######## s0_avmm_freeze_bridge_flat ########
s0_avmm_freeze_bridge_flat, met1 routing:
Scale: 4 px per um.
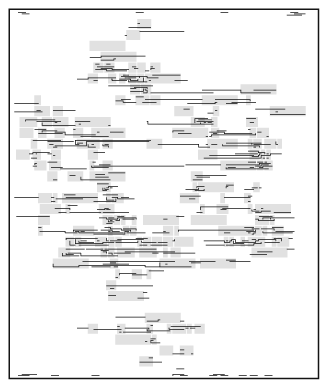
s0_avmm_freeze_bridge_flat, metal 2:
Scale: 4 px per um.
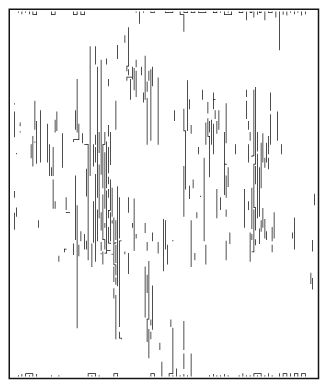
==> config.mk <==
export PLATFORM = sky130hd
export DESIGN_NAME = s0_avmm_freeze_bridge_flat
export DESIGN_NICKNAME = d
export VERILOG_FILES = /design/src/rtl/s0_avmm_freeze_bridge_if.sv /design/src/rtl/s0_avmm_freeze_bridge.sv /design/src/flat_wrapper.sv
export SDC_FILE = /design/constraint.sdc
export NUM_CORES = 1
export LEC_CHECK = 0
export CORE_ASPECT_RATIO = 1.2
export CORE_UTILIZATION = 27
export DETAILED_ROUTE_END_ITERATION = 8
export MAX_ROUTING_LAYER = met4
export PLACE_DENSITY_LB_ADDON = 0.1
export SETUP_SLACK_MARGIN = 0.2
export SLEW_MARGIN = 0
export SYNTH_ARGS = -nofsm -noshare
export SYNTH_HDL_FRONTEND = slang
export SYNTH_SLANG_ARGS = --single-unit
==> constraint.sdc <==
create_clock -name clk -period 1.9 [get_ports clk]
set_input_delay 0.38 -clock clk [delete_from_list [all_inputs] [get_ports clk]]
set_output_delay 0.38 -clock clk [all_outputs]
set_load 0.01 [all_outputs]
==> src/rtl/s0_avmm_freeze_bridge_if.sv <==
// Avalon-MM command/response bundle for one side of the s0 freeze bridge.
// Latency: none (wires only). Backpressure: waitrequest from slave to master.
// Ports: address/writedata/write/read (master->slave), waitrequest/readdata/readdatavalid (slave->master).
interface s0_avmm_freeze_bridge_if #(
  parameter int ADDR_W = 20,
  parameter int DATA_W = 32
);
  logic [ADDR_W-1:0] address;
  logic [DATA_W-1:0] writedata;
  logic              write;
  logic              read;
  logic              waitrequest;
  logic [DATA_W-1:0] readdata;
  logic              readdatavalid;

  modport master (
    output address, writedata, write, read,
    input  waitrequest, readdata, readdatavalid
  );

  modport slave (
    input  address, writedata, write, read,
    output waitrequest, readdata, readdatavalid
  );
endinterface

==> src/rtl/s0_avmm_freeze_bridge.sv <==
// Freeze/isolation bridge between the s0 PR-region AVMM master and the static NoC slave.
// Latency: zero-cycle pass-through for commands and responses; freeze_ack is registered.
// Backpressure: s.waitrequest = !allow | m.waitrequest; reads also stall while MAX_PENDING are in flight.
// Ports: clk, rst (async, active-high); freeze_req/freeze_ack handshake with PR controller;
//   err_clear, drain_timeout_err, unexpected_rsp_err sticky flags; s = region-side slave port,
//   m = NoC-side master port.
module s0_avmm_freeze_bridge #(
  parameter int ADDR_W        = 20,
  parameter int DATA_W        = 32,
  parameter int MAX_PENDING   = 8,
  parameter int DRAIN_TIMEOUT = 1024
) (
  input  logic                    clk,
  input  logic                    rst,
  input  logic                    freeze_req,
  output logic                    freeze_ack,
  input  logic                    err_clear,
  output logic                    drain_timeout_err,
  output logic                    unexpected_rsp_err,
  s0_avmm_freeze_bridge_if.slave  s,
  s0_avmm_freeze_bridge_if.master m
);

  localparam int CNT_W = $clog2(MAX_PENDING + 1);
  localparam int TMR_W = $clog2(DRAIN_TIMEOUT + 1);
  localparam logic [CNT_W-1:0] PEND_MAX  = CNT_W'(MAX_PENDING);
  localparam logic [TMR_W-1:0] TMR_LAST  = TMR_W'(DRAIN_TIMEOUT - 1);

  typedef enum logic [1:0] {
    RUN    = 2'd0,
    DRAIN  = 2'd1,
    FROZEN = 2'd2
  } state_t;

  state_t           state, state_nxt;
  logic [CNT_W-1:0] pending, pending_nxt;
  logic [TMR_W-1:0] timer, timer_nxt;
  logic             hold, hold_nxt;
  logic             tmo_set, unexp_set;
  logic             allow, rd_acc, rsp, frozen, drained;

  // Data paths are straight wires; only the handshake is gated.
  logic [ADDR_W-1:0] cmd_addr;
  logic [DATA_W-1:0] cmd_wdata;
  logic [DATA_W-1:0] rsp_rdata;

  assign cmd_addr    = s.address;
  assign cmd_wdata   = s.writedata;
  assign rsp_rdata   = m.readdata;
  assign m.address   = cmd_addr;
  assign m.writedata = cmd_wdata;
  assign s.readdata  = rsp_rdata;

  assign frozen = (state == FROZEN);
  assign rsp    = m.readdatavalid;

  // A command already on the bus when DRAIN starts (hold) must be allowed to
  // complete; anything new is blocked outside RUN. Writes are never stalled by
  // the outstanding-read limit.
  assign allow = !frozen &&
                 (((state == RUN) && !(s.read && (pending == PEND_MAX))) || hold);

  assign m.read          = s.read  & allow;
  assign m.write         = s.write & allow;
  assign s.waitrequest   = !allow | m.waitrequest;
  assign s.readdatavalid = rsp && !frozen;

  assign rd_acc    = m.read & !m.waitrequest;
  assign drained   = (pending == '0) && !hold;
  assign unexp_set = rsp && (pending == '0) && !frozen;

  always_comb begin
    state_nxt   = state;
    pending_nxt = pending;
    hold_nxt    = (m.read | m.write) & m.waitrequest;
    timer_nxt   = '0;
    tmo_set     = 1'b0;

    unique case ({rd_acc, rsp})
      2'b10:   pending_nxt = pending + CNT_W'(1);
      2'b01:   pending_nxt = (pending == '0) ? '0 : pending - CNT_W'(1);
      default: pending_nxt = pending;
    endcase

    unique case (state)
      RUN: begin
        if (freeze_req) state_nxt = DRAIN;
      end
      DRAIN: begin
        if (!freeze_req) begin
          state_nxt = RUN;
        end else if (drained) begin
          state_nxt = FROZEN;
        end else if (timer == TMR_LAST) begin
          // Give up on the stragglers: isolate anyway and forget them so a
          // later late response is dropped rather than counted.
          state_nxt   = FROZEN;
          tmo_set     = 1'b1;
          pending_nxt = '0;
          hold_nxt    = 1'b0;
        end else begin
          timer_nxt = timer + TMR_W'(1);
        end
      end
      FROZEN: begin
        if (!freeze_req) state_nxt = RUN;
      end
      default: state_nxt = RUN;
    endcase
  end

  always_ff @(posedge clk or posedge rst) begin
    if (rst) begin
      state              <= RUN;
      pending            <= '0;
      hold               <= 1'b0;
      timer              <= '0;
      freeze_ack         <= 1'b0;
      drain_timeout_err  <= 1'b0;
      unexpected_rsp_err <= 1'b0;
    end else begin
      state              <= state_nxt;
      pending            <= pending_nxt;
      hold               <= hold_nxt;
      timer              <= timer_nxt;
      freeze_ack         <= (state_nxt == FROZEN);
      // Set beats clear when both happen in the same cycle.
      drain_timeout_err  <= tmo_set   | (drain_timeout_err  & !err_clear);
      unexpected_rsp_err <= unexp_set | (unexpected_rsp_err & !err_clear);
    end
  end

endmodule

==> src/flat_wrapper.sv <==
// flat-port wrapper written by rule: the top's interface ports become plain ports
module s0_avmm_freeze_bridge_flat 
#(
  parameter int ADDR_W        = 20,
  parameter int DATA_W        = 32,
  parameter int MAX_PENDING   = 8,
  parameter int DRAIN_TIMEOUT = 1024
)
  (clk, rst, freeze_req, freeze_ack, err_clear, drain_timeout_err, unexpected_rsp_err, s_address, s_writedata, s_write, s_read, s_waitrequest, s_readdata, s_readdatavalid, m_address, m_writedata, m_write, m_read, m_waitrequest, m_readdata, m_readdatavalid);
  s0_avmm_freeze_bridge_if #(.ADDR_W(ADDR_W), .DATA_W(DATA_W)) s_i ();
  s0_avmm_freeze_bridge_if #(.ADDR_W(ADDR_W), .DATA_W(DATA_W)) m_i ();
  input  logic clk;
  input  logic rst;
  input  logic freeze_req;
  output logic freeze_ack;
  input  logic err_clear;
  output logic drain_timeout_err;
  output logic unexpected_rsp_err;
  input wire logic [$bits(s_i.address)-1:0] s_address;
  input wire logic [$bits(s_i.writedata)-1:0] s_writedata;
  input wire logic [$bits(s_i.write)-1:0] s_write;
  input wire logic [$bits(s_i.read)-1:0] s_read;
  output wire logic [$bits(s_i.waitrequest)-1:0] s_waitrequest;
  output wire logic [$bits(s_i.readdata)-1:0] s_readdata;
  output wire logic [$bits(s_i.readdatavalid)-1:0] s_readdatavalid;
  output wire logic [$bits(m_i.address)-1:0] m_address;
  output wire logic [$bits(m_i.writedata)-1:0] m_writedata;
  output wire logic [$bits(m_i.write)-1:0] m_write;
  output wire logic [$bits(m_i.read)-1:0] m_read;
  input wire logic [$bits(m_i.waitrequest)-1:0] m_waitrequest;
  input wire logic [$bits(m_i.readdata)-1:0] m_readdata;
  input wire logic [$bits(m_i.readdatavalid)-1:0] m_readdatavalid;
  assign s_i.address = s_address;
  assign s_i.writedata = s_writedata;
  assign s_i.write = s_write;
  assign s_i.read = s_read;
  assign s_waitrequest = s_i.waitrequest;
  assign s_readdata = s_i.readdata;
  assign s_readdatavalid = s_i.readdatavalid;
  assign m_address = m_i.address;
  assign m_writedata = m_i.writedata;
  assign m_write = m_i.write;
  assign m_read = m_i.read;
  assign m_i.waitrequest = m_waitrequest;
  assign m_i.readdata = m_readdata;
  assign m_i.readdatavalid = m_readdatavalid;
  s0_avmm_freeze_bridge #(.ADDR_W(ADDR_W), .DATA_W(DATA_W), .MAX_PENDING(MAX_PENDING), .DRAIN_TIMEOUT(DRAIN_TIMEOUT)) u_core (.clk(clk), .rst(rst), .freeze_req(freeze_req), .freeze_ack(freeze_ack), .err_clear(err_clear), .drain_timeout_err(drain_timeout_err), .unexpected_rsp_err(unexpected_rsp_err), .s(s_i), .m(m_i));
endmodule
==> CHANGELOG.md <==
### Metrics

* First-pass GRT wire length at ~5200 um
* Worst setup SP type: flip-flop
* Row cnt at 32
* Net Count, Synth at between 300 and 400
* Clock-pin slew on the worst setup and hold paths at ~80 ps
* Peak Freq at a little under 500 MHz
* Top cell area share at 35.08%
* Failing checks: setup timing
* Nets at 258
* Syn. warnings at 0
* Start of the worst register-to-register path: u_core.pending[1]
* Late-Pin Clk Latency at about 260 ps
* Area fraction in xor and xnor cells at under 10%
* Run status: finished with violations
* Tap cells at around 85
* Largest regs: u_core.timer (11), u_core.pending (4), u_core.state (2)
* Setup crit end: u_core.pending[2]
* Cell type with the largest total area: buf_4
* Seq/Total Area, Yosys at between 20% and 30%
* Critical Path End Type: flip-flop
* Die height at between 90 and 100 um
* Setup ws final at -170.6 ps
* N_diodes at 0
* Final setup fails at 7
* WP depth at 11
Notes on 'met1 routing' of s0_avmm_freeze_bridge_flat above:
longest straight run: 23.0 um
main direction: horizontal
wire length on this layer: 1420 um
share of all routed wire: 45%

Notes on 'metal 2' of s0_avmm_freeze_bridge_flat above:
main direction: vertical
wire length on this layer: 1480 um
nets with wire on the layer: 201
share of all routed wire: 47%


######## sd_spi_cmd_flat ########
sd_spi_cmd_flat, met1 routing:
Scale: 4 px per um.
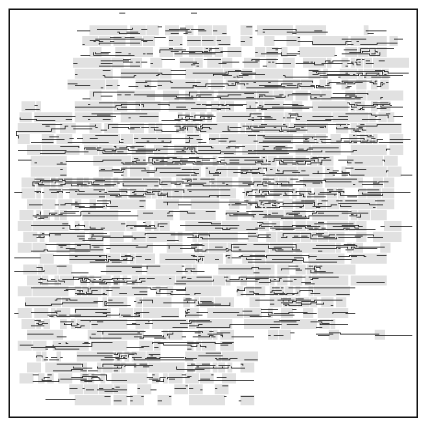
sd_spi_cmd_flat, routing congestion:
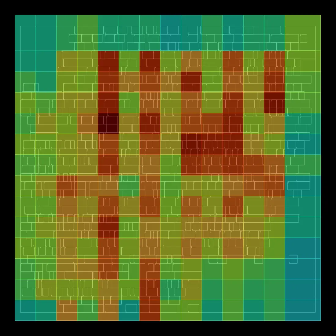
--- src/rtl/sd_spi_pkg.sv ---
// Shared types and constants for the SD card SPI command master.
package sd_spi_pkg;

  typedef enum logic [2:0] {
    ST_IDLE,
    ST_RAW,
    ST_CMD,
    ST_POLL,
    ST_DONE
  } state_e;

  localparam int unsigned SD_FRAME_BYTES = 6;
  localparam logic [7:0]  SD_CMD_START   = 8'h40;
  localparam logic [7:0]  SD_POLL_BYTE   = 8'hFF;
  localparam logic [7:0]  SD_R1_IDLE     = 8'h01;

  // First byte of a command frame: start/transmission bits plus the index.
  function automatic logic [7:0] sd_cmd_byte0(input logic [5:0] index);
    return SD_CMD_START | {2'b00, index};
  endfunction

endpackage

--- src/rtl/sd_spi_cmd_if.sv ---
// Core-side request/response bundle of the SD SPI command master.
interface sd_spi_cmd_if;
  logic        cs_assert;
  logic        xfer_start;
  logic [7:0]  xfer_din;
  logic [7:0]  xfer_dout;
  logic        xfer_done;
  logic        cmd_start;
  logic [5:0]  cmd_index;
  logic [31:0] cmd_arg;
  logic [7:0]  cmd_crc;
  logic [7:0]  cmd_r1;
  logic        cmd_timeout;
  logic        cmd_done;
  logic        busy;

  modport master (
    output cs_assert, xfer_start, xfer_din, cmd_start, cmd_index, cmd_arg, cmd_crc,
    input  xfer_dout, xfer_done, cmd_r1, cmd_timeout, cmd_done, busy
  );

  modport slave (
    input  cs_assert, xfer_start, xfer_din, cmd_start, cmd_index, cmd_arg, cmd_crc,
    output xfer_dout, xfer_done, cmd_r1, cmd_timeout, cmd_done, busy
  );
endinterface

--- src/rtl/sd_spi_byte.sv ---
// SPI mode-0 byte engine: SCK divider plus a shared TX/RX shift register.
module sd_spi_byte #(
  parameter int unsigned CLK_DIV = 4
) (
  input  logic       clk,
  input  logic       reset_n,
  input  logic       start,
  input  logic [7:0] din,
  input  logic       sdo,
  output logic       sck,
  output logic       sdi,
  output logic [7:0] dout,
  output logic       done_c
);

  localparam logic [7:0] DIV_LAST = 8'(CLK_DIV - 1);

  logic       active_q, active_d;
  logic       sck_q, sck_d;
  logic       sdi_q, sdi_d;
  logic [7:0] div_q, div_d;
  logic [2:0] bit_q, bit_d;
  logic [7:0] sr_q, sr_d;
  logic       edge_c;

  assign edge_c = active_q && (div_q == DIV_LAST);
  assign done_c = edge_c && sck_q && (bit_q == 3'd7);

  // A start coinciding with the last falling edge reloads without an SCK gap.
  always_comb begin
    active_d = active_q;
    sck_d    = sck_q;
    sdi_d    = sdi_q;
    div_d    = div_q;
    bit_d    = bit_q;
    sr_d     = sr_q;
    if (active_q) begin
      if (edge_c) begin
        div_d = 8'd0;
        sck_d = ~sck_q;
        if (!sck_q) begin
          sr_d = {sr_q[6:0], sdo};
        end else if (bit_q == 3'd7) begin
          active_d = 1'b0;
          sdi_d    = 1'b1;
          bit_d    = 3'd0;
        end else begin
          bit_d = bit_q + 3'd1;
          sdi_d = sr_q[7];
        end
      end else begin
        div_d = div_q + 8'd1;
      end
    end
    if (start) begin
      active_d = 1'b1;
      sck_d    = 1'b0;
      div_d    = 8'd0;
      bit_d    = 3'd0;
      sr_d     = din;
      sdi_d    = din[7];
    end
  end

  always_ff @(posedge clk or negedge reset_n) begin
    if (!reset_n) begin
      active_q <= 1'b0;
      sck_q    <= 1'b0;
      sdi_q    <= 1'b1;
      div_q    <= 8'd0;
      bit_q    <= 3'd0;
      sr_q     <= 8'hFF;
    end else begin
      active_q <= active_d;
      sck_q    <= sck_d;
      sdi_q    <= sdi_d;
      div_q    <= div_d;
      bit_q    <= bit_d;
      sr_q     <= sr_d;
    end
  end

  assign sck  = sck_q;
  assign sdi  = sdi_q;
  assign dout = sr_q;

endmodule

--- src/rtl/sd_spi_cmd.sv ---
// SD card SPI master: raw byte transfers plus framed commands with R1 polling.
module sd_spi_cmd
  import sd_spi_pkg::*;
#(
  parameter int unsigned CLK_DIV      = 4,
  parameter int unsigned RESP_TIMEOUT = 8
) (
  input  logic         clk,
  input  logic         reset_n,
  sd_spi_cmd_if.slave  bus,
  output logic         sd_cs,
  output logic         sd_sck,
  output logic         sd_sdi,
  input  logic         sd_sdo
);

  localparam logic [2:0] LAST_IDX  = 3'(SD_FRAME_BYTES - 1);
  localparam logic [7:0] POLL_LAST = 8'(RESP_TIMEOUT);

  state_e      state_q, state_d;
  logic [2:0]  idx_q, idx_d;
  logic [7:0]  poll_q, poll_d;
  logic [39:0] frame_q, frame_d;
  logic [7:0]  xfer_dout_q, xfer_dout_d;
  logic        xfer_done_q, xfer_done_d;
  logic [7:0]  cmd_r1_q, cmd_r1_d;
  logic        cmd_timeout_q, cmd_timeout_d;
  logic        cmd_done_q, cmd_done_d;
  logic        busy_q, busy_d;
  logic        sd_cs_q, sd_cs_d;
  logic        start_c;
  logic [7:0]  din_c;
  logic [7:0]  byte_dout;
  logic        byte_done_c;

  sd_spi_byte #(.CLK_DIV(CLK_DIV)) u_byte (
    .clk    (clk),
    .reset_n(reset_n),
    .start  (start_c),
    .din    (din_c),
    .sdo    (sd_sdo),
    .sck    (sd_sck),
    .sdi    (sd_sdi),
    .dout   (byte_dout),
    .done_c (byte_done_c)
  );

  always_comb begin
    state_d       = state_q;
    idx_d         = idx_q;
    poll_d        = poll_q;
    frame_d       = frame_q;
    xfer_dout_d   = xfer_dout_q;
    xfer_done_d   = 1'b0;
    cmd_r1_d      = cmd_r1_q;
    cmd_timeout_d = cmd_timeout_q;
    cmd_done_d    = 1'b0;
    sd_cs_d       = ~bus.cs_assert;
    start_c       = 1'b0;
    din_c         = SD_POLL_BYTE;
    unique case (state_q)
      ST_IDLE: begin
        if (bus.cmd_start) begin
          state_d = ST_CMD;
          idx_d   = 3'd0;
          frame_d = {bus.cmd_arg, bus.cmd_crc | 8'h01};
          start_c = 1'b1;
          din_c   = sd_cmd_byte0(bus.cmd_index);
        end else if (bus.xfer_start) begin
          state_d = ST_RAW;
          start_c = 1'b1;
          din_c   = bus.xfer_din;
        end
      end
      ST_RAW: begin
        if (byte_done_c) begin
          state_d     = ST_IDLE;
          xfer_dout_d = byte_dout;
          xfer_done_d = 1'b1;
        end
      end
      // Frame bytes after the first are shifted out of frame_q, MSB byte first.
      ST_CMD: begin
        if (byte_done_c) begin
          start_c = 1'b1;
          if (idx_q == LAST_IDX) begin
            state_d = ST_POLL;
            poll_d  = 8'd0;
          end else begin
            din_c   = frame_q[39:32];
            frame_d = {frame_q[31:0], SD_POLL_BYTE};
            idx_d   = idx_q + 3'd1;
          end
        end
      end
      ST_POLL: begin
        if (byte_done_c) begin
          if (!byte_dout[7]) begin
            state_d       = ST_DONE;
            cmd_r1_d      = byte_dout;
            cmd_timeout_d = 1'b0;
          end else if (poll_q + 8'd1 == POLL_LAST) begin
            state_d       = ST_DONE;
            poll_d        = poll_q + 8'd1;
            cmd_r1_d      = SD_POLL_BYTE;
            cmd_timeout_d = 1'b1;
          end else begin
            poll_d  = poll_q + 8'd1;
            start_c = 1'b1;
          end
        end
      end
      ST_DONE: begin
        state_d    = ST_IDLE;
        cmd_done_d = 1'b1;
      end
      default: state_d = ST_IDLE;
    endcase
    busy_d = (state_d != ST_IDLE);
  end

  always_ff @(posedge clk or negedge reset_n) begin
    if (!reset_n) begin
      state_q       <= ST_IDLE;
      idx_q         <= 3'd0;
      poll_q        <= 8'd0;
      frame_q       <= 40'd0;
      xfer_dout_q   <= 8'hFF;
      xfer_done_q   <= 1'b0;
      cmd_r1_q      <= 8'hFF;
      cmd_timeout_q <= 1'b0;
      cmd_done_q    <= 1'b0;
      busy_q        <= 1'b0;
      sd_cs_q       <= 1'b1;
    end else begin
      state_q       <= state_d;
      idx_q         <= idx_d;
      poll_q        <= poll_d;
      frame_q       <= frame_d;
      xfer_dout_q   <= xfer_dout_d;
      xfer_done_q   <= xfer_done_d;
      cmd_r1_q      <= cmd_r1_d;
      cmd_timeout_q <= cmd_timeout_d;
      cmd_done_q    <= cmd_done_d;
      busy_q        <= busy_d;
      sd_cs_q       <= sd_cs_d;
    end
  end

  assign sd_cs           = sd_cs_q;
  assign bus.xfer_dout   = xfer_dout_q;
  assign bus.xfer_done   = xfer_done_q;
  assign bus.cmd_r1      = cmd_r1_q;
  assign bus.cmd_timeout = cmd_timeout_q;
  assign bus.cmd_done    = cmd_done_q;
  assign bus.busy        = busy_q;

endmodule

--- src/flat_wrapper.sv ---
// flat-port wrapper written by rule: the top's interface ports become plain ports
module sd_spi_cmd_flat import sd_spi_pkg::*;
#(
  parameter int unsigned CLK_DIV      = 4,
  parameter int unsigned RESP_TIMEOUT = 8
)
  (clk, reset_n, sd_cs, sd_sck, sd_sdi, sd_sdo, bus_cs_assert, bus_xfer_start, bus_xfer_din, bus_cmd_start, bus_cmd_index, bus_cmd_arg, bus_cmd_crc, bus_xfer_dout, bus_xfer_done, bus_cmd_r1, bus_cmd_timeout, bus_cmd_done, bus_busy);
  sd_spi_cmd_if bus_i ();
  input  logic clk;
  input  logic reset_n;
  output logic sd_cs;
  output logic sd_sck;
  output logic sd_sdi;
  input  logic sd_sdo;
  input wire logic [$bits(bus_i.cs_assert)-1:0] bus_cs_assert;
  input wire logic [$bits(bus_i.xfer_start)-1:0] bus_xfer_start;
  input wire logic [$bits(bus_i.xfer_din)-1:0] bus_xfer_din;
  input wire logic [$bits(bus_i.cmd_start)-1:0] bus_cmd_start;
  input wire logic [$bits(bus_i.cmd_index)-1:0] bus_cmd_index;
  input wire logic [$bits(bus_i.cmd_arg)-1:0] bus_cmd_arg;
  input wire logic [$bits(bus_i.cmd_crc)-1:0] bus_cmd_crc;
  output wire logic [$bits(bus_i.xfer_dout)-1:0] bus_xfer_dout;
  output wire logic [$bits(bus_i.xfer_done)-1:0] bus_xfer_done;
  output wire logic [$bits(bus_i.cmd_r1)-1:0] bus_cmd_r1;
  output wire logic [$bits(bus_i.cmd_timeout)-1:0] bus_cmd_timeout;
  output wire logic [$bits(bus_i.cmd_done)-1:0] bus_cmd_done;
  output wire logic [$bits(bus_i.busy)-1:0] bus_busy;
  assign bus_i.cs_assert = bus_cs_assert;
  assign bus_i.xfer_start = bus_xfer_start;
  assign bus_i.xfer_din = bus_xfer_din;
  assign bus_i.cmd_start = bus_cmd_start;
  assign bus_i.cmd_index = bus_cmd_index;
  assign bus_i.cmd_arg = bus_cmd_arg;
  assign bus_i.cmd_crc = bus_cmd_crc;
  assign bus_xfer_dout = bus_i.xfer_dout;
  assign bus_xfer_done = bus_i.xfer_done;
  assign bus_cmd_r1 = bus_i.cmd_r1;
  assign bus_cmd_timeout = bus_i.cmd_timeout;
  assign bus_cmd_done = bus_i.cmd_done;
  assign bus_busy = bus_i.busy;
  sd_spi_cmd #(.CLK_DIV(CLK_DIV), .RESP_TIMEOUT(RESP_TIMEOUT)) u_core (.clk(clk), .reset_n(reset_n), .bus(bus_i), .sd_cs(sd_cs), .sd_sck(sd_sck), .sd_sdi(sd_sdi), .sd_sdo(sd_sdo));
endmodule
--- config.mk ---
export PLATFORM = sky130hd
export DESIGN_NAME = sd_spi_cmd_flat
export DESIGN_NICKNAME = d
export VERILOG_FILES = /design/src/rtl/sd_spi_pkg.sv /design/src/rtl/sd_spi_cmd_if.sv /design/src/rtl/sd_spi_byte.sv /design/src/rtl/sd_spi_cmd.sv /design/src/flat_wrapper.sv
export SDC_FILE = /design/constraint.sdc
export NUM_CORES = 1
export LEC_CHECK = 0
export CAP_MARGIN = 0
export CORE_MARGIN = 1.5
export CORE_UTILIZATION = 48
export DETAILED_ROUTE_END_ITERATION = 7
export PLACE_DENSITY = 0.77
export SLEW_MARGIN = 20
export SYNTH_ARGS = -nofsm -noshare
export SYNTH_HDL_FRONTEND = slang
export SYNTH_SLANG_ARGS = --single-unit
--- constraint.sdc ---
create_clock -name clk -period 1.9 [get_ports clk]
set_input_delay 0.57 -clock clk [delete_from_list [all_inputs] [get_ports clk]]
set_output_delay 0.57 -clock clk [all_outputs]
set_load 0.005 [all_outputs]
==> CHANGELOG.md <==
### Metrics

* Run status: finished with violations
* Failing checks: setup timing
* Most used cell, CP: buf_6
* Final hold slack at around 80 ps
* Yosys stat cell total at ~440
* OpenROAD warnings at 31
* Flip-flops with a built-in enable at 0
* Fin cells at approximately 710
* Final setup fails at 2
* CP arrival at roughly 2200 ps
* Chip area line of the yosys report at between 4000 and 5000 um^2
* Relative slew slack at around 63%
* Logic power comb at roughly 0.26 mW
* Setup ws final at -33.97 ps
* N_diodes at 0
* Number of sequential cells at between 90 and 100
* CTS tree: done
* Num CTS Buffers at 9
* Dominant logic cell type in the layout: dfrtp_1
* Dpl ws at -284.7 ps
* Crit path time final at between 1500 and 2000 ps
* Placed inst area at 5981 um^2
* First-pass GRT wire length at 18220 um
* Simple-gate share of the synthesized area at between 15 and 20%
* Max FFs per register at around 40
* Biggest register: u_core.frame_q
* HP Class: in2async
* Start of the worst register-to-register path: u_core.u_byte.bit_q[1]
* Met1 WL at just under 5000 um
* Reg2Reg Depth at 10
* Post-synth cell types at between 50 and 60
* Die W at 101.6 um
* Flop area at 2460 um^2
* Combinational fraction of the cell area at 33.88%
* Nets at between 600 and 700
* Clk_skew at ~15 ps
* Sequential cell area share at around two fifths
* Slew Limit Fails at 0
* Adder share at approximately 1.6%
* CP startpoint: u_core.u_byte.bit_q[1]
* Nonclk buf count at between 100 and 150
* Final tally of hold violations at 0
Notes on 'met1 routing' of sd_spi_cmd_flat above:
longest straight run: 27.6 um
wire length on this layer: 4900 um
nets with wire on the layer: 581
share of all routed wire: 43%
total wire length: 11300 um
M1 GR Usage: 28.85%
Vias: 3830

Notes on 'routing congestion' of sd_spi_cmd_flat above:
fin util: 69.05%
met3 Usage GRT: 4.210%


######## hist_mem_arbiter ########
File: src/rtl/hist_mem_pkg.sv
// hist_mem_pkg: shared constants and helpers for the histogram memory arbiter.
package hist_mem_pkg;
    localparam int PORT_HCU   = 0;
    localparam int PORT_DCU   = 1;
    localparam int DEF_ADDR_W = 21;
    localparam int DEF_DATA_W = 8;
    typedef enum logic {MODE_FIXED = 1'b0, MODE_RR = 1'b1} mode_e;
    function automatic int sel_w(input int n);
        return (n > 1) ? $clog2(n) : 1;
    endfunction
endpackage

File: src/rtl/hist_mem_arbiter_rr.sv
// rr_arbiter: combinational round-robin pick of the first request at or after ptr.
module rr_arbiter
    import hist_mem_pkg::*;
#(
    parameter int N  = 2,
    parameter int PW = sel_w(N)
) (
    input  logic [N-1:0]  req_i,
    input  logic [PW-1:0] ptr_i,
    output logic [N-1:0]  gnt_o,
    output logic [PW-1:0] idx_o,
    output logic          vld_o
);
    int j;
    always_comb begin
        gnt_o = '0;
        idx_o = '0;
        vld_o = 1'b0;
        j     = 0;
        for (int k = 0; k < N; k++) begin
            j = (int'(ptr_i) + k) % N;
            if (!vld_o && req_i[j[PW-1:0]]) begin
                vld_o              = 1'b1;
                gnt_o[j[PW-1:0]]   = 1'b1;
                idx_o              = j[PW-1:0];
            end
        end
    end
endmodule

File: src/rtl/hist_mem_arbiter.sv
// hist_mem_arbiter: shares one histogram SRAM port among N requesters with
// fixed/round-robin arbitration, write masking and tagged read-data return.
module hist_mem_arbiter
    import hist_mem_pkg::*;
#(
    parameter int                 N_PORTS = 2,
    parameter int                 ADDR_W  = DEF_ADDR_W,
    parameter int                 DATA_W  = DEF_DATA_W,
    parameter int                 RD_LAT  = 1,
    parameter logic [N_PORTS-1:0] WR_MASK = N_PORTS'(2'b01),
    localparam int                SEL_W   = sel_w(N_PORTS)
) (
    input  logic                       clk,
    input  logic                       rst_n,
    input  logic                       mode,
    input  logic [SEL_W-1:0]           sel,
    input  logic [N_PORTS-1:0]         req_ren,
    input  logic [N_PORTS-1:0]         req_wen,
    input  logic [N_PORTS*ADDR_W-1:0]  req_addr,
    input  logic [N_PORTS*DATA_W-1:0]  req_wdata,
    output logic [N_PORTS-1:0]         req_gnt,
    output logic [N_PORTS-1:0]         rsp_valid,
    output logic [N_PORTS*DATA_W-1:0]  rsp_rdata,
    output logic [ADDR_W-1:0]          mem_addr,
    output logic                       mem_ren,
    output logic                       mem_wen,
    output logic [DATA_W-1:0]          mem_wdata,
    input  logic [DATA_W-1:0]          mem_rdata
);
    logic [N_PORTS-1:0] eff, rr_gnt;
    logic [SEL_W-1:0]   rr_idx, g, ptr_q, ptr_d, port_q;
    logic               rr_vld, gv, wp, is_rr;
    logic               mem_ren_q, mem_ren_d, mem_wen_q, mem_wen_d;
    logic [ADDR_W-1:0]  mem_addr_q, mem_addr_d;
    logic [DATA_W-1:0]  mem_wdata_q, mem_wdata_d;
    logic [RD_LAT-1:0]  tv_q;
    logic [SEL_W-1:0]   tp_q [RD_LAT];

    assign eff   = req_ren | (req_wen & WR_MASK);
    assign is_rr = (mode == MODE_RR);

    rr_arbiter #(.N(N_PORTS), .PW(SEL_W)) u_rr (
        .req_i(eff),
        .ptr_i(ptr_q),
        .gnt_o(rr_gnt),
        .idx_o(rr_idx),
        .vld_o(rr_vld)
    );

    // Write wins when the granted port asks for both; reads then get no response.
    always_comb begin
        g           = is_rr ? rr_idx : sel;
        gv          = is_rr ? rr_vld : ((int'(sel) < N_PORTS) && eff[sel]);
        req_gnt     = is_rr ? rr_gnt : (gv ? (N_PORTS'(1) << sel) : '0);
        wp          = gv && req_wen[g] && WR_MASK[g];
        mem_wen_d   = wp;
        mem_ren_d   = gv && req_ren[g] && !wp;
        mem_addr_d  = gv ? req_addr[int'(g)*ADDR_W +: ADDR_W] : '0;
        mem_wdata_d = wp ? req_wdata[int'(g)*DATA_W +: DATA_W] : '0;
        ptr_d       = (is_rr && rr_vld) ? ((int'(rr_idx) == N_PORTS-1) ? '0 : rr_idx + 1'b1) : ptr_q;
    end

    always_ff @(posedge clk or negedge rst_n) begin
        if (!rst_n) begin
            ptr_q       <= '0;
            port_q      <= '0;
            mem_ren_q   <= 1'b0;
            mem_wen_q   <= 1'b0;
            mem_addr_q  <= '0;
            mem_wdata_q <= '0;
            tv_q        <= '0;
            for (int k = 0; k < RD_LAT; k++) tp_q[k] <= '0;
        end else begin
            ptr_q       <= ptr_d;
            port_q      <= g;
            mem_ren_q   <= mem_ren_d;
            mem_wen_q   <= mem_wen_d;
            mem_addr_q  <= mem_addr_d;
            mem_wdata_q <= mem_wdata_d;
            tv_q[0]     <= mem_ren_q;
            tp_q[0]     <= port_q;
            for (int k = 1; k < RD_LAT; k++) begin
                tv_q[k] <= tv_q[k-1];
                tp_q[k] <= tp_q[k-1];
            end
        end
    end

    assign mem_ren   = mem_ren_q;
    assign mem_wen   = mem_wen_q;
    assign mem_addr  = mem_addr_q;
    assign mem_wdata = mem_wdata_q;

    // The tag travelling with each read, not the live grant, picks the return port.
    always_comb begin
        rsp_valid = '0;
        rsp_rdata = '0;
        if (tv_q[RD_LAT-1]) begin
            rsp_valid[tp_q[RD_LAT-1]]                        = 1'b1;
            rsp_rdata[int'(tp_q[RD_LAT-1])*DATA_W +: DATA_W] = mem_rdata;
        end
    end
endmodule

File: config.mk
export PLATFORM = sky130hd
export DESIGN_NAME = hist_mem_arbiter
export DESIGN_NICKNAME = d
export VERILOG_FILES = /design/src/rtl/hist_mem_pkg.sv /design/src/rtl/hist_mem_arbiter_rr.sv /design/src/rtl/hist_mem_arbiter.sv
export SDC_FILE = /design/constraint.sdc
export NUM_CORES = 1
export LEC_CHECK = 0
export CAP_MARGIN = 5
export CORE_ASPECT_RATIO = 0.5
export CORE_MARGIN = 4
export CORE_UTILIZATION = 36
export CTS_CLUSTER_SIZE = 28
export DETAILED_ROUTE_END_ITERATION = 6
export GPL_TIMING_DRIVEN = 0
export PLACE_DENSITY_LB_ADDON = 0.08
export SYNTH_ARGS = -nofsm -noshare
export SYNTH_HDL_FRONTEND = slang
export SYNTH_SLANG_ARGS = --single-unit
File: constraint.sdc
create_clock -name clk -period 1.35 [get_ports clk]
set_input_delay 0.135 -clock clk [delete_from_list [all_inputs] [get_ports clk]]
set_output_delay 0.135 -clock clk [all_outputs]
set_load 0.01 [all_outputs]
hist_mem_arbiter, M3 wires:
Scale: 3 px per um.
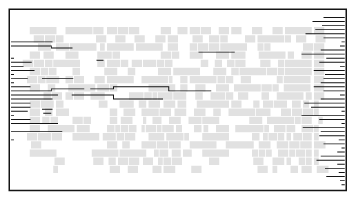
nets with wire on the layer: 67
wire length on this layer: 555 um

hist_mem_arbiter, routing congestion:
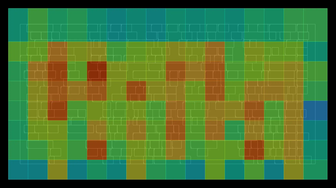
GRT Overall Usage: 18.31%
met3 Usage GRT: 7.280%
WL/cell: 17.20 um

==> CHANGELOG.md <==
### Metrics

* Run status: finished with violations
* Failing checks: setup timing
* Clk cell area share at between 3 and 4%
* Final setup fails at 3
* Area fraction in xor and xnor cells at 0%
* Area delta synth->final at 71.52%
* Setup ws final at -13.60 ps
* Switching share of power at between 20 and 30%
* Hold depth at 3
* Static Leak at 1.407 nW
* Final tally of hold violations at 0
* TritonRoute pass-1 iters at 4
* Peak Freq at 733.4 MHz
* Antenna Nets Post-Route at 0
* Reg2Reg Depth at 4
* Worst path top cell family by delay: flip-flops

######## pixel_out_streamer ########
pixel_out_streamer, met1 routing:
Scale: 2 px per um.
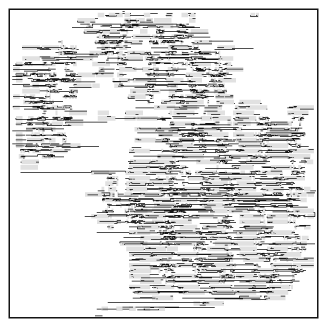
`src/rtl/pixel_out_streamer.sv`:
```
// Purpose : egress FIFO for the valid-only pixel stream, emitted on ready/valid with SOF/EOL/EOF markers.
// Latency : a pixel pushed on edge N is presented (first-word-fall-through) from edge N; no same-cycle bypass.
// Backpres: none upstream; a push into a full FIFO with no pop is dropped, flagged sticky and counted.
module pixel_out_streamer #(
  parameter int IMG_WIDTH  = 512,
  parameter int IMG_HEIGHT = 512,
  parameter int FIFO_DEPTH = 16
) (
  input  logic                               clk,
  input  logic                               rstN,
  input  logic [7:0]                         pixel_in,
  input  logic                               pixel_in_valid,
  output logic [7:0]                         pixel_out,
  output logic                               pixel_out_valid,
  input  logic                               pixel_out_ready,
  output logic                               pixel_out_sof,
  output logic                               pixel_out_eol,
  output logic                               pixel_out_eof,
  output logic                               frame_done,
  output logic [$clog2(FIFO_DEPTH+1)-1:0]    fifo_level,
  output logic                               overflow,
  output logic [15:0]                        drop_count
);

  localparam int PTR_W = $clog2(FIFO_DEPTH);
  localparam int LVL_W = $clog2(FIFO_DEPTH + 1);
  localparam int COL_W = (IMG_WIDTH  > 1) ? $clog2(IMG_WIDTH)  : 1;
  localparam int ROW_W = (IMG_HEIGHT > 1) ? $clog2(IMG_HEIGHT) : 1;

  typedef enum logic {S_IDLE, S_STREAM} state_t;

  logic [7:0]       mem_q [FIFO_DEPTH];
  logic [PTR_W-1:0] wr_ptr_q, rd_ptr_q;
  logic [LVL_W-1:0] level_q, level_d;
  logic [COL_W-1:0] col_q;
  logic [ROW_W-1:0] row_q;
  logic             frame_done_q;
  logic             overflow_q;
  logic [15:0]      drop_cnt_q;
  state_t           state_q;

  logic head_vld, full, pop, wr_en, drop, col_last, row_last;

  assign head_vld = (level_q != '0);
  assign full     = (level_q == LVL_W'(FIFO_DEPTH));
  assign pop      = head_vld & pixel_out_ready;
  // A pop in the same cycle frees the slot, so a push into a full FIFO survives.
  assign wr_en    = pixel_in_valid & (~full | pop);
  assign drop     = pixel_in_valid & full & ~pop;
  assign col_last = (col_q == COL_W'(IMG_WIDTH - 1));
  assign row_last = (row_q == ROW_W'(IMG_HEIGHT - 1));

  // Head data is forced to zero when empty so reset clears it without touching the RAM.
  assign pixel_out       = head_vld ? mem_q[rd_ptr_q] : 8'h00;
  assign pixel_out_valid = head_vld;
  assign pixel_out_sof   = head_vld & (col_q == '0) & (row_q == '0);
  assign pixel_out_eol   = head_vld & col_last;
  assign pixel_out_eof   = head_vld & col_last & row_last;
  assign frame_done      = frame_done_q;
  assign fifo_level      = level_q;
  assign overflow        = overflow_q;
  assign drop_count      = drop_cnt_q;

  // Occupancy next state: unchanged on push+pop, otherwise up or down by one.
  always_comb begin
    level_d = level_q;
    if (wr_en && !pop) begin
      level_d = level_q + LVL_W'(1);
    end else if (!wr_en && pop) begin
      level_d = level_q - LVL_W'(1);
    end
  end

  // Pixel storage; contents need no reset because the head is masked while empty.
  always_ff @(posedge clk) begin
    if (wr_en) begin
      mem_q[wr_ptr_q] <= pixel_in;
    end
  end

  // FIFO pointers and occupancy; power-of-two depth lets pointers wrap naturally.
  always_ff @(posedge clk or negedge rstN) begin
    if (!rstN) begin
      wr_ptr_q <= '0;
      rd_ptr_q <= '0;
      level_q  <= '0;
    end else begin
      if (wr_en) wr_ptr_q <= wr_ptr_q + PTR_W'(1);
      if (pop)   rd_ptr_q <= rd_ptr_q + PTR_W'(1);
      level_q <= level_d;
    end
  end

  // Frame position of the head pixel; advances on delivered pixels only.
  always_ff @(posedge clk or negedge rstN) begin
    if (!rstN) begin
      col_q        <= '0;
      row_q        <= '0;
      frame_done_q <= 1'b0;
    end else begin
      frame_done_q <= pop & col_last & row_last;
      if (pop) begin
        if (col_last) begin
          col_q <= '0;
          row_q <= row_last ? '0 : row_q + ROW_W'(1);
        end else begin
          col_q <= col_q + COL_W'(1);
        end
      end
    end
  end

  // Sticky overflow flag and saturating drop counter.
  always_ff @(posedge clk or negedge rstN) begin
    if (!rstN) begin
      overflow_q <= 1'b0;
      drop_cnt_q <= 16'h0000;
    end else if (drop) begin
      overflow_q <= 1'b1;
      if (drop_cnt_q != 16'hFFFF) drop_cnt_q <= drop_cnt_q + 16'h0001;
    end
  end

  // Activity tracker: idle while empty, streaming while anything is buffered.
  always_ff @(posedge clk or negedge rstN) begin
    if (!rstN) begin
      state_q <= S_IDLE;
    end else begin
      case (state_q)
        S_IDLE:   if (pixel_in_valid) state_q <= S_STREAM;
        S_STREAM: if (level_d == '0)  state_q <= S_IDLE;
        default:  state_q <= S_IDLE;
      endcase
    end
  end

endmodule

```
`config.mk`:
```
export PLATFORM = sky130hd
export DESIGN_NAME = pixel_out_streamer
export DESIGN_NICKNAME = d
export VERILOG_FILES = /design/src/rtl/pixel_out_streamer.sv
export SDC_FILE = /design/constraint.sdc
export NUM_CORES = 1
export LEC_CHECK = 0
export ABC_AREA = 1
export ABC_CLOCK_PERIOD_IN_PS = 7100
export CORE_UTILIZATION = 35
export CTS_CLUSTER_SIZE = 25
export DETAILED_ROUTE_END_ITERATION = 8
export PLACE_DENSITY = 0.63
export SYNTH_ARGS = -nofsm -noshare
export SYNTH_HDL_FRONTEND = slang
export SYNTH_SLANG_ARGS = --single-unit
```
`constraint.sdc`:
```
create_clock -name clk -period 7.1 [get_ports clk]
set_clock_uncertainty 0.05 [all_clocks]
set_input_delay 1.065 -clock clk [delete_from_list [all_inputs] [get_ports clk]]
set_output_delay 1.065 -clock clk [all_outputs]
set_load 0.01 [all_outputs]
```
==> CHANGELOG.md <==
### Metrics

* CP startpoint: rd_ptr_q[0]
* Pin count of the biggest net entering global routing at around 68
* Synth top cell by count: nand2_1
* Hold depth at 1
* DR DRC count at 0
* Run status: complete, no violations
* Final instance area at roughly 9300 um^2
* Start of the worst register-to-register path: fifo_level[0]
* Most frequent cells in the layout: nand2_1 (266), nand3_1 (129), edfxtp_1 (128)
* Simple-gate share of the synthesized area at around a quarter
* CTS HTree Levels at 4
* Late-Pin Clk Latency at 430 ps
* Max FFs per register at 128
* Initial antenna violation count at 0
* Die Footprint at approximately 24000 um^2
* Area fraction in xor and xnor cells at roughly 2.7%
* Biggest register: mem_q
* Post-synth cell types at 31
* Flip-flops with a built-in enable at between 100 and 150
* First-pass GRT wire length at roughly 28000 um
* Clock Buffer Count at 17
* Met2 routed WL at 8175 um
* Avg Cell Area, Syn at around 10 um^2
Notes on 'met1 routing' of pixel_out_streamer above:
wire length on this layer: 7580 um
nets with wire on the layer: 785
total wire length: 16890 um
M1 GR Usage: 19.39%
Vias: 5570


######## vga_frame_controller ########
vga_frame_controller, met1 routing:
Scale: 4 px per um.
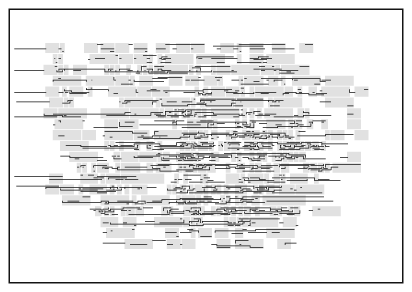
**config.mk**
```make
export PLATFORM = sky130hd
export DESIGN_NAME = vga_frame_controller
export DESIGN_NICKNAME = d
export VERILOG_FILES = /design/src/rtl/vga_timing_pkg.sv /design/src/rtl/vga_frame_controller_sync_delay_line.sv /design/src/rtl/vga_frame_controller.sv
export SDC_FILE = /design/constraint.sdc
export NUM_CORES = 1
export LEC_CHECK = 0
export ABC_AREA = 1
export CORE_AREA = 8 8 90 60
export DETAILED_ROUTE_END_ITERATION = 10
export DIE_AREA = 0 0 98 68
export PLACE_DENSITY = 0.8
export SLEW_MARGIN = 20
export SYNTH_ARGS = -nofsm -noshare
export SYNTH_HDL_FRONTEND = slang
export SYNTH_HIERARCHICAL = 1
export SYNTH_SLANG_ARGS = --single-unit
```
**constraint.sdc**
```tcl
create_clock -name clk -period 3.6 [get_ports clk]
set_clock_uncertainty 0.2 [all_clocks]
set_input_delay 0.54 -clock clk [delete_from_list [all_inputs] [get_ports clk]]
set_output_delay 0.54 -clock clk [all_outputs]
set_load 0.02 [all_outputs]
```
**src/rtl/vga_timing_pkg.sv**
```systemverilog
`default_nettype none
// +-----------------------------------------------------------------------+
// | vga_timing_pkg : default 640x480@60 raster timing and shared types     |
// | Rev 1.0                                                                |
// +-----------------------------------------------------------------------+
package vga_timing_pkg;

    localparam int c_COORD_W  = 11;

    localparam int c_H_ACTIVE = 640;
    localparam int c_H_FP     = 16;
    localparam int c_H_SYNC   = 96;
    localparam int c_H_BP     = 48;
    localparam int c_V_ACTIVE = 480;
    localparam int c_V_FP     = 10;
    localparam int c_V_SYNC   = 2;
    localparam int c_V_BP     = 33;

    localparam int c_H_TOTAL  = c_H_ACTIVE + c_H_FP + c_H_SYNC + c_H_BP;
    localparam int c_V_TOTAL  = c_V_ACTIVE + c_V_FP + c_V_SYNC + c_V_BP;
    localparam int c_HS_START = c_H_ACTIVE + c_H_FP;
    localparam int c_HS_END   = c_HS_START + c_H_SYNC;
    localparam int c_VS_START = c_V_ACTIVE + c_V_FP;
    localparam int c_VS_END   = c_VS_START + c_V_SYNC;

    typedef logic [c_COORD_W-1:0] coord_t;

    // Field order fixes the bit layout carried by the delay line.
    typedef struct packed {
        logic hs;
        logic vs;
        logic active;
    } sync_bits_t;

    localparam sync_bits_t c_SYNC_IDLE = '{hs: 1'b1, vs: 1'b1, active: 1'b0};

    function automatic logic in_span(coord_t v, coord_t lo, coord_t hi);
        return (v >= lo) && (v < hi);
    endfunction

endpackage
`default_nettype wire

```
**src/rtl/vga_frame_controller_sync_delay_line.sv**
```systemverilog
`default_nettype none
// +-----------------------------------------------------------------------+
// | sync_delay_line : WIDTH x DEPTH shift register, sync active-low reset  |
// | Rev 1.0                                                                |
// +-----------------------------------------------------------------------+
module sync_delay_line #(
    parameter int               WIDTH       = 3,
    parameter int               DEPTH       = 2,
    parameter logic [WIDTH-1:0] RESET_VALUE = '0
) (
    input  logic             clk,
    input  logic             resetN,
    input  logic [WIDTH-1:0] d,
    output logic [WIDTH-1:0] q
);

    logic [WIDTH-1:0] w_tap [DEPTH+1];

    assign w_tap[0] = d;

    genvar k;
    for (k = 0; k < DEPTH; k++) begin : g_stage
        logic [WIDTH-1:0] r_q;

        always_ff @(posedge clk) begin
            if (!resetN) begin
                r_q <= RESET_VALUE;
            end else begin
                r_q <= w_tap[k];
            end
        end

        assign w_tap[k+1] = r_q;
    end

    assign q = w_tap[DEPTH];

endmodule
`default_nettype wire

```
**src/rtl/vga_frame_controller.sv**
```systemverilog
`default_nettype none
// +-----------------------------------------------------------------------+
// | vga_frame_controller : raster counters, sync decode, aligned DAC regs  |
// | Rev 1.0                                                                |
// +-----------------------------------------------------------------------+
module vga_frame_controller
    import vga_timing_pkg::*;
#(
    parameter int H_ACTIVE   = c_H_ACTIVE,
    parameter int H_FP       = c_H_FP,
    parameter int H_SYNC     = c_H_SYNC,
    parameter int H_BP       = c_H_BP,
    parameter int V_ACTIVE   = c_V_ACTIVE,
    parameter int V_FP       = c_V_FP,
    parameter int V_SYNC     = c_V_SYNC,
    parameter int V_BP       = c_V_BP,
    parameter int PIPE_DELAY = 2
) (
    input  logic                 clk,
    input  logic                 resetN,
    input  logic [3:0]           Red_level,
    input  logic [3:0]           Green_level,
    input  logic [3:0]           Blue_level,
    output logic [c_COORD_W-1:0] pixelX,
    output logic [c_COORD_W-1:0] pixelY,
    output logic                 startOfFrame,
    output logic [3:0]           VGA_R,
    output logic [3:0]           VGA_G,
    output logic [3:0]           VGA_B,
    output logic                 VGA_HS,
    output logic                 VGA_VS,
    output logic                 VGA_BLANK_N
);

    localparam coord_t c_X_LAST   = coord_t'(H_ACTIVE + H_FP + H_SYNC + H_BP - 1);
    localparam coord_t c_Y_LAST   = coord_t'(V_ACTIVE + V_FP + V_SYNC + V_BP - 1);
    localparam coord_t c_X_ACTIVE = coord_t'(H_ACTIVE);
    localparam coord_t c_Y_ACTIVE = coord_t'(V_ACTIVE);
    localparam coord_t c_HS_LO    = coord_t'(H_ACTIVE + H_FP);
    localparam coord_t c_HS_HI    = coord_t'(H_ACTIVE + H_FP + H_SYNC);
    localparam coord_t c_VS_LO    = coord_t'(V_ACTIVE + V_FP);
    localparam coord_t c_VS_HI    = coord_t'(V_ACTIVE + V_FP + V_SYNC);

    coord_t     r_x;
    coord_t     r_y;
    sync_bits_t w_raw;
    sync_bits_t w_dly;
    logic [3:0] r_red;
    logic [3:0] r_green;
    logic [3:0] r_blue;
    logic       r_hs;
    logic       r_vs;
    logic       r_blank_n;

    always_ff @(posedge clk) begin
        if (!resetN) begin
            r_x <= '0;
            r_y <= '0;
        end else if (r_x == c_X_LAST) begin
            r_x <= '0;
            r_y <= (r_y == c_Y_LAST) ? '0 : r_y + coord_t'(1);
        end else begin
            r_x <= r_x + coord_t'(1);
        end
    end

    always_comb begin
        w_raw        = c_SYNC_IDLE;
        w_raw.hs     = !in_span(r_x, c_HS_LO, c_HS_HI);
        w_raw.vs     = !in_span(r_y, c_VS_LO, c_VS_HI);
        w_raw.active = (r_x < c_X_ACTIVE) && (r_y < c_Y_ACTIVE);
    end

    // Delays the decode to line up with the colour arriving from the mux.
    sync_delay_line #(
        .WIDTH       (3),
        .DEPTH       (PIPE_DELAY),
        .RESET_VALUE (c_SYNC_IDLE)
    ) u_sync_delay (
        .clk    (clk),
        .resetN (resetN),
        .d      (w_raw),
        .q      (w_dly)
    );

    always_ff @(posedge clk) begin
        if (!resetN) begin
            r_red     <= 4'h0;
            r_green   <= 4'h0;
            r_blue    <= 4'h0;
            r_hs      <= 1'b1;
            r_vs      <= 1'b1;
            r_blank_n <= 1'b0;
        end else begin
            r_red     <= w_dly.active ? Red_level   : 4'h0;
            r_green   <= w_dly.active ? Green_level : 4'h0;
            r_blue    <= w_dly.active ? Blue_level  : 4'h0;
            r_hs      <= w_dly.hs;
            r_vs      <= w_dly.vs;
            r_blank_n <= w_dly.active;
        end
    end

    assign pixelX       = r_x;
    assign pixelY       = r_y;
    assign startOfFrame = resetN && (r_x == '0) && (r_y == '0);
    assign VGA_R        = r_red;
    assign VGA_G        = r_green;
    assign VGA_B        = r_blue;
    assign VGA_HS       = r_hs;
    assign VGA_VS       = r_vs;
    assign VGA_BLANK_N  = r_blank_n;

endmodule
`default_nettype wire

```
==> CHANGELOG.md <==
### Metrics

* Internal at 0.7938 mW
* GRT met2 Usage at 22.67%
* Logic power comb at between 0.06 and 0.07 mW
* Syn Inst Count at 270
* NetSw at about 0.20 mW
* Adder share at roughly 3.2%
* Net Count, Synth at between 200 and 300
* Simple-gate share of the synthesized area at between 30 and 40%
* Non-clk buf share at between 10% and 20%
* Area fraction in xor and xnor cells at 0.4470%
* Combinational fraction of the cell area at 33.27%
* Worst path top cell family by delay: buffers and inverters
* Top comb family, area: simple AND/OR/NAND/NOR gates
* Slew @ Worst Pin at ~400 ps
* Post_cts resized at 0
* Met2 routed WL at between 2000 and 2500 um
* Max Cap Viol at 0
* Max FO, Critical Path at 2
* Grt total ovfl at 0
* Commonest cells post-synth: nand2_1 (54), inv_1 (48), dfxtp_1 (43), nor2_1 (43), nand3_1 (13)
* Yosys stat cell total at approximately 270
* Top FF cell, synth: dfxtp_1
* Seq group at roughly 0.5 mW
* N_diodes at 0
* CP arrival at between 2000 and 2500 ps
* Clock-pin slew on the worst setup and hold paths at about 80 ps
* Num CTS Buffers at 5
* First-pass GRT wire length at ~7800 um
* Run status: complete, no violations
* Top cells by area: dfxtp_1 (44%), nand2_1 (10%), inv_1 (9.2%), nor2_1 (8.2%), nand4_1 (3.8%)
* Clock Buffer Count at 6
Notes on 'met1 routing' of vga_frame_controller above:
main direction: horizontal
nets with wire on the layer: 319
M1 GR Usage: 18.94%
Vias: 1850


######## sram_rd_ctrl ########
[config.mk]
export PLATFORM = sky130hd
export DESIGN_NAME = sram_rd_ctrl
export DESIGN_NICKNAME = d
export VERILOG_FILES = /design/src/rtl/sram_rd_pkg.sv /design/src/rtl/sram_rd_skid_fifo.sv /design/src/rtl/sram_rd_ctrl.sv
export SDC_FILE = /design/constraint.sdc
export NUM_CORES = 1
export LEC_CHECK = 0
export ABC_AREA = 1
export CAP_MARGIN = 20
export CORE_ASPECT_RATIO = 1.75
export CORE_MARGIN = 5
export CORE_UTILIZATION = 55
export DETAILED_ROUTE_END_ITERATION = 6
export PLACE_DENSITY_LB_ADDON = 0.05
export SLEW_MARGIN = 20
export SYNTH_ARGS = -nofsm -noshare
export SYNTH_HDL_FRONTEND = slang
export SYNTH_SLANG_ARGS = --single-unit
[constraint.sdc]
create_clock -name clk_in -period 3.61 [get_ports clk_in]
set_input_delay 0.9025 -clock clk_in [delete_from_list [all_inputs] [get_ports clk_in]]
set_output_delay 0.9025 -clock clk_in [all_outputs]
set_load 0.01 [all_outputs]
[src/rtl/sram_rd_pkg.sv]
// Shared types and constants for the SRAM packet read-out controller.
package sram_rd_pkg;

  typedef enum logic [1:0] {
    IDLE,
    READ,
    DRAIN
  } rd_state_e;

  localparam int RD_FIFO_DEPTH = 2;

endpackage

[src/rtl/sram_rd_skid_fifo.sv]
// Two-entry skid buffer that catches SRAM read data returning one cycle after issue.
module sram_rd_skid_fifo
  import sram_rd_pkg::*;
#(
  parameter int W = 33
) (
  input  logic         clk_i,
  input  logic         rst_ni,
  input  logic         push_i,
  input  logic [W-1:0] push_data_i,
  input  logic         pop_i,
  output logic [W-1:0] head_o,
  output logic [1:0]   occ_o
);

  logic [W-1:0] mem_q [RD_FIFO_DEPTH];
  logic         wr_ptr_q;
  logic         rd_ptr_q;
  logic [1:0]   occ_q;

  // The controller's credit rule guarantees no push when full and no pop when empty.
  always_ff @(posedge clk_i or negedge rst_ni) begin
    if (!rst_ni) begin
      for (int i = 0; i < RD_FIFO_DEPTH; i++) begin
        mem_q[i] <= '0;
      end
      wr_ptr_q <= 1'b0;
      rd_ptr_q <= 1'b0;
      occ_q    <= 2'd0;
    end else begin
      if (push_i) begin
        mem_q[wr_ptr_q] <= push_data_i;
        wr_ptr_q        <= ~wr_ptr_q;
      end
      if (pop_i) begin
        rd_ptr_q <= ~rd_ptr_q;
      end
      occ_q <= occ_q + {1'b0, push_i} - {1'b0, pop_i};
    end
  end

  assign head_o = mem_q[rd_ptr_q];
  assign occ_o  = occ_q;

endmodule

[src/rtl/sram_rd_ctrl.sv]
// Reads a (start address, length) burst from the SRAM B port and streams it out
// as valid/ready words with a last flag, absorbing the one-cycle read latency.
module sram_rd_ctrl
  import sram_rd_pkg::*;
#(
  parameter int DWIDTH = 32,
  parameter int AWIDTH = 15,
  parameter int LWIDTH = 12
) (
  input  logic              clk_in,
  input  logic              rst_n_in,
  input  logic              req_valid_in,
  output logic              req_ready_out,
  input  logic [AWIDTH-1:0] req_addr_in,
  input  logic [LWIDTH-1:0] req_len_in,
  output logic              sram_en_out,
  output logic              sram_we_out,
  output logic [AWIDTH-1:0] sram_addr_out,
  input  logic [DWIDTH-1:0] sram_d_in,
  output logic              dout_valid_out,
  input  logic              dout_ready_in,
  output logic [DWIDTH-1:0] dout_data_out,
  output logic              dout_last_out,
  output logic              done_out,
  output logic              busy_out
);

  rd_state_e         state_q, state_d;
  logic [AWIDTH-1:0] addr_q, addr_d;
  logic [LWIDTH-1:0] remaining_q, remaining_d;
  logic              inflight_q;
  logic              inflight_last_q;
  logic              zero_done_q, zero_done_d;

  logic              req_hs;
  logic              issue;
  logic              pop;
  logic              last_pop;
  logic              credit_ok;
  logic [1:0]        occ;
  logic [DWIDTH:0]   fifo_head;

  assign req_ready_out = (state_q == IDLE);
  assign req_hs        = req_valid_in && req_ready_out;
  assign dout_valid_out = (occ != 2'd0);
  assign pop           = dout_valid_out && dout_ready_in;
  assign last_pop      = pop && dout_last_out;

  // Buffered words plus the one in flight must fit in the skid FIFO; a pop frees a slot.
  assign credit_ok = ((occ + {1'b0, inflight_q}) < 2'(RD_FIFO_DEPTH)) || pop;
  assign issue     = (state_q == READ) && (remaining_q != '0) && credit_ok;

  assign sram_en_out   = issue;
  assign sram_we_out   = 1'b0;
  assign sram_addr_out = addr_q;
  assign dout_data_out = fifo_head[DWIDTH-1:0];
  assign dout_last_out = dout_valid_out && fifo_head[DWIDTH];
  assign busy_out      = (state_q != IDLE);
  assign done_out      = zero_done_q || ((state_q == DRAIN) && last_pop);

  always_comb begin
    state_d     = state_q;
    addr_d      = addr_q;
    remaining_d = remaining_q;
    zero_done_d = 1'b0;
    unique case (state_q)
      IDLE: begin
        if (req_hs) begin
          if (req_len_in != '0) begin
            addr_d      = req_addr_in;
            remaining_d = req_len_in;
            state_d     = READ;
          end else begin
            zero_done_d = 1'b1;
          end
        end
      end
      READ: begin
        if (issue) begin
          addr_d      = addr_q + 1'b1;
          remaining_d = remaining_q - 1'b1;
          if (remaining_q == LWIDTH'(1)) begin
            state_d = DRAIN;
          end
        end
      end
      DRAIN: begin
        if (last_pop) begin
          state_d = IDLE;
        end
      end
      default: state_d = IDLE;
    endcase
  end

  // Clearing inflight on reset discards any read data still returning from the SRAM.
  always_ff @(posedge clk_in or negedge rst_n_in) begin
    if (!rst_n_in) begin
      state_q         <= IDLE;
      addr_q          <= '0;
      remaining_q     <= '0;
      inflight_q      <= 1'b0;
      inflight_last_q <= 1'b0;
      zero_done_q     <= 1'b0;
    end else begin
      state_q         <= state_d;
      addr_q          <= addr_d;
      remaining_q     <= remaining_d;
      inflight_q      <= issue;
      inflight_last_q <= issue && (remaining_q == LWIDTH'(1));
      zero_done_q     <= zero_done_d;
    end
  end

  sram_rd_skid_fifo #(
    .W(DWIDTH + 1)
  ) u_skid_fifo (
    .clk_i      (clk_in),
    .rst_ni     (rst_n_in),
    .push_i     (inflight_q),
    .push_data_i({inflight_last_q, sram_d_in}),
    .pop_i      (pop),
    .head_o     (fifo_head),
    .occ_o      (occ)
  );

endmodule

sram_rd_ctrl, met1 routing:
Scale: 4 px per um.
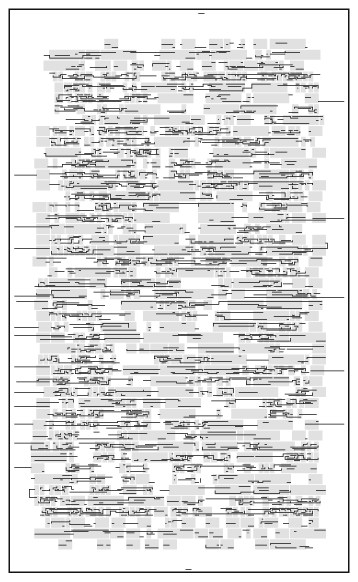
wire length on this layer: 5220 um
nets with wire on the layer: 803
longest straight run: 25.8 um
main direction: horizontal
share of all routed wire: 39%
Vias: 5069
M1 GR Usage: 26.17%
total wire length: 13340 um

sram_rd_ctrl, metal 2:
Scale: 4 px per um.
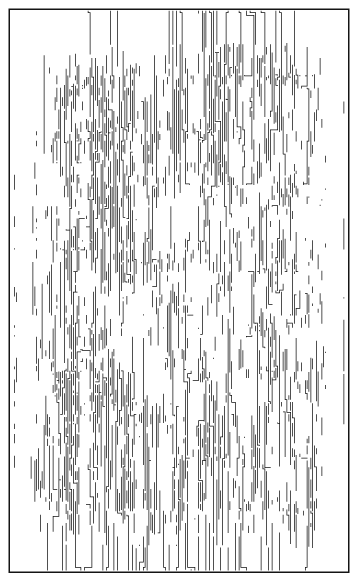
main direction: vertical
longest straight run: 34.3 um
nets with wire on the layer: 721
GRT met2 Usage: 39.82%

==> CHANGELOG.md <==
### Metrics

* Run status: complete, no violations
* N_diodes at 0
* Post-Synth AOI/OAI Area at approximately 9%
* IO buf count at 115
* Setup_tns at 0 ps
* Clk cell area share at 4.390%
* Clock Buffer Count at 9
* Worst Path Buf+Inv at 3
* Clk_skew at 7.704 ps
* Cell type with the largest total area: dfrtp_1
* Layout cell share with drive strength beyond 1 at a little under 7%
* Commonest cells post-synth: nand2_1 (332), dfrtp_1 (102), inv_1 (63)
* Comb_multi_in at between 500 and 600
* Comb. cell area at roughly 2400 um^2
* Top comb family, area: simple AND/OR/NAND/NOR gates
* Yosys stat cell total at 737
* CTS tree: done
* Area delta synth->final at 28.00%
* Max Cap Viol at 0
* Drt initial violations at 286
* Vias per inst at between 5 and 6
* Final tally of hold violations at 0
* Synth top cell by count: nand2_1
* Relative slew slack at 49.10%

######## uart_rx_word_packer ########
===== src/rtl/uart_pkg.sv =====
// Shared constants, the assembler state type and a byte-lane insert helper
// for the UART word packer.
package uart_pkg;

  localparam int BYTES_PER_WORD = 4;
  localparam int WORD_W         = 32;
  localparam int NBYTES_W       = 3;
  localparam int FIFO_W         = WORD_W + NBYTES_W;

  typedef enum logic {
    IDLE = 1'b0,
    FILL = 1'b1
  } asm_state_t;

  // Byte idx of a word occupies bits [8*idx+7 : 8*idx] (LSB-first packing).
  function automatic logic [WORD_W-1:0] insert_byte(
    input logic [WORD_W-1:0]   word,
    input logic [7:0]          b,
    input logic [NBYTES_W-1:0] idx
  );
    logic [WORD_W-1:0] r;
    r = word;
    for (int k = 0; k < BYTES_PER_WORD; k++) begin
      if (idx == NBYTES_W'(k)) r[8*k +: 8] = b;
    end
    return r;
  endfunction

endpackage


===== src/rtl/uart_word_fifo.sv =====
// First-word fall-through FIFO of {nbytes, word} entries with an occupancy
// count register; pointers wrap modulo DEPTH.
module uart_word_fifo
  import uart_pkg::*;
#(
  parameter int DEPTH = 4
) (
  input  logic              clk,
  input  logic              rst_n,
  input  logic              push,
  input  logic [FIFO_W-1:0] wdata,
  input  logic              pop,
  output logic [FIFO_W-1:0] rdata,
  output logic              full,
  output logic              empty
);

  localparam int AW = $clog2(DEPTH);

  logic [FIFO_W-1:0] mem [DEPTH];
  logic [AW-1:0]     wptr;
  logic [AW-1:0]     rptr;
  logic [AW:0]       cnt;
  logic              do_push;
  logic              do_pop;

  assign full  = (cnt == (AW+1)'(DEPTH));
  assign empty = (cnt == '0);

  // A pop frees the slot in the same cycle, so a full FIFO still accepts a
  // push that coincides with a pop. Pops on an empty FIFO are dropped.
  assign do_pop  = pop && !empty;
  assign do_push = push && (!full || do_pop);

  // Head is forced to zero while empty so stale entries never show on q.
  assign rdata = empty ? '0 : mem[rptr];

  always_ff @(posedge clk or negedge rst_n) begin
    if (!rst_n) begin
      wptr <= '0;
      rptr <= '0;
      cnt  <= '0;
    end else begin
      if (do_push) wptr <= wptr + 1'b1;
      if (do_pop)  rptr <= rptr + 1'b1;
      case ({do_push, do_pop})
        2'b10:   cnt <= cnt + 1'b1;
        2'b01:   cnt <= cnt - 1'b1;
        default: cnt <= cnt;
      endcase
    end
  end

  always_ff @(posedge clk) begin
    if (do_push) mem[wptr] <= wdata;
  end

endmodule


===== src/rtl/uart_rx_word_packer.sv =====
// Packs UART bytes into 32-bit words (one byte per word in normal mode, four
// in burst mode) and queues them. Optional idle timeout: UART_RX_WORD_TIMEOUT_EN.
module uart_rx_word_packer
  import uart_pkg::*;
#(
  parameter int FIFO_DEPTH  = 4,
  parameter int TIMEOUT_CYC = 160
) (
  input  logic                clk,
  input  logic                rst_n,
  input  logic [7:0]          rx_byte,
  input  logic                rx_dv,
  input  logic                mode,
  input  logic                flush,
  input  logic                rd,
  output logic [WORD_W-1:0]   q,
  output logic [NBYTES_W-1:0] q_nbytes,
  output logic                valid,
  output logic                ovf,
  input  logic                clr_ovf,
  output asm_state_t          dbg_state
);

  // Handshake: no back-pressure on the byte side (rx_dv/flush are strobes
  // that are always taken); on the word side valid means q is the head and
  // rd pops it that cycle; a push into a full FIFO without rd is dropped.

  asm_state_t          state;
  logic [NBYTES_W-1:0] cnt;
  logic [WORD_W-1:0]   acc;
  logic                eff_mode;
  logic                cur_mode;
  logic                timeout_hit;

  logic [WORD_W-1:0]   app_word;
  logic [NBYTES_W-1:0] app_cnt;
  logic                push;
  logic [WORD_W-1:0]   push_word;
  logic [NBYTES_W-1:0] push_nb;
  logic [NBYTES_W-1:0] nxt_cnt;
  logic [WORD_W-1:0]   nxt_acc;

  logic [FIFO_W-1:0]   fifo_rdata;
  logic                fifo_full;
  logic                fifo_empty;

  // The mode input only matters at a word boundary; mid-word the latched
  // mode keeps the current word's packing.
  assign cur_mode = (cnt == '0) ? mode : eff_mode;

`ifdef UART_RX_WORD_TIMEOUT_EN
  localparam int TW = $clog2(TIMEOUT_CYC + 1);
  logic [TW-1:0] tmr;

  // tmr counts idle cycles already elapsed; this cycle is idle number tmr+1.
  assign timeout_hit = (state == FILL) && (tmr == TW'(TIMEOUT_CYC - 1));
`else
  assign timeout_hit = 1'b0;
`endif

  always_comb begin
    app_word  = insert_byte(acc, rx_byte, cnt);
    app_cnt   = cnt + 1'b1;
    push      = 1'b0;
    push_word = acc;
    push_nb   = cnt;
    nxt_cnt   = cnt;
    nxt_acc   = acc;
    if (rx_dv) begin
      nxt_cnt = app_cnt;
      nxt_acc = app_word;
      // A byte arriving with flush is appended first, then the word goes out.
      if (!cur_mode || flush || (app_cnt == NBYTES_W'(BYTES_PER_WORD))) begin
        push      = 1'b1;
        push_word = app_word;
        push_nb   = app_cnt;
      end
    end else if ((cnt != '0) && (flush || timeout_hit)) begin
      push = 1'b1;
    end
    if (push) begin
      nxt_cnt = '0;
      nxt_acc = '0;
    end
  end

  always_ff @(posedge clk or negedge rst_n) begin
    if (!rst_n) begin
      state    <= IDLE;
      cnt      <= '0;
      acc      <= '0;
      eff_mode <= 1'b0;
`ifdef UART_RX_WORD_TIMEOUT_EN
      tmr      <= '0;
`endif
    end else begin
      cnt   <= nxt_cnt;
      acc   <= nxt_acc;
      state <= (nxt_cnt == '0) ? IDLE : FILL;
      if (cnt == '0) eff_mode <= mode;
`ifdef UART_RX_WORD_TIMEOUT_EN
      if (rx_dv || (nxt_cnt == '0)) tmr <= '0;
      else if (state == FILL)       tmr <= tmr + 1'b1;
`endif
    end
  end

  // Overrun: set has priority over clear.
  always_ff @(posedge clk or negedge rst_n) begin
    if (!rst_n) begin
      ovf <= 1'b0;
    end else if (push && fifo_full && !rd) begin
      ovf <= 1'b1;
    end else if (clr_ovf) begin
      ovf <= 1'b0;
    end
  end

  uart_word_fifo #(
    .DEPTH (FIFO_DEPTH)
  ) u_fifo (
    .clk   (clk),
    .rst_n (rst_n),
    .push  (push),
    .wdata ({push_nb, push_word}),
    .pop   (rd),
    .rdata (fifo_rdata),
    .full  (fifo_full),
    .empty (fifo_empty)
  );

  assign q         = fifo_rdata[WORD_W-1:0];
  assign q_nbytes  = fifo_rdata[FIFO_W-1:WORD_W];
  assign valid     = !fifo_empty;
  assign dbg_state = state;

endmodule


===== config.mk =====
export PLATFORM = sky130hd
export DESIGN_NAME = uart_rx_word_packer
export DESIGN_NICKNAME = d
export VERILOG_FILES = /design/src/rtl/uart_pkg.sv /design/src/rtl/uart_word_fifo.sv /design/src/rtl/uart_rx_word_packer.sv
export SDC_FILE = /design/constraint.sdc
export NUM_CORES = 1
export LEC_CHECK = 0
export CAP_MARGIN = 10
export CELL_PAD_IN_SITES_DETAIL_PLACEMENT = 0
export CELL_PAD_IN_SITES_GLOBAL_PLACEMENT = 1
export CORE_MARGIN = 2
export CORE_UTILIZATION = 45
export DETAILED_ROUTE_END_ITERATION = 6
export PLACE_DENSITY = 0.8
export REMOVE_ABC_BUFFERS = 1
export SYNTH_ARGS = -nofsm -noshare
export SYNTH_HDL_FRONTEND = slang
export SYNTH_SLANG_ARGS = --single-unit

===== constraint.sdc =====
create_clock -name clk -period 3 [get_ports clk]
set_input_delay 0.6 -clock clk [delete_from_list [all_inputs] [get_ports clk]]
set_output_delay 0.6 -clock clk [all_outputs]
set_load 0.05 [all_outputs]

uart_rx_word_packer, met1 routing:
Scale: 3 px per um.
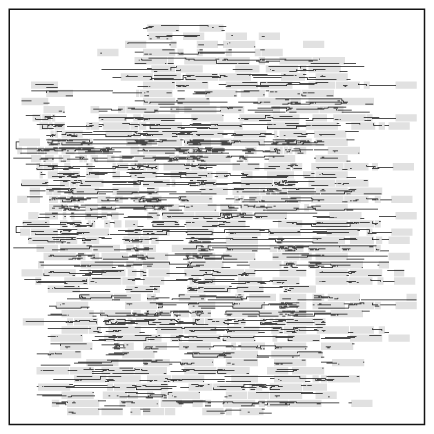
longest straight run: 31.7 um
share of all routed wire: 42%

==> CHANGELOG.md <==
### Metrics

* Combinational fraction of the cell area at about 26%
* Nets at ~590
* Vias per inst at roughly 5.5
* Simple-gate share of the synthesized area at around 6.3%
* Adder share at 1.953%
* IO buf count at between 50 and 60
* Post_cts resized at 0
* Fill cells at ~1300
* Reg2reg setup slack at around 220 ps
* Cell type with the largest total area: edfxtp_1
* Logic power comb at 5.21 mW
* Grt total ovfl at 0
* Final setup fails at 0
* Clk_skew at approximately 9.3 ps
* Post-Synth AOI/OAI Area at approximately 3.8%
* Fp_density at a little under half
* Setup ws final at around 150 ps
* Total wire length at 16580 um
* Critical Path End Type: output pin
* Run status: complete, no violations
* HP Class: in2async
* Wire length on met3 at 791 um
* Start of the worst register-to-register path: cnt[0]
* Avg Cell Area, Syn at ~16 um^2
* CTS HTree Levels at 4
* OpenROAD warnings at 32
* CP arrival at around 2300 ps
* Root buffer cell: clkbuf_16
* Die height at about 140 um
* Static Leak at roughly 3.6 nW
* TritonCTS Sinks at 185
* Drt initial violations at ~330
* Row cnt at approximately 48
* Power per cell area at ~1100 nW/um^2

######## dma_arb_fsm ########
[config.mk]
export PLATFORM = sky130hd
export DESIGN_NAME = dma_arb_fsm
export DESIGN_NICKNAME = d
export VERILOG_FILES = /design/src/rtl/dma_arb_fsm.sv
export SDC_FILE = /design/constraint.sdc
export NUM_CORES = 1
export LEC_CHECK = 0
export CORE_ASPECT_RATIO = 2
export CORE_MARGIN = 2
export CORE_UTILIZATION = 45
export DETAILED_ROUTE_END_ITERATION = 8
export HOLD_SLACK_MARGIN = 0.05
export PLACE_DENSITY = 0.81
export SLEW_MARGIN = 5
export SYNTH_ARGS = -nofsm -noshare
export SYNTH_HDL_FRONTEND = slang
export SYNTH_SLANG_ARGS = --single-unit
[constraint.sdc]
create_clock -name CLK -period 3 [get_ports CLK]
set_clock_uncertainty 0.05 [all_clocks]
set_input_delay 0.6 -clock CLK [delete_from_list [all_inputs] [get_ports CLK]]
set_output_delay 0.6 -clock CLK [all_outputs]
set_load 0.02 [all_outputs]
[src/rtl/dma_arb_fsm.sv]
// Four-channel DMA request arbiter and transfer sequencer (SI, S0..S4) driving
// hold request, channel acknowledges, address enables and register-block strobes.
module dma_arb_fsm (
  input  logic       CLK,
  input  logic       RESET,
  input  logic [3:0] DREQ,
  input  logic       HLDA,
  input  logic [3:0] TC,
  input  logic [7:0] commandReg,
  input  logic [7:0] xferMode,
  input  logic [3:0] maskReg,
  input  logic [3:0] swReq,
  output logic       HRQ,
  output logic [3:0] DACK,
  output logic       AEN,
  output logic       ADSTB,
  output logic [1:0] activeCh,
  output logic       ldCurrAddrTemp,
  output logic       ldCurrWordTemp,
  output logic       ldTempCurrAddr,
  output logic       ldTempCurrWord,
  output logic [2:0] state
);

  typedef enum logic [2:0] {
    ST_SI = 3'd0,
    ST_S0 = 3'd1,
    ST_S1 = 3'd2,
    ST_S2 = 3'd3,
    ST_S3 = 3'd4,
    ST_S4 = 3'd5
  } st_t;

  st_t        st;
  logic [1:0] rot_ptr;
  logic [3:0] dack_act;
  logic [3:0] valid;
  logic       any_valid;
  logic [1:0] rot_base;
  logic [1:0] winner;
  logic [1:0] cand;
  logic       found;
  logic [1:0] mode;
  logic       burst_done;
  logic       in_xfer;

  assign state     = st;
  assign valid     = ((DREQ ^ {4{commandReg[6]}}) & ~maskReg) | swReq;
  assign any_valid = |valid;
  assign rot_base  = commandReg[4] ? rot_ptr : 2'd0;
  assign mode      = xferMode[{activeCh, 1'b0} +: 2];
  assign in_xfer   = (st == ST_S1) || (st == ST_S2) || (st == ST_S3) || (st == ST_S4);

  // Acknowledge is tracked active-high internally so reset does not depend on commandReg.
  assign DACK = commandReg[7] ? dack_act : ~dack_act;

  // Code 11 behaves as single; demand mode keeps going only while its request stays up.
  assign burst_done = TC[activeCh] | commandReg[2] | (mode == 2'b01) | (mode == 2'b11) |
                      ((mode == 2'b00) & ~valid[activeCh]);

  // Search starts at the highest-priority channel and wraps modulo 4.
  always_comb begin
    winner = rot_base;
    found  = 1'b0;
    cand   = 2'd0;
    for (int i = 0; i < 4; i++) begin
      cand = rot_base + 2'(i);
      if (!found && valid[cand]) begin
        winner = cand;
        found  = 1'b1;
      end
    end
  end

  always_ff @(posedge CLK or posedge RESET) begin
    if (RESET) begin
      st             <= ST_SI;
      HRQ            <= 1'b0;
      AEN            <= 1'b0;
      ADSTB          <= 1'b0;
      activeCh       <= 2'd0;
      dack_act       <= 4'd0;
      rot_ptr        <= 2'd0;
      ldCurrAddrTemp <= 1'b0;
      ldCurrWordTemp <= 1'b0;
      ldTempCurrAddr <= 1'b0;
      ldTempCurrWord <= 1'b0;
    end else begin
      ADSTB          <= 1'b0;
      ldCurrAddrTemp <= 1'b0;
      ldCurrWordTemp <= 1'b0;
      ldTempCurrAddr <= 1'b0;
      ldTempCurrWord <= 1'b0;
      if (in_xfer && !HLDA) begin
        // Bus taken back mid-transfer: abandon without write-back.
        st       <= ST_SI;
        HRQ      <= 1'b0;
        AEN      <= 1'b0;
        dack_act <= 4'd0;
        rot_ptr  <= activeCh + 2'd1;
      end else begin
        case (st)
          ST_SI: begin
            if (!commandReg[2] && any_valid) begin
              st  <= ST_S0;
              HRQ <= 1'b1;
            end
          end
          ST_S0: begin
            if (commandReg[2] || !any_valid) begin
              st  <= ST_SI;
              HRQ <= 1'b0;
            end else if (HLDA) begin
              st             <= ST_S1;
              activeCh       <= winner;
              AEN            <= 1'b1;
              ADSTB          <= 1'b1;
              ldCurrAddrTemp <= 1'b1;
              ldCurrWordTemp <= 1'b1;
            end
          end
          ST_S1: begin
            st       <= ST_S2;
            dack_act <= 4'b0001 << activeCh;
          end
          ST_S2: begin
            st <= ST_S3;
          end
          ST_S3: begin
            st             <= ST_S4;
            ldTempCurrAddr <= 1'b1;
            ldTempCurrWord <= 1'b1;
          end
          ST_S4: begin
            dack_act <= 4'd0;
            if (burst_done) begin
              st      <= ST_SI;
              HRQ     <= 1'b0;
              AEN     <= 1'b0;
              rot_ptr <= activeCh + 2'd1;
            end else begin
              st             <= ST_S1;
              ADSTB          <= 1'b1;
              ldCurrAddrTemp <= 1'b1;
              ldCurrWordTemp <= 1'b1;
            end
          end
          default: begin
            st       <= ST_SI;
            HRQ      <= 1'b0;
            AEN      <= 1'b0;
            dack_act <= 4'd0;
          end
        endcase
      end
    end
  end

endmodule
dma_arb_fsm, met1 routing:
Scale: 6 px per um.
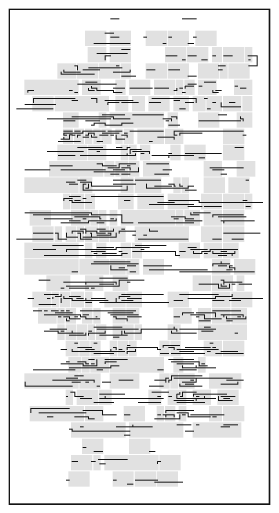
main direction: horizontal
longest straight run: 12.9 um
nets with wire on the layer: 208

dma_arb_fsm, metal 2:
Scale: 8 px per um.
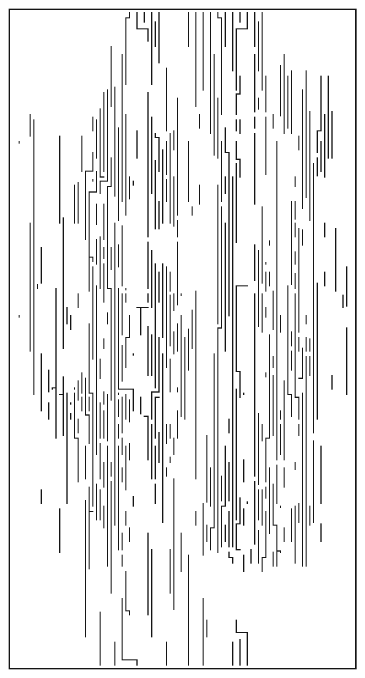
share of all routed wire: 57%
nets with wire on the layer: 215
wire length on this layer: 2210 um
longest straight run: 46.2 um
Vias: 1457
GRT met2 Usage: 43.58%
total wire length: 3880 um

==> CHANGELOG.md <==
### Metrics

* CTS tree: done
* Top comb family, area: AND-OR/OR-AND gates
* Dpl ws at about 57 ps
* Nets at approximately 250
* OpenROAD warnings at 33
* Internal at roughly 0.75 mW
* Power per cell area at 719.1 nW/um^2
* N_diodes at 0
* Max FO, Critical Path at 6
* Clk cell area share at 2.463%
* Run status: complete, no violations
* Met3 Usage GRT at 2.609%
* Drt initial violations at 42
* Slew @ Worst Pin at between 500 and 600 ps
* Setup ws final at around 330 ps
* Core area at between 2000 and 3000 um^2
* Syn Inst Count at around 170
* Placed inst area at 1833 um^2
* Final worst path period share at around nine tenths
* Vias per inst at 6.071

######## alu_arbiter ########
`src/rtl/alu_arbiter.sv`:
```
// Round-robin arbiter that shares one ALU_16 between two requesters and
// returns each registered result on a shared one-hot response bus.

`ifndef ALU_ADD
`define ALU_ADD 3'd0
`define ALU_SUB 3'd1
`define ALU_AND 3'd2
`define ALU_OR  3'd3
`define ALU_XOR 3'd4
`define ALU_SLL 3'd5
`define ALU_SRL 3'd6
`define ALU_SRA 3'd7
`endif

module alu_arbiter (
  input  logic        clk,
  input  logic        rst,
  input  logic        req_valid0,
  input  logic        req_valid1,
  output logic        req_ready0,
  output logic        req_ready1,
  input  logic [2:0]  req_op0,
  input  logic [2:0]  req_op1,
  input  logic [15:0] req_a0,
  input  logic [15:0] req_a1,
  input  logic [15:0] req_b0,
  input  logic [15:0] req_b1,
  output logic [1:0]  rsp_valid,
  input  logic        rsp_ready0,
  input  logic        rsp_ready1,
  output logic [15:0] rsp_data,
  output logic        rsp_z,
  output logic        rsp_v,
  output logic        rsp_n,
  output logic [15:0] ops_done,
  output logic        busy
);

  typedef enum logic [1:0] {IDLE, EXEC, RESP} state_t;

  state_t      state, state_next;
  logic        last_grant, gnt_r;
  logic [2:0]  op_r;
  logic [15:0] a_r, b_r;
  logic        accept, gnt_next, rsp_done;
  logic [15:0] alu_out;
  logic        alu_z, alu_v, alu_n;

  // NOTE: every output of this block gets a default first, so no path can infer a latch.
  always_comb begin
    state_next = state;
    req_ready0 = 1'b0;
    req_ready1 = 1'b0;
    accept     = 1'b0;
    gnt_next   = 1'b0;
    rsp_done   = 1'b0;
    unique case (state)
      IDLE: begin
        // A lone requester always wins; under contention the one not granted last wins.
        req_ready0 = !req_valid1 || last_grant;
        req_ready1 = !req_valid0 || !last_grant;
        gnt_next   = req_valid1 && req_ready1;
        accept     = (req_valid0 && req_ready0) || gnt_next;
        if (accept) state_next = EXEC;
      end
      EXEC: state_next = RESP;
      RESP: begin
        rsp_done = gnt_r ? rsp_ready1 : rsp_ready0;
        if (rsp_done) state_next = IDLE;
      end
      default: state_next = IDLE;
    endcase
  end

  // NOTE: sequential state uses non-blocking assignments so every flop samples pre-edge values.
  always_ff @(posedge clk) begin
    if (rst) state <= IDLE;
    else     state <= state_next;
  end

  // NOTE: operand registers are reset too; they only feed the ALU, but it keeps the datapath free of X after reset.
  always_ff @(posedge clk) begin
    if (rst) begin
      last_grant <= 1'b1;
      gnt_r      <= 1'b0;
      op_r       <= 3'd0;
      a_r        <= 16'd0;
      b_r        <= 16'd0;
      rsp_valid  <= 2'b00;
      rsp_data   <= 16'd0;
      rsp_z      <= 1'b0;
      rsp_v      <= 1'b0;
      rsp_n      <= 1'b0;
      ops_done   <= 16'd0;
      busy       <= 1'b0;
    end else begin
      busy <= (state_next != IDLE);
      if (accept) begin
        gnt_r      <= gnt_next;
        last_grant <= gnt_next;
        op_r       <= gnt_next ? req_op1 : req_op0;
        a_r        <= gnt_next ? req_a1  : req_a0;
        b_r        <= gnt_next ? req_b1  : req_b0;
      end
      if (state == EXEC) begin
        rsp_data  <= alu_out;
        rsp_z     <= alu_z;
        rsp_v     <= alu_v;
        rsp_n     <= alu_n;
        rsp_valid <= gnt_r ? 2'b10 : 2'b01;
      end
      if (rsp_done) begin
        rsp_valid <= 2'b00;
        ops_done  <= ops_done + 16'd1;
      end
    end
  end

  ALU_16 u_alu (
    .op      (op_r),
    .a       (a_r),
    .b       (b_r),
    .alu_out (alu_out),
    .z       (alu_z),
    .v       (alu_v),
    .n       (alu_n)
  );

endmodule

// Combinational 16-bit ALU; v flags signed overflow on add/sub only.
module ALU_16 (
  input  logic [2:0]  op,
  input  logic [15:0] a,
  input  logic [15:0] b,
  output logic [15:0] alu_out,
  output logic        z,
  output logic        v,
  output logic        n
);

  always_comb begin
    alu_out = 16'd0;
    v       = 1'b0;
    case (op)
      `ALU_ADD: begin
        alu_out = a + b;
        v       = (a[15] == b[15]) && (alu_out[15] != a[15]);
      end
      `ALU_SUB: begin
        alu_out = a - b;
        v       = (a[15] != b[15]) && (alu_out[15] != a[15]);
      end
      `ALU_AND: alu_out = a & b;
      `ALU_OR:  alu_out = a | b;
      `ALU_XOR: alu_out = a ^ b;
      `ALU_SLL: alu_out = a << b[3:0];
      `ALU_SRL: alu_out = a >> b[3:0];
      `ALU_SRA: alu_out = 16'($signed(a) >>> b[3:0]);
      default:  alu_out = 16'd0;
    endcase
    z = (alu_out == 16'd0);
    n = alu_out[15];
  end

endmodule

```
`config.mk`:
```
export PLATFORM = sky130hd
export DESIGN_NAME = alu_arbiter
export DESIGN_NICKNAME = d
export VERILOG_FILES = /design/src/rtl/alu_arbiter.sv
export SDC_FILE = /design/constraint.sdc
export NUM_CORES = 1
export LEC_CHECK = 0
export ABC_AREA = 0
export CORE_AREA = 2 2 138 140
export DETAILED_ROUTE_END_ITERATION = 8
export DIE_AREA = 0 0 140 142
export PLACE_DENSITY_LB_ADDON = 0.3
export SLEW_MARGIN = 20
export SYNTH_ARGS = -nofsm -noshare
export SYNTH_HDL_FRONTEND = slang
export SYNTH_SLANG_ARGS = --single-unit
```
`constraint.sdc`:
```
create_clock -name clk -period 4.43 [get_ports clk]
set_input_delay 0.886 -clock clk [delete_from_list [all_inputs] [get_ports clk]]
set_output_delay 0.886 -clock clk [all_outputs]
set_load 0.01 [all_outputs]
```
alu_arbiter, met1 routing:
Scale: 3 px per um.
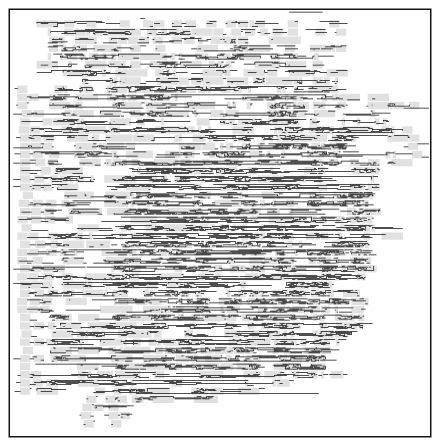
wire length on this layer: 11000 um
longest straight run: 60.7 um
main direction: horizontal
nets with wire on the layer: 1003
share of all routed wire: 46%
M1 GR Usage: 33.83%
total wire length: 24130 um

==> CHANGELOG.md <==
### Metrics

* Seq pwr share at about a quarter
* Met2 routed WL at roughly 11000 um
* Final instance area at approximately 9000 um^2
* HPWL after DPL at 18300 um
* Non-clk buf share at between 10 and 15%
* Post_cts resized at 0
* Final setup fails at 0
* Grt total ovfl at 0
* Worst Path Buf+Inv at 1
* Nonclk buf count at ~140
* Run status: complete, no violations
* TritonCTS Sinks at approximately 76
* Critical Path End Type: flip-flop
* Most frequent cells in the layout: clkdlybuf4s50_1 (114), nor2_1 (113), dfxtp_1 (74)
* GRT Overall Usage at between 20% and 30%
* Clk. pwr at between 0.8 and 0.9 mW

######## slt_serial ########
--- src/rtl/slt_serial.sv ---
// rtl/slt_serial.sv - bit-serial a-b compare unit producing SLT flags and the resolved less-than result.
module slt_serial #(
  parameter int WIDTH = 16
) (
  input  logic             clk_i,
  input  logic             reset_i,
  input  logic             start_i,
  input  logic [WIDTH-1:0] a_i,
  input  logic [WIDTH-1:0] b_i,
  input  logic             unsigned_mode_i,
  output logic             busy_o,
  output logic             done_o,
  output logic             lt_o,
  output logic             sign_o,
  output logic             overflow_o,
  output logic             carry_o,
  output logic             zero_o
);
  localparam int CW = $clog2(WIDTH) + 1;

  localparam logic [1:0] S_IDLE  = 2'd0;
  localparam logic [1:0] S_SHIFT = 2'd1;
  localparam logic [1:0] S_DONE  = 2'd2;

  logic [1:0]       state_q, state_d;
  logic [WIDTH-1:0] a_sh_q, a_sh_d;
  logic [WIDTH-1:0] b_sh_q, b_sh_d;
  logic [CW-1:0]    count_q, count_d;
  logic             carry_reg_q, carry_reg_d;
  logic             zero_acc_q, zero_acc_d;
  logic             mode_q, mode_d;
  logic             lt_q, lt_d;
  logic             sign_q, sign_d;
  logic             overflow_q, overflow_d;
  logic             carry_q, carry_d;
  logic             zero_q, zero_d;

  logic b_inv, diff_bit, carry_nxt, last_bit;

  // One full-subtractor step: a + ~b + carry, LSB first.
  always_comb begin
    b_inv     = ~b_sh_q[0];
    diff_bit  = a_sh_q[0] ^ b_inv ^ carry_reg_q;
    carry_nxt = (a_sh_q[0] & b_inv) | (a_sh_q[0] & carry_reg_q) | (b_inv & carry_reg_q);
    last_bit  = (count_q == CW'(WIDTH - 1));
  end

  always_comb begin
    state_d     = state_q;
    a_sh_d      = a_sh_q;
    b_sh_d      = b_sh_q;
    count_d     = count_q;
    carry_reg_d = carry_reg_q;
    zero_acc_d  = zero_acc_q;
    mode_d      = mode_q;
    lt_d        = lt_q;
    sign_d      = sign_q;
    overflow_d  = overflow_q;
    carry_d     = carry_q;
    zero_d      = zero_q;
    case (state_q)
      S_IDLE, S_DONE: begin
        if (start_i) begin
          a_sh_d      = a_i;
          b_sh_d      = b_i;
          mode_d      = unsigned_mode_i;
          carry_reg_d = 1'b1;
          zero_acc_d  = 1'b1;
          count_d     = '0;
          state_d     = S_SHIFT;
        end else begin
          state_d = S_IDLE;
        end
      end
      S_SHIFT: begin
        a_sh_d      = {1'b0, a_sh_q[WIDTH-1:1]};
        b_sh_d      = {1'b0, b_sh_q[WIDTH-1:1]};
        carry_reg_d = carry_nxt;
        zero_acc_d  = zero_acc_q & ~diff_bit;
        count_d     = count_q + CW'(1);
        // MSB step: carry_reg_q is the carry into the sign bit.
        if (last_bit) begin
          state_d    = S_DONE;
          sign_d     = diff_bit;
          carry_d    = carry_nxt;
          overflow_d = carry_reg_q ^ carry_nxt;
          zero_d     = zero_acc_q & ~diff_bit;
          lt_d       = mode_q ? ~carry_nxt : (diff_bit ^ (carry_reg_q ^ carry_nxt));
        end
      end
      default: state_d = S_IDLE;
    endcase
  end

  always_ff @(posedge clk_i or posedge reset_i) begin
    if (reset_i) begin
      state_q     <= S_IDLE;
      a_sh_q      <= '0;
      b_sh_q      <= '0;
      count_q     <= '0;
      carry_reg_q <= 1'b0;
      zero_acc_q  <= 1'b0;
      mode_q      <= 1'b0;
      lt_q        <= 1'b0;
      sign_q      <= 1'b0;
      overflow_q  <= 1'b0;
      carry_q     <= 1'b0;
      zero_q      <= 1'b0;
    end else begin
      state_q     <= state_d;
      a_sh_q      <= a_sh_d;
      b_sh_q      <= b_sh_d;
      count_q     <= count_d;
      carry_reg_q <= carry_reg_d;
      zero_acc_q  <= zero_acc_d;
      mode_q      <= mode_d;
      lt_q        <= lt_d;
      sign_q      <= sign_d;
      overflow_q  <= overflow_d;
      carry_q     <= carry_d;
      zero_q      <= zero_d;
    end
  end

  assign busy_o     = (state_q == S_SHIFT);
  assign done_o     = (state_q == S_DONE);
  assign lt_o       = lt_q;
  assign sign_o     = sign_q;
  assign overflow_o = overflow_q;
  assign carry_o    = carry_q;
  assign zero_o     = zero_q;
endmodule
--- config.mk ---
export PLATFORM = sky130hd
export DESIGN_NAME = slt_serial
export DESIGN_NICKNAME = d
export VERILOG_FILES = /design/src/rtl/slt_serial.sv
export SDC_FILE = /design/constraint.sdc
export NUM_CORES = 1
export LEC_CHECK = 0
export ABC_AREA = 1
export CAP_MARGIN = 20
export CORE_MARGIN = 10
export CORE_UTILIZATION = 47
export CTS_CLUSTER_SIZE = 12
export DETAILED_ROUTE_END_ITERATION = 8
export PLACE_DENSITY_LB_ADDON = 0.15
export SKIP_LAST_GASP = 1
export SYNTH_ARGS = -nofsm -noshare
export SYNTH_HDL_FRONTEND = slang
export SYNTH_SLANG_ARGS = --single-unit
--- constraint.sdc ---
create_clock -name clk_i -period 1.25 [get_ports clk_i]
set_input_delay 0.125 -clock clk_i [delete_from_list [all_inputs] [get_ports clk_i]]
set_output_delay 0.125 -clock clk_i [all_outputs]
set_load 0.1 [all_outputs]
==> CHANGELOG.md <==
### Metrics

* Combinational fraction of the cell area at a little under a third
* WL/cell at ~13 um
* Run status: finished with violations
* Top pwr grp: combinational cells
* Grt total ovfl at 0
* TritonCTS Sinks at 47
* Final worst path period share at 103.5%
* Net Count, Synth at 347
* Commonest cells post-synth: nand2_1 (172), dfrtp_1 (47), inv_1 (39)
* Number of sequential cells at 47
* Final setup fails at 5
* Async set-reset flop share out of synthesis at 100.0%
* Setup ws final at -44.33 ps
* CTS HTree Levels at 2
* Seq pwr share at 34.7%
* Gpl congestion at between 0.7 and 0.8
* Setup_tns at -99.10 ps
* Setup repair after global routing missed its margin: yes
* OpenROAD warnings at 30
* Wire length on met3 at roughly 250 um
* Clk. pwr at 0.896 mW
* Met1 WL at around 2600 um
* Chip area line of the yosys report at about 2300 um^2
* Row cnt at 25
* Slew @ Worst Pin at between 200 and 300 ps
* Failing checks: setup timing
* Post-Synth AOI/OAI Area at 1.992%
* Cell type with the largest total area: dfrtp_1
* Peak Freq at between 700 and 800 MHz
slt_serial, met1 routing:
Scale: 4 px per um.
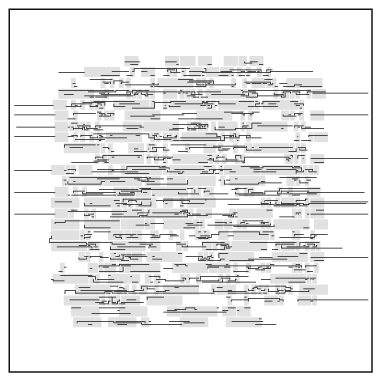
main direction: horizontal
nets with wire on the layer: 381
share of all routed wire: 47%
longest straight run: 23.5 um
Vias: 1947
total wire length: 5480 um

slt_serial, metal 2:
Scale: 4 px per um.
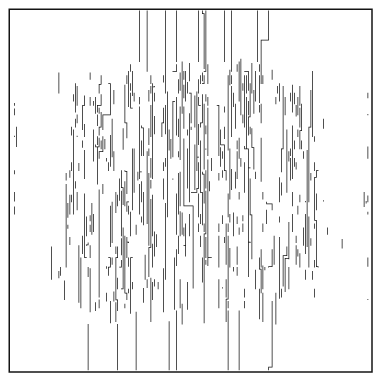
wire length on this layer: 2610 um
longest straight run: 32.0 um
GRT met2 Usage: 20.22%


######## seven_seg_scan_drv ########
File: src/rtl/seven_seg_scan_drv.sv
// Time-multiplexed driver for an 8-digit common-anode seven-segment display.
// Inputs are snapshotted once per frame so a frame never mixes two values.
module seven_seg_scan_drv #(
  parameter int DIV_BITS   = 17,
  parameter int BLINK_BITS = 25
) (
  input  logic        clk,
  input  logic        rst,
  input  logic [31:0] disp_num,
  input  logic [7:0]  point,
  input  logic [7:0]  blank,
  input  logic [7:0]  blink_en,
  output logic [7:0]  AN,
  output logic [7:0]  SEGMENT,
  output logic        frame_sync
);

  localparam logic [DIV_BITS-1:0]   DIV_ONE = {{(DIV_BITS-1){1'b0}}, 1'b1};
  localparam logic [BLINK_BITS-1:0] BLK_ONE = {{(BLINK_BITS-1){1'b0}}, 1'b1};

  logic [DIV_BITS-1:0]   div_cnt_reg, div_cnt_next;
  logic [BLINK_BITS-1:0] blk_cnt_reg, blk_cnt_next;
  logic [2:0]            idx_reg, idx_next;
  logic [31:0]           sh_num_reg, sh_num_next;
  logic [7:0]            sh_point_reg, sh_point_next;
  logic [7:0]            sh_blank_reg, sh_blank_next;
  logic [7:0]            sh_blink_reg, sh_blink_next;
  logic [7:0]            an_reg, an_next;
  logic [7:0]            seg_reg, seg_next;
  logic                  frame_sync_reg, frame_sync_next;

  logic                  tick;
  logic                  snap;
  logic                  blink_off_next;
  logic                  dark_next;
  logic [3:0]            digit_nib [8];

  function automatic logic [6:0] hex_to_seg(input logic [3:0] nib);
    logic [6:0] s;
    s = 7'h7F;
    case (nib)
      4'h0: s = 7'h40;
      4'h1: s = 7'h79;
      4'h2: s = 7'h24;
      4'h3: s = 7'h30;
      4'h4: s = 7'h19;
      4'h5: s = 7'h12;
      4'h6: s = 7'h02;
      4'h7: s = 7'h78;
      4'h8: s = 7'h00;
      4'h9: s = 7'h10;
      4'hA: s = 7'h08;
      4'hB: s = 7'h03;
      4'hC: s = 7'h46;
      4'hD: s = 7'h21;
      4'hE: s = 7'h06;
      4'hF: s = 7'h0E;
      default: s = 7'h7F;
    endcase
    return s;
  endfunction

  assign tick = &div_cnt_reg;
  assign snap = tick && (idx_reg == 3'd7);

  // Nibbles come from the next-state shadow so a snapshot edge drives new data at once.
  genvar gi;
  generate
    for (gi = 0; gi < 8; gi++) begin : g_nib
      assign digit_nib[gi] = sh_num_next[4*gi +: 4];
    end
  endgenerate

  always_comb begin
    div_cnt_next    = div_cnt_reg + DIV_ONE;
    blk_cnt_next    = blk_cnt_reg + BLK_ONE;
    idx_next        = idx_reg;
    sh_num_next     = sh_num_reg;
    sh_point_next   = sh_point_reg;
    sh_blank_next   = sh_blank_reg;
    sh_blink_next   = sh_blink_reg;
    frame_sync_next = 1'b0;
    if (tick) begin
      idx_next = idx_reg + 3'd1;
    end
    if (snap) begin
      idx_next        = 3'd0;
      sh_num_next     = disp_num;
      sh_point_next   = point;
      sh_blank_next   = blank;
      sh_blink_next   = blink_en;
      frame_sync_next = 1'b1;
    end
  end

  // Output decode looks at next-state values so blink and digit changes land with no lag.
  always_comb begin
    blink_off_next = blk_cnt_next[BLINK_BITS-1];
    dark_next      = sh_blank_next[idx_next] | (sh_blink_next[idx_next] & blink_off_next);
    an_next        = 8'hFF;
    seg_next       = 8'hFF;
    if (!dark_next) begin
      an_next  = ~(8'b0000_0001 << idx_next);
      seg_next = {~sh_point_next[idx_next], hex_to_seg(digit_nib[idx_next])};
    end
  end

  always_ff @(posedge clk or posedge rst) begin
    if (rst) begin
      div_cnt_reg    <= '0;
      blk_cnt_reg    <= '0;
      idx_reg        <= 3'd7;
      sh_num_reg     <= 32'h0;
      sh_point_reg   <= 8'h00;
      sh_blank_reg   <= 8'hFF;
      sh_blink_reg   <= 8'h00;
      an_reg         <= 8'hFF;
      seg_reg        <= 8'hFF;
      frame_sync_reg <= 1'b0;
    end else begin
      div_cnt_reg    <= div_cnt_next;
      blk_cnt_reg    <= blk_cnt_next;
      idx_reg        <= idx_next;
      sh_num_reg     <= sh_num_next;
      sh_point_reg   <= sh_point_next;
      sh_blank_reg   <= sh_blank_next;
      sh_blink_reg   <= sh_blink_next;
      an_reg         <= an_next;
      seg_reg        <= seg_next;
      frame_sync_reg <= frame_sync_next;
    end
  end

  assign AN         = an_reg;
  assign SEGMENT    = seg_reg;
  assign frame_sync = frame_sync_reg;

endmodule
File: config.mk
export PLATFORM = sky130hd
export DESIGN_NAME = seven_seg_scan_drv
export DESIGN_NICKNAME = d
export VERILOG_FILES = /design/src/rtl/seven_seg_scan_drv.sv
export SDC_FILE = /design/constraint.sdc
export NUM_CORES = 1
export LEC_CHECK = 0
export CAP_MARGIN = 0
export CORE_UTILIZATION = 26
export DETAILED_ROUTE_END_ITERATION = 8
export SLEW_MARGIN = 20
export SYNTH_ARGS = -nofsm -noshare
export SYNTH_HDL_FRONTEND = slang
export SYNTH_SLANG_ARGS = --single-unit
File: constraint.sdc
create_clock -name clk -period 4.2 [get_ports clk]
set_input_delay 0.84 -clock clk [delete_from_list [all_inputs] [get_ports clk]]
set_output_delay 0.84 -clock clk [all_outputs]
set_load 0.02 [all_outputs]
seven_seg_scan_drv, met1 routing:
Scale: 2 px per um.
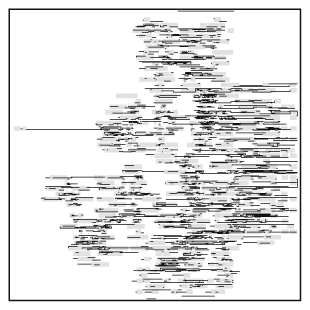
nets with wire on the layer: 513
main direction: horizontal
M1 GR Usage: 14.12%
Vias: 3421
total wire length: 11410 um

==> CHANGELOG.md <==
### Metrics

* Run status: complete, no violations
* Crit path time final at between 3000 and 4000 ps
* Clock-pin slew on the worst setup and hold paths at about 50 ps
* Nets at roughly 570
* Power per cell area at about 420 nW/um^2
* Clk_skew at between 10 and 15 ps
* Dpl cells at around 750
* Comb_multi_in at 261
* NetSw at 0.6003 mW
* Worst setup SP type: flip-flop
* Syn Inst Count at around 410
* IO buf count at 74
* Clk. pwr at 1.60 mW
* Vias per inst at 4.392
* Reg2reg setup slack at roughly 360 ps
* Dpl ws at 276.1 ps
* Cell Area, Synth at ~5300 um^2
* CP max stage delay at between 400 and 500 ps
* Final hold slack at approximately 470 ps
* Comb. cell area at 2157 um^2
* Fin util at ~36%
* Start of the worst register-to-register path: div_cnt_reg[0]
* OpenROAD warnings at 31
* Net Count, Synth at about 480
* Non-clk buf share at about an eighth
* Seq pwr share at ~40%
* CP required at 4530 ps
* First-pass GRT wire length at about 19000 um
* Max FFs per register at 32
* Seq/Total Area, Yosys at between 50% and 60%
* Core area at 19720 um^2
* Top-Level Pins at 75
* Clk cell area share at approximately a tenth
* CP startpoint: div_cnt_reg[0]
* Switching share of power at a little over 20%
* Fill cells at 1865
* Most frequent cells in the layout: dfrtp_1 (91), clkdlybuf4s50_1 (74), mux2_2 (51)
* Top comb family, area: multiplexers
* WP depth at 16
* Async set-reset flop share out of synthesis at 100.0%
* Sequential cell area share at a little over two fifths
* Final setup fails at 0
* Logic power comb at between 0.15 and 0.2 mW
* Static Leak at a little over 3 nW
* Top cell area share at a little over two fifths
seven_seg_scan_drv, metal 2:
Scale: 3 px per um.
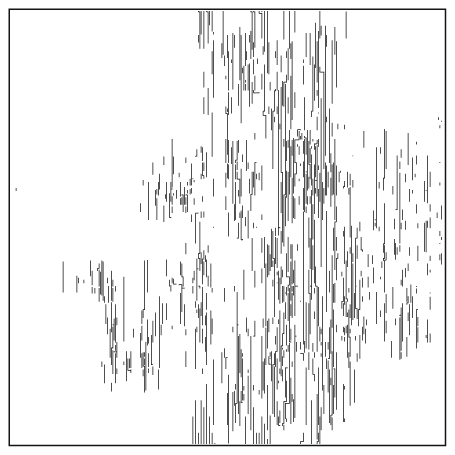
main direction: vertical
wire length on this layer: 5470 um


######## rns_461_512_to_bin_flat ########
rns_461_512_to_bin_flat, met1 routing:
Scale: 3 px per um.
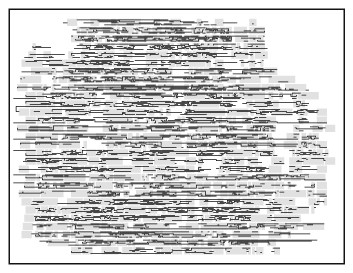
[config.mk]
export PLATFORM = sky130hd
export DESIGN_NAME = rns_461_512_to_bin_flat
export DESIGN_NICKNAME = d
export VERILOG_FILES = /design/src/rtl/rns_461_512_to_bin_if.sv /design/src/rtl/rns_461_512_to_bin.sv /design/src/flat_wrapper.sv
export SDC_FILE = /design/constraint.sdc
export NUM_CORES = 1
export LEC_CHECK = 0
export CAP_MARGIN = 5
export CORE_ASPECT_RATIO = 0.75
export CORE_MARGIN = 2
export CORE_UTILIZATION = 53
export DETAILED_ROUTE_END_ITERATION = 10
export GPL_TIMING_DRIVEN = 0
export PLACE_DENSITY = 0.78
export SYNTH_ARGS = -nofsm -noshare
export SYNTH_HDL_FRONTEND = slang
export SYNTH_SLANG_ARGS = --single-unit
[constraint.sdc]
create_clock -name clk -period 3.9 [get_ports clk]
set_input_delay 1.17 -clock clk [delete_from_list [all_inputs] [get_ports clk]]
set_output_delay 1.17 -clock clk [all_outputs]
set_load 0.02 [all_outputs]
[src/rtl/rns_461_512_to_bin_if.sv]
// ----------------------------------------------------------------------------
// rns_461_512_to_bin_if
//
// Purpose: groups the residue-pair input handshake and the reconstructed
// result handshake of rns_461_512_to_bin into one bundle.
//
// Handshake semantics (both channels): a transfer happens on a rising clock
// edge where valid and ready are both high. A producer holding valid keeps its
// payload stable until that edge. Neither ready nor valid is derived
// combinationally from the other side of the same channel.
//
// Signals:
//   in_valid  (master->slave) residue pair valid
//   in_ready  (slave->master) converter can accept a pair
//   r1 [8:0]  (master->slave) x mod 461, legal 0..460
//   r2 [8:0]  (master->slave) x mod 512
//   out_valid (slave->master) reconstructed value valid
//   out_ready (master->slave) downstream accepts the result
//   out_x[17:0] (slave->master) reconstructed x, 0..236031
//   out_err   (slave->master) r1 was out of range (range-check builds only)
//
// Modports: master = upstream/downstream environment, slave = converter.
// ----------------------------------------------------------------------------
interface rns_461_512_to_bin_if;
    logic        in_valid;
    logic        in_ready;
    logic [8:0]  r1;
    logic [8:0]  r2;
    logic        out_valid;
    logic        out_ready;
    logic [17:0] out_x;
    logic        out_err;

    modport master (
        output in_valid, r1, r2, out_ready,
        input  in_ready, out_valid, out_x, out_err
    );

    modport slave (
        input  in_valid, r1, r2, out_ready,
        output in_ready, out_valid, out_x, out_err
    );
endinterface

[src/rtl/rns_461_512_to_bin.sv]
// ----------------------------------------------------------------------------
// rns_461_512_to_bin
//
// Purpose: sequential residue-to-binary converter for the RNS {461, 512}.
// Rebuilds x in [0, 236031] from (x mod 461, x mod 512) with the CRT form
//   x = r2 + 512 * (((r1 - r2) * 226) mod 461)
// where 226 is the inverse of 512 modulo 461. The modular multiply is done
// bit-serially (MSB first shift-add), one multiplier bit per clock.
//
// Ports:
//   clk          rising-edge clock
//   rst_n        synchronous active-low reset
//   bus          rns_461_512_to_bin_if.slave (in/out handshakes, r1, r2,
//                out_x, out_err)
//   dbg_state_o  current FSM state (0 IDLE, 1 DIFF, 2 MUL, 3 DONE)
//
// Latency: 11 cycles from the accepting edge to out_valid; one conversion
// every 13 cycles with out_ready held high.
//
// Optional feature, macro RNS_461_RANGE_CHECK_EN: when defined, r1 >= 461 is
// flagged, the multiply is skipped and the result is out_x = 0, out_err = 1
// (out_valid 2 cycles after acceptance). When undefined, out_err is tied 0
// and an illegal r1 simply yields an unspecified out_x on normal timing.
// ----------------------------------------------------------------------------
module rns_461_512_to_bin (
    input  logic                      clk,
    input  logic                      rst_n,
    rns_461_512_to_bin_if.slave       bus,
    output logic [1:0]                dbg_state_o
);

    typedef enum logic [1:0] {
        S_IDLE = 2'd0,
        S_DIFF = 2'd1,
        S_MUL  = 2'd2,
        S_DONE = 2'd3
    } state_t;

    localparam logic [9:0] M1      = 10'd461;
    localparam logic [9:0] K_INV   = 10'd226;
    localparam logic [3:0] LAST_CNT = 4'd9;

    state_t      state_q;
    logic [8:0]  r1_q;
    logic [8:0]  r2_q;
    logic [8:0]  d_q;       // multiplier, shifted left so the live bit is d_q[8]
    logic [8:0]  acc_q;
    logic [3:0]  cnt_q;     // 0..8 = multiply steps, 9 = publish result
    logic        in_ready_q;
    logic        out_valid_q;
    logic [17:0] out_x_q;
`ifdef RNS_461_RANGE_CHECK_EN
    logic        err_q;
    logic        out_err_q;
`endif

    logic [8:0]  r2m_d;
    logic [8:0]  diff_d;
    logic [8:0]  acc_dbl_d;
    logic [8:0]  acc_d;

    // Single conditional subtract: valid for any v < 2*461.
    function automatic logic [8:0] mod_fix(input logic [9:0] v);
        return (v >= M1) ? 9'(v - M1) : v[8:0];
    endfunction

    always_comb begin
        r2m_d = (r2_q >= 9'd461) ? 9'(r2_q - 9'd461) : r2_q;
        // (r1 - r2m) mod 461; the wrap branch stays in 9 bits because
        // r1 < r2m implies r1 + (461 - r2m) < 461.
        if (r1_q >= r2m_d) begin
            diff_d = r1_q - r2m_d;
        end else begin
            diff_d = r1_q + (9'd461 - r2m_d);
        end
        acc_dbl_d = mod_fix({acc_q, 1'b0});
        if (d_q[8]) begin
            acc_d = mod_fix({1'b0, acc_dbl_d} + K_INV);
        end else begin
            acc_d = acc_dbl_d;
        end
    end

    always_ff @(posedge clk) begin
        if (!rst_n) begin
            state_q     <= S_IDLE;
            r1_q        <= '0;
            r2_q        <= '0;
            d_q         <= '0;
            acc_q       <= '0;
            cnt_q       <= '0;
            in_ready_q  <= 1'b1;
            out_valid_q <= 1'b0;
            out_x_q     <= '0;
`ifdef RNS_461_RANGE_CHECK_EN
            err_q       <= 1'b0;
            out_err_q   <= 1'b0;
`endif
        end else begin
            case (state_q)
                S_IDLE: begin
                    if (bus.in_valid) begin
                        r1_q       <= bus.r1;
                        r2_q       <= bus.r2;
                        in_ready_q <= 1'b0;
                        state_q    <= S_DIFF;
                    end
                end
                S_DIFF: begin
                    d_q     <= diff_d;
                    acc_q   <= '0;
                    cnt_q   <= '0;
                    state_q <= S_MUL;
`ifdef RNS_461_RANGE_CHECK_EN
                    // Illegal r1: jump the counter to its publish value so
                    // the next cycle presents the error result.
                    if (r1_q >= 9'd461) begin
                        err_q <= 1'b1;
                        cnt_q <= LAST_CNT;
                    end else begin
                        err_q <= 1'b0;
                    end
`endif
                end
                S_MUL: begin
                    if (cnt_q == LAST_CNT) begin
                        out_valid_q <= 1'b1;
                        state_q     <= S_DONE;
`ifdef RNS_461_RANGE_CHECK_EN
                        out_err_q   <= err_q;
                        out_x_q     <= err_q ? 18'd0 : {acc_q, r2_q};
`else
                        out_x_q     <= {acc_q, r2_q};
`endif
                    end else begin
                        acc_q <= acc_d;
                        d_q   <= {d_q[7:0], 1'b0};
                        cnt_q <= cnt_q + 4'd1;
                    end
                end
                S_DONE: begin
                    if (bus.out_ready) begin
                        out_valid_q <= 1'b0;
                        in_ready_q  <= 1'b1;
                        state_q     <= S_IDLE;
                    end
                end
                default: begin
                    state_q <= S_IDLE;
                end
            endcase
        end
    end

    assign bus.in_ready  = in_ready_q;
    assign bus.out_valid = out_valid_q;
    assign bus.out_x     = out_x_q;
`ifdef RNS_461_RANGE_CHECK_EN
    assign bus.out_err   = out_err_q;
`else
    assign bus.out_err   = 1'b0;
`endif
    assign dbg_state_o   = state_q;

endmodule

[src/flat_wrapper.sv]
// flat-port wrapper written by rule: the top's interface ports become plain ports
module rns_461_512_to_bin_flat 
  (clk, rst_n, dbg_state_o, bus_in_valid, bus_r1, bus_r2, bus_out_ready, bus_in_ready, bus_out_valid, bus_out_x, bus_out_err);
  rns_461_512_to_bin_if bus_i ();
  input  logic clk;
  input  logic rst_n;
  output logic [1:0] dbg_state_o;
  input wire logic [$bits(bus_i.in_valid)-1:0] bus_in_valid;
  input wire logic [$bits(bus_i.r1)-1:0] bus_r1;
  input wire logic [$bits(bus_i.r2)-1:0] bus_r2;
  input wire logic [$bits(bus_i.out_ready)-1:0] bus_out_ready;
  output wire logic [$bits(bus_i.in_ready)-1:0] bus_in_ready;
  output wire logic [$bits(bus_i.out_valid)-1:0] bus_out_valid;
  output wire logic [$bits(bus_i.out_x)-1:0] bus_out_x;
  output wire logic [$bits(bus_i.out_err)-1:0] bus_out_err;
  assign bus_i.in_valid = bus_in_valid;
  assign bus_i.r1 = bus_r1;
  assign bus_i.r2 = bus_r2;
  assign bus_i.out_ready = bus_out_ready;
  assign bus_in_ready = bus_i.in_ready;
  assign bus_out_valid = bus_i.out_valid;
  assign bus_out_x = bus_i.out_x;
  assign bus_out_err = bus_i.out_err;
  rns_461_512_to_bin u_core (.clk(clk), .rst_n(rst_n), .bus(bus_i), .dbg_state_o(dbg_state_o));
endmodule
==> CHANGELOG.md <==
### Metrics

* Pin count of the biggest net entering global routing at 12
* Die Footprint at 9373 um^2
* Seq/Total Area, Yosys at a little over a quarter
* Dpl ws at -494.2 ps
* Slew Limit Fails at 0
* Top comb family, area: AND-OR/OR-AND gates
* CP arrival at between 3000 and 4000 ps
* Chip area line of the yosys report at 4562 um^2
* Reg2Reg Depth at 20
* Met3 Usage GRT at 7.004%
* Crit path time final at ~3700 ps
* WL/cell at roughly 17 um
* Flops out of synthesis at between 60 and 70
* Run status: complete, no violations
* Slew @ Worst Pin at roughly 730 ps
* Reg2reg setup slack at ~180 ps
* Mux area share at under 10%
* Gpl congestion at slightly above 0.9
* Power per cell area at around 550 nW/um^2
* M1 GR Usage at between 30 and 40%
* Row cnt at 29
* Comb_multi_in at about 450
* Num CTS Buffers at 9
* Avg Cell Area, Syn at roughly 7.8 um^2
* First-pass GRT wire length at a little over 20000 um
* N_diodes at 0
* WHS Endpoint: u_core.d_q[7]
## Picture notes: 'met1 routing' of rns_461_512_to_bin_flat
main direction: horizontal
longest straight run: 51.5 um


######## secuenciador_suma_64_flat ########
secuenciador_suma_64_flat, routing congestion:
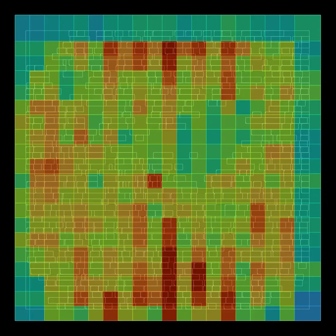
secuenciador_suma_64_flat, the metal 4 layer:
Scale: 2 px per um.
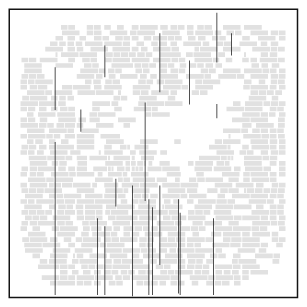
<file path="config.mk">
export PLATFORM = sky130hd
export DESIGN_NAME = secuenciador_suma_64_flat
export DESIGN_NICKNAME = d
export VERILOG_FILES = /design/src/rtl/secuenciador_suma_64_if.sv /design/src/rtl/secuenciador_suma_64.sv /design/src/flat_wrapper.sv
export SDC_FILE = /design/constraint.sdc
export NUM_CORES = 1
export LEC_CHECK = 0
export CAP_MARGIN = 20
export CORE_MARGIN = 5
export CORE_UTILIZATION = 43
export CTS_CLUSTER_DIAMETER = 40
export CTS_CLUSTER_SIZE = 24
export DETAILED_ROUTE_END_ITERATION = 10
export PLACE_DENSITY = 0.8
export SLEW_MARGIN = 20
export SYNTH_ARGS = -nofsm -noshare
export SYNTH_HDL_FRONTEND = slang
export SYNTH_SLANG_ARGS = --single-unit
</file>
<file path="constraint.sdc">
create_clock -name clk -period 2 [get_ports clk]
set_clock_uncertainty 0.05 [all_clocks]
set_input_delay 0.2 -clock clk [delete_from_list [all_inputs] [get_ports clk]]
set_output_delay 0.2 -clock clk [all_outputs]
set_load 0.005 [all_outputs]
</file>
<file path="src/rtl/secuenciador_suma_64_if.sv">
// Bus bundle for secuenciador_suma_64: input beats, external adder hookup and result handshake.
// slave is the sequencer's view; master is the surrounding environment's view.
interface secuenciador_suma_64_if;
    logic        in_valid;
    logic        in_ready;
    logic [31:0] in_data;
    logic        in_cin;
    logic [63:0] add_a;
    logic [63:0] add_b;
    logic        add_cin;
    logic [63:0] add_sum;
    logic        add_cout;
    logic        out_valid;
    logic        out_ready;
    logic [63:0] out_sum;
    logic        out_cout;
    logic        out_ovf;
    logic        busy;

    modport slave (
        input  in_valid, in_data, in_cin, add_sum, add_cout, out_ready,
        output in_ready, add_a, add_b, add_cin, out_valid, out_sum, out_cout, out_ovf, busy
    );

    modport master (
        output in_valid, in_data, in_cin, add_sum, add_cout, out_ready,
        input  in_ready, add_a, add_b, add_cin, out_valid, out_sum, out_cout, out_ovf, busy
    );
endinterface

</file>
<file path="src/rtl/secuenciador_suma_64.sv">
// Collects two 64-bit operands as four 32-bit beats, drives an external combinational
// adder from the operand registers, and holds the registered result until it is taken.
module secuenciador_suma_64 (
    input logic                   clk,
    input logic                   rst_n,
    secuenciador_suma_64_if.slave bus
);

    typedef enum logic [2:0] {
        A_LO = 3'd0,
        A_HI = 3'd1,
        B_LO = 3'd2,
        B_HI = 3'd3,
        CALC = 3'd4,
        HOLD = 3'd5
    } state_t;

    state_t      state_r;
    state_t      state_s;
    logic        in_ready_r;
    logic        in_ready_nx_s;
    logic        busy_r;
    logic        busy_nx_s;
    logic        out_valid_r;
    logic        out_valid_nx_s;
    logic        in_ready_s;
    logic        accept_s;
    logic [63:0] a_r;
    logic [63:0] b_r;
    logic        cin_r;
    logic [63:0] out_sum_r;
    logic        out_cout_r;
    logic        out_ovf_r;

    // Signed overflow: like-signed operands producing a result of the opposite sign.
    function automatic logic signed_ovf(input logic a_msb, input logic b_msb, input logic sum_msb);
        return (a_msb == b_msb) && (sum_msb != a_msb);
    endfunction

    assign in_ready_s = in_ready_r & rst_n;
    assign accept_s   = bus.in_valid & in_ready_s;

    // Next-state logic and next values of the registered status flags.
    always_comb begin
        state_s = state_r;
        case (state_r)
            A_LO: begin
                if (accept_s) state_s = A_HI;
                else          state_s = A_LO;
            end
            A_HI: begin
                if (accept_s) state_s = B_LO;
                else          state_s = A_HI;
            end
            B_LO: begin
                if (accept_s) state_s = B_HI;
                else          state_s = B_LO;
            end
            B_HI: begin
                if (accept_s) state_s = CALC;
                else          state_s = B_HI;
            end
            CALC: state_s = HOLD;
            HOLD: begin
                if (out_valid_r && bus.out_ready) state_s = A_LO;
                else                              state_s = HOLD;
            end
            default: state_s = A_LO;
        endcase
        in_ready_nx_s  = (state_s == A_LO) || (state_s == A_HI) ||
                         (state_s == B_LO) || (state_s == B_HI);
        busy_nx_s      = (state_s != A_LO);
        out_valid_nx_s = (state_s == HOLD);
    end

    // State register plus flags registered from the next state, so they track it exactly.
    always_ff @(posedge clk or negedge rst_n) begin
        if (!rst_n) begin
            state_r     <= A_LO;
            in_ready_r  <= 1'b1;
            busy_r      <= 1'b0;
            out_valid_r <= 1'b0;
        end else begin
            state_r     <= state_s;
            in_ready_r  <= in_ready_nx_s;
            busy_r      <= busy_nx_s;
            out_valid_r <= out_valid_nx_s;
        end
    end

    // Operand slice loading on accepted beats and result capture in CALC.
    always_ff @(posedge clk or negedge rst_n) begin
        if (!rst_n) begin
            a_r        <= 64'd0;
            b_r        <= 64'd0;
            cin_r      <= 1'b0;
            out_sum_r  <= 64'd0;
            out_cout_r <= 1'b0;
            out_ovf_r  <= 1'b0;
        end else begin
            case (state_r)
                A_LO: if (accept_s) a_r[31:0]  <= bus.in_data;
                A_HI: if (accept_s) a_r[63:32] <= bus.in_data;
                B_LO: if (accept_s) b_r[31:0]  <= bus.in_data;
                B_HI: begin
                    if (accept_s) begin
                        b_r[63:32] <= bus.in_data;
                        cin_r      <= bus.in_cin;
                    end
                end
                CALC: begin
                    out_sum_r  <= bus.add_sum;
                    out_cout_r <= bus.add_cout;
                    out_ovf_r  <= signed_ovf(a_r[63], b_r[63], bus.add_sum[63]);
                end
                default: begin
                    out_sum_r <= out_sum_r;
                end
            endcase
        end
    end

    assign bus.in_ready  = in_ready_s;
    assign bus.busy      = busy_r;
    assign bus.out_valid = out_valid_r;
    assign bus.add_a     = a_r;
    assign bus.add_b     = b_r;
    assign bus.add_cin   = cin_r;
    assign bus.out_sum   = out_sum_r;
    assign bus.out_cout  = out_cout_r;
    assign bus.out_ovf   = out_ovf_r;

endmodule

</file>
<file path="src/flat_wrapper.sv">
// flat-port wrapper written by rule: the top's interface ports become plain ports
module secuenciador_suma_64_flat 
  (clk, rst_n, bus_in_valid, bus_in_data, bus_in_cin, bus_add_sum, bus_add_cout, bus_out_ready, bus_in_ready, bus_add_a, bus_add_b, bus_add_cin, bus_out_valid, bus_out_sum, bus_out_cout, bus_out_ovf, bus_busy);
  secuenciador_suma_64_if bus_i ();
  input logic clk;
  input logic rst_n;
  input wire logic [$bits(bus_i.in_valid)-1:0] bus_in_valid;
  input wire logic [$bits(bus_i.in_data)-1:0] bus_in_data;
  input wire logic [$bits(bus_i.in_cin)-1:0] bus_in_cin;
  input wire logic [$bits(bus_i.add_sum)-1:0] bus_add_sum;
  input wire logic [$bits(bus_i.add_cout)-1:0] bus_add_cout;
  input wire logic [$bits(bus_i.out_ready)-1:0] bus_out_ready;
  output wire logic [$bits(bus_i.in_ready)-1:0] bus_in_ready;
  output wire logic [$bits(bus_i.add_a)-1:0] bus_add_a;
  output wire logic [$bits(bus_i.add_b)-1:0] bus_add_b;
  output wire logic [$bits(bus_i.add_cin)-1:0] bus_add_cin;
  output wire logic [$bits(bus_i.out_valid)-1:0] bus_out_valid;
  output wire logic [$bits(bus_i.out_sum)-1:0] bus_out_sum;
  output wire logic [$bits(bus_i.out_cout)-1:0] bus_out_cout;
  output wire logic [$bits(bus_i.out_ovf)-1:0] bus_out_ovf;
  output wire logic [$bits(bus_i.busy)-1:0] bus_busy;
  assign bus_i.in_valid = bus_in_valid;
  assign bus_i.in_data = bus_in_data;
  assign bus_i.in_cin = bus_in_cin;
  assign bus_i.add_sum = bus_add_sum;
  assign bus_i.add_cout = bus_add_cout;
  assign bus_i.out_ready = bus_out_ready;
  assign bus_in_ready = bus_i.in_ready;
  assign bus_add_a = bus_i.add_a;
  assign bus_add_b = bus_i.add_b;
  assign bus_add_cin = bus_i.add_cin;
  assign bus_out_valid = bus_i.out_valid;
  assign bus_out_sum = bus_i.out_sum;
  assign bus_out_cout = bus_i.out_cout;
  assign bus_out_ovf = bus_i.out_ovf;
  assign bus_busy = bus_i.busy;
  secuenciador_suma_64 u_core (.clk(clk), .rst_n(rst_n), .bus(bus_i));
endmodule
</file>
==> CHANGELOG.md <==
### Metrics

* Initial antenna violation count at 0
* Fill cells at 1137
* Power per cell area at 1694 nW/um^2
* Clk cell area share at 8.380%
* Peak Freq at 538.4 MHz
* Syn Inst Count at approximately 440
* Run status: complete, no violations
* Setup crit end: u_core.bus.add_b[27]
* CP arrival at about 2200 ps
* Drt initial violations at ~160
* Static Leak at between 5 and 6 nW
* Nonclk buf count at approximately 310
* Dominant logic cell type in the layout: clkdlybuf4s50_1
* Worst-path cell chain: nand4b_4, buf_4, nor3b_4, buf_4, mux2_2
* Chip area line of the yosys report at 7646 um^2
* Flip-flops with a built-in enable at 0
* Switching share of power at 26.02%
* Setup repair after global routing missed its margin: no
* Comb_multi_in at between 200 and 250
* CP required at 2340 ps
* Pin count of the biggest net entering global routing at roughly 200
* Wire length on met3 at about 1700 um
* Seq pwr share at a little over a third
* Row cnt at 48
* Late-Pin Clk Latency at between 500 and 600 ps
* Most frequent cells in the layout: clkdlybuf4s50_1 (297), dfrtp_1 (200), mux2_2 (162)
* Most used cell, CP: buf_4
* Reg2reg setup slack at ~140 ps
* Crit-path slowest cell: dfstp_2
* IO buf count at ~300
* Met1 WL at 7456 um
* Flops out of synthesis at about 200
* Cell Area, Synth at about 7600 um^2
* Worst path top cell family by delay: flip-flops
* Antenna Nets Post-Route at 0
* Clk. pwr at 5.27 mW
* Flop area at between 5000 and 6000 um^2
* Top cell area share at around 65%
## Picture notes: 'routing congestion' of secuenciador_suma_64_flat
busiest grt layer: met2
M1 GR Usage: 22.49%
met3 Usage GRT: 5.324%

## Picture notes: 'the metal 4 layer' of secuenciador_suma_64_flat
longest straight run: 76.2 um
nets with wire on the layer: 15
main direction: vertical
wire length on this layer: 663 um


######## event_uart_tx ########
[config.mk]
export PLATFORM = sky130hd
export DESIGN_NAME = event_uart_tx
export DESIGN_NICKNAME = d
export VERILOG_FILES = /design/src/rtl/qn17_pkg.sv /design/src/rtl/uart_tx_byte.sv /design/src/rtl/event_uart_tx.sv
export SDC_FILE = /design/constraint.sdc
export NUM_CORES = 1
export LEC_CHECK = 0
export CAP_MARGIN = 5
export CORE_MARGIN = 3
export CORE_UTILIZATION = 58
export CTS_CLUSTER_SIZE = 10
export DETAILED_ROUTE_END_ITERATION = 8
export PLACE_DENSITY = 0.88
export SLEW_MARGIN = 20
export SYNTH_ARGS = -nofsm -noshare
export SYNTH_HDL_FRONTEND = slang
export SYNTH_SLANG_ARGS = --single-unit
export TNS_END_PERCENT = 10
[constraint.sdc]
create_clock -name clk100 -period 3.2 [get_ports clk100]
set_input_delay 0.64 -clock clk100 [delete_from_list [all_inputs] [get_ports clk100]]
set_output_delay 0.64 -clock clk100 [all_outputs]
set_load 0.05 [all_outputs]
[src/rtl/qn17_pkg.sv]
// ---------------------------------------------------------------------------
// qn17_pkg -- shared definitions for the event UART transmitter.
//
// Contents:
//   state_t     : sequencer FSM states (IDLE, REQ, WAIT_VALID, SEND, GAP)
//   SYNC_BYTE   : first byte of every frame (0xA5)
//   FRAME_BYTES : bytes per frame; 3 by default, 4 when EVT_CHECKSUM_EN is
//                 defined (the 4th byte is the XOR of the first three)
//
// Build macro: EVT_CHECKSUM_EN
// ---------------------------------------------------------------------------
package qn17_pkg;

    typedef enum logic [2:0] {
        IDLE       = 3'd0,
        REQ        = 3'd1,
        WAIT_VALID = 3'd2,
        SEND       = 3'd3,
        GAP        = 3'd4
    } state_t;

    localparam logic [7:0] SYNC_BYTE = 8'hA5;

`ifdef EVT_CHECKSUM_EN
    localparam int FRAME_BYTES = 4;
`else
    localparam int FRAME_BYTES = 3;
`endif

endpackage

[src/rtl/uart_tx_byte.sv]
// ---------------------------------------------------------------------------
// uart_tx_byte -- 8N1 serialiser for a single byte.
//
// Parameters:
//   BAUD_DIV : clock cycles per bit (4..65535)
// Ports:
//   clk    in   clock
//   rst_n  in   asynchronous active-low reset
//   start  in   load data and begin a start bit on the next edge; accepted
//               when idle or in the last cycle of a stop bit (done=1), so
//               consecutive bytes can follow each other without idle bits
//   data   in   [7:0] byte to send, sampled together with start
//   tx     out  registered serial line, idle high
//   done   out  high during the final cycle of the stop bit
// ---------------------------------------------------------------------------
module uart_tx_byte #(
    parameter int BAUD_DIV = 868
) (
    input  logic       clk,
    input  logic       rst_n,
    input  logic       start,
    input  logic [7:0] data,
    output logic       tx,
    output logic       done
);

    localparam logic [15:0] BAUD_LAST = 16'(BAUD_DIV - 1);

    logic        active;
    logic [15:0] baud_cnt;
    logic [3:0]  bit_idx;   // 0 = start bit, 1..8 = data bits, 9 = stop bit
    logic [7:0]  shreg;
    logic        tx_q;
    logic        bit_end;

    assign bit_end = active && (baud_cnt == BAUD_LAST);
    assign done    = bit_end && (bit_idx == 4'd9);
    assign tx      = tx_q;

    always_ff @(posedge clk or negedge rst_n) begin
        if (!rst_n) begin
            active   <= 1'b0;
            baud_cnt <= '0;
            bit_idx  <= '0;
            shreg    <= '0;
            tx_q     <= 1'b1;
        end else if (start && (!active || done)) begin
            active   <= 1'b1;
            baud_cnt <= '0;
            bit_idx  <= '0;
            shreg    <= data;
            tx_q     <= 1'b0;
        end else if (active) begin
            if (bit_end) begin
                baud_cnt <= '0;
                if (bit_idx == 4'd9) begin
                    active <= 1'b0;
                    tx_q   <= 1'b1;
                end else begin
                    bit_idx <= bit_idx + 4'd1;
                    // Leaving data bit 8 (MSB) means the stop bit comes next.
                    tx_q    <= (bit_idx == 4'd8) ? 1'b1 : shreg[0];
                    shreg   <= {1'b0, shreg[7:1]};
                end
            end else begin
                baud_cnt <= baud_cnt + 16'd1;
            end
        end
    end

endmodule

[src/rtl/event_uart_tx.sv]
// ---------------------------------------------------------------------------
// event_uart_tx -- reads 16-bit event words from a FIFO and sends each one
// as a UART frame: 0xA5, OTUBE[15:8], OTUBE[7:0] (plus an XOR checksum byte
// when EVT_CHECKSUM_EN is defined), followed by one idle bit period.
//
// Parameters:
//   BAUD_DIV      : clk100 cycles per UART bit (4..65535)
//   VALID_TIMEOUT : cycles to wait for RD_VALID after RD_EN
// Ports:
//   clk100       in   system clock, also clocks the FIFO read port
//   rst_n        in   asynchronous active-low reset
//   RD_EMPTY     in   FIFO empty flag
//   RD_VALID     in   FIFO read data valid
//   OTUBE        in   [15:0] FIFO read data
//   RD_EN        out  one-cycle read request per word
//   UART_TX      out  serial line, 8N1, idle high
//   TX_BUSY      out  high from the RD_EN pulse to the end of the last stop bit
//   FRAME_COUNT  out  [15:0] frames completed since reset (wraps)
//   RD_ERR       out  sticky: a read timed out
//   dbg_state    out  current sequencer state
//
// Build macro: EVT_CHECKSUM_EN
//
// FIFO handshake: RD_EN is a single-cycle request issued only while
// RD_EMPTY=0. The word is taken on the first cycle in WAIT_VALID with
// RD_VALID=1; RD_VALID/OTUBE are ignored in every other state. If no
// RD_VALID arrives within VALID_TIMEOUT cycles the request is abandoned and
// RD_ERR is set.
// ---------------------------------------------------------------------------
module event_uart_tx
    import qn17_pkg::*;
#(
    parameter int BAUD_DIV      = 868,
    parameter int VALID_TIMEOUT = 15
) (
    input  logic        clk100,
    input  logic        rst_n,
    input  logic        RD_EMPTY,
    input  logic        RD_VALID,
    input  logic [15:0] OTUBE,
    output logic        RD_EN,
    output logic        UART_TX,
    output logic        TX_BUSY,
    output logic [15:0] FRAME_COUNT,
    output logic        RD_ERR,
    output state_t      dbg_state
);

    localparam logic [15:0] BAUD_LAST = 16'(BAUD_DIV - 1);
    localparam logic [15:0] WAIT_LAST = 16'(VALID_TIMEOUT - 1);
    localparam logic [1:0]  BYTE_LAST = 2'(FRAME_BYTES - 1);

    logic [1:0]  rst_sync;
    logic        run;
    state_t      state_q;
    logic        rd_en_q;
    logic        busy_q;
    logic [15:0] frame_count_q;
    logic        rd_err_q;
    logic [15:0] word_q;
    logic [1:0]  byte_idx;
    logic [15:0] wait_cnt;
    logic [15:0] gap_cnt;

    logic        byte_start;
    logic [7:0]  byte_data;
    logic        byte_done;
    logic        last_byte;

    // Reset asserts asynchronously everywhere; release only lets the FSM
    // leave IDLE after two clean edges.
    always_ff @(posedge clk100 or negedge rst_n) begin
        if (!rst_n) begin
            rst_sync <= 2'b00;
        end else begin
            rst_sync <= {rst_sync[0], 1'b1};
        end
    end
    assign run = rst_sync[1];

`ifdef EVT_CHECKSUM_EN
    logic [7:0] checksum;
    assign checksum = SYNC_BYTE ^ word_q[15:8] ^ word_q[7:0];
`endif

    assign last_byte = (byte_idx == BYTE_LAST);

    // The sync byte starts in the same cycle RD_VALID is seen, so its start
    // bit appears right after that edge. Later bytes are chained on done.
    always_comb begin
        byte_start = 1'b0;
        byte_data  = SYNC_BYTE;
        if (state_q == WAIT_VALID && RD_VALID) begin
            byte_start = 1'b1;
        end else if (state_q == SEND && byte_done && !last_byte) begin
            byte_start = 1'b1;
            case (byte_idx)
                2'd0:    byte_data = word_q[15:8];
                2'd1:    byte_data = word_q[7:0];
`ifdef EVT_CHECKSUM_EN
                2'd2:    byte_data = checksum;
`endif
                default: byte_data = SYNC_BYTE;
            endcase
        end
    end

    always_ff @(posedge clk100 or negedge rst_n) begin
        if (!rst_n) begin
            state_q       <= IDLE;
            rd_en_q       <= 1'b0;
            busy_q        <= 1'b0;
            frame_count_q <= '0;
            rd_err_q      <= 1'b0;
            word_q        <= '0;
            byte_idx      <= '0;
            wait_cnt      <= '0;
            gap_cnt       <= '0;
        end else begin
            case (state_q)
                IDLE: begin
                    if (run && !RD_EMPTY) begin
                        state_q <= REQ;
                        rd_en_q <= 1'b1;
                        busy_q  <= 1'b1;
                    end
                end
                REQ: begin
                    rd_en_q  <= 1'b0;
                    wait_cnt <= '0;
                    state_q  <= WAIT_VALID;
                end
                WAIT_VALID: begin
                    if (RD_VALID) begin
                        word_q   <= OTUBE;
                        byte_idx <= '0;
                        state_q  <= SEND;
                    end else if (wait_cnt == WAIT_LAST) begin
                        rd_err_q <= 1'b1;
                        busy_q   <= 1'b0;
                        state_q  <= IDLE;
                    end else begin
                        wait_cnt <= wait_cnt + 16'd1;
                    end
                end
                SEND: begin
                    if (byte_done) begin
                        if (last_byte) begin
                            busy_q        <= 1'b0;
                            frame_count_q <= frame_count_q + 16'd1;
                            gap_cnt       <= '0;
                            state_q       <= GAP;
                        end else begin
                            byte_idx <= byte_idx + 2'd1;
                        end
                    end
                end
                GAP: begin
                    if (gap_cnt == BAUD_LAST) begin
                        state_q <= IDLE;
                    end else begin
                        gap_cnt <= gap_cnt + 16'd1;
                    end
                end
                default: begin
                    state_q <= IDLE;
                    rd_en_q <= 1'b0;
                    busy_q  <= 1'b0;
                end
            endcase
        end
    end

    uart_tx_byte #(
        .BAUD_DIV (BAUD_DIV)
    ) u_byte (
        .clk   (clk100),
        .rst_n (rst_n),
        .start (byte_start),
        .data  (byte_data),
        .tx    (UART_TX),
        .done  (byte_done)
    );

    // Masking with RD_EMPTY guarantees no read request ever reaches an
    // empty FIFO, even if the flag changes under a pending request.
    assign RD_EN       = rd_en_q & ~RD_EMPTY;
    assign TX_BUSY     = busy_q;
    assign FRAME_COUNT = frame_count_q;
    assign RD_ERR      = rd_err_q;
    assign dbg_state   = state_q;

endmodule

event_uart_tx, met1 routing:
Scale: 4 px per um.
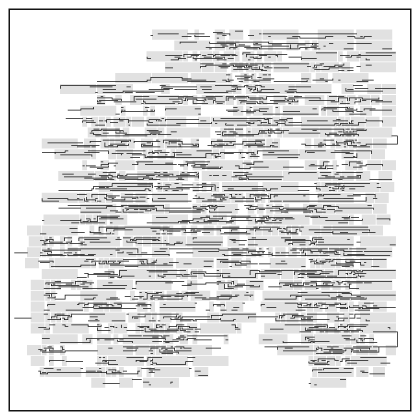
share of all routed wire: 45%
longest straight run: 27.1 um
nets with wire on the layer: 549
main direction: horizontal
wire length on this layer: 4780 um
M1 GR Usage: 30.02%
Vias: 4041
total wire length: 10560 um

event_uart_tx, metal 2:
Scale: 4 px per um.
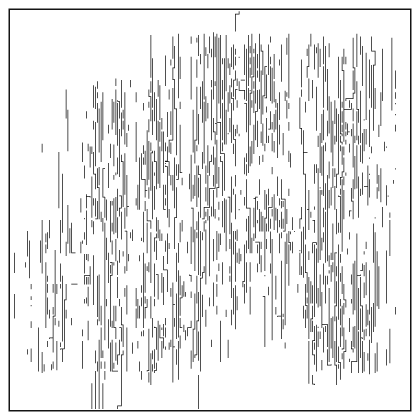
share of all routed wire: 49%
main direction: vertical
longest straight run: 32.0 um

==> CHANGELOG.md <==
### Metrics

* Max FO, Critical Path at 11
* Clock Path Buffers at 2
* Setup repair after global routing missed its margin: no
* Non-clock inverter total of the final layout at 19
* Reg2Reg Depth at 7
* Clock-pin slew on the worst setup and hold paths at ~100 ps
* WL/cell at about 15 um
* Net Count, Synth at between 500 and 600
* Late-Pin Clk Latency at about 370 ps
* Relative slew slack at about 57%
* Run status: complete, no violations
* Seq group at ~1.6 mW
* Crit path time final at roughly 2800 ps
* Final hold slack at between 200 and 300 ps
* Top cell category: registers
* CP startpoint: u_byte.baud_cnt[7]
* CP arrival at around 3000 ps

######## mem_access_ctrl_flat ########
mem_access_ctrl_flat, M3 wires:
Scale: 3 px per um.
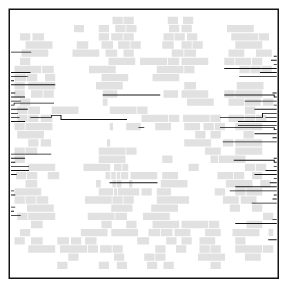
mem_access_ctrl_flat, metal 2:
Scale: 6 px per um.
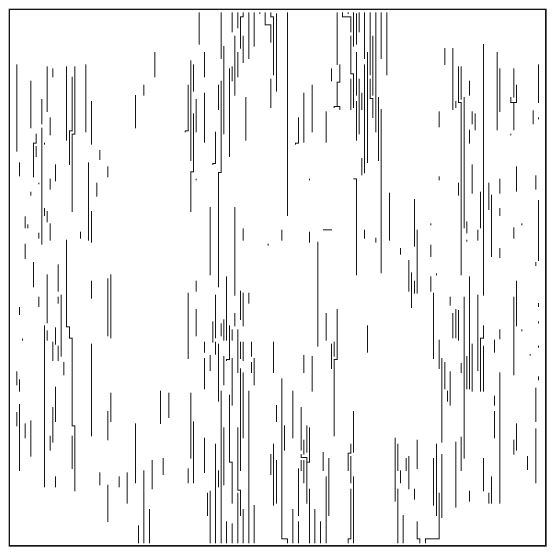
mem_access_ctrl_flat, met1 routing:
Scale: 4 px per um.
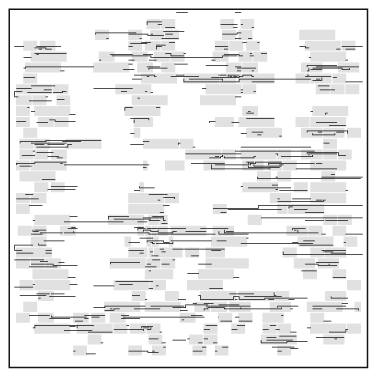
## src/rtl/mem_access_ctrl_if.sv

```systemverilog
// Core-side load/store request bus of mem_access_ctrl: request, address/data, busy and read return.
`ifndef DATA_WIDTH
`define DATA_WIDTH 16
`endif

interface mem_access_ctrl_if #(
    parameter int DATA_WIDTH = `DATA_WIDTH,
    parameter int ADDR_WIDTH = `DATA_WIDTH
);
    logic                  i_ren;
    logic                  i_wen;
    logic [ADDR_WIDTH-1:0] i_address;
    logic [DATA_WIDTH-1:0] i_data;
    logic                  o_busy;
    logic [DATA_WIDTH-1:0] o_data;
    logic                  o_rvalid;

    modport master (
        output i_ren, i_wen, i_address, i_data,
        input  o_busy, o_data, o_rvalid
    );

    modport slave (
        input  i_ren, i_wen, i_address, i_data,
        output o_busy, o_data, o_rvalid
    );
endinterface

```

## src/rtl/mem_access_ctrl.sv

```systemverilog
// Registered controller between the core load/store port and a synchronous memory (optional MEM_CTRL_WBUF_EN posted-write FIFO).
// Latency: write enable 1 cycle after accept (2 with buffer); read data returns RD_LATENCY+2 cycles after accept.
// Backpressure: o_busy holds the requester while a transfer is in flight; with the buffer, writes stall only when the FIFO is full.
`ifndef DATA_WIDTH
`define DATA_WIDTH 16
`endif

module mem_access_ctrl #(
    parameter int DATA_WIDTH = `DATA_WIDTH,
    parameter int ADDR_WIDTH = `DATA_WIDTH,
    parameter int RD_LATENCY = 1,
    parameter int WBUF_DEPTH = 4
) (
    input  logic                  clk,
    input  logic                  rst_n,
    mem_access_ctrl_if.slave      bus,
    input  logic [DATA_WIDTH-1:0] mem_r_data,
    output logic [DATA_WIDTH-1:0] mem_w_data,
    output logic [ADDR_WIDTH-1:0] mem_addr,
    output logic                  mem_r_en,
    output logic                  mem_w_en
);
    typedef enum logic [1:0] {IDLE, WRITE, READ, WAIT} state_t;

    localparam int CW = $clog2(RD_LATENCY + 1);

    state_t                state;
    logic [CW-1:0]         cnt;
    logic [DATA_WIDTH-1:0] o_data_q;
    logic                  o_rvalid_q;

    logic                  wr_go;
    logic                  rd_go;
    logic [ADDR_WIDTH-1:0] wr_addr;
    logic [DATA_WIDTH-1:0] wr_data;
    logic                  busy;

`ifdef MEM_CTRL_WBUF_EN
    localparam int PW = $clog2(WBUF_DEPTH);

    logic [ADDR_WIDTH-1:0] fifo_addr [WBUF_DEPTH];
    logic [DATA_WIDTH-1:0] fifo_data [WBUF_DEPTH];
    logic [PW-1:0]         wr_ptr;
    logic [PW-1:0]         rd_ptr;
    logic [PW:0]           fifo_cnt;
    logic                  fifo_empty;
    logic                  fifo_full;
    logic                  push;
    logic                  pop;

    assign fifo_empty = (fifo_cnt == '0);
    assign fifo_full  = (fifo_cnt == (PW+1)'(WBUF_DEPTH));
    // Draining the FIFO takes priority over a read, so reads always see earlier writes.
    assign pop        = (state == IDLE) && !fifo_empty;
    assign push       = bus.i_wen && (!fifo_full || pop);
    assign wr_go      = pop;
    assign rd_go      = bus.i_ren && !bus.i_wen && fifo_empty;
    assign wr_addr    = fifo_addr[rd_ptr];
    assign wr_data    = fifo_data[rd_ptr];
    assign busy       = bus.i_wen ? (fifo_full && !pop)
                                  : ((state != IDLE) || !fifo_empty);

    always_ff @(posedge clk) begin
        if (push) begin
            fifo_addr[wr_ptr] <= bus.i_address;
            fifo_data[wr_ptr] <= bus.i_data;
        end
    end

    always_ff @(posedge clk or negedge rst_n) begin
        if (!rst_n) begin
            wr_ptr   <= '0;
            rd_ptr   <= '0;
            fifo_cnt <= '0;
        end else begin
            if (push) wr_ptr <= wr_ptr + PW'(1);
            if (pop)  rd_ptr <= rd_ptr + PW'(1);
            if (push && !pop)      fifo_cnt <= fifo_cnt + (PW+1)'(1);
            else if (pop && !push) fifo_cnt <= fifo_cnt - (PW+1)'(1);
        end
    end
`else
    // A simultaneous read is dropped silently; the requester re-presents it.
    assign wr_go   = bus.i_wen;
    assign rd_go   = bus.i_ren;
    assign wr_addr = bus.i_address;
    assign wr_data = bus.i_data;
    assign busy    = (state != IDLE);
`endif

    always_ff @(posedge clk or negedge rst_n) begin
        if (!rst_n) begin
            state      <= IDLE;
            cnt        <= '0;
            mem_w_en   <= 1'b0;
            mem_r_en   <= 1'b0;
            mem_addr   <= '0;
            mem_w_data <= '0;
            o_data_q   <= '0;
            o_rvalid_q <= 1'b0;
        end else begin
            mem_w_en   <= 1'b0;
            mem_r_en   <= 1'b0;
            o_rvalid_q <= 1'b0;
            case (state)
                IDLE: begin
                    if (wr_go) begin
                        state      <= WRITE;
                        mem_w_en   <= 1'b1;
                        mem_addr   <= wr_addr;
                        mem_w_data <= wr_data;
                    end else if (rd_go) begin
                        state    <= READ;
                        mem_r_en <= 1'b1;
                        mem_addr <= bus.i_address;
                    end
                end
                WRITE: state <= IDLE;
                READ: begin
                    cnt   <= CW'(RD_LATENCY);
                    state <= WAIT;
                end
                WAIT: begin
                    // The final count cycle is the one where mem_r_data is valid.
                    cnt <= cnt - CW'(1);
                    if (cnt == CW'(1)) begin
                        o_data_q   <= mem_r_data;
                        o_rvalid_q <= 1'b1;
                        state      <= IDLE;
                    end
                end
                default: state <= IDLE;
            endcase
        end
    end

    assign bus.o_busy   = busy;
    assign bus.o_data   = o_data_q;
    assign bus.o_rvalid = o_rvalid_q;
endmodule

```

## src/flat_wrapper.sv

```systemverilog
// flat-port wrapper written by rule: the top's interface ports become plain ports
module mem_access_ctrl_flat 
#(
    parameter int DATA_WIDTH = `DATA_WIDTH,
    parameter int ADDR_WIDTH = `DATA_WIDTH,
    parameter int RD_LATENCY = 1,
    parameter int WBUF_DEPTH = 4
)
  (clk, rst_n, mem_r_data, mem_w_data, mem_addr, mem_r_en, mem_w_en, bus_i_ren, bus_i_wen, bus_i_address, bus_i_data, bus_o_busy, bus_o_data, bus_o_rvalid);
  mem_access_ctrl_if #(.DATA_WIDTH(DATA_WIDTH), .ADDR_WIDTH(ADDR_WIDTH)) bus_i ();
  input  logic clk;
  input  logic rst_n;
  input  logic [DATA_WIDTH-1:0] mem_r_data;
  output logic [DATA_WIDTH-1:0] mem_w_data;
  output logic [ADDR_WIDTH-1:0] mem_addr;
  output logic mem_r_en;
  output logic mem_w_en;
  input wire logic [$bits(bus_i.i_ren)-1:0] bus_i_ren;
  input wire logic [$bits(bus_i.i_wen)-1:0] bus_i_wen;
  input wire logic [$bits(bus_i.i_address)-1:0] bus_i_address;
  input wire logic [$bits(bus_i.i_data)-1:0] bus_i_data;
  output wire logic [$bits(bus_i.o_busy)-1:0] bus_o_busy;
  output wire logic [$bits(bus_i.o_data)-1:0] bus_o_data;
  output wire logic [$bits(bus_i.o_rvalid)-1:0] bus_o_rvalid;
  assign bus_i.i_ren = bus_i_ren;
  assign bus_i.i_wen = bus_i_wen;
  assign bus_i.i_address = bus_i_address;
  assign bus_i.i_data = bus_i_data;
  assign bus_o_busy = bus_i.o_busy;
  assign bus_o_data = bus_i.o_data;
  assign bus_o_rvalid = bus_i.o_rvalid;
  mem_access_ctrl #(.DATA_WIDTH(DATA_WIDTH), .ADDR_WIDTH(ADDR_WIDTH), .RD_LATENCY(RD_LATENCY), .WBUF_DEPTH(WBUF_DEPTH)) u_core (.clk(clk), .rst_n(rst_n), .bus(bus_i), .mem_r_data(mem_r_data), .mem_w_data(mem_w_data), .mem_addr(mem_addr), .mem_r_en(mem_r_en), .mem_w_en(mem_w_en));
endmodule
```

## config.mk

```make
export PLATFORM = sky130hd
export DESIGN_NAME = mem_access_ctrl_flat
export DESIGN_NICKNAME = d
export VERILOG_FILES = /design/src/rtl/mem_access_ctrl_if.sv /design/src/rtl/mem_access_ctrl.sv /design/src/flat_wrapper.sv
export SDC_FILE = /design/constraint.sdc
export NUM_CORES = 1
export LEC_CHECK = 0
export CAP_MARGIN = 20
export CELL_PAD_IN_SITES_DETAIL_PLACEMENT = 0
export CELL_PAD_IN_SITES_GLOBAL_PLACEMENT = 2
export CORE_UTILIZATION = 28
export CTS_CLUSTER_SIZE = 10
export DETAILED_ROUTE_END_ITERATION = 8
export PLACE_DENSITY_LB_ADDON = 0.1
export SYNTH_ARGS = -nofsm -noshare
export SYNTH_HDL_FRONTEND = slang
export SYNTH_SLANG_ARGS = --single-unit
export TNS_END_PERCENT = 100
```

## constraint.sdc

```tcl
create_clock -name clk -period 3.8 [get_ports clk]
set_input_delay 0.76 -clock clk [delete_from_list [all_inputs] [get_ports clk]]
set_output_delay 0.76 -clock clk [all_outputs]
set_load 0.05 [all_outputs]
```

==> CHANGELOG.md <==
### Metrics

* Worst Path Buf+Inv at 1
* Setup repair after global routing missed its margin: no
* Relative slew slack at ~59%
* Seq/Total Area, Yosys at 63.49%
* Avg Cell Area, Syn at 17.59 um^2
* Die W at 89.19 um
* Yosys stat cell total at 121
* Vias per inst at between 4 and 5
* Adder share at 0%
* CTS HTree Levels at 2
* IO buf count at 103
* Gpl congestion at ~0.67
* Post_cts resized at 0
* Late-Pin Clk Latency at roughly 300 ps
* GRT met2 Usage at between 20% and 30%
* Area delta synth->final at 56.85%
* Fill cells at around 670
* Top FF cell, synth: dfrtp_1
* Clk cell area share at between 3 and 4%
* CTS tree: done
* Simple-gate share of the synthesized area at 4.056%
* Comb. cell area at a little over 700 um^2
* Run status: complete, no violations
Notes on 'M3 wires' of mem_access_ctrl_flat above:
longest straight run: 21.8 um
nets with wire on the layer: 59

Notes on 'metal 2' of mem_access_ctrl_flat above:
nets with wire on the layer: 263
share of all routed wire: 50%
longest straight run: 41.8 um
main direction: vertical

Notes on 'met1 routing' of mem_access_ctrl_flat above:
nets with wire on the layer: 227
main direction: horizontal


######## mem_channel_sched ########
===== src/rtl/mem_channel_sched.sv =====
// mem_channel_sched: round-robin scheduler sharing one memory channel, one transaction in flight.
// Define MEM_CHANNEL_SCHED_TIMEOUT_EN to add a response watchdog of TIMEOUT_CYCLES.
module mem_channel_sched #(
  parameter int NUM_USERS      = 4,
  parameter int ADDR_WIDTH     = 32,
  parameter int DATA_WIDTH     = 32,
  parameter int TIMEOUT_CYCLES = 255
) (
  input  logic                             clk,
  input  logic                             reset,
  input  logic [NUM_USERS-1:0]             req_valid,
  input  logic [NUM_USERS-1:0]             req_we,
  input  logic [NUM_USERS*ADDR_WIDTH-1:0]  req_addr,
  input  logic [NUM_USERS*DATA_WIDTH-1:0]  req_data,
  output logic [NUM_USERS-1:0]             req_ready,
  output logic [NUM_USERS-1:0]             req_resp_valid,
  output logic [DATA_WIDTH-1:0]            req_resp_data,
  output logic                             req_resp_err,
  output logic                             mem_valid,
  output logic                             mem_we,
  output logic [ADDR_WIDTH-1:0]            mem_addr,
  output logic [DATA_WIDTH-1:0]            mem_data,
  input  logic                             mem_ready,
  input  logic                             mem_resp_valid,
  input  logic [DATA_WIDTH-1:0]            mem_resp_data
);
  localparam int UW = $clog2(NUM_USERS);
  typedef enum logic [1:0] {IDLE, ISSUE, WAIT_RESP, RESPOND} state_t;
  state_t state_q, state_d;
  logic [UW-1:0] ptr_q, ptr_d, uid_q, uid_d, off, sel;
  logic [UW:0] sum;
  logic [2*NUM_USERS-1:0] dbl;
  logic found, we_q, we_d, err_q, err_d, tmo;
  logic [ADDR_WIDTH-1:0] addr_q, addr_d;
  logic [DATA_WIDTH-1:0] data_q, data_d, rdata_q, rdata_d;
  // Rotate requests so bit 0 is the pointer position, then take the lowest set offset.
  assign dbl = {req_valid, req_valid} >> ptr_q;
  always_comb begin
    found = 1'b0;
    off = '0;
    for (int i = NUM_USERS - 1; i >= 0; i--) begin
      if (dbl[i]) begin
        found = 1'b1;
        off = UW'(i);
      end
    end
  end
  assign sum = {1'b0, ptr_q} + {1'b0, off};
  assign sel = sum >= (UW+1)'(NUM_USERS) ? UW'(sum - (UW+1)'(NUM_USERS)) : UW'(sum);
  assign req_ready      = (state_q == IDLE && found && !reset) ? NUM_USERS'(1) << sel : '0;
  assign req_resp_valid = (state_q == RESPOND && !reset) ? NUM_USERS'(1) << uid_q : '0;
  assign req_resp_data  = rdata_q;
  assign req_resp_err   = err_q;
  assign mem_valid      = state_q == ISSUE && !reset;
  assign mem_we         = we_q;
  assign mem_addr       = addr_q;
  assign mem_data       = data_q;
`ifdef MEM_CHANNEL_SCHED_TIMEOUT_EN
  logic [31:0] cnt_q;
  always_ff @(posedge clk) begin
    cnt_q <= (reset || state_q != WAIT_RESP) ? '0 : cnt_q + 1'b1;
  end
  assign tmo = state_q == WAIT_RESP && cnt_q == 32'(TIMEOUT_CYCLES - 1);
`else
  logic unused_timeout;
  assign unused_timeout = TIMEOUT_CYCLES > 0;
  assign tmo = 1'b0;
`endif
  always_comb begin
    state_d = state_q;
    ptr_d = ptr_q;
    uid_d = uid_q;
    we_d = we_q;
    addr_d = addr_q;
    data_d = data_q;
    rdata_d = rdata_q;
    err_d = err_q;
    case (state_q)
      IDLE: if (found) begin
        state_d = ISSUE;
        uid_d = sel;
        we_d = req_we[sel];
        addr_d = req_addr[sel*ADDR_WIDTH +: ADDR_WIDTH];
        data_d = req_data[sel*DATA_WIDTH +: DATA_WIDTH];
      end
      ISSUE: state_d = mem_ready ? WAIT_RESP : ISSUE;
      WAIT_RESP: if (mem_resp_valid || tmo) begin
        state_d = RESPOND;
        rdata_d = mem_resp_valid ? mem_resp_data : '0;
        err_d = !mem_resp_valid;
      end
      default: begin
        state_d = IDLE;
        ptr_d = uid_q == UW'(NUM_USERS - 1) ? '0 : uid_q + 1'b1;
      end
    endcase
  end
  always_ff @(posedge clk) begin
    if (reset) begin
      state_q <= IDLE;
      ptr_q <= '0;
      uid_q <= '0;
      we_q <= 1'b0;
      addr_q <= '0;
      data_q <= '0;
      rdata_q <= '0;
      err_q <= 1'b0;
    end else begin
      state_q <= state_d;
      ptr_q <= ptr_d;
      uid_q <= uid_d;
      we_q <= we_d;
      addr_q <= addr_d;
      data_q <= data_d;
      rdata_q <= rdata_d;
      err_q <= err_d;
    end
  end
endmodule


===== config.mk =====
export PLATFORM = sky130hd
export DESIGN_NAME = mem_channel_sched
export DESIGN_NICKNAME = d
export VERILOG_FILES = /design/src/rtl/mem_channel_sched.sv
export SDC_FILE = /design/constraint.sdc
export NUM_CORES = 1
export LEC_CHECK = 0
export ABC_AREA = 1
export ABC_CLOCK_PERIOD_IN_PS = 2900
export CORE_AREA = 2 2 157 159
export CTS_CLUSTER_DIAMETER = 200
export CTS_CLUSTER_SIZE = 8
export DETAILED_ROUTE_END_ITERATION = 8
export DIE_AREA = 0 0 159 161
export SLEW_MARGIN = 10
export SYNTH_ARGS = -nofsm -noshare
export SYNTH_HDL_FRONTEND = slang
export SYNTH_SLANG_ARGS = --single-unit

===== constraint.sdc =====
create_clock -name clk -period 2.9 [get_ports clk]
set_clock_uncertainty 0.1 [all_clocks]
set_input_delay 0.58 -clock clk [delete_from_list [all_inputs] [get_ports clk]]
set_output_delay 0.58 -clock clk [all_outputs]
set_load 0.02 [all_outputs]

==> CHANGELOG.md <==
### Metrics

* Run status: complete, no violations
* Die Footprint at 25600 um^2
* Die height at between 150 and 200 um
* OpenROAD warnings at 32
* Reg2reg setup slack at about 170 ps
* Busiest grt layer: met2
* HPWL after DPL at 19480 um
* DR DRC count at 0
* CTS HTree Levels at 3
* Worst-path cell chain: clkdlybuf4s15_1, nand2_1, nand3_2, nand2_1, a21boi_2, buf_4, ha_4, xor2_4, inv_2, nand3_4, nand2_4, inv_4, nor3_2, buf_4
* Root buffer cell: clkbuf_16
* CP required at around 2200 ps
* Post_cts resized at approximately 49
* Wire length on met3 at about 1600 um
* Top pwr grp: combinational cells
* Slew @ Worst Pin at a little under 900 ps
* Seq pwr share at roughly a third
* Commonest cells post-synth: nand2_1 (352), nand3_1 (114), dfxtp_1 (104)
* Fin util at 46.22%
* Hold depth at 2
* N_diodes at 1
* Setup repair bufs after CTS at 2
* Seq/Total Area, Yosys at about a third
* Async set-reset flop share out of synthesis at 0%
* Flop area at about 2100 um^2
* Min-delay src: req_resp_data[6]
* Hold-fix buffers at CTS at 0
mem_channel_sched, met1 routing:
Scale: 2 px per um.
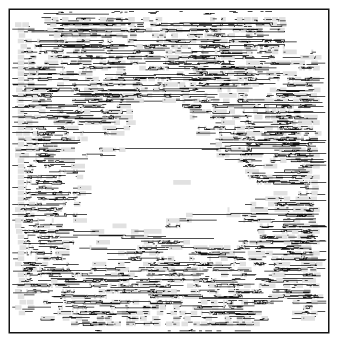
share of all routed wire: 42%
nets with wire on the layer: 1451
Vias: 7431
M1 GR Usage: 22.64%
total wire length: 25560 um

mem_channel_sched, metal 2:
Scale: 3 px per um.
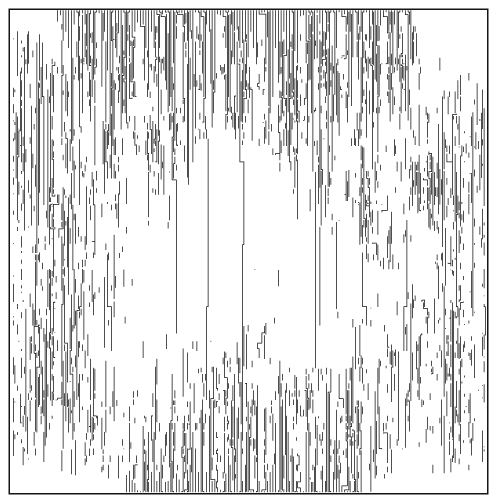
wire length on this layer: 12700 um
nets with wire on the layer: 1239
share of all routed wire: 50%

mem_channel_sched, M3 wires:
Scale: 1.5 px per um.
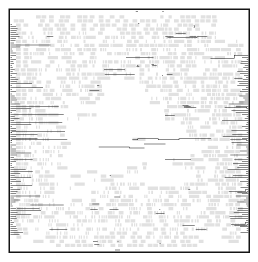
longest straight run: 36.8 um
wire length on this layer: 1550 um
share of all routed wire: 6.1%
main direction: horizontal
nets with wire on the layer: 217
met3 Usage GRT: 4.083%


######## grf_wb ########
## src/rtl/grf_wb.sv

```systemverilog
// grf_wb: 32 x 32-bit MIPS general register file at the WB/ID boundary.
// One synchronous write port from WB, two combinational read ports for ID,
// optional WB-to-ID bypass, and a commit trace for the verification monitor.
module grf_wb #(
   parameter bit          BYPASS_EN = 1'b1,
   parameter int          CNT_W     = 32,
   parameter logic [31:0] RST_PC    = 32'h0000_3000
) (
   input  logic             clk,
   input  logic             reset,
   input  logic             RegWrite_WB,
   input  logic [4:0]       MUX_WAout,
   input  logic [31:0]      WD_WB,
   input  logic [31:0]      PC_WB,
   input  logic [4:0]       A1,
   input  logic [4:0]       A2,
   output logic [31:0]      RD1,
   output logic [31:0]      RD2,
   output logic [CNT_W-1:0] commit_cnt,
   output logic             last_valid,
   output logic [4:0]       last_wa,
   output logic [31:0]      last_wd,
   output logic [31:0]      last_pc
);

   logic [31:0]      r_regs [0:31];
   logic [CNT_W-1:0] r_commit_cnt;
   logic             r_last_valid;
   logic [4:0]       r_last_wa;
   logic [31:0]      r_last_wd;
   logic [31:0]      r_last_pc;

   logic             w_commit;
   logic             w_byp_live;
   logic             w_byp1;
   logic             w_byp2;

   // A write to $0 never commits, so entry 0 can never leave its reset value.
   assign w_commit   = RegWrite_WB & (MUX_WAout != 5'd0) & reset;

   // Bypass is only live outside reset so that reads stay zero while reset is held.
   assign w_byp_live = BYPASS_EN & RegWrite_WB & reset;
   assign w_byp1     = w_byp_live & (MUX_WAout == A1);
   assign w_byp2     = w_byp_live & (MUX_WAout == A2);

   genvar gi;
   generate
      for (gi = 0; gi < 32; gi++) begin : g_reg
         // Per-entry storage: cleared by reset, loaded when the commit targets this entry.
         always_ff @(posedge clk or negedge reset) begin
            if (!reset) begin
               r_regs[gi] <= 32'd0;
            end else if (w_commit && (MUX_WAout == 5'(gi))) begin
               r_regs[gi] <= WD_WB;
            end
         end
      end
   endgenerate

   // Commit trace: counter plus a record of the most recent committed write.
   always_ff @(posedge clk or negedge reset) begin
      if (!reset) begin
         r_commit_cnt <= '0;
         r_last_valid <= 1'b0;
         r_last_wa    <= 5'd0;
         r_last_wd    <= 32'd0;
         r_last_pc    <= RST_PC;
      end else if (w_commit) begin
         r_commit_cnt <= r_commit_cnt + 1'b1;
         r_last_valid <= 1'b1;
         r_last_wa    <= MUX_WAout;
         r_last_wd    <= WD_WB;
         r_last_pc    <= PC_WB;
      end
   end

   // Zero-latency read ports: $0 first, then the in-flight write, then stored state.
   always_comb begin
      RD1 = 32'd0;
      RD2 = 32'd0;
      if (A1 != 5'd0) begin
         RD1 = w_byp1 ? WD_WB : r_regs[A1];
      end
      if (A2 != 5'd0) begin
         RD2 = w_byp2 ? WD_WB : r_regs[A2];
      end
   end

   assign commit_cnt = r_commit_cnt;
   assign last_valid = r_last_valid;
   assign last_wa    = r_last_wa;
   assign last_wd    = r_last_wd;
   assign last_pc    = r_last_pc;

endmodule

```

## config.mk

```make
export PLATFORM = sky130hd
export DESIGN_NAME = grf_wb
export DESIGN_NICKNAME = d
export VERILOG_FILES = /design/src/rtl/grf_wb.sv
export SDC_FILE = /design/constraint.sdc
export NUM_CORES = 2
export LEC_CHECK = 0
export CAP_MARGIN = 15
export CORE_UTILIZATION = 60
export DETAILED_ROUTE_END_ITERATION = 10
export GPL_TIMING_DRIVEN = 1
export PLACE_DENSITY = 0.9
export RECOVER_POWER = 50
export REMOVE_ABC_BUFFERS = 1
export SLEW_MARGIN = 40
export SYNTH_ARGS = -nofsm -noshare
export SYNTH_HDL_FRONTEND = slang
export SYNTH_SLANG_ARGS = --single-unit
```

## constraint.sdc

```tcl
create_clock -name clk -period 9.8 [get_ports clk]
set_clock_uncertainty 0.15 [all_clocks]
set_input_delay 1.96 -clock clk [delete_from_list [all_inputs] [get_ports clk]]
set_output_delay 1.96 -clock clk [all_outputs]
set_load 0.03 [all_outputs]
```

grf_wb, met1 routing:
Scale: 1 px per um.
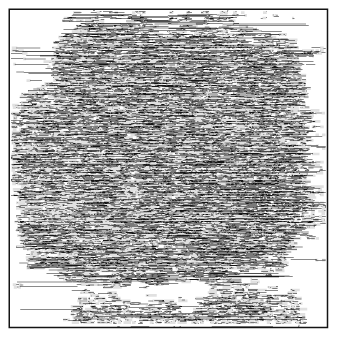
longest straight run: 83.3 um
nets with wire on the layer: 3916
M1 GR Usage: 48.20%
total wire length: 179900 um
Vias: 40280

==> CHANGELOG.md <==
### Metrics

* Run status: finished with violations
* Failing checks: capacitance limit, slew limit
* Top cells by area: dfrtp_1 (47%), mux4_2 (20%), mux2_2 (19%), mux2i_1 (2.4%), nand2_1 (1.8%)
* First-pass GRT wire length at ~270000 um
* DR DRC count at 0
* Top FF cell, synth: dfrtp_1
* CP max stage delay at about 990 ps
* Root buffer cell: clkbuf_16
* Top-Level Pins at ~250
* Post_cts resized at 0
* Async set-reset flop share out of synthesis at 100.0%
* TritonCTS Sinks at around 1100
* Crit-path slowest cell: dlygate4sd3_1
* Area delta synth->final at 12.86%
* WP depth at 7
* Clk cell area share at 5.973%
* Top cell area share at between 40% and 50%
* Seq/Total Area, Yosys at 47.42%
* Top pwr grp: registers
* CTS HTree Levels at 3
* R2r endpoint: commit_cnt[30]
* Slew Limit Fails at approximately 540
* HPWL after DPL at between 100000 and 150000 um
* Sequential cell area share at between 40% and 50%
* Fill cells at 6169
* Pin count of the biggest net entering global routing at roughly 110
* Max Cap Viol at 12
* Total power at 12.80 mW
* Synth top cell by count: dfrtp_1
* Placed inst area at approximately 63000 um^2
* Reg2reg setup slack at ~7600 ps
* Dominant logic cell type in the layout: dfrtp_1
* TritonRoute pass-1 iters at 8

######## fc_score_streamer_flat ########
fc_score_streamer_flat, met1 routing:
Scale: 2 px per um.
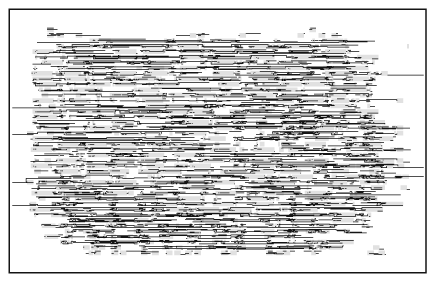
[src/rtl/fc_score_streamer_pkg.sv]
// Shared types and constants for the FC score streamer: FSM encoding and
// saturation limits for signed score words.
package fc_score_streamer_pkg;

    typedef enum logic [1:0] {
        ST_FILL   = 2'd0,
        ST_STREAM = 2'd1,
        ST_DONE   = 2'd2
    } state_t;

    localparam int INDEX_W = 5;

    // Largest and smallest representable values of a w-bit signed score.
    function automatic int sat_max(input int w);
        return (1 << (w - 1)) - 1;
    endfunction

    function automatic int sat_min(input int w);
        return -(1 << (w - 1));
    endfunction

endpackage

[src/rtl/fc_score_streamer_if.sv]
// Accumulator-in / score-pair-out handshake bundle for the FC score streamer.
// master = producer/consumer around the block, slave = the streamer itself.
interface fc_score_streamer_if #(
    parameter int ACC_WIDTH  = 24,
    parameter int DATA_WIDTH = 16
);
    logic                         in_valid;
    logic signed [ACC_WIDTH-1:0]  in_data;
    logic                         in_last;
    logic                         in_ready;
    logic                         out_valid;
    logic signed [DATA_WIDTH-1:0] out_a;
    logic signed [DATA_WIDTH-1:0] out_b;
    logic [4:0]                   out_index;
    logic                         out_ready;
    logic                         frame_done;

    modport master (
        output in_valid, in_data, in_last, out_ready,
        input  in_ready, out_valid, out_a, out_b, out_index, frame_done
    );

    modport slave (
        input  in_valid, in_data, in_last, out_ready,
        output in_ready, out_valid, out_a, out_b, out_index, frame_done
    );
endinterface

[src/rtl/fc_score_streamer_score_saturate.sv]
// Converts one accumulator to a score: arithmetic shift right, then clamp.
// Purely combinational; no handshake.
module score_saturate
    import fc_score_streamer_pkg::*;
#(
    parameter int ACC_WIDTH  = 24,
    parameter int DATA_WIDTH = 16,
    parameter int FRAC_SHIFT = 4
) (
    input  logic signed [ACC_WIDTH-1:0]  acc,
    output logic signed [DATA_WIDTH-1:0] score
);
    localparam logic signed [ACC_WIDTH-1:0] MAX_V = ACC_WIDTH'(sat_max(DATA_WIDTH));
    localparam logic signed [ACC_WIDTH-1:0] MIN_V = ACC_WIDTH'(sat_min(DATA_WIDTH));

    logic signed [ACC_WIDTH-1:0] shifted;
    logic signed [ACC_WIDTH-1:0] clamped;

    always_comb begin
        shifted = acc >>> FRAC_SHIFT;
        clamped = shifted;
        if (shifted > MAX_V) begin
            clamped = MAX_V;
        end else if (shifted < MIN_V) begin
            clamped = MIN_V;
        end
        score = DATA_WIDTH'(clamped);
    end
endmodule

[src/rtl/fc_score_streamer.sv]
// Buffers one frame of class accumulators as saturated scores, then streams
// them out as (even, odd) channel pairs; input is held off while streaming.
module fc_score_streamer
    import fc_score_streamer_pkg::*;
#(
    parameter int DATA_WIDTH     = 16,
    parameter int ACC_WIDTH      = 24,
    parameter int FRAC_SHIFT     = 4,
    parameter int OUTPUT_CHANNEL = 10
) (
    input logic              clk,
    input logic              rst,
    fc_score_streamer_if.slave bus
);
    localparam int NPAIR = OUTPUT_CHANNEL / 2;
    localparam logic signed [DATA_WIDTH-1:0] PAD = DATA_WIDTH'(sat_min(DATA_WIDTH));

    state_t state, state_nxt;
    logic [4:0] wr_cnt;
    logic [3:0] rd_cnt;
    logic signed [DATA_WIDTH-1:0] buffer [OUTPUT_CHANNEL];
    logic signed [DATA_WIDTH-1:0] conv_score;

    logic in_fire, out_fire, fill_end, last_pair;

    score_saturate #(
        .ACC_WIDTH (ACC_WIDTH),
        .DATA_WIDTH(DATA_WIDTH),
        .FRAC_SHIFT(FRAC_SHIFT)
    ) u_sat (
        .acc  (bus.in_data),
        .score(conv_score)
    );

    assign in_fire   = bus.in_valid && bus.in_ready;
    assign out_fire  = bus.out_valid && bus.out_ready;
    assign fill_end  = in_fire && (bus.in_last || (wr_cnt == 5'(OUTPUT_CHANNEL - 1)));
    assign last_pair = (rd_cnt == 4'(NPAIR - 1));

    always_ff @(posedge clk) begin
        if (rst) begin
            state <= ST_FILL;
        end else begin
            state <= state_nxt;
        end
    end

    always_comb begin
        state_nxt = state;
        case (state)
            ST_FILL:   if (fill_end) state_nxt = ST_STREAM;
            ST_STREAM: if (out_fire && last_pair) state_nxt = ST_DONE;
            ST_DONE:   state_nxt = ST_FILL;
            default:   state_nxt = ST_FILL;
        endcase
    end

    always_ff @(posedge clk) begin
        if (rst) begin
            wr_cnt <= '0;
            rd_cnt <= '0;
        end else begin
            if (in_fire) begin
                wr_cnt <= fill_end ? 5'd0 : wr_cnt + 5'd1;
            end
            if (out_fire) begin
                rd_cnt <= last_pair ? 4'd0 : rd_cnt + 4'd1;
            end
        end
    end

    // An early in_last pads every later slot in the same edge, so stale
    // entries from the previous frame can never leak into the stream.
    always_ff @(posedge clk) begin
        if (in_fire) begin
            for (int i = 0; i < OUTPUT_CHANNEL; i++) begin
                if (5'(i) == wr_cnt) begin
                    buffer[i] <= conv_score;
                end else if (bus.in_last && (5'(i) > wr_cnt)) begin
                    buffer[i] <= PAD;
                end
            end
        end
    end

    always_comb begin
        bus.in_ready   = 1'b0;
        bus.out_valid  = 1'b0;
        bus.frame_done = 1'b0;
        bus.out_a      = '0;
        bus.out_b      = '0;
        bus.out_index  = '0;
        case (state)
            ST_FILL: bus.in_ready = 1'b1;
            ST_STREAM: begin
                bus.out_valid = 1'b1;
                bus.out_index = {rd_cnt, 1'b0};
                for (int k = 0; k < NPAIR; k++) begin
                    if (rd_cnt == 4'(k)) begin
                        bus.out_a = buffer[2*k];
                        bus.out_b = buffer[2*k+1];
                    end
                end
            end
            ST_DONE: bus.frame_done = 1'b1;
            default: ;
        endcase
    end
endmodule

[src/flat_wrapper.sv]
// flat-port wrapper written by rule: the top's interface ports become plain ports
module fc_score_streamer_flat import fc_score_streamer_pkg::*;
#(
    parameter int DATA_WIDTH     = 16,
    parameter int ACC_WIDTH      = 24,
    parameter int FRAC_SHIFT     = 4,
    parameter int OUTPUT_CHANNEL = 10
)
  (clk, rst, bus_in_valid, bus_in_data, bus_in_last, bus_out_ready, bus_in_ready, bus_out_valid, bus_out_a, bus_out_b, bus_out_index, bus_frame_done);
  fc_score_streamer_if #(.ACC_WIDTH(ACC_WIDTH), .DATA_WIDTH(DATA_WIDTH)) bus_i ();
  input logic clk;
  input logic rst;
  input wire logic [$bits(bus_i.in_valid)-1:0] bus_in_valid;
  input wire logic [$bits(bus_i.in_data)-1:0] bus_in_data;
  input wire logic [$bits(bus_i.in_last)-1:0] bus_in_last;
  input wire logic [$bits(bus_i.out_ready)-1:0] bus_out_ready;
  output wire logic [$bits(bus_i.in_ready)-1:0] bus_in_ready;
  output wire logic [$bits(bus_i.out_valid)-1:0] bus_out_valid;
  output wire logic [$bits(bus_i.out_a)-1:0] bus_out_a;
  output wire logic [$bits(bus_i.out_b)-1:0] bus_out_b;
  output wire logic [$bits(bus_i.out_index)-1:0] bus_out_index;
  output wire logic [$bits(bus_i.frame_done)-1:0] bus_frame_done;
  assign bus_i.in_valid = bus_in_valid;
  assign bus_i.in_data = bus_in_data;
  assign bus_i.in_last = bus_in_last;
  assign bus_i.out_ready = bus_out_ready;
  assign bus_in_ready = bus_i.in_ready;
  assign bus_out_valid = bus_i.out_valid;
  assign bus_out_a = bus_i.out_a;
  assign bus_out_b = bus_i.out_b;
  assign bus_out_index = bus_i.out_index;
  assign bus_frame_done = bus_i.frame_done;
  fc_score_streamer #(.DATA_WIDTH(DATA_WIDTH), .ACC_WIDTH(ACC_WIDTH), .FRAC_SHIFT(FRAC_SHIFT), .OUTPUT_CHANNEL(OUTPUT_CHANNEL)) u_core (.clk(clk), .rst(rst), .bus(bus_i));
endmodule
[config.mk]
export PLATFORM = sky130hd
export DESIGN_NAME = fc_score_streamer_flat
export DESIGN_NICKNAME = d
export VERILOG_FILES = /design/src/rtl/fc_score_streamer_pkg.sv /design/src/rtl/fc_score_streamer_if.sv /design/src/rtl/fc_score_streamer_score_saturate.sv /design/src/rtl/fc_score_streamer.sv /design/src/flat_wrapper.sv
export SDC_FILE = /design/constraint.sdc
export NUM_CORES = 1
export LEC_CHECK = 0
export CAP_MARGIN = 20
export CORE_ASPECT_RATIO = 0.6
export CORE_MARGIN = 8
export CORE_UTILIZATION = 40
export CTS_CLUSTER_DIAMETER = 150
export CTS_CLUSTER_SIZE = 30
export DETAILED_ROUTE_END_ITERATION = 12
export GPL_ROUTABILITY_DRIVEN = 0
export PLACE_DENSITY_LB_ADDON = 0.08
export REMOVE_ABC_BUFFERS = 1
export SETUP_SLACK_MARGIN = 0.4
export SLEW_MARGIN = 30
export SYNTH_ARGS = -nofsm -noshare
export SYNTH_HDL_FRONTEND = slang
export SYNTH_SLANG_ARGS = --single-unit
[constraint.sdc]
create_clock -name clk -period 5.7 [get_ports clk]
set_input_delay 1.14 -clock clk [delete_from_list [all_inputs] [get_ports clk]]
set_output_delay 1.14 -clock clk [all_outputs]
set_load 0.01 [all_outputs]
==> CHANGELOG.md <==
### Metrics

* Tap cells at ~290
* Vias in the first global route at around 6600
* Clk cell area share at under 10%
* TritonRoute pass-1 iters at 5
* Power per cell area at 293.2 nW/um^2
* CP max stage delay at 620 ps
* HPWL after DPL at 16310 um
* R2r endpoint: u_core.buffer[3][17]
* Dpl ws at 1515 ps
* CP arrival at 3570 ps
* Clock Path Buffers at 2
* Setup_tns at 0 ps
* Top comb family, area: AND-OR/OR-AND gates
* Met2 routed WL at ~11000 um
* Avg Cell Area, Syn at approximately 9.3 um^2
* Synth top cell by count: a21oi_1
* Clock power share at about two fifths
* Fin util at 47.44%
* Worst path top cell family by delay: buffers and inverters
* Post-Synth AOI/OAI Area at around 22%
* Nonclk buf count at a little over 90
* Number of sequential cells at around 170
* Pin count of the biggest net entering global routing at ~60
* Critical Path End Type: output pin
* Die W at 207.6 um
* Setup repair bufs after CTS at 0
* Run status: complete, no violations
* Internal at around 2.3 mW
* VDD IR max at around 220 uV
* Row cnt at ~42
* Worst setup SP type: flip-flop
* Max FO, Critical Path at 33
* GRT met2 Usage at ~28%
* Met3 Usage GRT at about 4%
* Crit path time final at around 4700 ps
## Picture notes: 'met1 routing' of fc_score_streamer_flat
main direction: horizontal
share of all routed wire: 52%
nets with wire on the layer: 952
wire length on this layer: 13700 um
longest straight run: 69.5 um
M1 GR Usage: 29.65%
total wire length: 26330 um
Vias: 7067


######## axi_stream_to_bt656 ########
axi_stream_to_bt656, met1 routing:
Scale: 2 px per um.
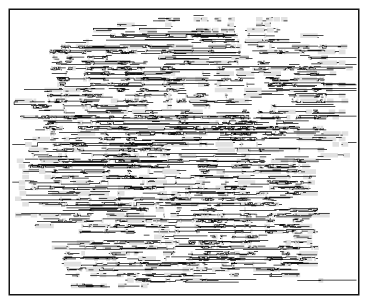
axi_stream_to_bt656, metal 2:
Scale: 3 px per um.
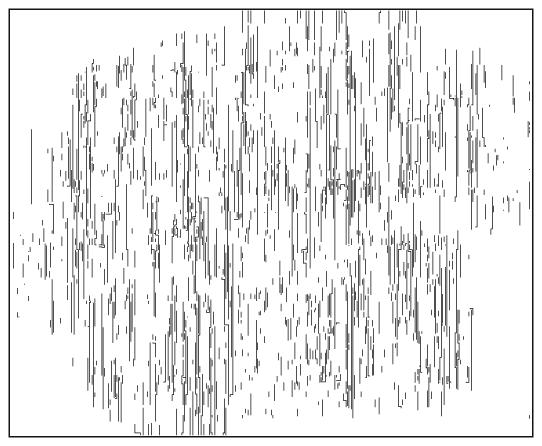
--- config.mk ---
export PLATFORM = sky130hd
export DESIGN_NAME = axi_stream_to_bt656
export DESIGN_NICKNAME = d
export VERILOG_FILES = /design/src/rtl/bt656_pkg.sv /design/src/rtl/axi_stream_to_bt656.sv
export SDC_FILE = /design/constraint.sdc
export NUM_CORES = 1
export LEC_CHECK = 0
export ABC_AREA = 1
export CAP_MARGIN = 20
export CORE_AREA = 2 2 172 140
export CTS_CLUSTER_DIAMETER = 60
export DETAILED_ROUTE_END_ITERATION = 10
export DIE_AREA = 0 0 174 142
export GPL_TIMING_DRIVEN = 0
export PLACE_DENSITY = 0.44
export SYNTH_ARGS = -nofsm -noshare
export SYNTH_HDL_FRONTEND = slang
export SYNTH_SLANG_ARGS = --single-unit
--- constraint.sdc ---
create_clock -name axi_clk_i -period 3.5 [get_ports axi_clk_i]
set_clock_uncertainty 0.05 [all_clocks]
set_input_delay 0.7 -clock axi_clk_i [delete_from_list [all_inputs] [get_ports axi_clk_i]]
set_output_delay 0.7 -clock axi_clk_i [all_outputs]
set_load 0.01 [all_outputs]
--- src/rtl/bt656_pkg.sv ---
// rtl/bt656_pkg.sv - BT.656 byte constants, protected XY helper and transmitter state type.
package bt656_pkg;

  localparam logic [7:0] BT656_BLANK_Y = 8'h10;
  localparam logic [7:0] BT656_BLANK_C = 8'h80;
  localparam logic [7:0] BT656_PRE_FF  = 8'hFF;
  localparam logic [7:0] BT656_PRE_00  = 8'h00;

  typedef enum logic [2:0] {IDLE, EAV, HBLANK, SAV, ACTIVE} tx_state_t;

  function automatic logic [7:0] bt656_xy(input logic f, input logic v, input logic h);
    return {1'b1, f, v, h, v ^ h, f ^ h, f ^ v, f ^ v ^ h};
  endfunction

endpackage

--- src/rtl/axi_stream_to_bt656.sv ---
// rtl/axi_stream_to_bt656.sv - AXI4-Stream YUV 4:2:2 to isochronous 8-bit BT.656 transmitter.
// State and counters describe the byte being loaded into the output register this cycle.
module axi_stream_to_bt656
  import bt656_pkg::*;
#(
  parameter int DW = 16,
  parameter int CW = 11
) (
  input  logic          axi_clk_i,
  input  logic          axi_rstn_i,
  input  logic [DW-1:0] s_tdata_i,
  input  logic          s_tvalid_i,
  input  logic          s_tuser_i,
  input  logic          s_tlast_i,
  output logic          s_tready_o,
  input  logic          en_i,
  input  logic [CW-1:0] cfg_width_i,
  input  logic [CW-1:0] cfg_height_i,
  input  logic [CW-1:0] cfg_hblank_i,
  input  logic [CW-1:0] cfg_vblank_i,
  input  logic          clr_i,
  output logic [7:0]    bt656_data_o,
  output logic          underflow_o,
  output logic          sof_err_o,
  output logic          eol_err_o
);

  localparam logic [CW:0] ONE   = (CW+1)'(1);
  localparam logic [CW:0] THREE = (CW+1)'(3);

  tx_state_t     state_q;
  logic [CW:0]   cnt_q, line_q;
  logic [CW-1:0] width_q, height_q, hblank_q, vblank_q;
  logic [7:0]    data_q, y_q;
  logic          pix_ok_q, unf_q, sof_q, eol_q;

  logic [CW:0] vb_ext, act_last, hb_last, frame_last;
  logic        v_blank, even, act_v, act_b, hs, sof_exp, pix_last;
  logic        unf_ev, sof_ev, eol_ev;
  logic [7:0]  byte_d;

  always_comb begin
    vb_ext     = {1'b0, vblank_q};
    act_last   = {width_q, 1'b0} - ONE;
    hb_last    = {1'b0, hblank_q} - ONE;
    frame_last = vb_ext + {1'b0, height_q} - ONE;
    v_blank    = line_q < vb_ext;
    even       = ~cnt_q[0];
    act_v      = (state_q == ACTIVE) && !v_blank;
    act_b      = (state_q == ACTIVE) && v_blank;
    // Blank lines only drain beats that cannot be a frame start.
    s_tready_o = (act_v && even) || (act_b && even && s_tvalid_i && !s_tuser_i);
    hs         = s_tready_o && s_tvalid_i;
    sof_exp    = (line_q == vb_ext) && (cnt_q == '0);
    pix_last   = cnt_q == (act_last - ONE);
    unf_ev     = act_v && even && !s_tvalid_i;
    sof_ev     = hs && (act_b || (s_tuser_i != sof_exp));
    eol_ev     = hs && act_v && (s_tlast_i != pix_last);
  end

  always_comb begin
    byte_d = BT656_BLANK_Y;
    unique case (state_q)
      IDLE, HBLANK: byte_d = cnt_q[0] ? BT656_BLANK_Y : BT656_BLANK_C;
      EAV, SAV: begin
        unique case (cnt_q[1:0])
          2'd0:    byte_d = BT656_PRE_FF;
          2'd3:    byte_d = bt656_xy(1'b0, v_blank, state_q == EAV);
          default: byte_d = BT656_PRE_00;
        endcase
      end
      ACTIVE: begin
        if (v_blank)        byte_d = even ? BT656_BLANK_C : BT656_BLANK_Y;
        else if (even)      byte_d = s_tvalid_i ? s_tdata_i[15:8] : BT656_BLANK_C;
        else                byte_d = pix_ok_q ? y_q : BT656_BLANK_Y;
      end
      default: byte_d = BT656_BLANK_Y;
    endcase
  end

  always_ff @(posedge axi_clk_i or negedge axi_rstn_i) begin
    if (!axi_rstn_i) begin
      state_q  <= IDLE;
      cnt_q    <= '0;
      line_q   <= '0;
      width_q  <= '0;
      height_q <= '0;
      hblank_q <= '0;
      vblank_q <= '0;
      data_q   <= BT656_BLANK_Y;
      y_q      <= '0;
      pix_ok_q <= 1'b0;
      unf_q    <= 1'b0;
      sof_q    <= 1'b0;
      eol_q    <= 1'b0;
    end else begin
      data_q <= byte_d;
      unf_q  <= (unf_q & ~clr_i) | unf_ev;
      sof_q  <= (sof_q & ~clr_i) | sof_ev;
      eol_q  <= (eol_q & ~clr_i) | eol_ev;
      if (act_v && even) begin
        pix_ok_q <= s_tvalid_i;
        if (s_tvalid_i) y_q <= s_tdata_i[7:0];
      end
      unique case (state_q)
        IDLE: begin
          cnt_q <= {cnt_q[CW:1], ~cnt_q[0]};
          if (en_i) begin
            state_q  <= EAV;
            cnt_q    <= '0;
            line_q   <= '0;
            width_q  <= cfg_width_i;
            height_q <= cfg_height_i;
            hblank_q <= cfg_hblank_i;
            vblank_q <= cfg_vblank_i;
          end
        end
        EAV, SAV: begin
          if (cnt_q == THREE) begin
            state_q <= (state_q == EAV) ? HBLANK : ACTIVE;
            cnt_q   <= '0;
          end else cnt_q <= cnt_q + ONE;
        end
        HBLANK: begin
          if (cnt_q == hb_last) begin
            state_q <= SAV;
            cnt_q   <= '0;
          end else cnt_q <= cnt_q + ONE;
        end
        ACTIVE: begin
          if (cnt_q == act_last) begin
            cnt_q <= '0;
            if (line_q == frame_last) begin
              line_q <= '0;
              if (en_i) begin
                state_q  <= EAV;
                width_q  <= cfg_width_i;
                height_q <= cfg_height_i;
                hblank_q <= cfg_hblank_i;
                vblank_q <= cfg_vblank_i;
              end else state_q <= IDLE;
            end else begin
              line_q  <= line_q + ONE;
              state_q <= EAV;
            end
          end else cnt_q <= cnt_q + ONE;
        end
        default: state_q <= IDLE;
      endcase
    end
  end

  assign bt656_data_o = data_q;
  assign underflow_o  = unf_q;
  assign sof_err_o    = sof_q;
  assign eol_err_o    = eol_q;

endmodule

==> CHANGELOG.md <==
### Metrics

* Seq pwr share at a little under half
* Critical Path End Type: output pin
* Peak Freq at 301.2 MHz
* Die W at 174 um
* Vias in the first global route at ~6100
* Top-Level Pins at 79
* Placed inst area at between 8000 and 9000 um^2
* CP startpoint: vblank_q[9]
* Final instance area at about 8500 um^2
* Run status: complete, no violations
* Combinational fraction of the cell area at about 46%
* Static Leak at roughly 4.4 nW
* Num CTS Buffers at 9
* Adder share at 7.441%
* Grt total ovfl at 0
* Reg2reg setup slack at 230 ps
* Final setup fails at 0
* Synth top cell by count: nand2_1
* VDD IR max at 176.7 uV
## Picture notes: 'met1 routing' of axi_stream_to_bt656
share of all routed wire: 56%
longest straight run: 58.4 um
total wire length: 20950 um
M1 GR Usage: 27.46%
Vias: 6497

## Picture notes: 'metal 2' of axi_stream_to_bt656
share of all routed wire: 40%
wire length on this layer: 8280 um
longest straight run: 56.4 um
nets with wire on the layer: 881
GRT met2 Usage: 24.22%


######## sync_fifo_flat ########
sync_fifo_flat, met1 routing:
Scale: 2 px per um.
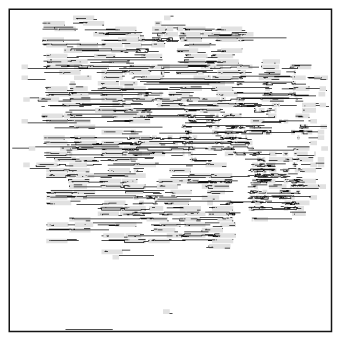
sync_fifo_flat, metal 2:
Scale: 3 px per um.
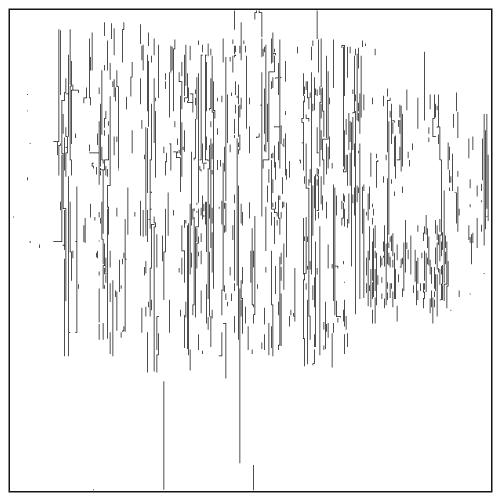
sync_fifo_flat, M3 wires:
Scale: 1.5 px per um.
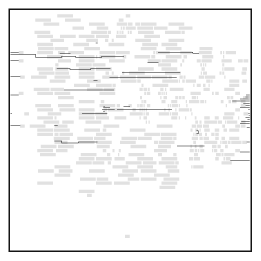
===== config.mk =====
export PLATFORM = sky130hd
export DESIGN_NAME = sync_fifo_flat
export DESIGN_NICKNAME = d
export VERILOG_FILES = /design/src/rtl/sync_fifo_if.sv /design/src/rtl/sync_fifo.sv /design/src/flat_wrapper.sv
export SDC_FILE = /design/constraint.sdc
export NUM_CORES = 1
export LEC_CHECK = 0
export ABC_CLOCK_PERIOD_IN_PS = 3800
export CORE_MARGIN = 1
export CORE_UTILIZATION = 25
export DETAILED_ROUTE_END_ITERATION = 8
export GPL_TIMING_DRIVEN = 1
export HOLD_SLACK_MARGIN = 0.05
export PLACE_DENSITY = 0.44
export RECOVER_POWER = 50
export SYNTH_ARGS = -nofsm -noshare
export SYNTH_HDL_FRONTEND = slang
export SYNTH_SLANG_ARGS = --single-unit

===== constraint.sdc =====
create_clock -name clk_i -period 3.8 [get_ports clk_i]
set_input_delay 0.57 -clock clk_i [delete_from_list [all_inputs] [get_ports clk_i]]
set_output_delay 0.57 -clock clk_i [all_outputs]
set_load 0.05 [all_outputs]

===== src/rtl/sync_fifo_if.sv =====
// Handshake and status bundle between a single-clock FIFO and its user.
// The user side takes the master modport, the FIFO takes the slave modport.
interface sync_fifo_if #(
    parameter int unsigned DATA_WIDTH = 8,
    parameter int unsigned FIFO_DEPTH = 16
) ();
    localparam int unsigned CNT_WIDTH = $clog2(FIFO_DEPTH) + 1;

    logic                  wr_en_i;
    logic [DATA_WIDTH-1:0] wr_data_i;
    logic                  rd_en_i;
    logic [DATA_WIDTH-1:0] rd_data_o;
    logic                  full_o;
    logic                  almost_full_o;
    logic                  empty_o;
    logic                  almost_empty_o;
    logic [CNT_WIDTH-1:0]  data_cnt_o;
    logic                  overflow_o;
    logic                  underflow_o;

    modport master (
        output wr_en_i,
        output wr_data_i,
        output rd_en_i,
        input  rd_data_o,
        input  full_o,
        input  almost_full_o,
        input  empty_o,
        input  almost_empty_o,
        input  data_cnt_o,
        input  overflow_o,
        input  underflow_o
    );

    modport slave (
        input  wr_en_i,
        input  wr_data_i,
        input  rd_en_i,
        output rd_data_o,
        output full_o,
        output almost_full_o,
        output empty_o,
        output almost_empty_o,
        output data_cnt_o,
        output overflow_o,
        output underflow_o
    );
endinterface


===== src/rtl/sync_fifo.sv =====
// Single-clock FIFO on an inferred dual-port RAM with registered flags, occupancy count,
// error pulses and a selectable standard / first-word-fall-through read path.
module sync_fifo #(
    parameter int unsigned DATA_WIDTH    = 8,
    parameter int unsigned FIFO_DEPTH    = 16,
    parameter int unsigned FWFT          = 0,
    parameter int unsigned RAM_STYLE     = 1,
    parameter int unsigned AFULL_THRESH  = FIFO_DEPTH - 2,
    parameter int unsigned AEMPTY_THRESH = 2
) (
    input  logic       clk_i,
    input  logic       rst_i,
    sync_fifo_if.slave bus
);
    localparam int unsigned ADDR_WIDTH = $clog2(FIFO_DEPTH);
    localparam int unsigned CNT_WIDTH  = ADDR_WIDTH + 1;

    localparam logic [CNT_WIDTH-1:0] DepthCnt  = CNT_WIDTH'(FIFO_DEPTH);
    localparam logic [CNT_WIDTH-1:0] AfullCnt  = CNT_WIDTH'(AFULL_THRESH);
    localparam logic [CNT_WIDTH-1:0] AemptyCnt = CNT_WIDTH'(AEMPTY_THRESH);

    logic [ADDR_WIDTH-1:0] wr_ptr_q, rd_ptr_q;
    logic [CNT_WIDTH-1:0]  count_q, count_d;
    logic [DATA_WIDTH-1:0] rd_data_q, ram_rdata;
    logic                  full_q, almost_full_q, empty_q, almost_empty_q;
    logic                  overflow_q, underflow_q;
    logic                  wr_acc, rd_acc, ram_we, ram_re, empty_d;

    // Acceptance uses only the registered flags, so a full FIFO never takes a same-cycle write.
    assign wr_acc = bus.wr_en_i && !full_q;
    assign rd_acc = bus.rd_en_i && !empty_q;
    assign ram_we = wr_acc && !rst_i;

    always_comb begin
        count_d = count_q;
        case ({wr_acc, rd_acc})
            2'b10:   count_d = count_q + 1'b1;
            2'b01:   count_d = count_q - 1'b1;
            default: count_d = count_q;
        endcase
    end

    if (RAM_STYLE != 0) begin : g_block_ram
        (* ram_style = "block" *)
        logic [DATA_WIDTH-1:0] mem [FIFO_DEPTH];

        always_ff @(posedge clk_i) begin
            if (ram_we) begin
                mem[wr_ptr_q] <= bus.wr_data_i;
            end
        end

        assign ram_rdata = mem[rd_ptr_q];
    end else begin : g_dist_ram
        (* ram_style = "distributed" *)
        logic [DATA_WIDTH-1:0] mem [FIFO_DEPTH];

        always_ff @(posedge clk_i) begin
            if (ram_we) begin
                mem[wr_ptr_q] <= bus.wr_data_i;
            end
        end

        assign ram_rdata = mem[rd_ptr_q];
    end

    if (FWFT != 0) begin : g_fwft
        // rd_data_q acts as the prefetch register; ram_cnt_q counts only words still in RAM.
        logic [CNT_WIDTH-1:0] ram_cnt_q, ram_cnt_d;
        logic                 valid_q, valid_d;
        logic                 load;

        always_comb begin
            load      = (!valid_q || rd_acc) && (ram_cnt_q != '0);
            valid_d   = valid_q;
            ram_cnt_d = ram_cnt_q;
            if (load) begin
                valid_d = 1'b1;
            end else if (rd_acc) begin
                valid_d = 1'b0;
            end
            if (ram_we && !load) begin
                ram_cnt_d = ram_cnt_q + 1'b1;
            end else if (!ram_we && load) begin
                ram_cnt_d = ram_cnt_q - 1'b1;
            end
        end

        always_ff @(posedge clk_i) begin
            if (rst_i) begin
                ram_cnt_q <= '0;
                valid_q   <= 1'b0;
            end else begin
                ram_cnt_q <= ram_cnt_d;
                valid_q   <= valid_d;
            end
        end

        assign ram_re  = load;
        assign empty_d = !valid_d;
    end else begin : g_std
        assign ram_re  = rd_acc;
        assign empty_d = (count_d == '0);
    end

    always_ff @(posedge clk_i) begin
        if (rst_i) begin
            wr_ptr_q       <= '0;
            rd_ptr_q       <= '0;
            count_q        <= '0;
            rd_data_q      <= '0;
            full_q         <= 1'b0;
            almost_full_q  <= 1'b0;
            empty_q        <= 1'b1;
            almost_empty_q <= 1'b1;
            overflow_q     <= 1'b0;
            underflow_q    <= 1'b0;
        end else begin
            if (wr_acc) begin
                wr_ptr_q <= wr_ptr_q + 1'b1;
            end
            if (ram_re) begin
                rd_ptr_q  <= rd_ptr_q + 1'b1;
                rd_data_q <= ram_rdata;
            end
            count_q        <= count_d;
            full_q         <= (count_d == DepthCnt);
            almost_full_q  <= (count_d >= AfullCnt);
            empty_q        <= empty_d;
            almost_empty_q <= (count_d <= AemptyCnt);
            overflow_q     <= bus.wr_en_i && full_q;
            underflow_q    <= bus.rd_en_i && empty_q;
        end
    end

    assign bus.rd_data_o      = rd_data_q;
    assign bus.full_o         = full_q;
    assign bus.almost_full_o  = almost_full_q;
    assign bus.empty_o        = empty_q;
    assign bus.almost_empty_o = almost_empty_q;
    assign bus.data_cnt_o     = count_q;
    assign bus.overflow_o     = overflow_q;
    assign bus.underflow_o    = underflow_q;
endmodule

===== src/flat_wrapper.sv =====
// flat-port wrapper written by rule: the top's interface ports become plain ports
module sync_fifo_flat 
#(
    parameter int unsigned DATA_WIDTH    = 8,
    parameter int unsigned FIFO_DEPTH    = 16,
    parameter int unsigned FWFT          = 0,
    parameter int unsigned RAM_STYLE     = 1,
    parameter int unsigned AFULL_THRESH  = FIFO_DEPTH - 2,
    parameter int unsigned AEMPTY_THRESH = 2
)
  (clk_i, rst_i, bus_wr_en_i, bus_wr_data_i, bus_rd_en_i, bus_rd_data_o, bus_full_o, bus_almost_full_o, bus_empty_o, bus_almost_empty_o, bus_data_cnt_o, bus_overflow_o, bus_underflow_o);
  sync_fifo_if #(.DATA_WIDTH(DATA_WIDTH), .FIFO_DEPTH(FIFO_DEPTH)) bus_i ();
  input  logic clk_i;
  input  logic rst_i;
  input wire logic [$bits(bus_i.wr_en_i)-1:0] bus_wr_en_i;
  input wire logic [$bits(bus_i.wr_data_i)-1:0] bus_wr_data_i;
  input wire logic [$bits(bus_i.rd_en_i)-1:0] bus_rd_en_i;
  output wire logic [$bits(bus_i.rd_data_o)-1:0] bus_rd_data_o;
  output wire logic [$bits(bus_i.full_o)-1:0] bus_full_o;
  output wire logic [$bits(bus_i.almost_full_o)-1:0] bus_almost_full_o;
  output wire logic [$bits(bus_i.empty_o)-1:0] bus_empty_o;
  output wire logic [$bits(bus_i.almost_empty_o)-1:0] bus_almost_empty_o;
  output wire logic [$bits(bus_i.data_cnt_o)-1:0] bus_data_cnt_o;
  output wire logic [$bits(bus_i.overflow_o)-1:0] bus_overflow_o;
  output wire logic [$bits(bus_i.underflow_o)-1:0] bus_underflow_o;
  assign bus_i.wr_en_i = bus_wr_en_i;
  assign bus_i.wr_data_i = bus_wr_data_i;
  assign bus_i.rd_en_i = bus_rd_en_i;
  assign bus_rd_data_o = bus_i.rd_data_o;
  assign bus_full_o = bus_i.full_o;
  assign bus_almost_full_o = bus_i.almost_full_o;
  assign bus_empty_o = bus_i.empty_o;
  assign bus_almost_empty_o = bus_i.almost_empty_o;
  assign bus_data_cnt_o = bus_i.data_cnt_o;
  assign bus_overflow_o = bus_i.overflow_o;
  assign bus_underflow_o = bus_i.underflow_o;
  sync_fifo #(.DATA_WIDTH(DATA_WIDTH), .FIFO_DEPTH(FIFO_DEPTH), .FWFT(FWFT), .RAM_STYLE(RAM_STYLE), .AFULL_THRESH(AFULL_THRESH), .AEMPTY_THRESH(AEMPTY_THRESH)) u_core (.clk_i(clk_i), .rst_i(rst_i), .bus(bus_i));
endmodule

==> CHANGELOG.md <==
### Metrics

* Min-delay src: u_core.bus.rd_data_o[3]
* Reg2Reg Depth at 10
* DR DRC count at 0
* CTS tree: done
* Die W at 160.4 um
* Static Leak at 2.464 nW
* R2r endpoint: u_core.bus.almost_empty_o
* Setup crit end: u_core.bus.almost_empty_o
* Switching share of power at between 20% and 30%
* HP Class: reg2reg
* Yosys stat cell total at 363
* IO buf count at 30
* Fin cells at ~750
* Mux area share at 12.61%
* Fill cells at ~2400
* TritonRoute pass-1 iters at 6
* Relative slew slack at between 10% and 20%
* Final tally of hold violations at 0
* Cell Area, Synth at between 6000 and 7000 um^2
* Vias per inst at between 4 and 5
* Wire length on met3 at 505 um
* Dpl ws at slightly below 900 ps
* Final worst path period share at roughly 80%
* Clock power share at 38.5%
* Post-synth cell types at 48
* N_diodes at 0
* Max FFs per register at 128
* Post_cts resized at 0
* Worst path top cell family by delay: AND-OR/OR-AND gates
* Max FO, Critical Path at 7
* Worst setup SP type: input pin
* Run status: complete, no violations
* NetSw at 1.233 mW
* Simple-gate share of the synthesized area at under 10%
* Area fraction in xor and xnor cells at 1.397%
* Hold-fix buffers at CTS at 0
* Net Count, Synth at approximately 380
* Slew Limit Fails at 0
* HPWL after DPL at approximately 8700 um
* Clock-pin slew on the worst setup and hold paths at ~60 ps
* Flop area at roughly 4400 um^2
* Crit-path slowest cell: dlygate4sd3_1
* Pin count of the biggest net entering global routing at 34
* Comb. cell area at 1699 um^2
About 'met1 routing' of sync_fifo_flat:
longest straight run: 56.6 um
main direction: horizontal
nets with wire on the layer: 395
wire length on this layer: 6280 um
share of all routed wire: 46%

About 'metal 2' of sync_fifo_flat:
longest straight run: 67.7 um
wire length on this layer: 6730 um
main direction: vertical
nets with wire on the layer: 367
share of all routed wire: 49%
total wire length: 13620 um
GRT met2 Usage: 18.42%

About 'M3 wires' of sync_fifo_flat:
longest straight run: 44.6 um
wire length on this layer: 505 um
main direction: horizontal
nets with wire on the layer: 37
share of all routed wire: 3.7%


######## uart_tx_byte_sched_flat ########
[src/rtl/uart_tx_byte_sched_pkg.sv]
// Shared types and helpers for the UART TX byte scheduler.
package uart_sched_pkg;

   typedef enum logic [1:0] {
      IDLE      = 2'd0,
      LOAD      = 2'd1,
      SEND      = 2'd2,
      WAIT_DONE = 2'd3
   } sched_state_t;

   localparam int BYTES_PER_WORD = 4;
   localparam int ENTRY_W        = BYTES_PER_WORD * 9;   // strobes + data

   function automatic logic [1:0] lowest_set(input logic [3:0] strb);
      if (strb[0])      return 2'd0;
      else if (strb[1]) return 2'd1;
      else if (strb[2]) return 2'd2;
      else              return 2'd3;
   endfunction

endpackage

[src/rtl/uart_tx_byte_sched_if.sv]
// Register-write and UART-TX handshake bundle of the byte scheduler.
interface uart_tx_byte_sched_if #(
   parameter int FIFO_DEPTH = 4
);
   import uart_sched_pkg::*;

   localparam int CW = $clog2(FIFO_DEPTH) + 1;

   logic                          wr_valid;
   logic                          wr_ready;
   logic [8*BYTES_PER_WORD-1:0]   wr_data;
   logic [BYTES_PER_WORD-1:0]     wr_strb;
   logic                          tx_start;
   logic [7:0]                    tx_byte;
   logic                          tx_busy;
   logic                          tx_done;
   logic [CW-1:0]                 fifo_count;
   logic                          sched_busy;

   modport master (
      output wr_valid, wr_data, wr_strb, tx_busy, tx_done,
      input  wr_ready, tx_start, tx_byte, fifo_count, sched_busy
   );

   modport slave (
      input  wr_valid, wr_data, wr_strb, tx_busy, tx_done,
      output wr_ready, tx_start, tx_byte, fifo_count, sched_busy
   );

endinterface

[src/rtl/uart_tx_byte_sched_fifo.sv]
// Show-ahead synchronous word FIFO holding {strb, data} entries.
module sched_word_fifo
   import uart_sched_pkg::*;
#(
   parameter int DEPTH = 4,
   parameter int WIDTH = ENTRY_W
) (
   input  logic                     clk,
   input  logic                     rst_n,
   input  logic                     push,
   input  logic                     pop,
   input  logic [WIDTH-1:0]         wdata,
   output logic [WIDTH-1:0]         rdata,
   output logic                     full,
   output logic                     empty,
   output logic [$clog2(DEPTH):0]   count
);
   localparam int AW = $clog2(DEPTH);

   logic [WIDTH-1:0] mem [DEPTH];
   logic [AW-1:0]    wr_ptr;
   logic [AW-1:0]    rd_ptr;
   logic             do_push;
   logic             do_pop;

   assign full    = (count == (AW + 1)'(DEPTH));
   assign empty   = (count == '0);
   assign do_push = push && !full;
   assign do_pop  = pop && !empty;
   assign rdata   = mem[rd_ptr];

   // NOTE: storage is not reset; count and pointers alone say which entries are valid.
   always_ff @(posedge clk) begin
      if (do_push) mem[wr_ptr] <= wdata;
   end

   // NOTE: sequential state uses non-blocking assignments so every flop samples pre-edge values.
   always_ff @(posedge clk or posedge rst_n) begin
      if (rst_n) begin
         wr_ptr <= '0;
         rd_ptr <= '0;
         count  <= '0;
      end else begin
         if (do_push) wr_ptr <= wr_ptr + 1'b1;
         if (do_pop)  rd_ptr <= rd_ptr + 1'b1;
         case ({do_push, do_pop})
            2'b10:   count <= count + 1'b1;
            2'b01:   count <= count - 1'b1;
            default: count <= count;
         endcase
      end
   end

endmodule

[src/rtl/uart_tx_byte_sched.sv]
// Splits buffered 32-bit strobed words into LSB-first bytes for the UART TX core.
module uart_tx_byte_sched
   import uart_sched_pkg::*;
#(
   parameter int FIFO_DEPTH = 4
) (
   input  logic                  clk,
   input  logic                  rst_n,
   uart_tx_byte_sched_if.slave   bus
);
   localparam int CW = $clog2(FIFO_DEPTH) + 1;

   localparam logic [1:0] S_IDLE = IDLE;
   localparam logic [1:0] S_LOAD = LOAD;
   localparam logic [1:0] S_SEND = SEND;
   localparam logic [1:0] S_WAIT = WAIT_DONE;

   logic [1:0]            state;
   logic [1:0]            state_d;
   logic [31:0]           cur_data;
   logic [3:0]            cur_strb;
   logic [1:0]            sel;
   logic                  tx_start_q;
   logic                  start_d;
   logic [7:0]            tx_byte_q;

   logic                  push;
   logic                  pop;
   logic                  fifo_full;
   logic                  fifo_empty;
   logic [ENTRY_W-1:0]    fifo_rdata;
   logic [CW-1:0]         count;

   assign push = bus.wr_valid && bus.wr_ready;
   assign pop  = (state == S_IDLE) && !fifo_empty;

   sched_word_fifo #(
      .DEPTH (FIFO_DEPTH),
      .WIDTH (ENTRY_W)
   ) u_fifo (
      .clk   (clk),
      .rst_n (rst_n),
      .push  (push),
      .pop   (pop),
      .wdata ({bus.wr_strb, bus.wr_data}),
      .rdata (fifo_rdata),
      .full  (fifo_full),
      .empty (fifo_empty),
      .count (count)
   );

   assign bus.wr_ready   = !rst_n && !fifo_full;
   assign bus.fifo_count = count;
   assign bus.sched_busy = (state != S_IDLE) || (count != '0);
   assign bus.tx_start   = tx_start_q;
   assign bus.tx_byte    = tx_byte_q;

   assign sel = lowest_set(cur_strb);

   always_comb begin
      // NOTE: default first so no path through the case leaves state_d unassigned (no latch).
      state_d = state;
      case (state)
         S_IDLE:  if (!fifo_empty) state_d = S_LOAD;
         S_LOAD:  state_d = (cur_strb == 4'b0000) ? S_IDLE : S_SEND;
         S_SEND:  if (tx_start_q) state_d = S_WAIT;
         S_WAIT:  if (bus.tx_done) state_d = (cur_strb != 4'b0000) ? S_SEND : S_IDLE;
         default: state_d = S_IDLE;
      endcase
   end

   // The start pulse is registered one edge ahead, so it is high during the SEND cycle itself.
   assign start_d = (state_d == S_SEND) && !bus.tx_busy;

   always_ff @(posedge clk or posedge rst_n) begin
      if (rst_n) begin
         state      <= S_IDLE;
         cur_data   <= '0;
         cur_strb   <= '0;
         tx_start_q <= 1'b0;
         tx_byte_q  <= '0;
      end else begin
         state      <= state_d;
         tx_start_q <= start_d;
         if (start_d) tx_byte_q <= cur_data[{sel, 3'b000} +: 8];
         if (pop) begin
            cur_data <= fifo_rdata[31:0];
            cur_strb <= fifo_rdata[ENTRY_W-1:32];
         end
         if (state == S_SEND && tx_start_q) cur_strb[sel] <= 1'b0;
      end
   end

endmodule

[src/flat_wrapper.sv]
// flat-port wrapper written by rule: the top's interface ports become plain ports
module uart_tx_byte_sched_flat import uart_sched_pkg::*;
#(
   parameter int FIFO_DEPTH = 4
)
  (clk, rst_n, bus_wr_valid, bus_wr_data, bus_wr_strb, bus_tx_busy, bus_tx_done, bus_wr_ready, bus_tx_start, bus_tx_byte, bus_fifo_count, bus_sched_busy);
  uart_tx_byte_sched_if #(.FIFO_DEPTH(FIFO_DEPTH)) bus_i ();
  input  logic clk;
  input  logic rst_n;
  input wire logic [$bits(bus_i.wr_valid)-1:0] bus_wr_valid;
  input wire logic [$bits(bus_i.wr_data)-1:0] bus_wr_data;
  input wire logic [$bits(bus_i.wr_strb)-1:0] bus_wr_strb;
  input wire logic [$bits(bus_i.tx_busy)-1:0] bus_tx_busy;
  input wire logic [$bits(bus_i.tx_done)-1:0] bus_tx_done;
  output wire logic [$bits(bus_i.wr_ready)-1:0] bus_wr_ready;
  output wire logic [$bits(bus_i.tx_start)-1:0] bus_tx_start;
  output wire logic [$bits(bus_i.tx_byte)-1:0] bus_tx_byte;
  output wire logic [$bits(bus_i.fifo_count)-1:0] bus_fifo_count;
  output wire logic [$bits(bus_i.sched_busy)-1:0] bus_sched_busy;
  assign bus_i.wr_valid = bus_wr_valid;
  assign bus_i.wr_data = bus_wr_data;
  assign bus_i.wr_strb = bus_wr_strb;
  assign bus_i.tx_busy = bus_tx_busy;
  assign bus_i.tx_done = bus_tx_done;
  assign bus_wr_ready = bus_i.wr_ready;
  assign bus_tx_start = bus_i.tx_start;
  assign bus_tx_byte = bus_i.tx_byte;
  assign bus_fifo_count = bus_i.fifo_count;
  assign bus_sched_busy = bus_i.sched_busy;
  uart_tx_byte_sched #(.FIFO_DEPTH(FIFO_DEPTH)) u_core (.clk(clk), .rst_n(rst_n), .bus(bus_i));
endmodule
[config.mk]
export PLATFORM = sky130hd
export DESIGN_NAME = uart_tx_byte_sched_flat
export DESIGN_NICKNAME = d
export VERILOG_FILES = /design/src/rtl/uart_tx_byte_sched_pkg.sv /design/src/rtl/uart_tx_byte_sched_if.sv /design/src/rtl/uart_tx_byte_sched_fifo.sv /design/src/rtl/uart_tx_byte_sched.sv /design/src/flat_wrapper.sv
export SDC_FILE = /design/constraint.sdc
export NUM_CORES = 1
export LEC_CHECK = 0
export CORE_MARGIN = 3
export CORE_UTILIZATION = 35
export DETAILED_ROUTE_END_ITERATION = 10
export PLACE_DENSITY_LB_ADDON = 0.25
export SETUP_SLACK_MARGIN = 0.15
export SYNTH_ARGS = -nofsm -noshare
export SYNTH_HDL_FRONTEND = slang
export SYNTH_SLANG_ARGS = --single-unit
[constraint.sdc]
create_clock -name clk -period 3.45 [get_ports clk]
set_clock_uncertainty 0.2 [all_clocks]
set_input_delay 0.69 -clock clk [delete_from_list [all_inputs] [get_ports clk]]
set_output_delay 0.69 -clock clk [all_outputs]
set_load 0.05 [all_outputs]
uart_tx_byte_sched_flat, met1 routing:
Scale: 2 px per um.
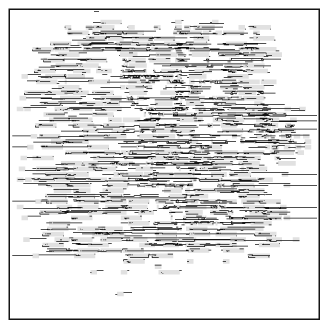
longest straight run: 46.9 um
share of all routed wire: 47%
wire length on this layer: 7010 um
nets with wire on the layer: 518

==> CHANGELOG.md <==
### Metrics

* Run status: complete, no violations
* Dominant logic cell type in the layout: edfxtp_1
* Nets at between 500 and 600
* Static Leak at about 3.4 nW
* Flop area at between 5000 and 6000 um^2
* NetSw at approximately 2.4 mW
* Sequential cell area share at 61.48%
* Seq pwr share at approximately 45%
* Cell Area, Synth at around 7700 um^2
* Placed inst area at ~8600 um^2
* Final hold slack at between 200 and 300 ps
* Top cell category: registers
* Max FFs per register at 144
* Top FF cell, synth: edfxtp_1
* First-pass GRT wire length at around 24000 um
* HPWL after DPL at 9333 um
* Setup_tns at 0 ps
* Top Layer Used: met4
* R2r endpoint: u_core.bus.tx_byte[7]
* Worst path top cell family by delay: buffers and inverters
* Crit-path slowest cell: clkdlybuf4s50_1
* Initial antenna violation count at 0
* Most used cell, CP: clkdlybuf4s50_1
* Setup ws final at between 300 and 400 ps
* Final instance area at 9234 um^2
* Comb_multi_in at 223
* Min-delay src: u_core.cur_data[17]
* Internal at roughly 5.4 mW
* Met3 Usage GRT at roughly 2.6%
* Core area at 21290 um^2
* Syn Inst Count at 449
* CP startpoint: rst_n
* Busiest grt layer: met2
* TritonRoute pass-1 iters at 4
* Top comb family, area: multiplexers
* Post-Synth AOI/OAI Area at roughly 1.2%
* Switching share of power at a little under a third
uart_tx_byte_sched_flat, metal 2:
Scale: 3 px per um.
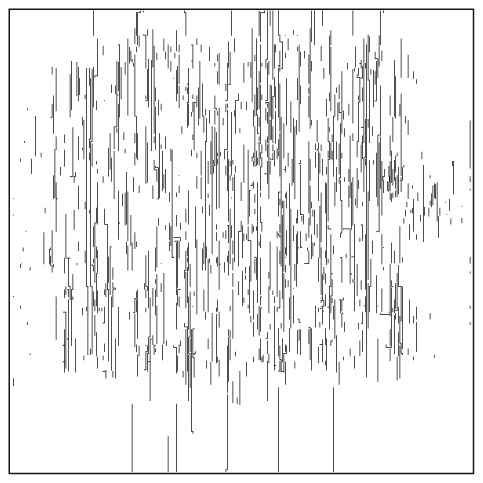
wire length on this layer: 7130 um
nets with wire on the layer: 486
longest straight run: 111 um
Vias: 3925
GRT met2 Usage: 20.88%
total wire length: 14860 um


######## axi_burst_loader_flat ########
axi_burst_loader_flat, met1 routing:
Scale: 1.5 px per um.
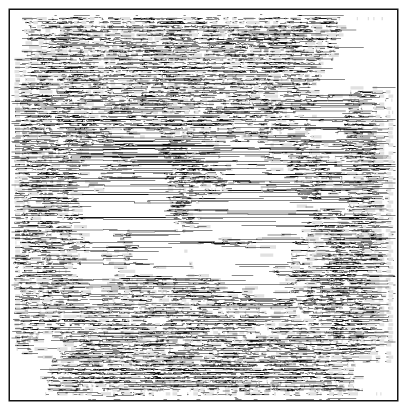
axi_burst_loader_flat, metal 2:
Scale: 2 px per um.
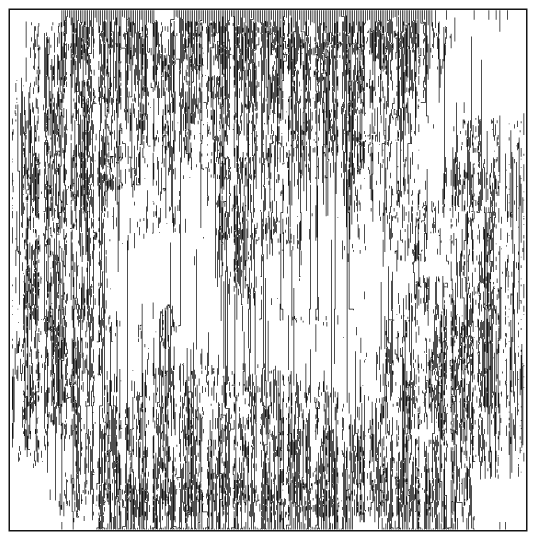
File: config.mk
export PLATFORM = sky130hd
export DESIGN_NAME = axi_burst_loader_flat
export DESIGN_NICKNAME = d
export VERILOG_FILES = /design/src/rtl/axi_burst_loader_if.sv /design/src/rtl/axi_burst_loader.sv /design/src/flat_wrapper.sv
export SDC_FILE = /design/constraint.sdc
export NUM_CORES = 1
export LEC_CHECK = 0
export CAP_MARGIN = 0
export CELL_PAD_IN_SITES_DETAIL_PLACEMENT = 1
export CELL_PAD_IN_SITES_GLOBAL_PLACEMENT = 1
export CORE_AREA = 2 2 256 258
export CTS_CLUSTER_DIAMETER = 150
export DETAILED_ROUTE_END_ITERATION = 16
export DIE_AREA = 0 0 258 260
export PLACE_DENSITY = 0.86
export SETUP_SLACK_MARGIN = 0.15
export SLEW_MARGIN = 20
export SYNTH_ARGS = -nofsm -noshare
export SYNTH_HDL_FRONTEND = slang
export SYNTH_SLANG_ARGS = --single-unit
File: constraint.sdc
create_clock -name m00_axi_aclk -period 5.4 [get_ports m00_axi_aclk]
set_input_delay 1.08 -clock m00_axi_aclk [delete_from_list [all_inputs] [get_ports m00_axi_aclk]]
set_output_delay 1.08 -clock m00_axi_aclk [all_outputs]
set_load 0.01 [all_outputs]
File: src/rtl/axi_burst_loader_if.sv
// Bus bundle between the burst loader and its environment: the incoming word
// stream, the write/read burst handshakes toward the AXI burst master, and the
// status counters. The "master" modport is the loader's view and the "slave"
// modport is the view of the logic that drives it.
interface axi_burst_loader_if #(
   parameter int DATA_W = 32,
   parameter int BEATS  = 16
);
   logic [DATA_W-1:0]       s_data;
   logic                    s_valid;
   logic                    s_ready;
   logic                    start_write_txn;
   logic [31:0]             write_base_addr;
   logic [DATA_W*BEATS-1:0] write_data;
   logic                    write_done;
   logic                    start_read_txn;
   logic [31:0]             read_base_addr;
   logic                    read_done;
   logic                    read_error;
   logic                    busy;
   logic [15:0]             burst_count;
   logic [15:0]             error_count;
   logic                    timeout;

   modport master (
      input  s_data, s_valid, write_done, read_done, read_error,
      output s_ready, start_write_txn, write_base_addr, write_data,
             start_read_txn, read_base_addr, busy, burst_count,
             error_count, timeout
   );

   modport slave (
      output s_data, s_valid, write_done, read_done, read_error,
      input  s_ready, start_write_txn, write_base_addr, write_data,
             start_read_txn, read_base_addr, busy, burst_count,
             error_count, timeout
   );
endinterface

File: src/rtl/axi_burst_loader.sv
// Burst loader: packs BEATS stream words into one burst image, pulses
// start_write_txn with an auto-incrementing (wrapping) base address, waits for
// write_done with a timeout, and keeps burst/error/timeout status.
// Optional feature macro: VERIFY_READBACK_EN adds a readback pass (ISSUE_RD /
// WAIT_RD) after every completed write and makes error_count live.
module axi_burst_loader #(
   parameter int          DATA_W      = 32,
   parameter int          BEATS       = 16,
   parameter logic [31:0] BASE_ADDR   = 32'h40000000,
   parameter logic [31:0] ADDR_SPAN   = 32'h00001000,
   parameter int          TIMEOUT_CYC = 1024
) (
   input logic                m00_axi_aclk,
   input logic                m00_axi_areset,
   axi_burst_loader_if.master bus
);

   localparam int IDX_W = (BEATS > 1) ? $clog2(BEATS) : 1;
   localparam int TMR_W = (TIMEOUT_CYC > 1) ? $clog2(TIMEOUT_CYC) : 1;
   localparam logic [31:0]      ADDR_STEP = 32'(BEATS * DATA_W / 8);
   localparam logic [IDX_W-1:0] LAST_IDX  = IDX_W'(BEATS - 1);
   localparam logic [TMR_W-1:0] TMR_LAST  = TMR_W'(TIMEOUT_CYC - 1);

`ifdef VERIFY_READBACK_EN
   typedef enum logic [2:0] {FILL, ISSUE_WR, WAIT_WR, ISSUE_RD, WAIT_RD, ADVANCE} state_t;
`else
   typedef enum logic [2:0] {FILL, ISSUE_WR, WAIT_WR, ADVANCE} state_t;
`endif

   state_t                  state;
   state_t                  next_state;
   logic [IDX_W-1:0]        idx;
   logic [TMR_W-1:0]        tmr;
   logic [DATA_W*BEATS-1:0] image;
   logic [31:0]             addr;
   logic [15:0]             bursts;
   logic                    tmo_flag;

   // Decoded per-cycle actions from the FSM
   logic ready;
   logic wr_pulse;
   logic tmr_clr;
   logic tmr_inc;
   logic wr_ok;
   logic tmo_hit;
   logic adv;
`ifdef VERIFY_READBACK_EN
   logic        rd_pulse;
   logic        err_hit;
   logic [15:0] errors;
`endif

   // Counter increment that sticks at all-ones
   function automatic logic [15:0] sat_inc(input logic [15:0] v);
      return (v == 16'hFFFF) ? v : v + 16'd1;
   endfunction

   // Step to the next burst address, folding back to BASE_ADDR past the span
   function automatic logic [31:0] wrap_addr(input logic [31:0] a);
      logic [32:0] stepped;
      logic [32:0] limit;
      stepped = {1'b0, a} + {1'b0, ADDR_STEP};
      limit   = {1'b0, BASE_ADDR} + {1'b0, ADDR_SPAN};
      return (stepped >= limit) ? BASE_ADDR : stepped[31:0];
   endfunction

   // State register
   always_ff @(posedge m00_axi_aclk) begin
      if (m00_axi_areset) state <= FILL;
      else                state <= next_state;
   end

   // Next-state and per-state action decode; a done beats the terminal count
   always_comb begin
      next_state = state;
      ready      = 1'b0;
      wr_pulse   = 1'b0;
      tmr_clr    = 1'b0;
      tmr_inc    = 1'b0;
      wr_ok      = 1'b0;
      tmo_hit    = 1'b0;
      adv        = 1'b0;
`ifdef VERIFY_READBACK_EN
      rd_pulse   = 1'b0;
      err_hit    = 1'b0;
`endif
      case (state)
         FILL: begin
            ready = 1'b1;
            if (bus.s_valid && idx == LAST_IDX) next_state = ISSUE_WR;
         end
         ISSUE_WR: begin
            wr_pulse   = 1'b1;
            tmr_clr    = 1'b1;
            next_state = WAIT_WR;
         end
         WAIT_WR: begin
            if (bus.write_done) begin
               wr_ok = 1'b1;
`ifdef VERIFY_READBACK_EN
               next_state = ISSUE_RD;
`else
               next_state = ADVANCE;
`endif
            end else if (tmr == TMR_LAST) begin
               tmo_hit    = 1'b1;
               next_state = ADVANCE;
            end else begin
               tmr_inc = 1'b1;
            end
         end
`ifdef VERIFY_READBACK_EN
         ISSUE_RD: begin
            rd_pulse   = 1'b1;
            tmr_clr    = 1'b1;
            next_state = WAIT_RD;
         end
         WAIT_RD: begin
            if (bus.read_done) begin
               err_hit    = bus.read_error;
               next_state = ADVANCE;
            end else if (tmr == TMR_LAST) begin
               tmo_hit    = 1'b1;
               next_state = ADVANCE;
            end else begin
               tmr_inc = 1'b1;
            end
         end
`endif
         ADVANCE: begin
            adv        = 1'b1;
            next_state = FILL;
         end
         default: next_state = FILL;
      endcase
   end

   // Burst image capture, beat index, done timer, address and status counters
   always_ff @(posedge m00_axi_aclk) begin
      if (m00_axi_areset) begin
         idx      <= '0;
         tmr      <= '0;
         image    <= '0;
         addr     <= BASE_ADDR;
         bursts   <= '0;
         tmo_flag <= 1'b0;
      end else begin
         if (ready && bus.s_valid) begin
            image[idx*DATA_W +: DATA_W] <= bus.s_data;
            if (idx != LAST_IDX) idx <= idx + 1'b1;
         end
         if (tmr_clr)      tmr <= '0;
         else if (tmr_inc) tmr <= tmr + 1'b1;
         if (wr_ok)   bursts   <= bursts + 16'd1;
         if (tmo_hit) tmo_flag <= 1'b1;
         if (adv) begin
            addr <= wrap_addr(addr);
            idx  <= '0;
         end
      end
   end

`ifdef VERIFY_READBACK_EN
   // Readback mismatch counter, saturating
   always_ff @(posedge m00_axi_aclk) begin
      if (m00_axi_areset)  errors <= '0;
      else if (err_hit)    errors <= sat_inc(errors);
   end

   assign bus.start_read_txn = rd_pulse;
   assign bus.error_count    = errors;
`else
   // Readback inputs have no consumer in this build
   logic unused_rd;
   assign unused_rd = &{1'b0, bus.read_done, bus.read_error, sat_inc(16'h0)};

   assign bus.start_read_txn = 1'b0;
   assign bus.error_count    = 16'h0;
`endif

   assign bus.s_ready         = ready;
   assign bus.start_write_txn = wr_pulse;
   assign bus.write_base_addr = addr;
   assign bus.read_base_addr  = addr;
   assign bus.write_data      = image;
   assign bus.busy            = (state != FILL);
   assign bus.burst_count     = bursts;
   assign bus.timeout         = tmo_flag;

endmodule

File: src/flat_wrapper.sv
// flat-port wrapper written by rule: the top's interface ports become plain ports
module axi_burst_loader_flat 
#(
   parameter int          DATA_W      = 32,
   parameter int          BEATS       = 16,
   parameter logic [31:0] BASE_ADDR   = 32'h40000000,
   parameter logic [31:0] ADDR_SPAN   = 32'h00001000,
   parameter int          TIMEOUT_CYC = 1024
)
  (m00_axi_aclk, m00_axi_areset, bus_s_data, bus_s_valid, bus_write_done, bus_read_done, bus_read_error, bus_s_ready, bus_start_write_txn, bus_write_base_addr, bus_write_data, bus_start_read_txn, bus_read_base_addr, bus_busy, bus_burst_count, bus_error_count, bus_timeout);
  axi_burst_loader_if #(.DATA_W(DATA_W), .BEATS(BEATS)) bus_i ();
  input logic m00_axi_aclk;
  input logic m00_axi_areset;
  input wire logic [$bits(bus_i.s_data)-1:0] bus_s_data;
  input wire logic [$bits(bus_i.s_valid)-1:0] bus_s_valid;
  input wire logic [$bits(bus_i.write_done)-1:0] bus_write_done;
  input wire logic [$bits(bus_i.read_done)-1:0] bus_read_done;
  input wire logic [$bits(bus_i.read_error)-1:0] bus_read_error;
  output wire logic [$bits(bus_i.s_ready)-1:0] bus_s_ready;
  output wire logic [$bits(bus_i.start_write_txn)-1:0] bus_start_write_txn;
  output wire logic [$bits(bus_i.write_base_addr)-1:0] bus_write_base_addr;
  output wire logic [$bits(bus_i.write_data)-1:0] bus_write_data;
  output wire logic [$bits(bus_i.start_read_txn)-1:0] bus_start_read_txn;
  output wire logic [$bits(bus_i.read_base_addr)-1:0] bus_read_base_addr;
  output wire logic [$bits(bus_i.busy)-1:0] bus_busy;
  output wire logic [$bits(bus_i.burst_count)-1:0] bus_burst_count;
  output wire logic [$bits(bus_i.error_count)-1:0] bus_error_count;
  output wire logic [$bits(bus_i.timeout)-1:0] bus_timeout;
  assign bus_i.s_data = bus_s_data;
  assign bus_i.s_valid = bus_s_valid;
  assign bus_i.write_done = bus_write_done;
  assign bus_i.read_done = bus_read_done;
  assign bus_i.read_error = bus_read_error;
  assign bus_s_ready = bus_i.s_ready;
  assign bus_start_write_txn = bus_i.start_write_txn;
  assign bus_write_base_addr = bus_i.write_base_addr;
  assign bus_write_data = bus_i.write_data;
  assign bus_start_read_txn = bus_i.start_read_txn;
  assign bus_read_base_addr = bus_i.read_base_addr;
  assign bus_busy = bus_i.busy;
  assign bus_burst_count = bus_i.burst_count;
  assign bus_error_count = bus_i.error_count;
  assign bus_timeout = bus_i.timeout;
  axi_burst_loader #(.DATA_W(DATA_W), .BEATS(BEATS), .BASE_ADDR(BASE_ADDR), .ADDR_SPAN(ADDR_SPAN), .TIMEOUT_CYC(TIMEOUT_CYC)) u_core (.m00_axi_aclk(m00_axi_aclk), .m00_axi_areset(m00_axi_areset), .bus(bus_i));
endmodule
==> CHANGELOG.md <==
### Metrics

* Dpl ws at about 1100 ps
* TritonRoute pass-1 iters at 5
* Gpl congestion at ~0.95
* Final worst path period share at approximately 80%
* Syn. warnings at 0
* CP required at between 5000 and 6000 ps
* Reg2reg setup slack at 1170 ps
* OpenROAD warnings at about 43
* Final tally of hold violations at 0
* Clk_skew at roughly 26 ps
* Fin cells at about 4200
* Fill cells at around 7600
* Late-Pin Clk Latency at ~600 ps
* Top Layer Used: met5
* TritonCTS Sinks at 571
* Drt initial violations at roughly 1700
* N_diodes at 2
* Nets at 3348
* Adder share at 0.6197%
* Critical path class: reg2reg
* Run status: complete, no violations
* Clk. pwr at ~4.5 mW
* Worst-path cell chain: buf_4, nor3_1, ha_1, nand2b_1, inv_1, nand2_1, nor2_4, nand3_1, a21oi_1
* Cell type with the largest total area: dfxtp_1
* Setup repair bufs after CTS at 0
* Setup_tns at 0 ps
* Commonest cells post-synth: dfxtp_1 (571), a21oi_1 (526), nand2_1 (399)
* Grt total ovfl at 0
* Antenna Nets Post-Route at 0
* Fp_density at roughly 35%
* Final instance area at between 30000 and 40000 um^2
## Picture notes: 'met1 routing' of axi_burst_loader_flat
main direction: horizontal
wire length on this layer: 41.6 mm
total wire length: 103800 um
Vias: 22930
M1 GR Usage: 36.39%

## Picture notes: 'metal 2' of axi_burst_loader_flat
longest straight run: 134 um
main direction: vertical
GRT met2 Usage: 47.97%


######## pc_gen ########
pc_gen, routing congestion:
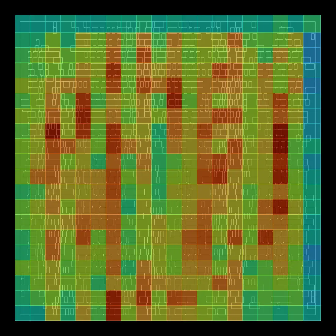
pc_gen, metal 2:
Scale: 3 px per um.
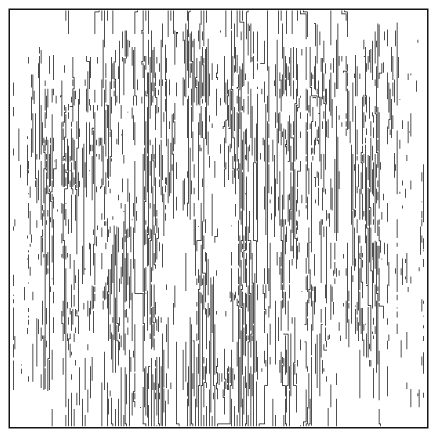
pc_gen, met1 routing:
Scale: 3 px per um.
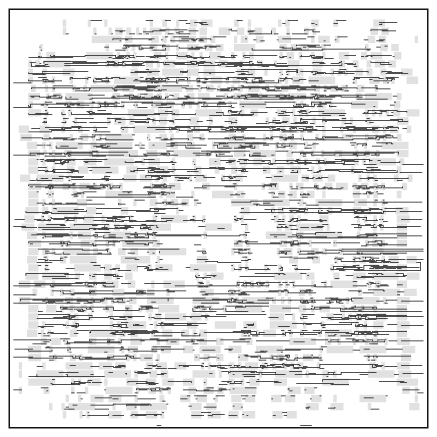
## src/rtl/pc_gen.sv

```systemverilog
// Fetch-stage program counter: BOOT/RUN/HALT control, trap > redirect > sequential
// next-PC selection with misaligned-target rejection. Optional return-address stack under PC_RAS_EN.
module pc_gen #(
  parameter int              XLEN         = 32,
  parameter logic [XLEN-1:0] RESET_VECTOR = '0,
  parameter int              INC          = 4,
  parameter int              RAS_DEPTH    = 4
) (
  input  logic            clk,
  input  logic            rst_n,
  output logic            fetch_valid,
  input  logic            fetch_ready,
  output logic [XLEN-1:0] pc,
  output logic [XLEN-1:0] pc_plus_inc,
  input  logic            redirect_valid,
  input  logic [XLEN-1:0] redirect_pc,
  input  logic            trap_valid,
  input  logic [XLEN-1:0] trap_vector,
  input  logic            halt_req,
  input  logic            resume,
  output logic            halted,
  output logic            misalign,
  output logic [XLEN-1:0] misalign_addr,
  input  logic            call_hint,
  input  logic            ret_hint,
  output logic [XLEN-1:0] ras_top,
  output logic            ras_valid
);
  localparam int ALB = $clog2(INC);

  typedef enum logic [1:0] {S_BOOT, S_RUN, S_HALT} state_t;

  state_t          state_q, state_d;
  logic [XLEN-1:0] pc_q, pc_d;
  logic            mis_q, mis_d;
  logic [XLEN-1:0] mis_addr_q, mis_addr_d;

  logic active, accept;
  logic trap_ok, trap_bad, redir_ok, redir_bad;

  assign fetch_valid   = (state_q == S_RUN);
  assign halted        = (state_q == S_HALT);
  assign pc            = pc_q;
  assign pc_plus_inc   = pc_q + XLEN'(INC);
  assign misalign      = mis_q;
  assign misalign_addr = mis_addr_q;

  assign active    = (state_q != S_BOOT);
  assign accept    = fetch_valid & fetch_ready;
  assign trap_ok   = active & trap_valid & (trap_vector[ALB-1:0] == '0);
  assign trap_bad  = active & trap_valid & (trap_vector[ALB-1:0] != '0);
  assign redir_ok  = active & redirect_valid & (redirect_pc[ALB-1:0] == '0);
  assign redir_bad = active & redirect_valid & (redirect_pc[ALB-1:0] != '0);

  always_comb begin
    pc_d       = pc_q;
    state_d    = state_q;
    mis_d      = 1'b0;
    mis_addr_d = mis_addr_q;

    if (trap_ok)       pc_d = trap_vector;
    else if (redir_ok) pc_d = redirect_pc;
    else if (accept)   pc_d = pc_plus_inc;

    // A rejected trap is the one reported even if the redirect is also bad.
    if (trap_bad) begin
      mis_d      = 1'b1;
      mis_addr_d = trap_vector;
    end else if (!trap_ok && redir_bad) begin
      mis_d      = 1'b1;
      mis_addr_d = redirect_pc;
    end

    case (state_q)
      S_BOOT:  state_d = S_RUN;
      S_RUN:   if (halt_req) state_d = S_HALT;
      S_HALT:  if (resume || trap_ok || redir_ok) state_d = S_RUN;
      default: state_d = S_BOOT;
    endcase
  end

  always_ff @(posedge clk or negedge rst_n) begin
    if (!rst_n) begin
      state_q    <= S_BOOT;
      pc_q       <= RESET_VECTOR;
      mis_q      <= 1'b0;
      mis_addr_q <= '0;
    end else begin
      state_q    <= state_d;
      pc_q       <= pc_d;
      mis_q      <= mis_d;
      mis_addr_q <= mis_addr_d;
    end
  end

`ifdef PC_RAS_EN
  localparam int PW = (RAS_DEPTH > 1) ? $clog2(RAS_DEPTH) : 1;
  localparam int CW = $clog2(RAS_DEPTH + 1);

  logic [RAS_DEPTH-1:0][XLEN-1:0] ras_q, ras_d;
  logic [PW-1:0]                  top_q, top_d;
  logic [CW-1:0]                  cnt_q, cnt_d;

  function automatic logic [PW-1:0] ptr_inc(input logic [PW-1:0] p);
    return (p == PW'(RAS_DEPTH - 1)) ? '0 : p + 1'b1;
  endfunction

  function automatic logic [PW-1:0] ptr_dec(input logic [PW-1:0] p);
    return (p == '0) ? PW'(RAS_DEPTH - 1) : p - 1'b1;
  endfunction

  // Pop before push so a combined call+ret replaces the top entry.
  always_comb begin
    ras_d = ras_q;
    top_d = top_q;
    cnt_d = cnt_q;
    if (trap_ok) begin
      cnt_d = '0;
    end else if (accept) begin
      if (ret_hint && cnt_q != '0) begin
        top_d = ptr_dec(top_q);
        cnt_d = cnt_q - 1'b1;
      end
      if (call_hint) begin
        top_d        = ptr_inc(top_d);
        ras_d[top_d] = pc_plus_inc;
        if (cnt_d != CW'(RAS_DEPTH)) cnt_d = cnt_d + 1'b1;
      end
    end
  end

  always_ff @(posedge clk or negedge rst_n) begin
    if (!rst_n) begin
      ras_q <= '0;
      top_q <= '0;
      cnt_q <= '0;
    end else begin
      ras_q <= ras_d;
      top_q <= top_d;
      cnt_q <= cnt_d;
    end
  end

  assign ras_valid = (cnt_q != '0);
  assign ras_top   = ras_valid ? ras_q[top_q] : '0;
`else
  logic unused_hints;
  assign unused_hints = call_hint ^ ret_hint;
  assign ras_top      = '0;
  assign ras_valid    = 1'b0;
`endif

endmodule

```

## config.mk

```make
export PLATFORM = sky130hd
export DESIGN_NAME = pc_gen
export DESIGN_NICKNAME = d
export VERILOG_FILES = /design/src/rtl/pc_gen.sv
export SDC_FILE = /design/constraint.sdc
export NUM_CORES = 1
export LEC_CHECK = 0
export ABC_AREA = 1
export CAP_MARGIN = 40
export CELL_PAD_IN_SITES_DETAIL_PLACEMENT = 1
export CELL_PAD_IN_SITES_GLOBAL_PLACEMENT = 1
export CORE_MARGIN = 2
export CORE_UTILIZATION = 26
export CTS_BUF_LIST = sky130_fd_sc_hd__clkbuf_4 sky130_fd_sc_hd__clkbuf_8 sky130_fd_sc_hd__clkbuf_16
export CTS_CLUSTER_DIAMETER = 100
export CTS_CLUSTER_SIZE = 10
export DETAILED_ROUTE_END_ITERATION = 8
export PLACE_DENSITY_LB_ADDON = 0.1
export SLEW_MARGIN = 10
export SYNTH_ARGS = -nofsm -noshare
export SYNTH_HDL_FRONTEND = slang
export SYNTH_SLANG_ARGS = --single-unit
export TNS_END_PERCENT = 10
```

## constraint.sdc

```tcl
create_clock -name clk -period 1.4 [get_ports clk]
set_input_delay 0.28 -clock clk [delete_from_list [all_inputs] [get_ports clk]]
set_output_delay 0.28 -clock clk [all_outputs]
set_load 0.01 [all_outputs]
```

==> CHANGELOG.md <==
### Metrics

* Run status: finished with violations
* Failing checks: setup timing
* Critical path class: reg2out
* Vias in the first global route at between 6000 and 7000
* R2r endpoint: pc[26]
* Met1 WL at about 8600 um
* Post-synth cell types at 29
* Crit path time final at around 2200 ps
* Post_cts resized at about 290
* IO buf count at about 170
* Final setup fails at approximately 94
* GRT Overall Usage at 22.02%
* Tap cells at around 230
* Critical Path End Type: output pin
* First-pass GRT wire length at 33800 um
* DR DRC count at 0
* Static Leak at around 4.4 nW
* Async set-reset flop share out of synthesis at 100.0%
* Comb. cell area at 2923 um^2
* Late-Pin Clk Latency at approximately 350 ps
* Met2 routed WL at 11360 um
* Gpl congestion at ~0.84
* Setup ws final at -785.7 ps
About 'routing congestion' of pc_gen:
fin util: 46.67%
met3 Usage GRT: 5.801%
WL/cell: 17.00 um
GRT met2 Usage: 40.55%

About 'metal 2' of pc_gen:
longest straight run: 59.5 um
nets with wire on the layer: 1022
wire length on this layer: 11400 um
main direction: vertical
share of all routed wire: 53%
total wire length: 21560 um
Vias: 5863

About 'met1 routing' of pc_gen:
nets with wire on the layer: 975
share of all routed wire: 40%
main direction: horizontal
wire length on this layer: 8560 um
longest straight run: 47.4 um
M1 GR Usage: 24.63%


######## floor_request_latch ########
===== src/rtl/floor_request_latch.sv =====
// floor_request_latch
//   Debounces raw hall-call and cab buttons for two cars, latches accepted
//   presses as pending requests and runs a per-car door-dwell FSM that clears
//   a floor's requests once the car has stopped there for the dwell time.
//   Bits [5:0] belong to car 0 (left), bits [11:6] to car 1 (right).
//
//   Optional build macro: CAB_CANCEL_EN
//     defined   - an accepted cab press on an already-latched destination
//                 clears it (toggle/cancel); hall calls never cancel.
//     undefined - accepted presses only ever set request bits.
//
// Ports
//   clk                in  system clock
//   rst                in  asynchronous, active-high reset
//   hall_btn[11:0]     in  raw hall-call buttons (async)
//   cab_btn[11:0]      in  raw cab destination buttons (async)
//   elevator_position  in  [7:4] car0, [3:0] car1; even 2f = at floor f
//   FloorsRequested    out latched hall calls
//   FloorDestinations  out latched cab destinations
//   door_open[1:0]     out high exactly while a car is in OPEN
//   served_pulse[1:0]  out one-clk pulse when a car's floor is cleared
module floor_request_latch #(
  parameter int TICK_DIV    = 1000,
  parameter int DB_SAMPLES  = 4,
  parameter int DWELL_TICKS = 60
) (
  input  logic        clk,
  input  logic        rst,
  input  logic [11:0] hall_btn,
  input  logic [11:0] cab_btn,
  input  logic [7:0]  elevator_position,
  output logic [11:0] FloorsRequested,
  output logic [11:0] FloorDestinations,
  output logic [1:0]  door_open,
  output logic [1:0]  served_pulse
);

  localparam int NUM_CARS = 2;
  localparam int NUM_BTN  = 24;

  typedef enum logic [1:0] {IDLE = 2'd0, OPEN = 2'd1, CLEAR = 2'd2} svc_state_t;

  // {cab, hall} through a 2-FF synchronizer before any other use
  logic [NUM_BTN-1:0] sync1, sync2;

  always_ff @(posedge clk or posedge rst) begin
    if (rst) begin
      sync1 <= '0;
      sync2 <= '0;
    end else begin
      sync1 <= {cab_btn, hall_btn};
      sync2 <= sync1;
    end
  end

  // Sample tick prescaler
  logic [11:0] pre_cnt;
  logic        tick;

  always_ff @(posedge clk or posedge rst) begin
    if (rst) begin
      pre_cnt <= '0;
      tick    <= 1'b0;
    end else begin
      tick    <= (pre_cnt == 12'(TICK_DIV-1));
      pre_cnt <= (pre_cnt == 12'(TICK_DIV-1)) ? '0 : pre_cnt + 12'd1;
    end
  end

  // Debounce: the counter saturates at DB_SAMPLES, so the accept strobe
  // (the step from DB_SAMPLES-1 to DB_SAMPLES) fires once per press.
  logic [NUM_BTN-1:0][3:0] db_cnt;
  logic [NUM_BTN-1:0]      accept;

  always_comb begin
    for (int i = 0; i < NUM_BTN; i++)
      accept[i] = tick && sync2[i] && (db_cnt[i] == 4'(DB_SAMPLES-1));
  end

  always_ff @(posedge clk or posedge rst) begin
    if (rst) begin
      db_cnt <= '0;
    end else if (tick) begin
      for (int i = 0; i < NUM_BTN; i++) begin
        if (!sync2[i])
          db_cnt[i] <= '0;
        else if (db_cnt[i] != 4'(DB_SAMPLES))
          db_cnt[i] <= db_cnt[i] + 4'd1;
      end
    end
  end

  // Per-car service state
  svc_state_t          state   [NUM_CARS];
  logic [2:0]          floor_q [NUM_CARS];
  logic [7:0]          dwell   [NUM_CARS];
  logic [NUM_CARS-1:0][3:0] pos;
  logic [NUM_CARS-1:0] hit;
  logic [NUM_CARS-1:0] done_evt;
  logic [11:0]         clr_mask;
  logic [11:0]         drop_mask;
  logic [5:0]          floor_oh;
  logic [5:0]          served_oh;
  logic [5:0]          req_car;

  assign pos[0] = elevator_position[7:4];
  assign pos[1] = elevator_position[3:0];

  // clr_mask: floor being cleared this clk (OPEN->CLEAR edge).
  // drop_mask: floor a busy car is serving; presses there are discarded.
  always_comb begin
    hit       = '0;
    done_evt  = '0;
    clr_mask  = '0;
    drop_mask = '0;
    floor_oh  = '0;
    served_oh = '0;
    req_car   = '0;
    for (int c = 0; c < NUM_CARS; c++) begin
      floor_oh  = 6'b1 << pos[c][3:1];
      req_car   = FloorsRequested[c*6 +: 6] | FloorDestinations[c*6 +: 6];
      hit[c]    = !pos[c][0] && (pos[c][3:1] <= 3'd5) && |(floor_oh & req_car);
      served_oh = 6'b1 << floor_q[c];
      done_evt[c] = (state[c] == OPEN) && tick && (dwell[c] == 8'(DWELL_TICKS-1));
      if (done_evt[c])
        clr_mask[c*6 +: 6] = served_oh;
      if (state[c] != IDLE)
        drop_mask[c*6 +: 6] = served_oh;
    end
  end

  // Request latches; clear is applied last so it wins over a same-clk set
  always_ff @(posedge clk or posedge rst) begin
    if (rst) begin
      FloorsRequested   <= '0;
      FloorDestinations <= '0;
    end else begin
      FloorsRequested <= (FloorsRequested | (accept[11:0] & ~drop_mask)) & ~clr_mask;
`ifdef CAB_CANCEL_EN
      FloorDestinations <= (FloorDestinations ^ (accept[23:12] & ~drop_mask)) & ~clr_mask;
`else
      FloorDestinations <= (FloorDestinations | (accept[23:12] & ~drop_mask)) & ~clr_mask;
`endif
    end
  end

  // Door-dwell FSMs; floor is captured on entry so position is ignored in OPEN
  always_ff @(posedge clk or posedge rst) begin
    if (rst) begin
      for (int c = 0; c < NUM_CARS; c++) begin
        state[c]   <= IDLE;
        floor_q[c] <= '0;
        dwell[c]   <= '0;
      end
      door_open    <= '0;
      served_pulse <= '0;
    end else begin
      for (int c = 0; c < NUM_CARS; c++) begin
        case (state[c])
          IDLE: begin
            if (hit[c]) begin
              state[c]     <= OPEN;
              floor_q[c]   <= pos[c][3:1];
              dwell[c]     <= '0;
              door_open[c] <= 1'b1;
            end
          end
          OPEN: begin
            if (done_evt[c]) begin
              state[c]        <= CLEAR;
              door_open[c]    <= 1'b0;
              served_pulse[c] <= 1'b1;
            end else if (tick) begin
              dwell[c] <= dwell[c] + 8'd1;
            end
          end
          CLEAR: begin
            state[c]        <= IDLE;
            served_pulse[c] <= 1'b0;
          end
          default: begin
            state[c]        <= IDLE;
            door_open[c]    <= 1'b0;
            served_pulse[c] <= 1'b0;
          end
        endcase
      end
    end
  end

endmodule


===== config.mk =====
export PLATFORM = sky130hd
export DESIGN_NAME = floor_request_latch
export DESIGN_NICKNAME = d
export VERILOG_FILES = /design/src/rtl/floor_request_latch.sv
export SDC_FILE = /design/constraint.sdc
export NUM_CORES = 1
export LEC_CHECK = 0
export CAP_MARGIN = 20
export CORE_MARGIN = 2
export CORE_UTILIZATION = 32
export CTS_CLUSTER_DIAMETER = 50
export CTS_CLUSTER_SIZE = 40
export DETAILED_ROUTE_END_ITERATION = 6
export SYNTH_ARGS = -nofsm -noshare
export SYNTH_HDL_FRONTEND = slang
export SYNTH_SLANG_ARGS = --single-unit
export TNS_END_PERCENT = 10

===== constraint.sdc =====
create_clock -name clk -period 7.9 [get_ports clk]
set_input_delay 0.79 -clock clk [delete_from_list [all_inputs] [get_ports clk]]
set_output_delay 0.79 -clock clk [all_outputs]
set_load 0.05 [all_outputs]

floor_request_latch, M3 wires:
Scale: 1.5 px per um.
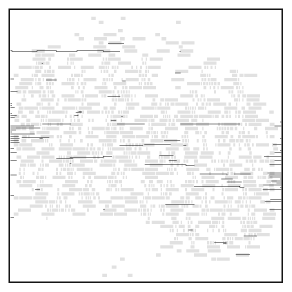
share of all routed wire: 3.5%
main direction: horizontal
wire length on this layer: 719 um
longest straight run: 39.8 um
nets with wire on the layer: 64
met3 Usage GRT: 1.915%
total wire length: 20430 um

floor_request_latch, met1 routing:
Scale: 2 px per um.
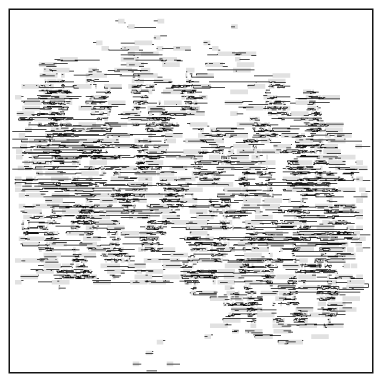
wire length on this layer: 10000 um
share of all routed wire: 49%
nets with wire on the layer: 1108
main direction: horizontal

==> CHANGELOG.md <==
### Metrics

* Run status: complete, no violations
* DR DRC count at 0
* Die W at around 180 um
* Relative slew slack at 37.88%
* Clk_skew at about 16 ps
* Total power at ~2.3 mW
* Clock Buffer Count at 28
* Seq pwr share at 47.5%
* Setup repair after global routing missed its margin: no
* Net Count, Synth at between 1000 and 1500
* Vias in the first global route at about 7400
* Switching share of power at approximately a quarter
* Nets at between 1000 and 1500
* Largest regs: db_cnt (96), sync1 (24), sync2 (24)
* Fp_density at roughly a third
* Row cnt at ~64
* Clk cell area share at ~7%
* Dpl cells at approximately 1500
* Slew Limit Fails at 0
* Area fraction in xor and xnor cells at 1.223%
* Flip-flops with a built-in enable at 0
* Final tally of hold violations at 0
* GRT Overall Usage at around an eighth
* Comb pwr share at ~2.9%
* Slew @ Worst Pin at slightly above 900 ps
* Comb. cell area at 4370 um^2
* Final instance area at between 10000 and 15000 um^2
* Layout cell share with drive strength beyond 1 at 5.405%
* Grt total ovfl at 0
* Initial antenna violation count at 0
* Die Footprint at approximately 33000 um^2
* Reg2reg setup slack at approximately 5500 ps
* Avg Cell Area, Syn at between 9 and 10 um^2
* Num CTS Buffers at 25
* Top pwr grp: clock
floor_request_latch, metal 2:
Scale: 2 px per um.
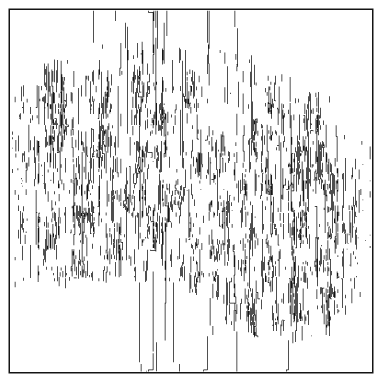
longest straight run: 55.1 um
nets with wire on the layer: 973


######## bcd_sub_serial ########
bcd_sub_serial, met1 routing:
Scale: 4 px per um.
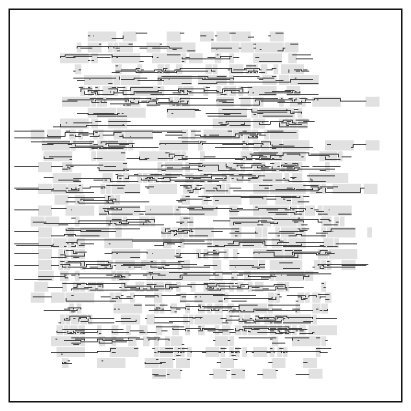
bcd_sub_serial, metal 2:
Scale: 4 px per um.
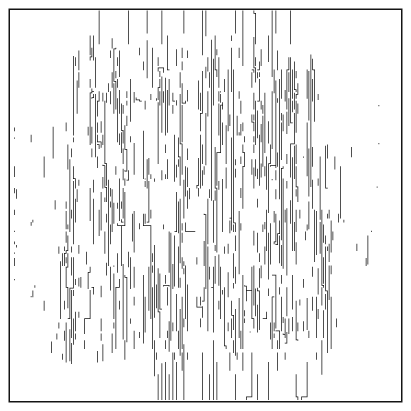
<file path="src/rtl/bcd_sub_serial.sv">
// rtl/bcd_sub_serial.sv - digit-serial packed BCD subtractor (A - B - bin), LSD first
// Optional BCD_SUB_ERR_EN adds a sticky non-BCD digit flag on port err.
module bcd_sub_serial #(
  parameter int DIGITS = 4
) (
  input  logic                  clk,
  input  logic                  rst,
  input  logic                  start,
  input  logic [4*DIGITS-1:0]   a,
  input  logic [4*DIGITS-1:0]   b,
  input  logic                  bin,
  output logic [4*DIGITS-1:0]   diff,
  output logic                  bout,
  output logic                  busy,
  output logic                  done
`ifdef BCD_SUB_ERR_EN
  ,
  output logic                  err
`endif
);

  localparam int W  = 4 * DIGITS;
  localparam int CW = (DIGITS > 1) ? $clog2(DIGITS) : 1;
  localparam logic [CW-1:0] LAST = CW'(DIGITS - 1);

  typedef enum logic [1:0] {IDLE, CALC, DONE} state_t;

  state_t          state, state_n;
  logic [CW-1:0]   k;
  logic [W-1:0]    a_sh, b_sh, res, res_next;
  logic            brw;
  logic [3:0]      ak, bk, d;
  logic signed [5:0] t;
  logic            neg;
  logic            last;

  always_ff @(posedge clk) begin
    if (rst) state <= IDLE;
    else     state <= state_n;
  end

  always_comb begin
    state_n = state;
    case (state)
      IDLE:    if (start) state_n = CALC;
      CALC:    if (last)  state_n = DONE;
      DONE:    state_n = IDLE;
      default: state_n = IDLE;
    endcase
  end

  always_comb begin
    busy = (state != IDLE);
    done = (state == DONE);
  end

  // Operands shift right so the active digit is always in the low nibble;
  // the result fills from the top so digit 0 lands at the bottom after DIGITS steps.
  assign ak   = a_sh[3:0];
  assign bk   = b_sh[3:0];
  assign last = (k == LAST);

  always_comb begin
    t   = $signed({2'b00, ak}) - $signed({2'b00, bk}) - $signed({5'b00000, brw});
    neg = t[5];
    d   = neg ? 4'(t + 6'sd10) : t[3:0];
    res_next = res >> 4;
    res_next[W-1 -: 4] = d;
  end

`ifdef BCD_SUB_ERR_EN
  logic flag;
  logic dig_bad;
  assign dig_bad = (ak > 4'd9) || (bk > 4'd9);
`endif

  always_ff @(posedge clk) begin
    if (rst) begin
      a_sh <= '0;
      b_sh <= '0;
      res  <= '0;
      brw  <= 1'b0;
      k    <= '0;
      diff <= '0;
      bout <= 1'b0;
`ifdef BCD_SUB_ERR_EN
      flag <= 1'b0;
      err  <= 1'b0;
`endif
    end else begin
      case (state)
        IDLE: begin
          if (start) begin
            a_sh <= a;
            b_sh <= b;
            brw  <= bin;
            res  <= '0;
            k    <= '0;
`ifdef BCD_SUB_ERR_EN
            flag <= 1'b0;
`endif
          end
        end
        CALC: begin
          a_sh <= a_sh >> 4;
          b_sh <= b_sh >> 4;
          brw  <= neg;
          res  <= res_next;
          k    <= k + 1'b1;
`ifdef BCD_SUB_ERR_EN
          flag <= flag | dig_bad;
`endif
          if (last) begin
            diff <= res_next;
            bout <= neg;
`ifdef BCD_SUB_ERR_EN
            err  <= flag | dig_bad;
`endif
          end
        end
        default: ;
      endcase
    end
  end

endmodule
</file>
<file path="config.mk">
export PLATFORM = sky130hd
export DESIGN_NAME = bcd_sub_serial
export DESIGN_NICKNAME = d
export VERILOG_FILES = /design/src/rtl/bcd_sub_serial.sv
export SDC_FILE = /design/constraint.sdc
export NUM_CORES = 1
export LEC_CHECK = 0
export CAP_MARGIN = 20
export CORE_MARGIN = 5
export CORE_UTILIZATION = 40
export DETAILED_ROUTE_END_ITERATION = 8
export GPL_TIMING_DRIVEN = 0
export HOLD_SLACK_MARGIN = 0.05
export PLACE_DENSITY = 0.63
export SYNTH_ARGS = -nofsm -noshare
export SYNTH_HDL_FRONTEND = slang
export SYNTH_SLANG_ARGS = --single-unit
</file>
<file path="constraint.sdc">
create_clock -name clk -period 2.3 [get_ports clk]
set_input_delay 0.69 -clock clk [delete_from_list [all_inputs] [get_ports clk]]
set_output_delay 0.69 -clock clk [all_outputs]
set_load 0.02 [all_outputs]
</file>
==> CHANGELOG.md <==
### Metrics

* GRT met2 Usage at 24.93%
* Busiest grt layer: met2
* Worst setup SP type: flip-flop
* Num CTS Buffers at 9
* N_diodes at 0
* Antenna Nets Post-Route at 0
* Die Footprint at 9556 um^2
* Chip area line of the yosys report at ~3100 um^2
* Largest regs: a_sh (16), b_sh (16), diff (16)
* Crit-path slowest cell: or3b_4
* Combinational fraction of the cell area at between 40% and 50%
* Slew Limit Fails at 0
* CP arrival at about 2500 ps
* Dpl ws at -277.2 ps
* Cell Area, Synth at between 3000 and 4000 um^2
* Top cells by area: dfxtp_1 (43%), nor2_1 (12%), a21oi_1 (6.5%), nor2b_1 (5.3%), a22oi_1 (4.1%)
* Cell type with the largest total area: dfxtp_1
* Dominant logic cell type in the layout: nor2_1
* Adder share at between 3 and 4%
* Run status: complete, no violations
* First-pass GRT wire length at between 10000 and 15000 um
* Area delta synth->final at 31.23%
* CP max stage delay at around 400 ps
* TritonRoute pass-1 iters at 4
* Tap cells at ~100
* HP Class: reg2reg
* Fin util at between 50 and 60%
* Final tally of hold violations at 0
* Die height at between 90 and 100 um
* HPWL after DPL at about 5600 um
* Met3 Usage GRT at under 10%
* Static Leak at roughly 1.6 nW
* Final instance area at between 4000 and 5000 um^2
* Relative slew slack at 61.31%
* Comb_multi_in at between 200 and 300
* Peak Freq at approximately 440 MHz
* Syn Inst Count at approximately 400
About 'met1 routing' of bcd_sub_serial:
longest straight run: 50.6 um
main direction: horizontal
wire length on this layer: 3810 um
nets with wire on the layer: 479
Vias: 2809
total wire length: 7835 um
M1 GR Usage: 22.68%

About 'metal 2' of bcd_sub_serial:
share of all routed wire: 46%
nets with wire on the layer: 406


######## memshare_rqst_sched ########
===== src/rtl/memshare_rqst_sched_pkg.sv =====
// memshare_rqst_sched_pkg: scheduler state encoding and pipeline timing constants.
package memshare_rqst_sched_pkg;
  localparam int MEMSHARE_RQSTFLAG_CYCLE = 1;
  localparam int MEMSHARE_REGFILE_RD_CYCLE = 1;
  localparam int MEMSHARE_SKID_PIPE0_CYCLE = 1;
  localparam int MEMSHARE_PIPE_LAT = MEMSHARE_RQSTFLAG_CYCLE + MEMSHARE_REGFILE_RD_CYCLE + MEMSHARE_SKID_PIPE0_CYCLE;
  localparam int MEMSHARE_SCHED_FIFO_DEPTH = 4;
  typedef enum logic [2:0] {CFG, IDLE, ISSUE, WAIT, SEQ} sched_state_e;
endpackage


===== src/rtl/memshare_rqst_sched_fifo.sv =====
// memshare_rqst_sched_fifo: synchronous request FIFO; head is read straight from the storage registers.
module memshare_rqst_sched_fifo #(
  parameter int WIDTH = 40,
  parameter int DEPTH = 4
) (
  input  logic             clk,
  input  logic             rst,
  input  logic             i_push,
  input  logic             i_pop,
  input  logic [WIDTH-1:0] i_data,
  output logic [WIDTH-1:0] o_head,
  output logic             o_full,
  output logic             o_empty
);
  localparam int AW = $clog2(DEPTH);
  logic [WIDTH-1:0] r_mem [DEPTH];
  logic [AW-1:0] r_wr, r_rd;
  logic [AW:0] r_cnt;
  logic w_push, w_pop;
  assign o_full = r_cnt == (AW+1)'(DEPTH);
  assign o_empty = r_cnt == '0;
  assign w_push = i_push && !o_full;
  assign w_pop = i_pop && !o_empty;
  assign o_head = r_mem[r_rd];
  // pointers wrap naturally because DEPTH is a power of two
  always_ff @(posedge clk) begin
    if (rst) begin
      r_wr <= '0;
      r_rd <= '0;
      r_cnt <= '0;
    end else begin
      if (w_push) r_wr <= r_wr + AW'(1);
      if (w_pop) r_rd <= r_rd + AW'(1);
      r_cnt <= r_cnt + (AW+1)'(w_push) - (AW+1)'(w_pop);
    end
  end
  always_ff @(posedge clk) begin
    if (w_push) r_mem[r_wr] <= i_data;
  end
endmodule


===== src/rtl/memshare_rqst_sched.sv =====
// memshare_rqst_sched: loads the L1PA type-0 regFile, then issues buffered request bundles
// one at a time, holding each until the RFMU shift sequence ends (isGtr low).
module memshare_rqst_sched
  import memshare_rqst_sched_pkg::*;
#(
  parameter int SHARE_GROUP_SIZE = 10,
  parameter int RQST_ADDR_BITWIDTH = 4,
  parameter int REGFILE_ADDR_WIDTH = 6,
  parameter int REGFILE_PAGE_WIDTH = 7,
  parameter int REGFILE_PAGE_NUM = 64,
  parameter int FIFO_DEPTH = MEMSHARE_SCHED_FIFO_DEPTH,
  parameter int PIPE_LAT = MEMSHARE_PIPE_LAT,
  parameter int SEQ_SIZE = 4
) (
  input  logic                                         sys_clk,
  input  logic                                         rst,
  input  logic                                         cfg_valid_i,
  output logic                                         cfg_ready_o,
  input  logic [REGFILE_PAGE_WIDTH-1:0]                cfg_wdata_i,
  input  logic                                         cfg_last_i,
  output logic                                         cfg_done_o,
  output logic [REGFILE_ADDR_WIDTH-1:0]                regType0_waddr_o,
  output logic [REGFILE_PAGE_WIDTH-1:0]                regType0_wdata_o,
  output logic                                         regType0_we_o,
  input  logic                                         rqst_valid_i,
  output logic                                         rqst_ready_o,
  input  logic [RQST_ADDR_BITWIDTH*SHARE_GROUP_SIZE-1:0] rqst_addr_i,
  output logic                                         issue_valid_o,
  output logic [RQST_ADDR_BITWIDTH*SHARE_GROUP_SIZE-1:0] issue_addr_o,
  input  logic                                         isGtr_i,
  output logic                                         inst_done_o,
  output logic [$clog2(SEQ_SIZE):0]                    pat_cnt_o,
  output logic                                         busy_o,
  output logic                                         err_o
);
  localparam int BW = RQST_ADDR_BITWIDTH*SHARE_GROUP_SIZE;
  localparam int PW = $clog2(SEQ_SIZE)+1;
  localparam int LW = $clog2(PIPE_LAT)+1;
  localparam logic [REGFILE_ADDR_WIDTH-1:0] LAST_PG = REGFILE_ADDR_WIDTH'(REGFILE_PAGE_NUM-1);
  sched_state_e r_state, w_next;
  logic [REGFILE_ADDR_WIDTH-1:0] r_pg, r_waddr;
  logic [REGFILE_PAGE_WIDTH-1:0] r_wdata;
  logic [LW-1:0] r_lat;
  logic [PW-1:0] r_pat;
  logic [BW-1:0] r_addr, w_head;
  logic r_we, r_cfg_done, r_done, r_err;
  logic w_full, w_empty, w_cfg_hs, w_cfg_end, w_pop, w_fin, w_err;
  memshare_rqst_sched_fifo #(.WIDTH(BW), .DEPTH(FIFO_DEPTH)) u_fifo (
    .clk(sys_clk),
    .rst(rst),
    .i_push(rqst_valid_i),
    .i_pop(w_pop),
    .i_data(rqst_addr_i),
    .o_head(w_head),
    .o_full(w_full),
    .o_empty(w_empty)
  );
  assign w_cfg_hs = cfg_valid_i && r_state == CFG;
  assign w_cfg_end = w_cfg_hs && (cfg_last_i || r_pg == LAST_PG);
  always_ff @(posedge sys_clk) begin
    if (rst) r_state <= CFG;
    else r_state <= w_next;
  end
  // a sequence ends on isGtr low, or is cut short once SEQ_SIZE patterns are seen with isGtr still high
  always_comb begin
    w_next = r_state;
    w_pop = 1'b0;
    w_fin = 1'b0;
    w_err = 1'b0;
    case (r_state)
      CFG: w_next = w_cfg_end ? IDLE : CFG;
      IDLE: w_next = w_empty ? IDLE : ISSUE;
      ISSUE: begin
        w_pop = 1'b1;
        w_next = PIPE_LAT > 1 ? WAIT : SEQ;
      end
      WAIT: w_next = r_lat <= LW'(1) ? SEQ : WAIT;
      SEQ: begin
        w_err = isGtr_i && r_pat == PW'(SEQ_SIZE-1);
        w_fin = !isGtr_i || w_err;
        w_next = !w_fin ? SEQ : (w_err || w_empty) ? IDLE : ISSUE;
      end
      default: w_next = CFG;
    endcase
  end
  always_ff @(posedge sys_clk) begin
    if (rst) begin
      r_pg <= '0;
      r_we <= 1'b0;
      r_waddr <= '0;
      r_wdata <= '0;
      r_cfg_done <= 1'b0;
      r_addr <= '0;
      r_lat <= '0;
      r_pat <= '0;
      r_done <= 1'b0;
      r_err <= 1'b0;
    end else begin
      r_we <= w_cfg_hs;
      if (w_cfg_hs) begin
        r_waddr <= r_pg;
        r_wdata <= cfg_wdata_i;
      end
      if (w_cfg_hs && r_pg != LAST_PG) r_pg <= r_pg + REGFILE_ADDR_WIDTH'(1);
      if (w_cfg_end) r_cfg_done <= 1'b1;
      if (w_pop) begin
        r_addr <= w_head;
        r_lat <= LW'(PIPE_LAT-1);
      end else if (r_state == WAIT) begin
        r_lat <= r_lat - LW'(1);
      end
      r_pat <= w_pop ? '0 : r_state == SEQ ? r_pat + PW'(1) : r_pat;
      r_done <= w_fin;
      r_err <= r_err | w_err;
    end
  end
  assign cfg_ready_o = r_state == CFG;
  assign cfg_done_o = r_cfg_done;
  assign regType0_we_o = r_we;
  assign regType0_waddr_o = r_waddr;
  assign regType0_wdata_o = r_wdata;
  assign rqst_ready_o = !w_full;
  assign issue_valid_o = r_state == ISSUE;
  assign issue_addr_o = issue_valid_o ? w_head : r_addr;
  assign inst_done_o = r_done;
  assign pat_cnt_o = r_pat;
  assign busy_o = r_state != IDLE && r_state != CFG;
  assign err_o = r_err;
endmodule

===== config.mk =====
export PLATFORM = sky130hd
export DESIGN_NAME = memshare_rqst_sched
export DESIGN_NICKNAME = d
export VERILOG_FILES = /design/src/rtl/memshare_rqst_sched_pkg.sv /design/src/rtl/memshare_rqst_sched_fifo.sv /design/src/rtl/memshare_rqst_sched.sv
export SDC_FILE = /design/constraint.sdc
export NUM_CORES = 1
export LEC_CHECK = 0
export ABC_AREA = 0
export CAP_MARGIN = 20
export CORE_MARGIN = 5
export CORE_UTILIZATION = 58
export DETAILED_ROUTE_END_ITERATION = 10
export GPL_TIMING_DRIVEN = 0
export PLACE_DENSITY = 0.83
export RECOVER_POWER = 100
export SKIP_LAST_GASP = 1
export SLEW_MARGIN = 30
export SYNTH_ARGS = -nofsm -noshare
export SYNTH_HDL_FRONTEND = slang
export SYNTH_SLANG_ARGS = --single-unit

===== constraint.sdc =====
create_clock -name sys_clk -period 4.5 [get_ports sys_clk]
set_clock_uncertainty 0.1 [all_clocks]
set_input_delay 0.9 -clock sys_clk [delete_from_list [all_inputs] [get_ports sys_clk]]
set_output_delay 0.9 -clock sys_clk [all_outputs]
set_load 0.01 [all_outputs]

memshare_rqst_sched, met1 routing:
Scale: 3 px per um.
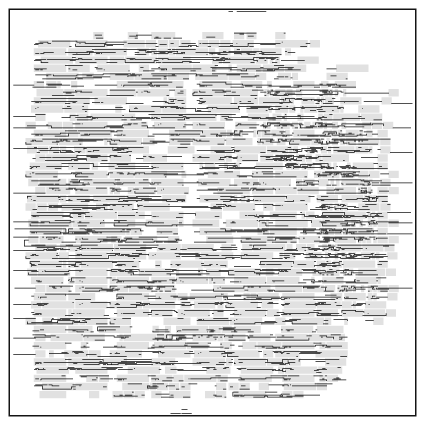
share of all routed wire: 41%
wire length on this layer: 7380 um
longest straight run: 37.7 um
Vias: 5035
M1 GR Usage: 26.22%

memshare_rqst_sched, metal 2:
Scale: 3 px per um.
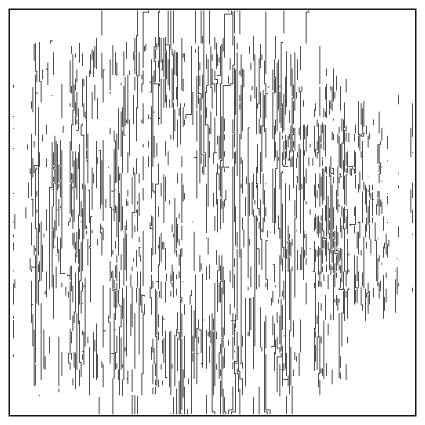
share of all routed wire: 50%
wire length on this layer: 9070 um
main direction: vertical
nets with wire on the layer: 675
longest straight run: 61.7 um
GRT met2 Usage: 35.49%
total wire length: 18190 um

==> CHANGELOG.md <==
### Metrics

* Peak Freq at 248.1 MHz
* CTS tree: done
* Fill cells at 907
* Crit-path slowest cell: and2_0
* Top Layer Used: met5
* First-pass GRT wire length at just under 30000 um
* Static Leak at between 4 and 5 nW
* Top FF cell, synth: edfxtp_1
* Slew Limit Fails at 38
* Critical Path End Type: flip-flop
* Start of the worst register-to-register path: u_fifo.r_cnt[1]
* TritonRoute pass-1 iters at 4
* Run status: finished with violations
* Worst Path Buf+Inv at 2
* Dpl ws at between 1000 and 1500 ps
* Max Cap Viol at 2
* Max FFs per register at between 150 and 200
* OpenROAD warnings at 29
* IO buf count at between 100 and 150
* Met1 WL at approximately 7400 um
* Flip-flops with a built-in enable at ~160
* Simple-gate share of the synthesized area at 7.164%
* Failing checks: capacitance limit, slew limit
* WL/cell at about 20 um
* Final setup fails at 0
* Internal at approximately 4.3 mW
* N_diodes at 2


==> notes/layouts.md <==
Pictures saved along the way, in no particular order.

The metal 4 layer.
shot_01.png
Scale: 1 px per um.
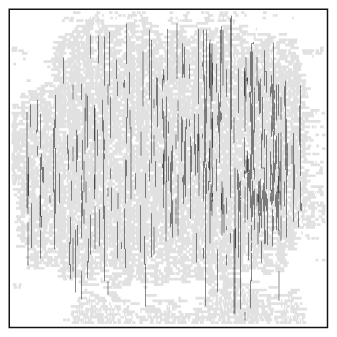
shot_02.png
Scale: 2 px per um.
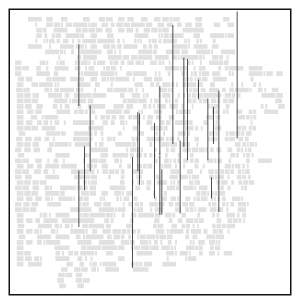
shot_03.png
Scale: 3 px per um.
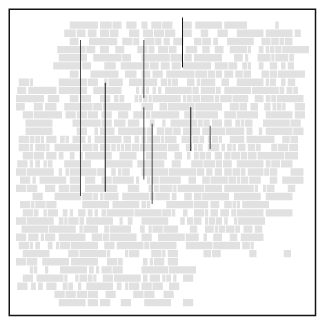
shot_04.png
Scale: 2 px per um.
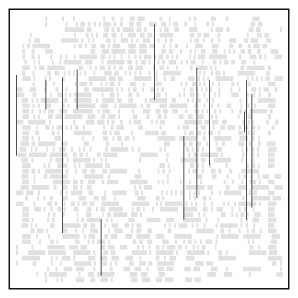
shot_05.png
Scale: 1.5 px per um.
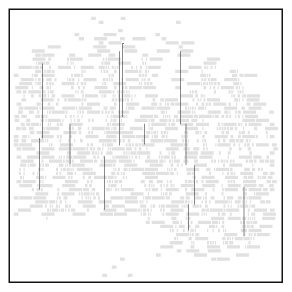
shot_06.png
Scale: 1.5 px per um.
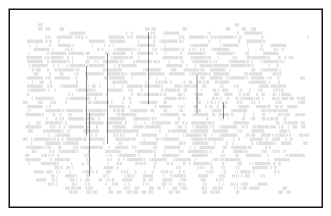
Of these, largest die: shot_01.png
Of these, smallest die: shot_03.png
| picture | from |
|---|---|
| shot_01.png | grf_wb |
| shot_04.png | pc_gen |
| shot_02.png | alu_arbiter |
| shot_06.png | fc_score_streamer_flat |
| shot_03.png | sd_spi_cmd_flat |
| shot_05.png | floor_request_latch |

Key to shot_06.png:
longest straight run: 59.8 um
nets with wire on the layer: 5
wire length on this layer: 231 um
share of all routed wire: 0.88%


==> notes/layouts.md <==
Pictures saved along the way, in no particular order.

Metal 2.
picture 1
Scale: 2 px per um.
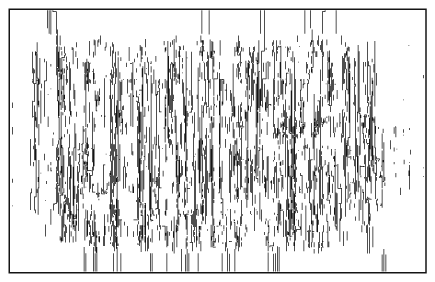
picture 2
Scale: 1.5 px per um.
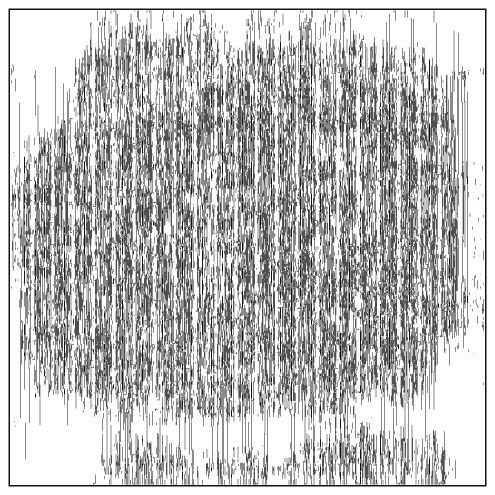
picture 3
Scale: 4 px per um.
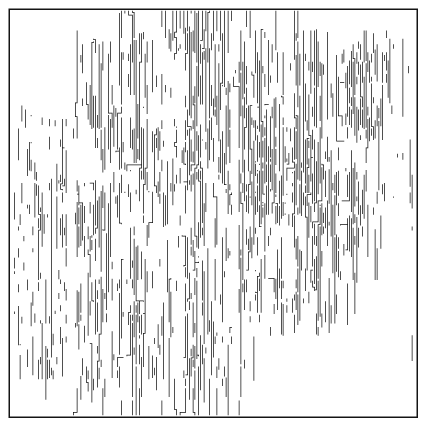
picture 4
Scale: 3 px per um.
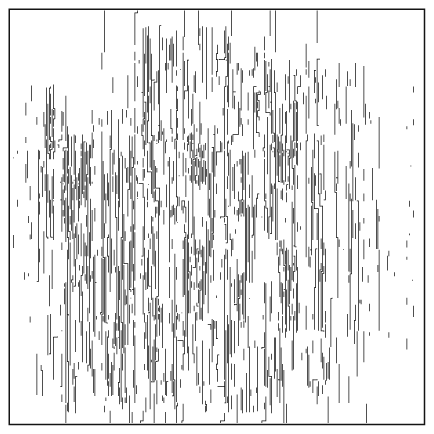
picture 5
Scale: 3 px per um.
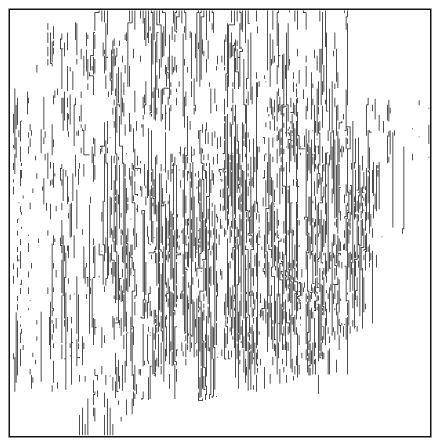
picture 6
Scale: 4 px per um.
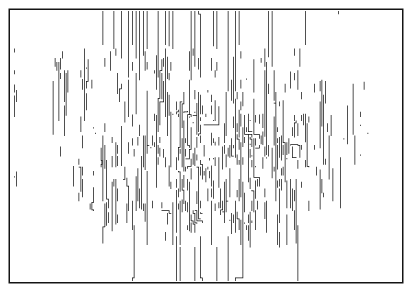
Picture 1 is fc_score_streamer_flat.
Picture 5 is alu_arbiter.
Picture 4 is uart_rx_word_packer.
Picture 2 is grf_wb.
Picture 3 is sd_spi_cmd_flat.
Picture 6 is vga_frame_controller.
Of these, smallest die: picture 6
Of these, largest die: picture 2

Power is estimated from default activity; no workload was simulated.
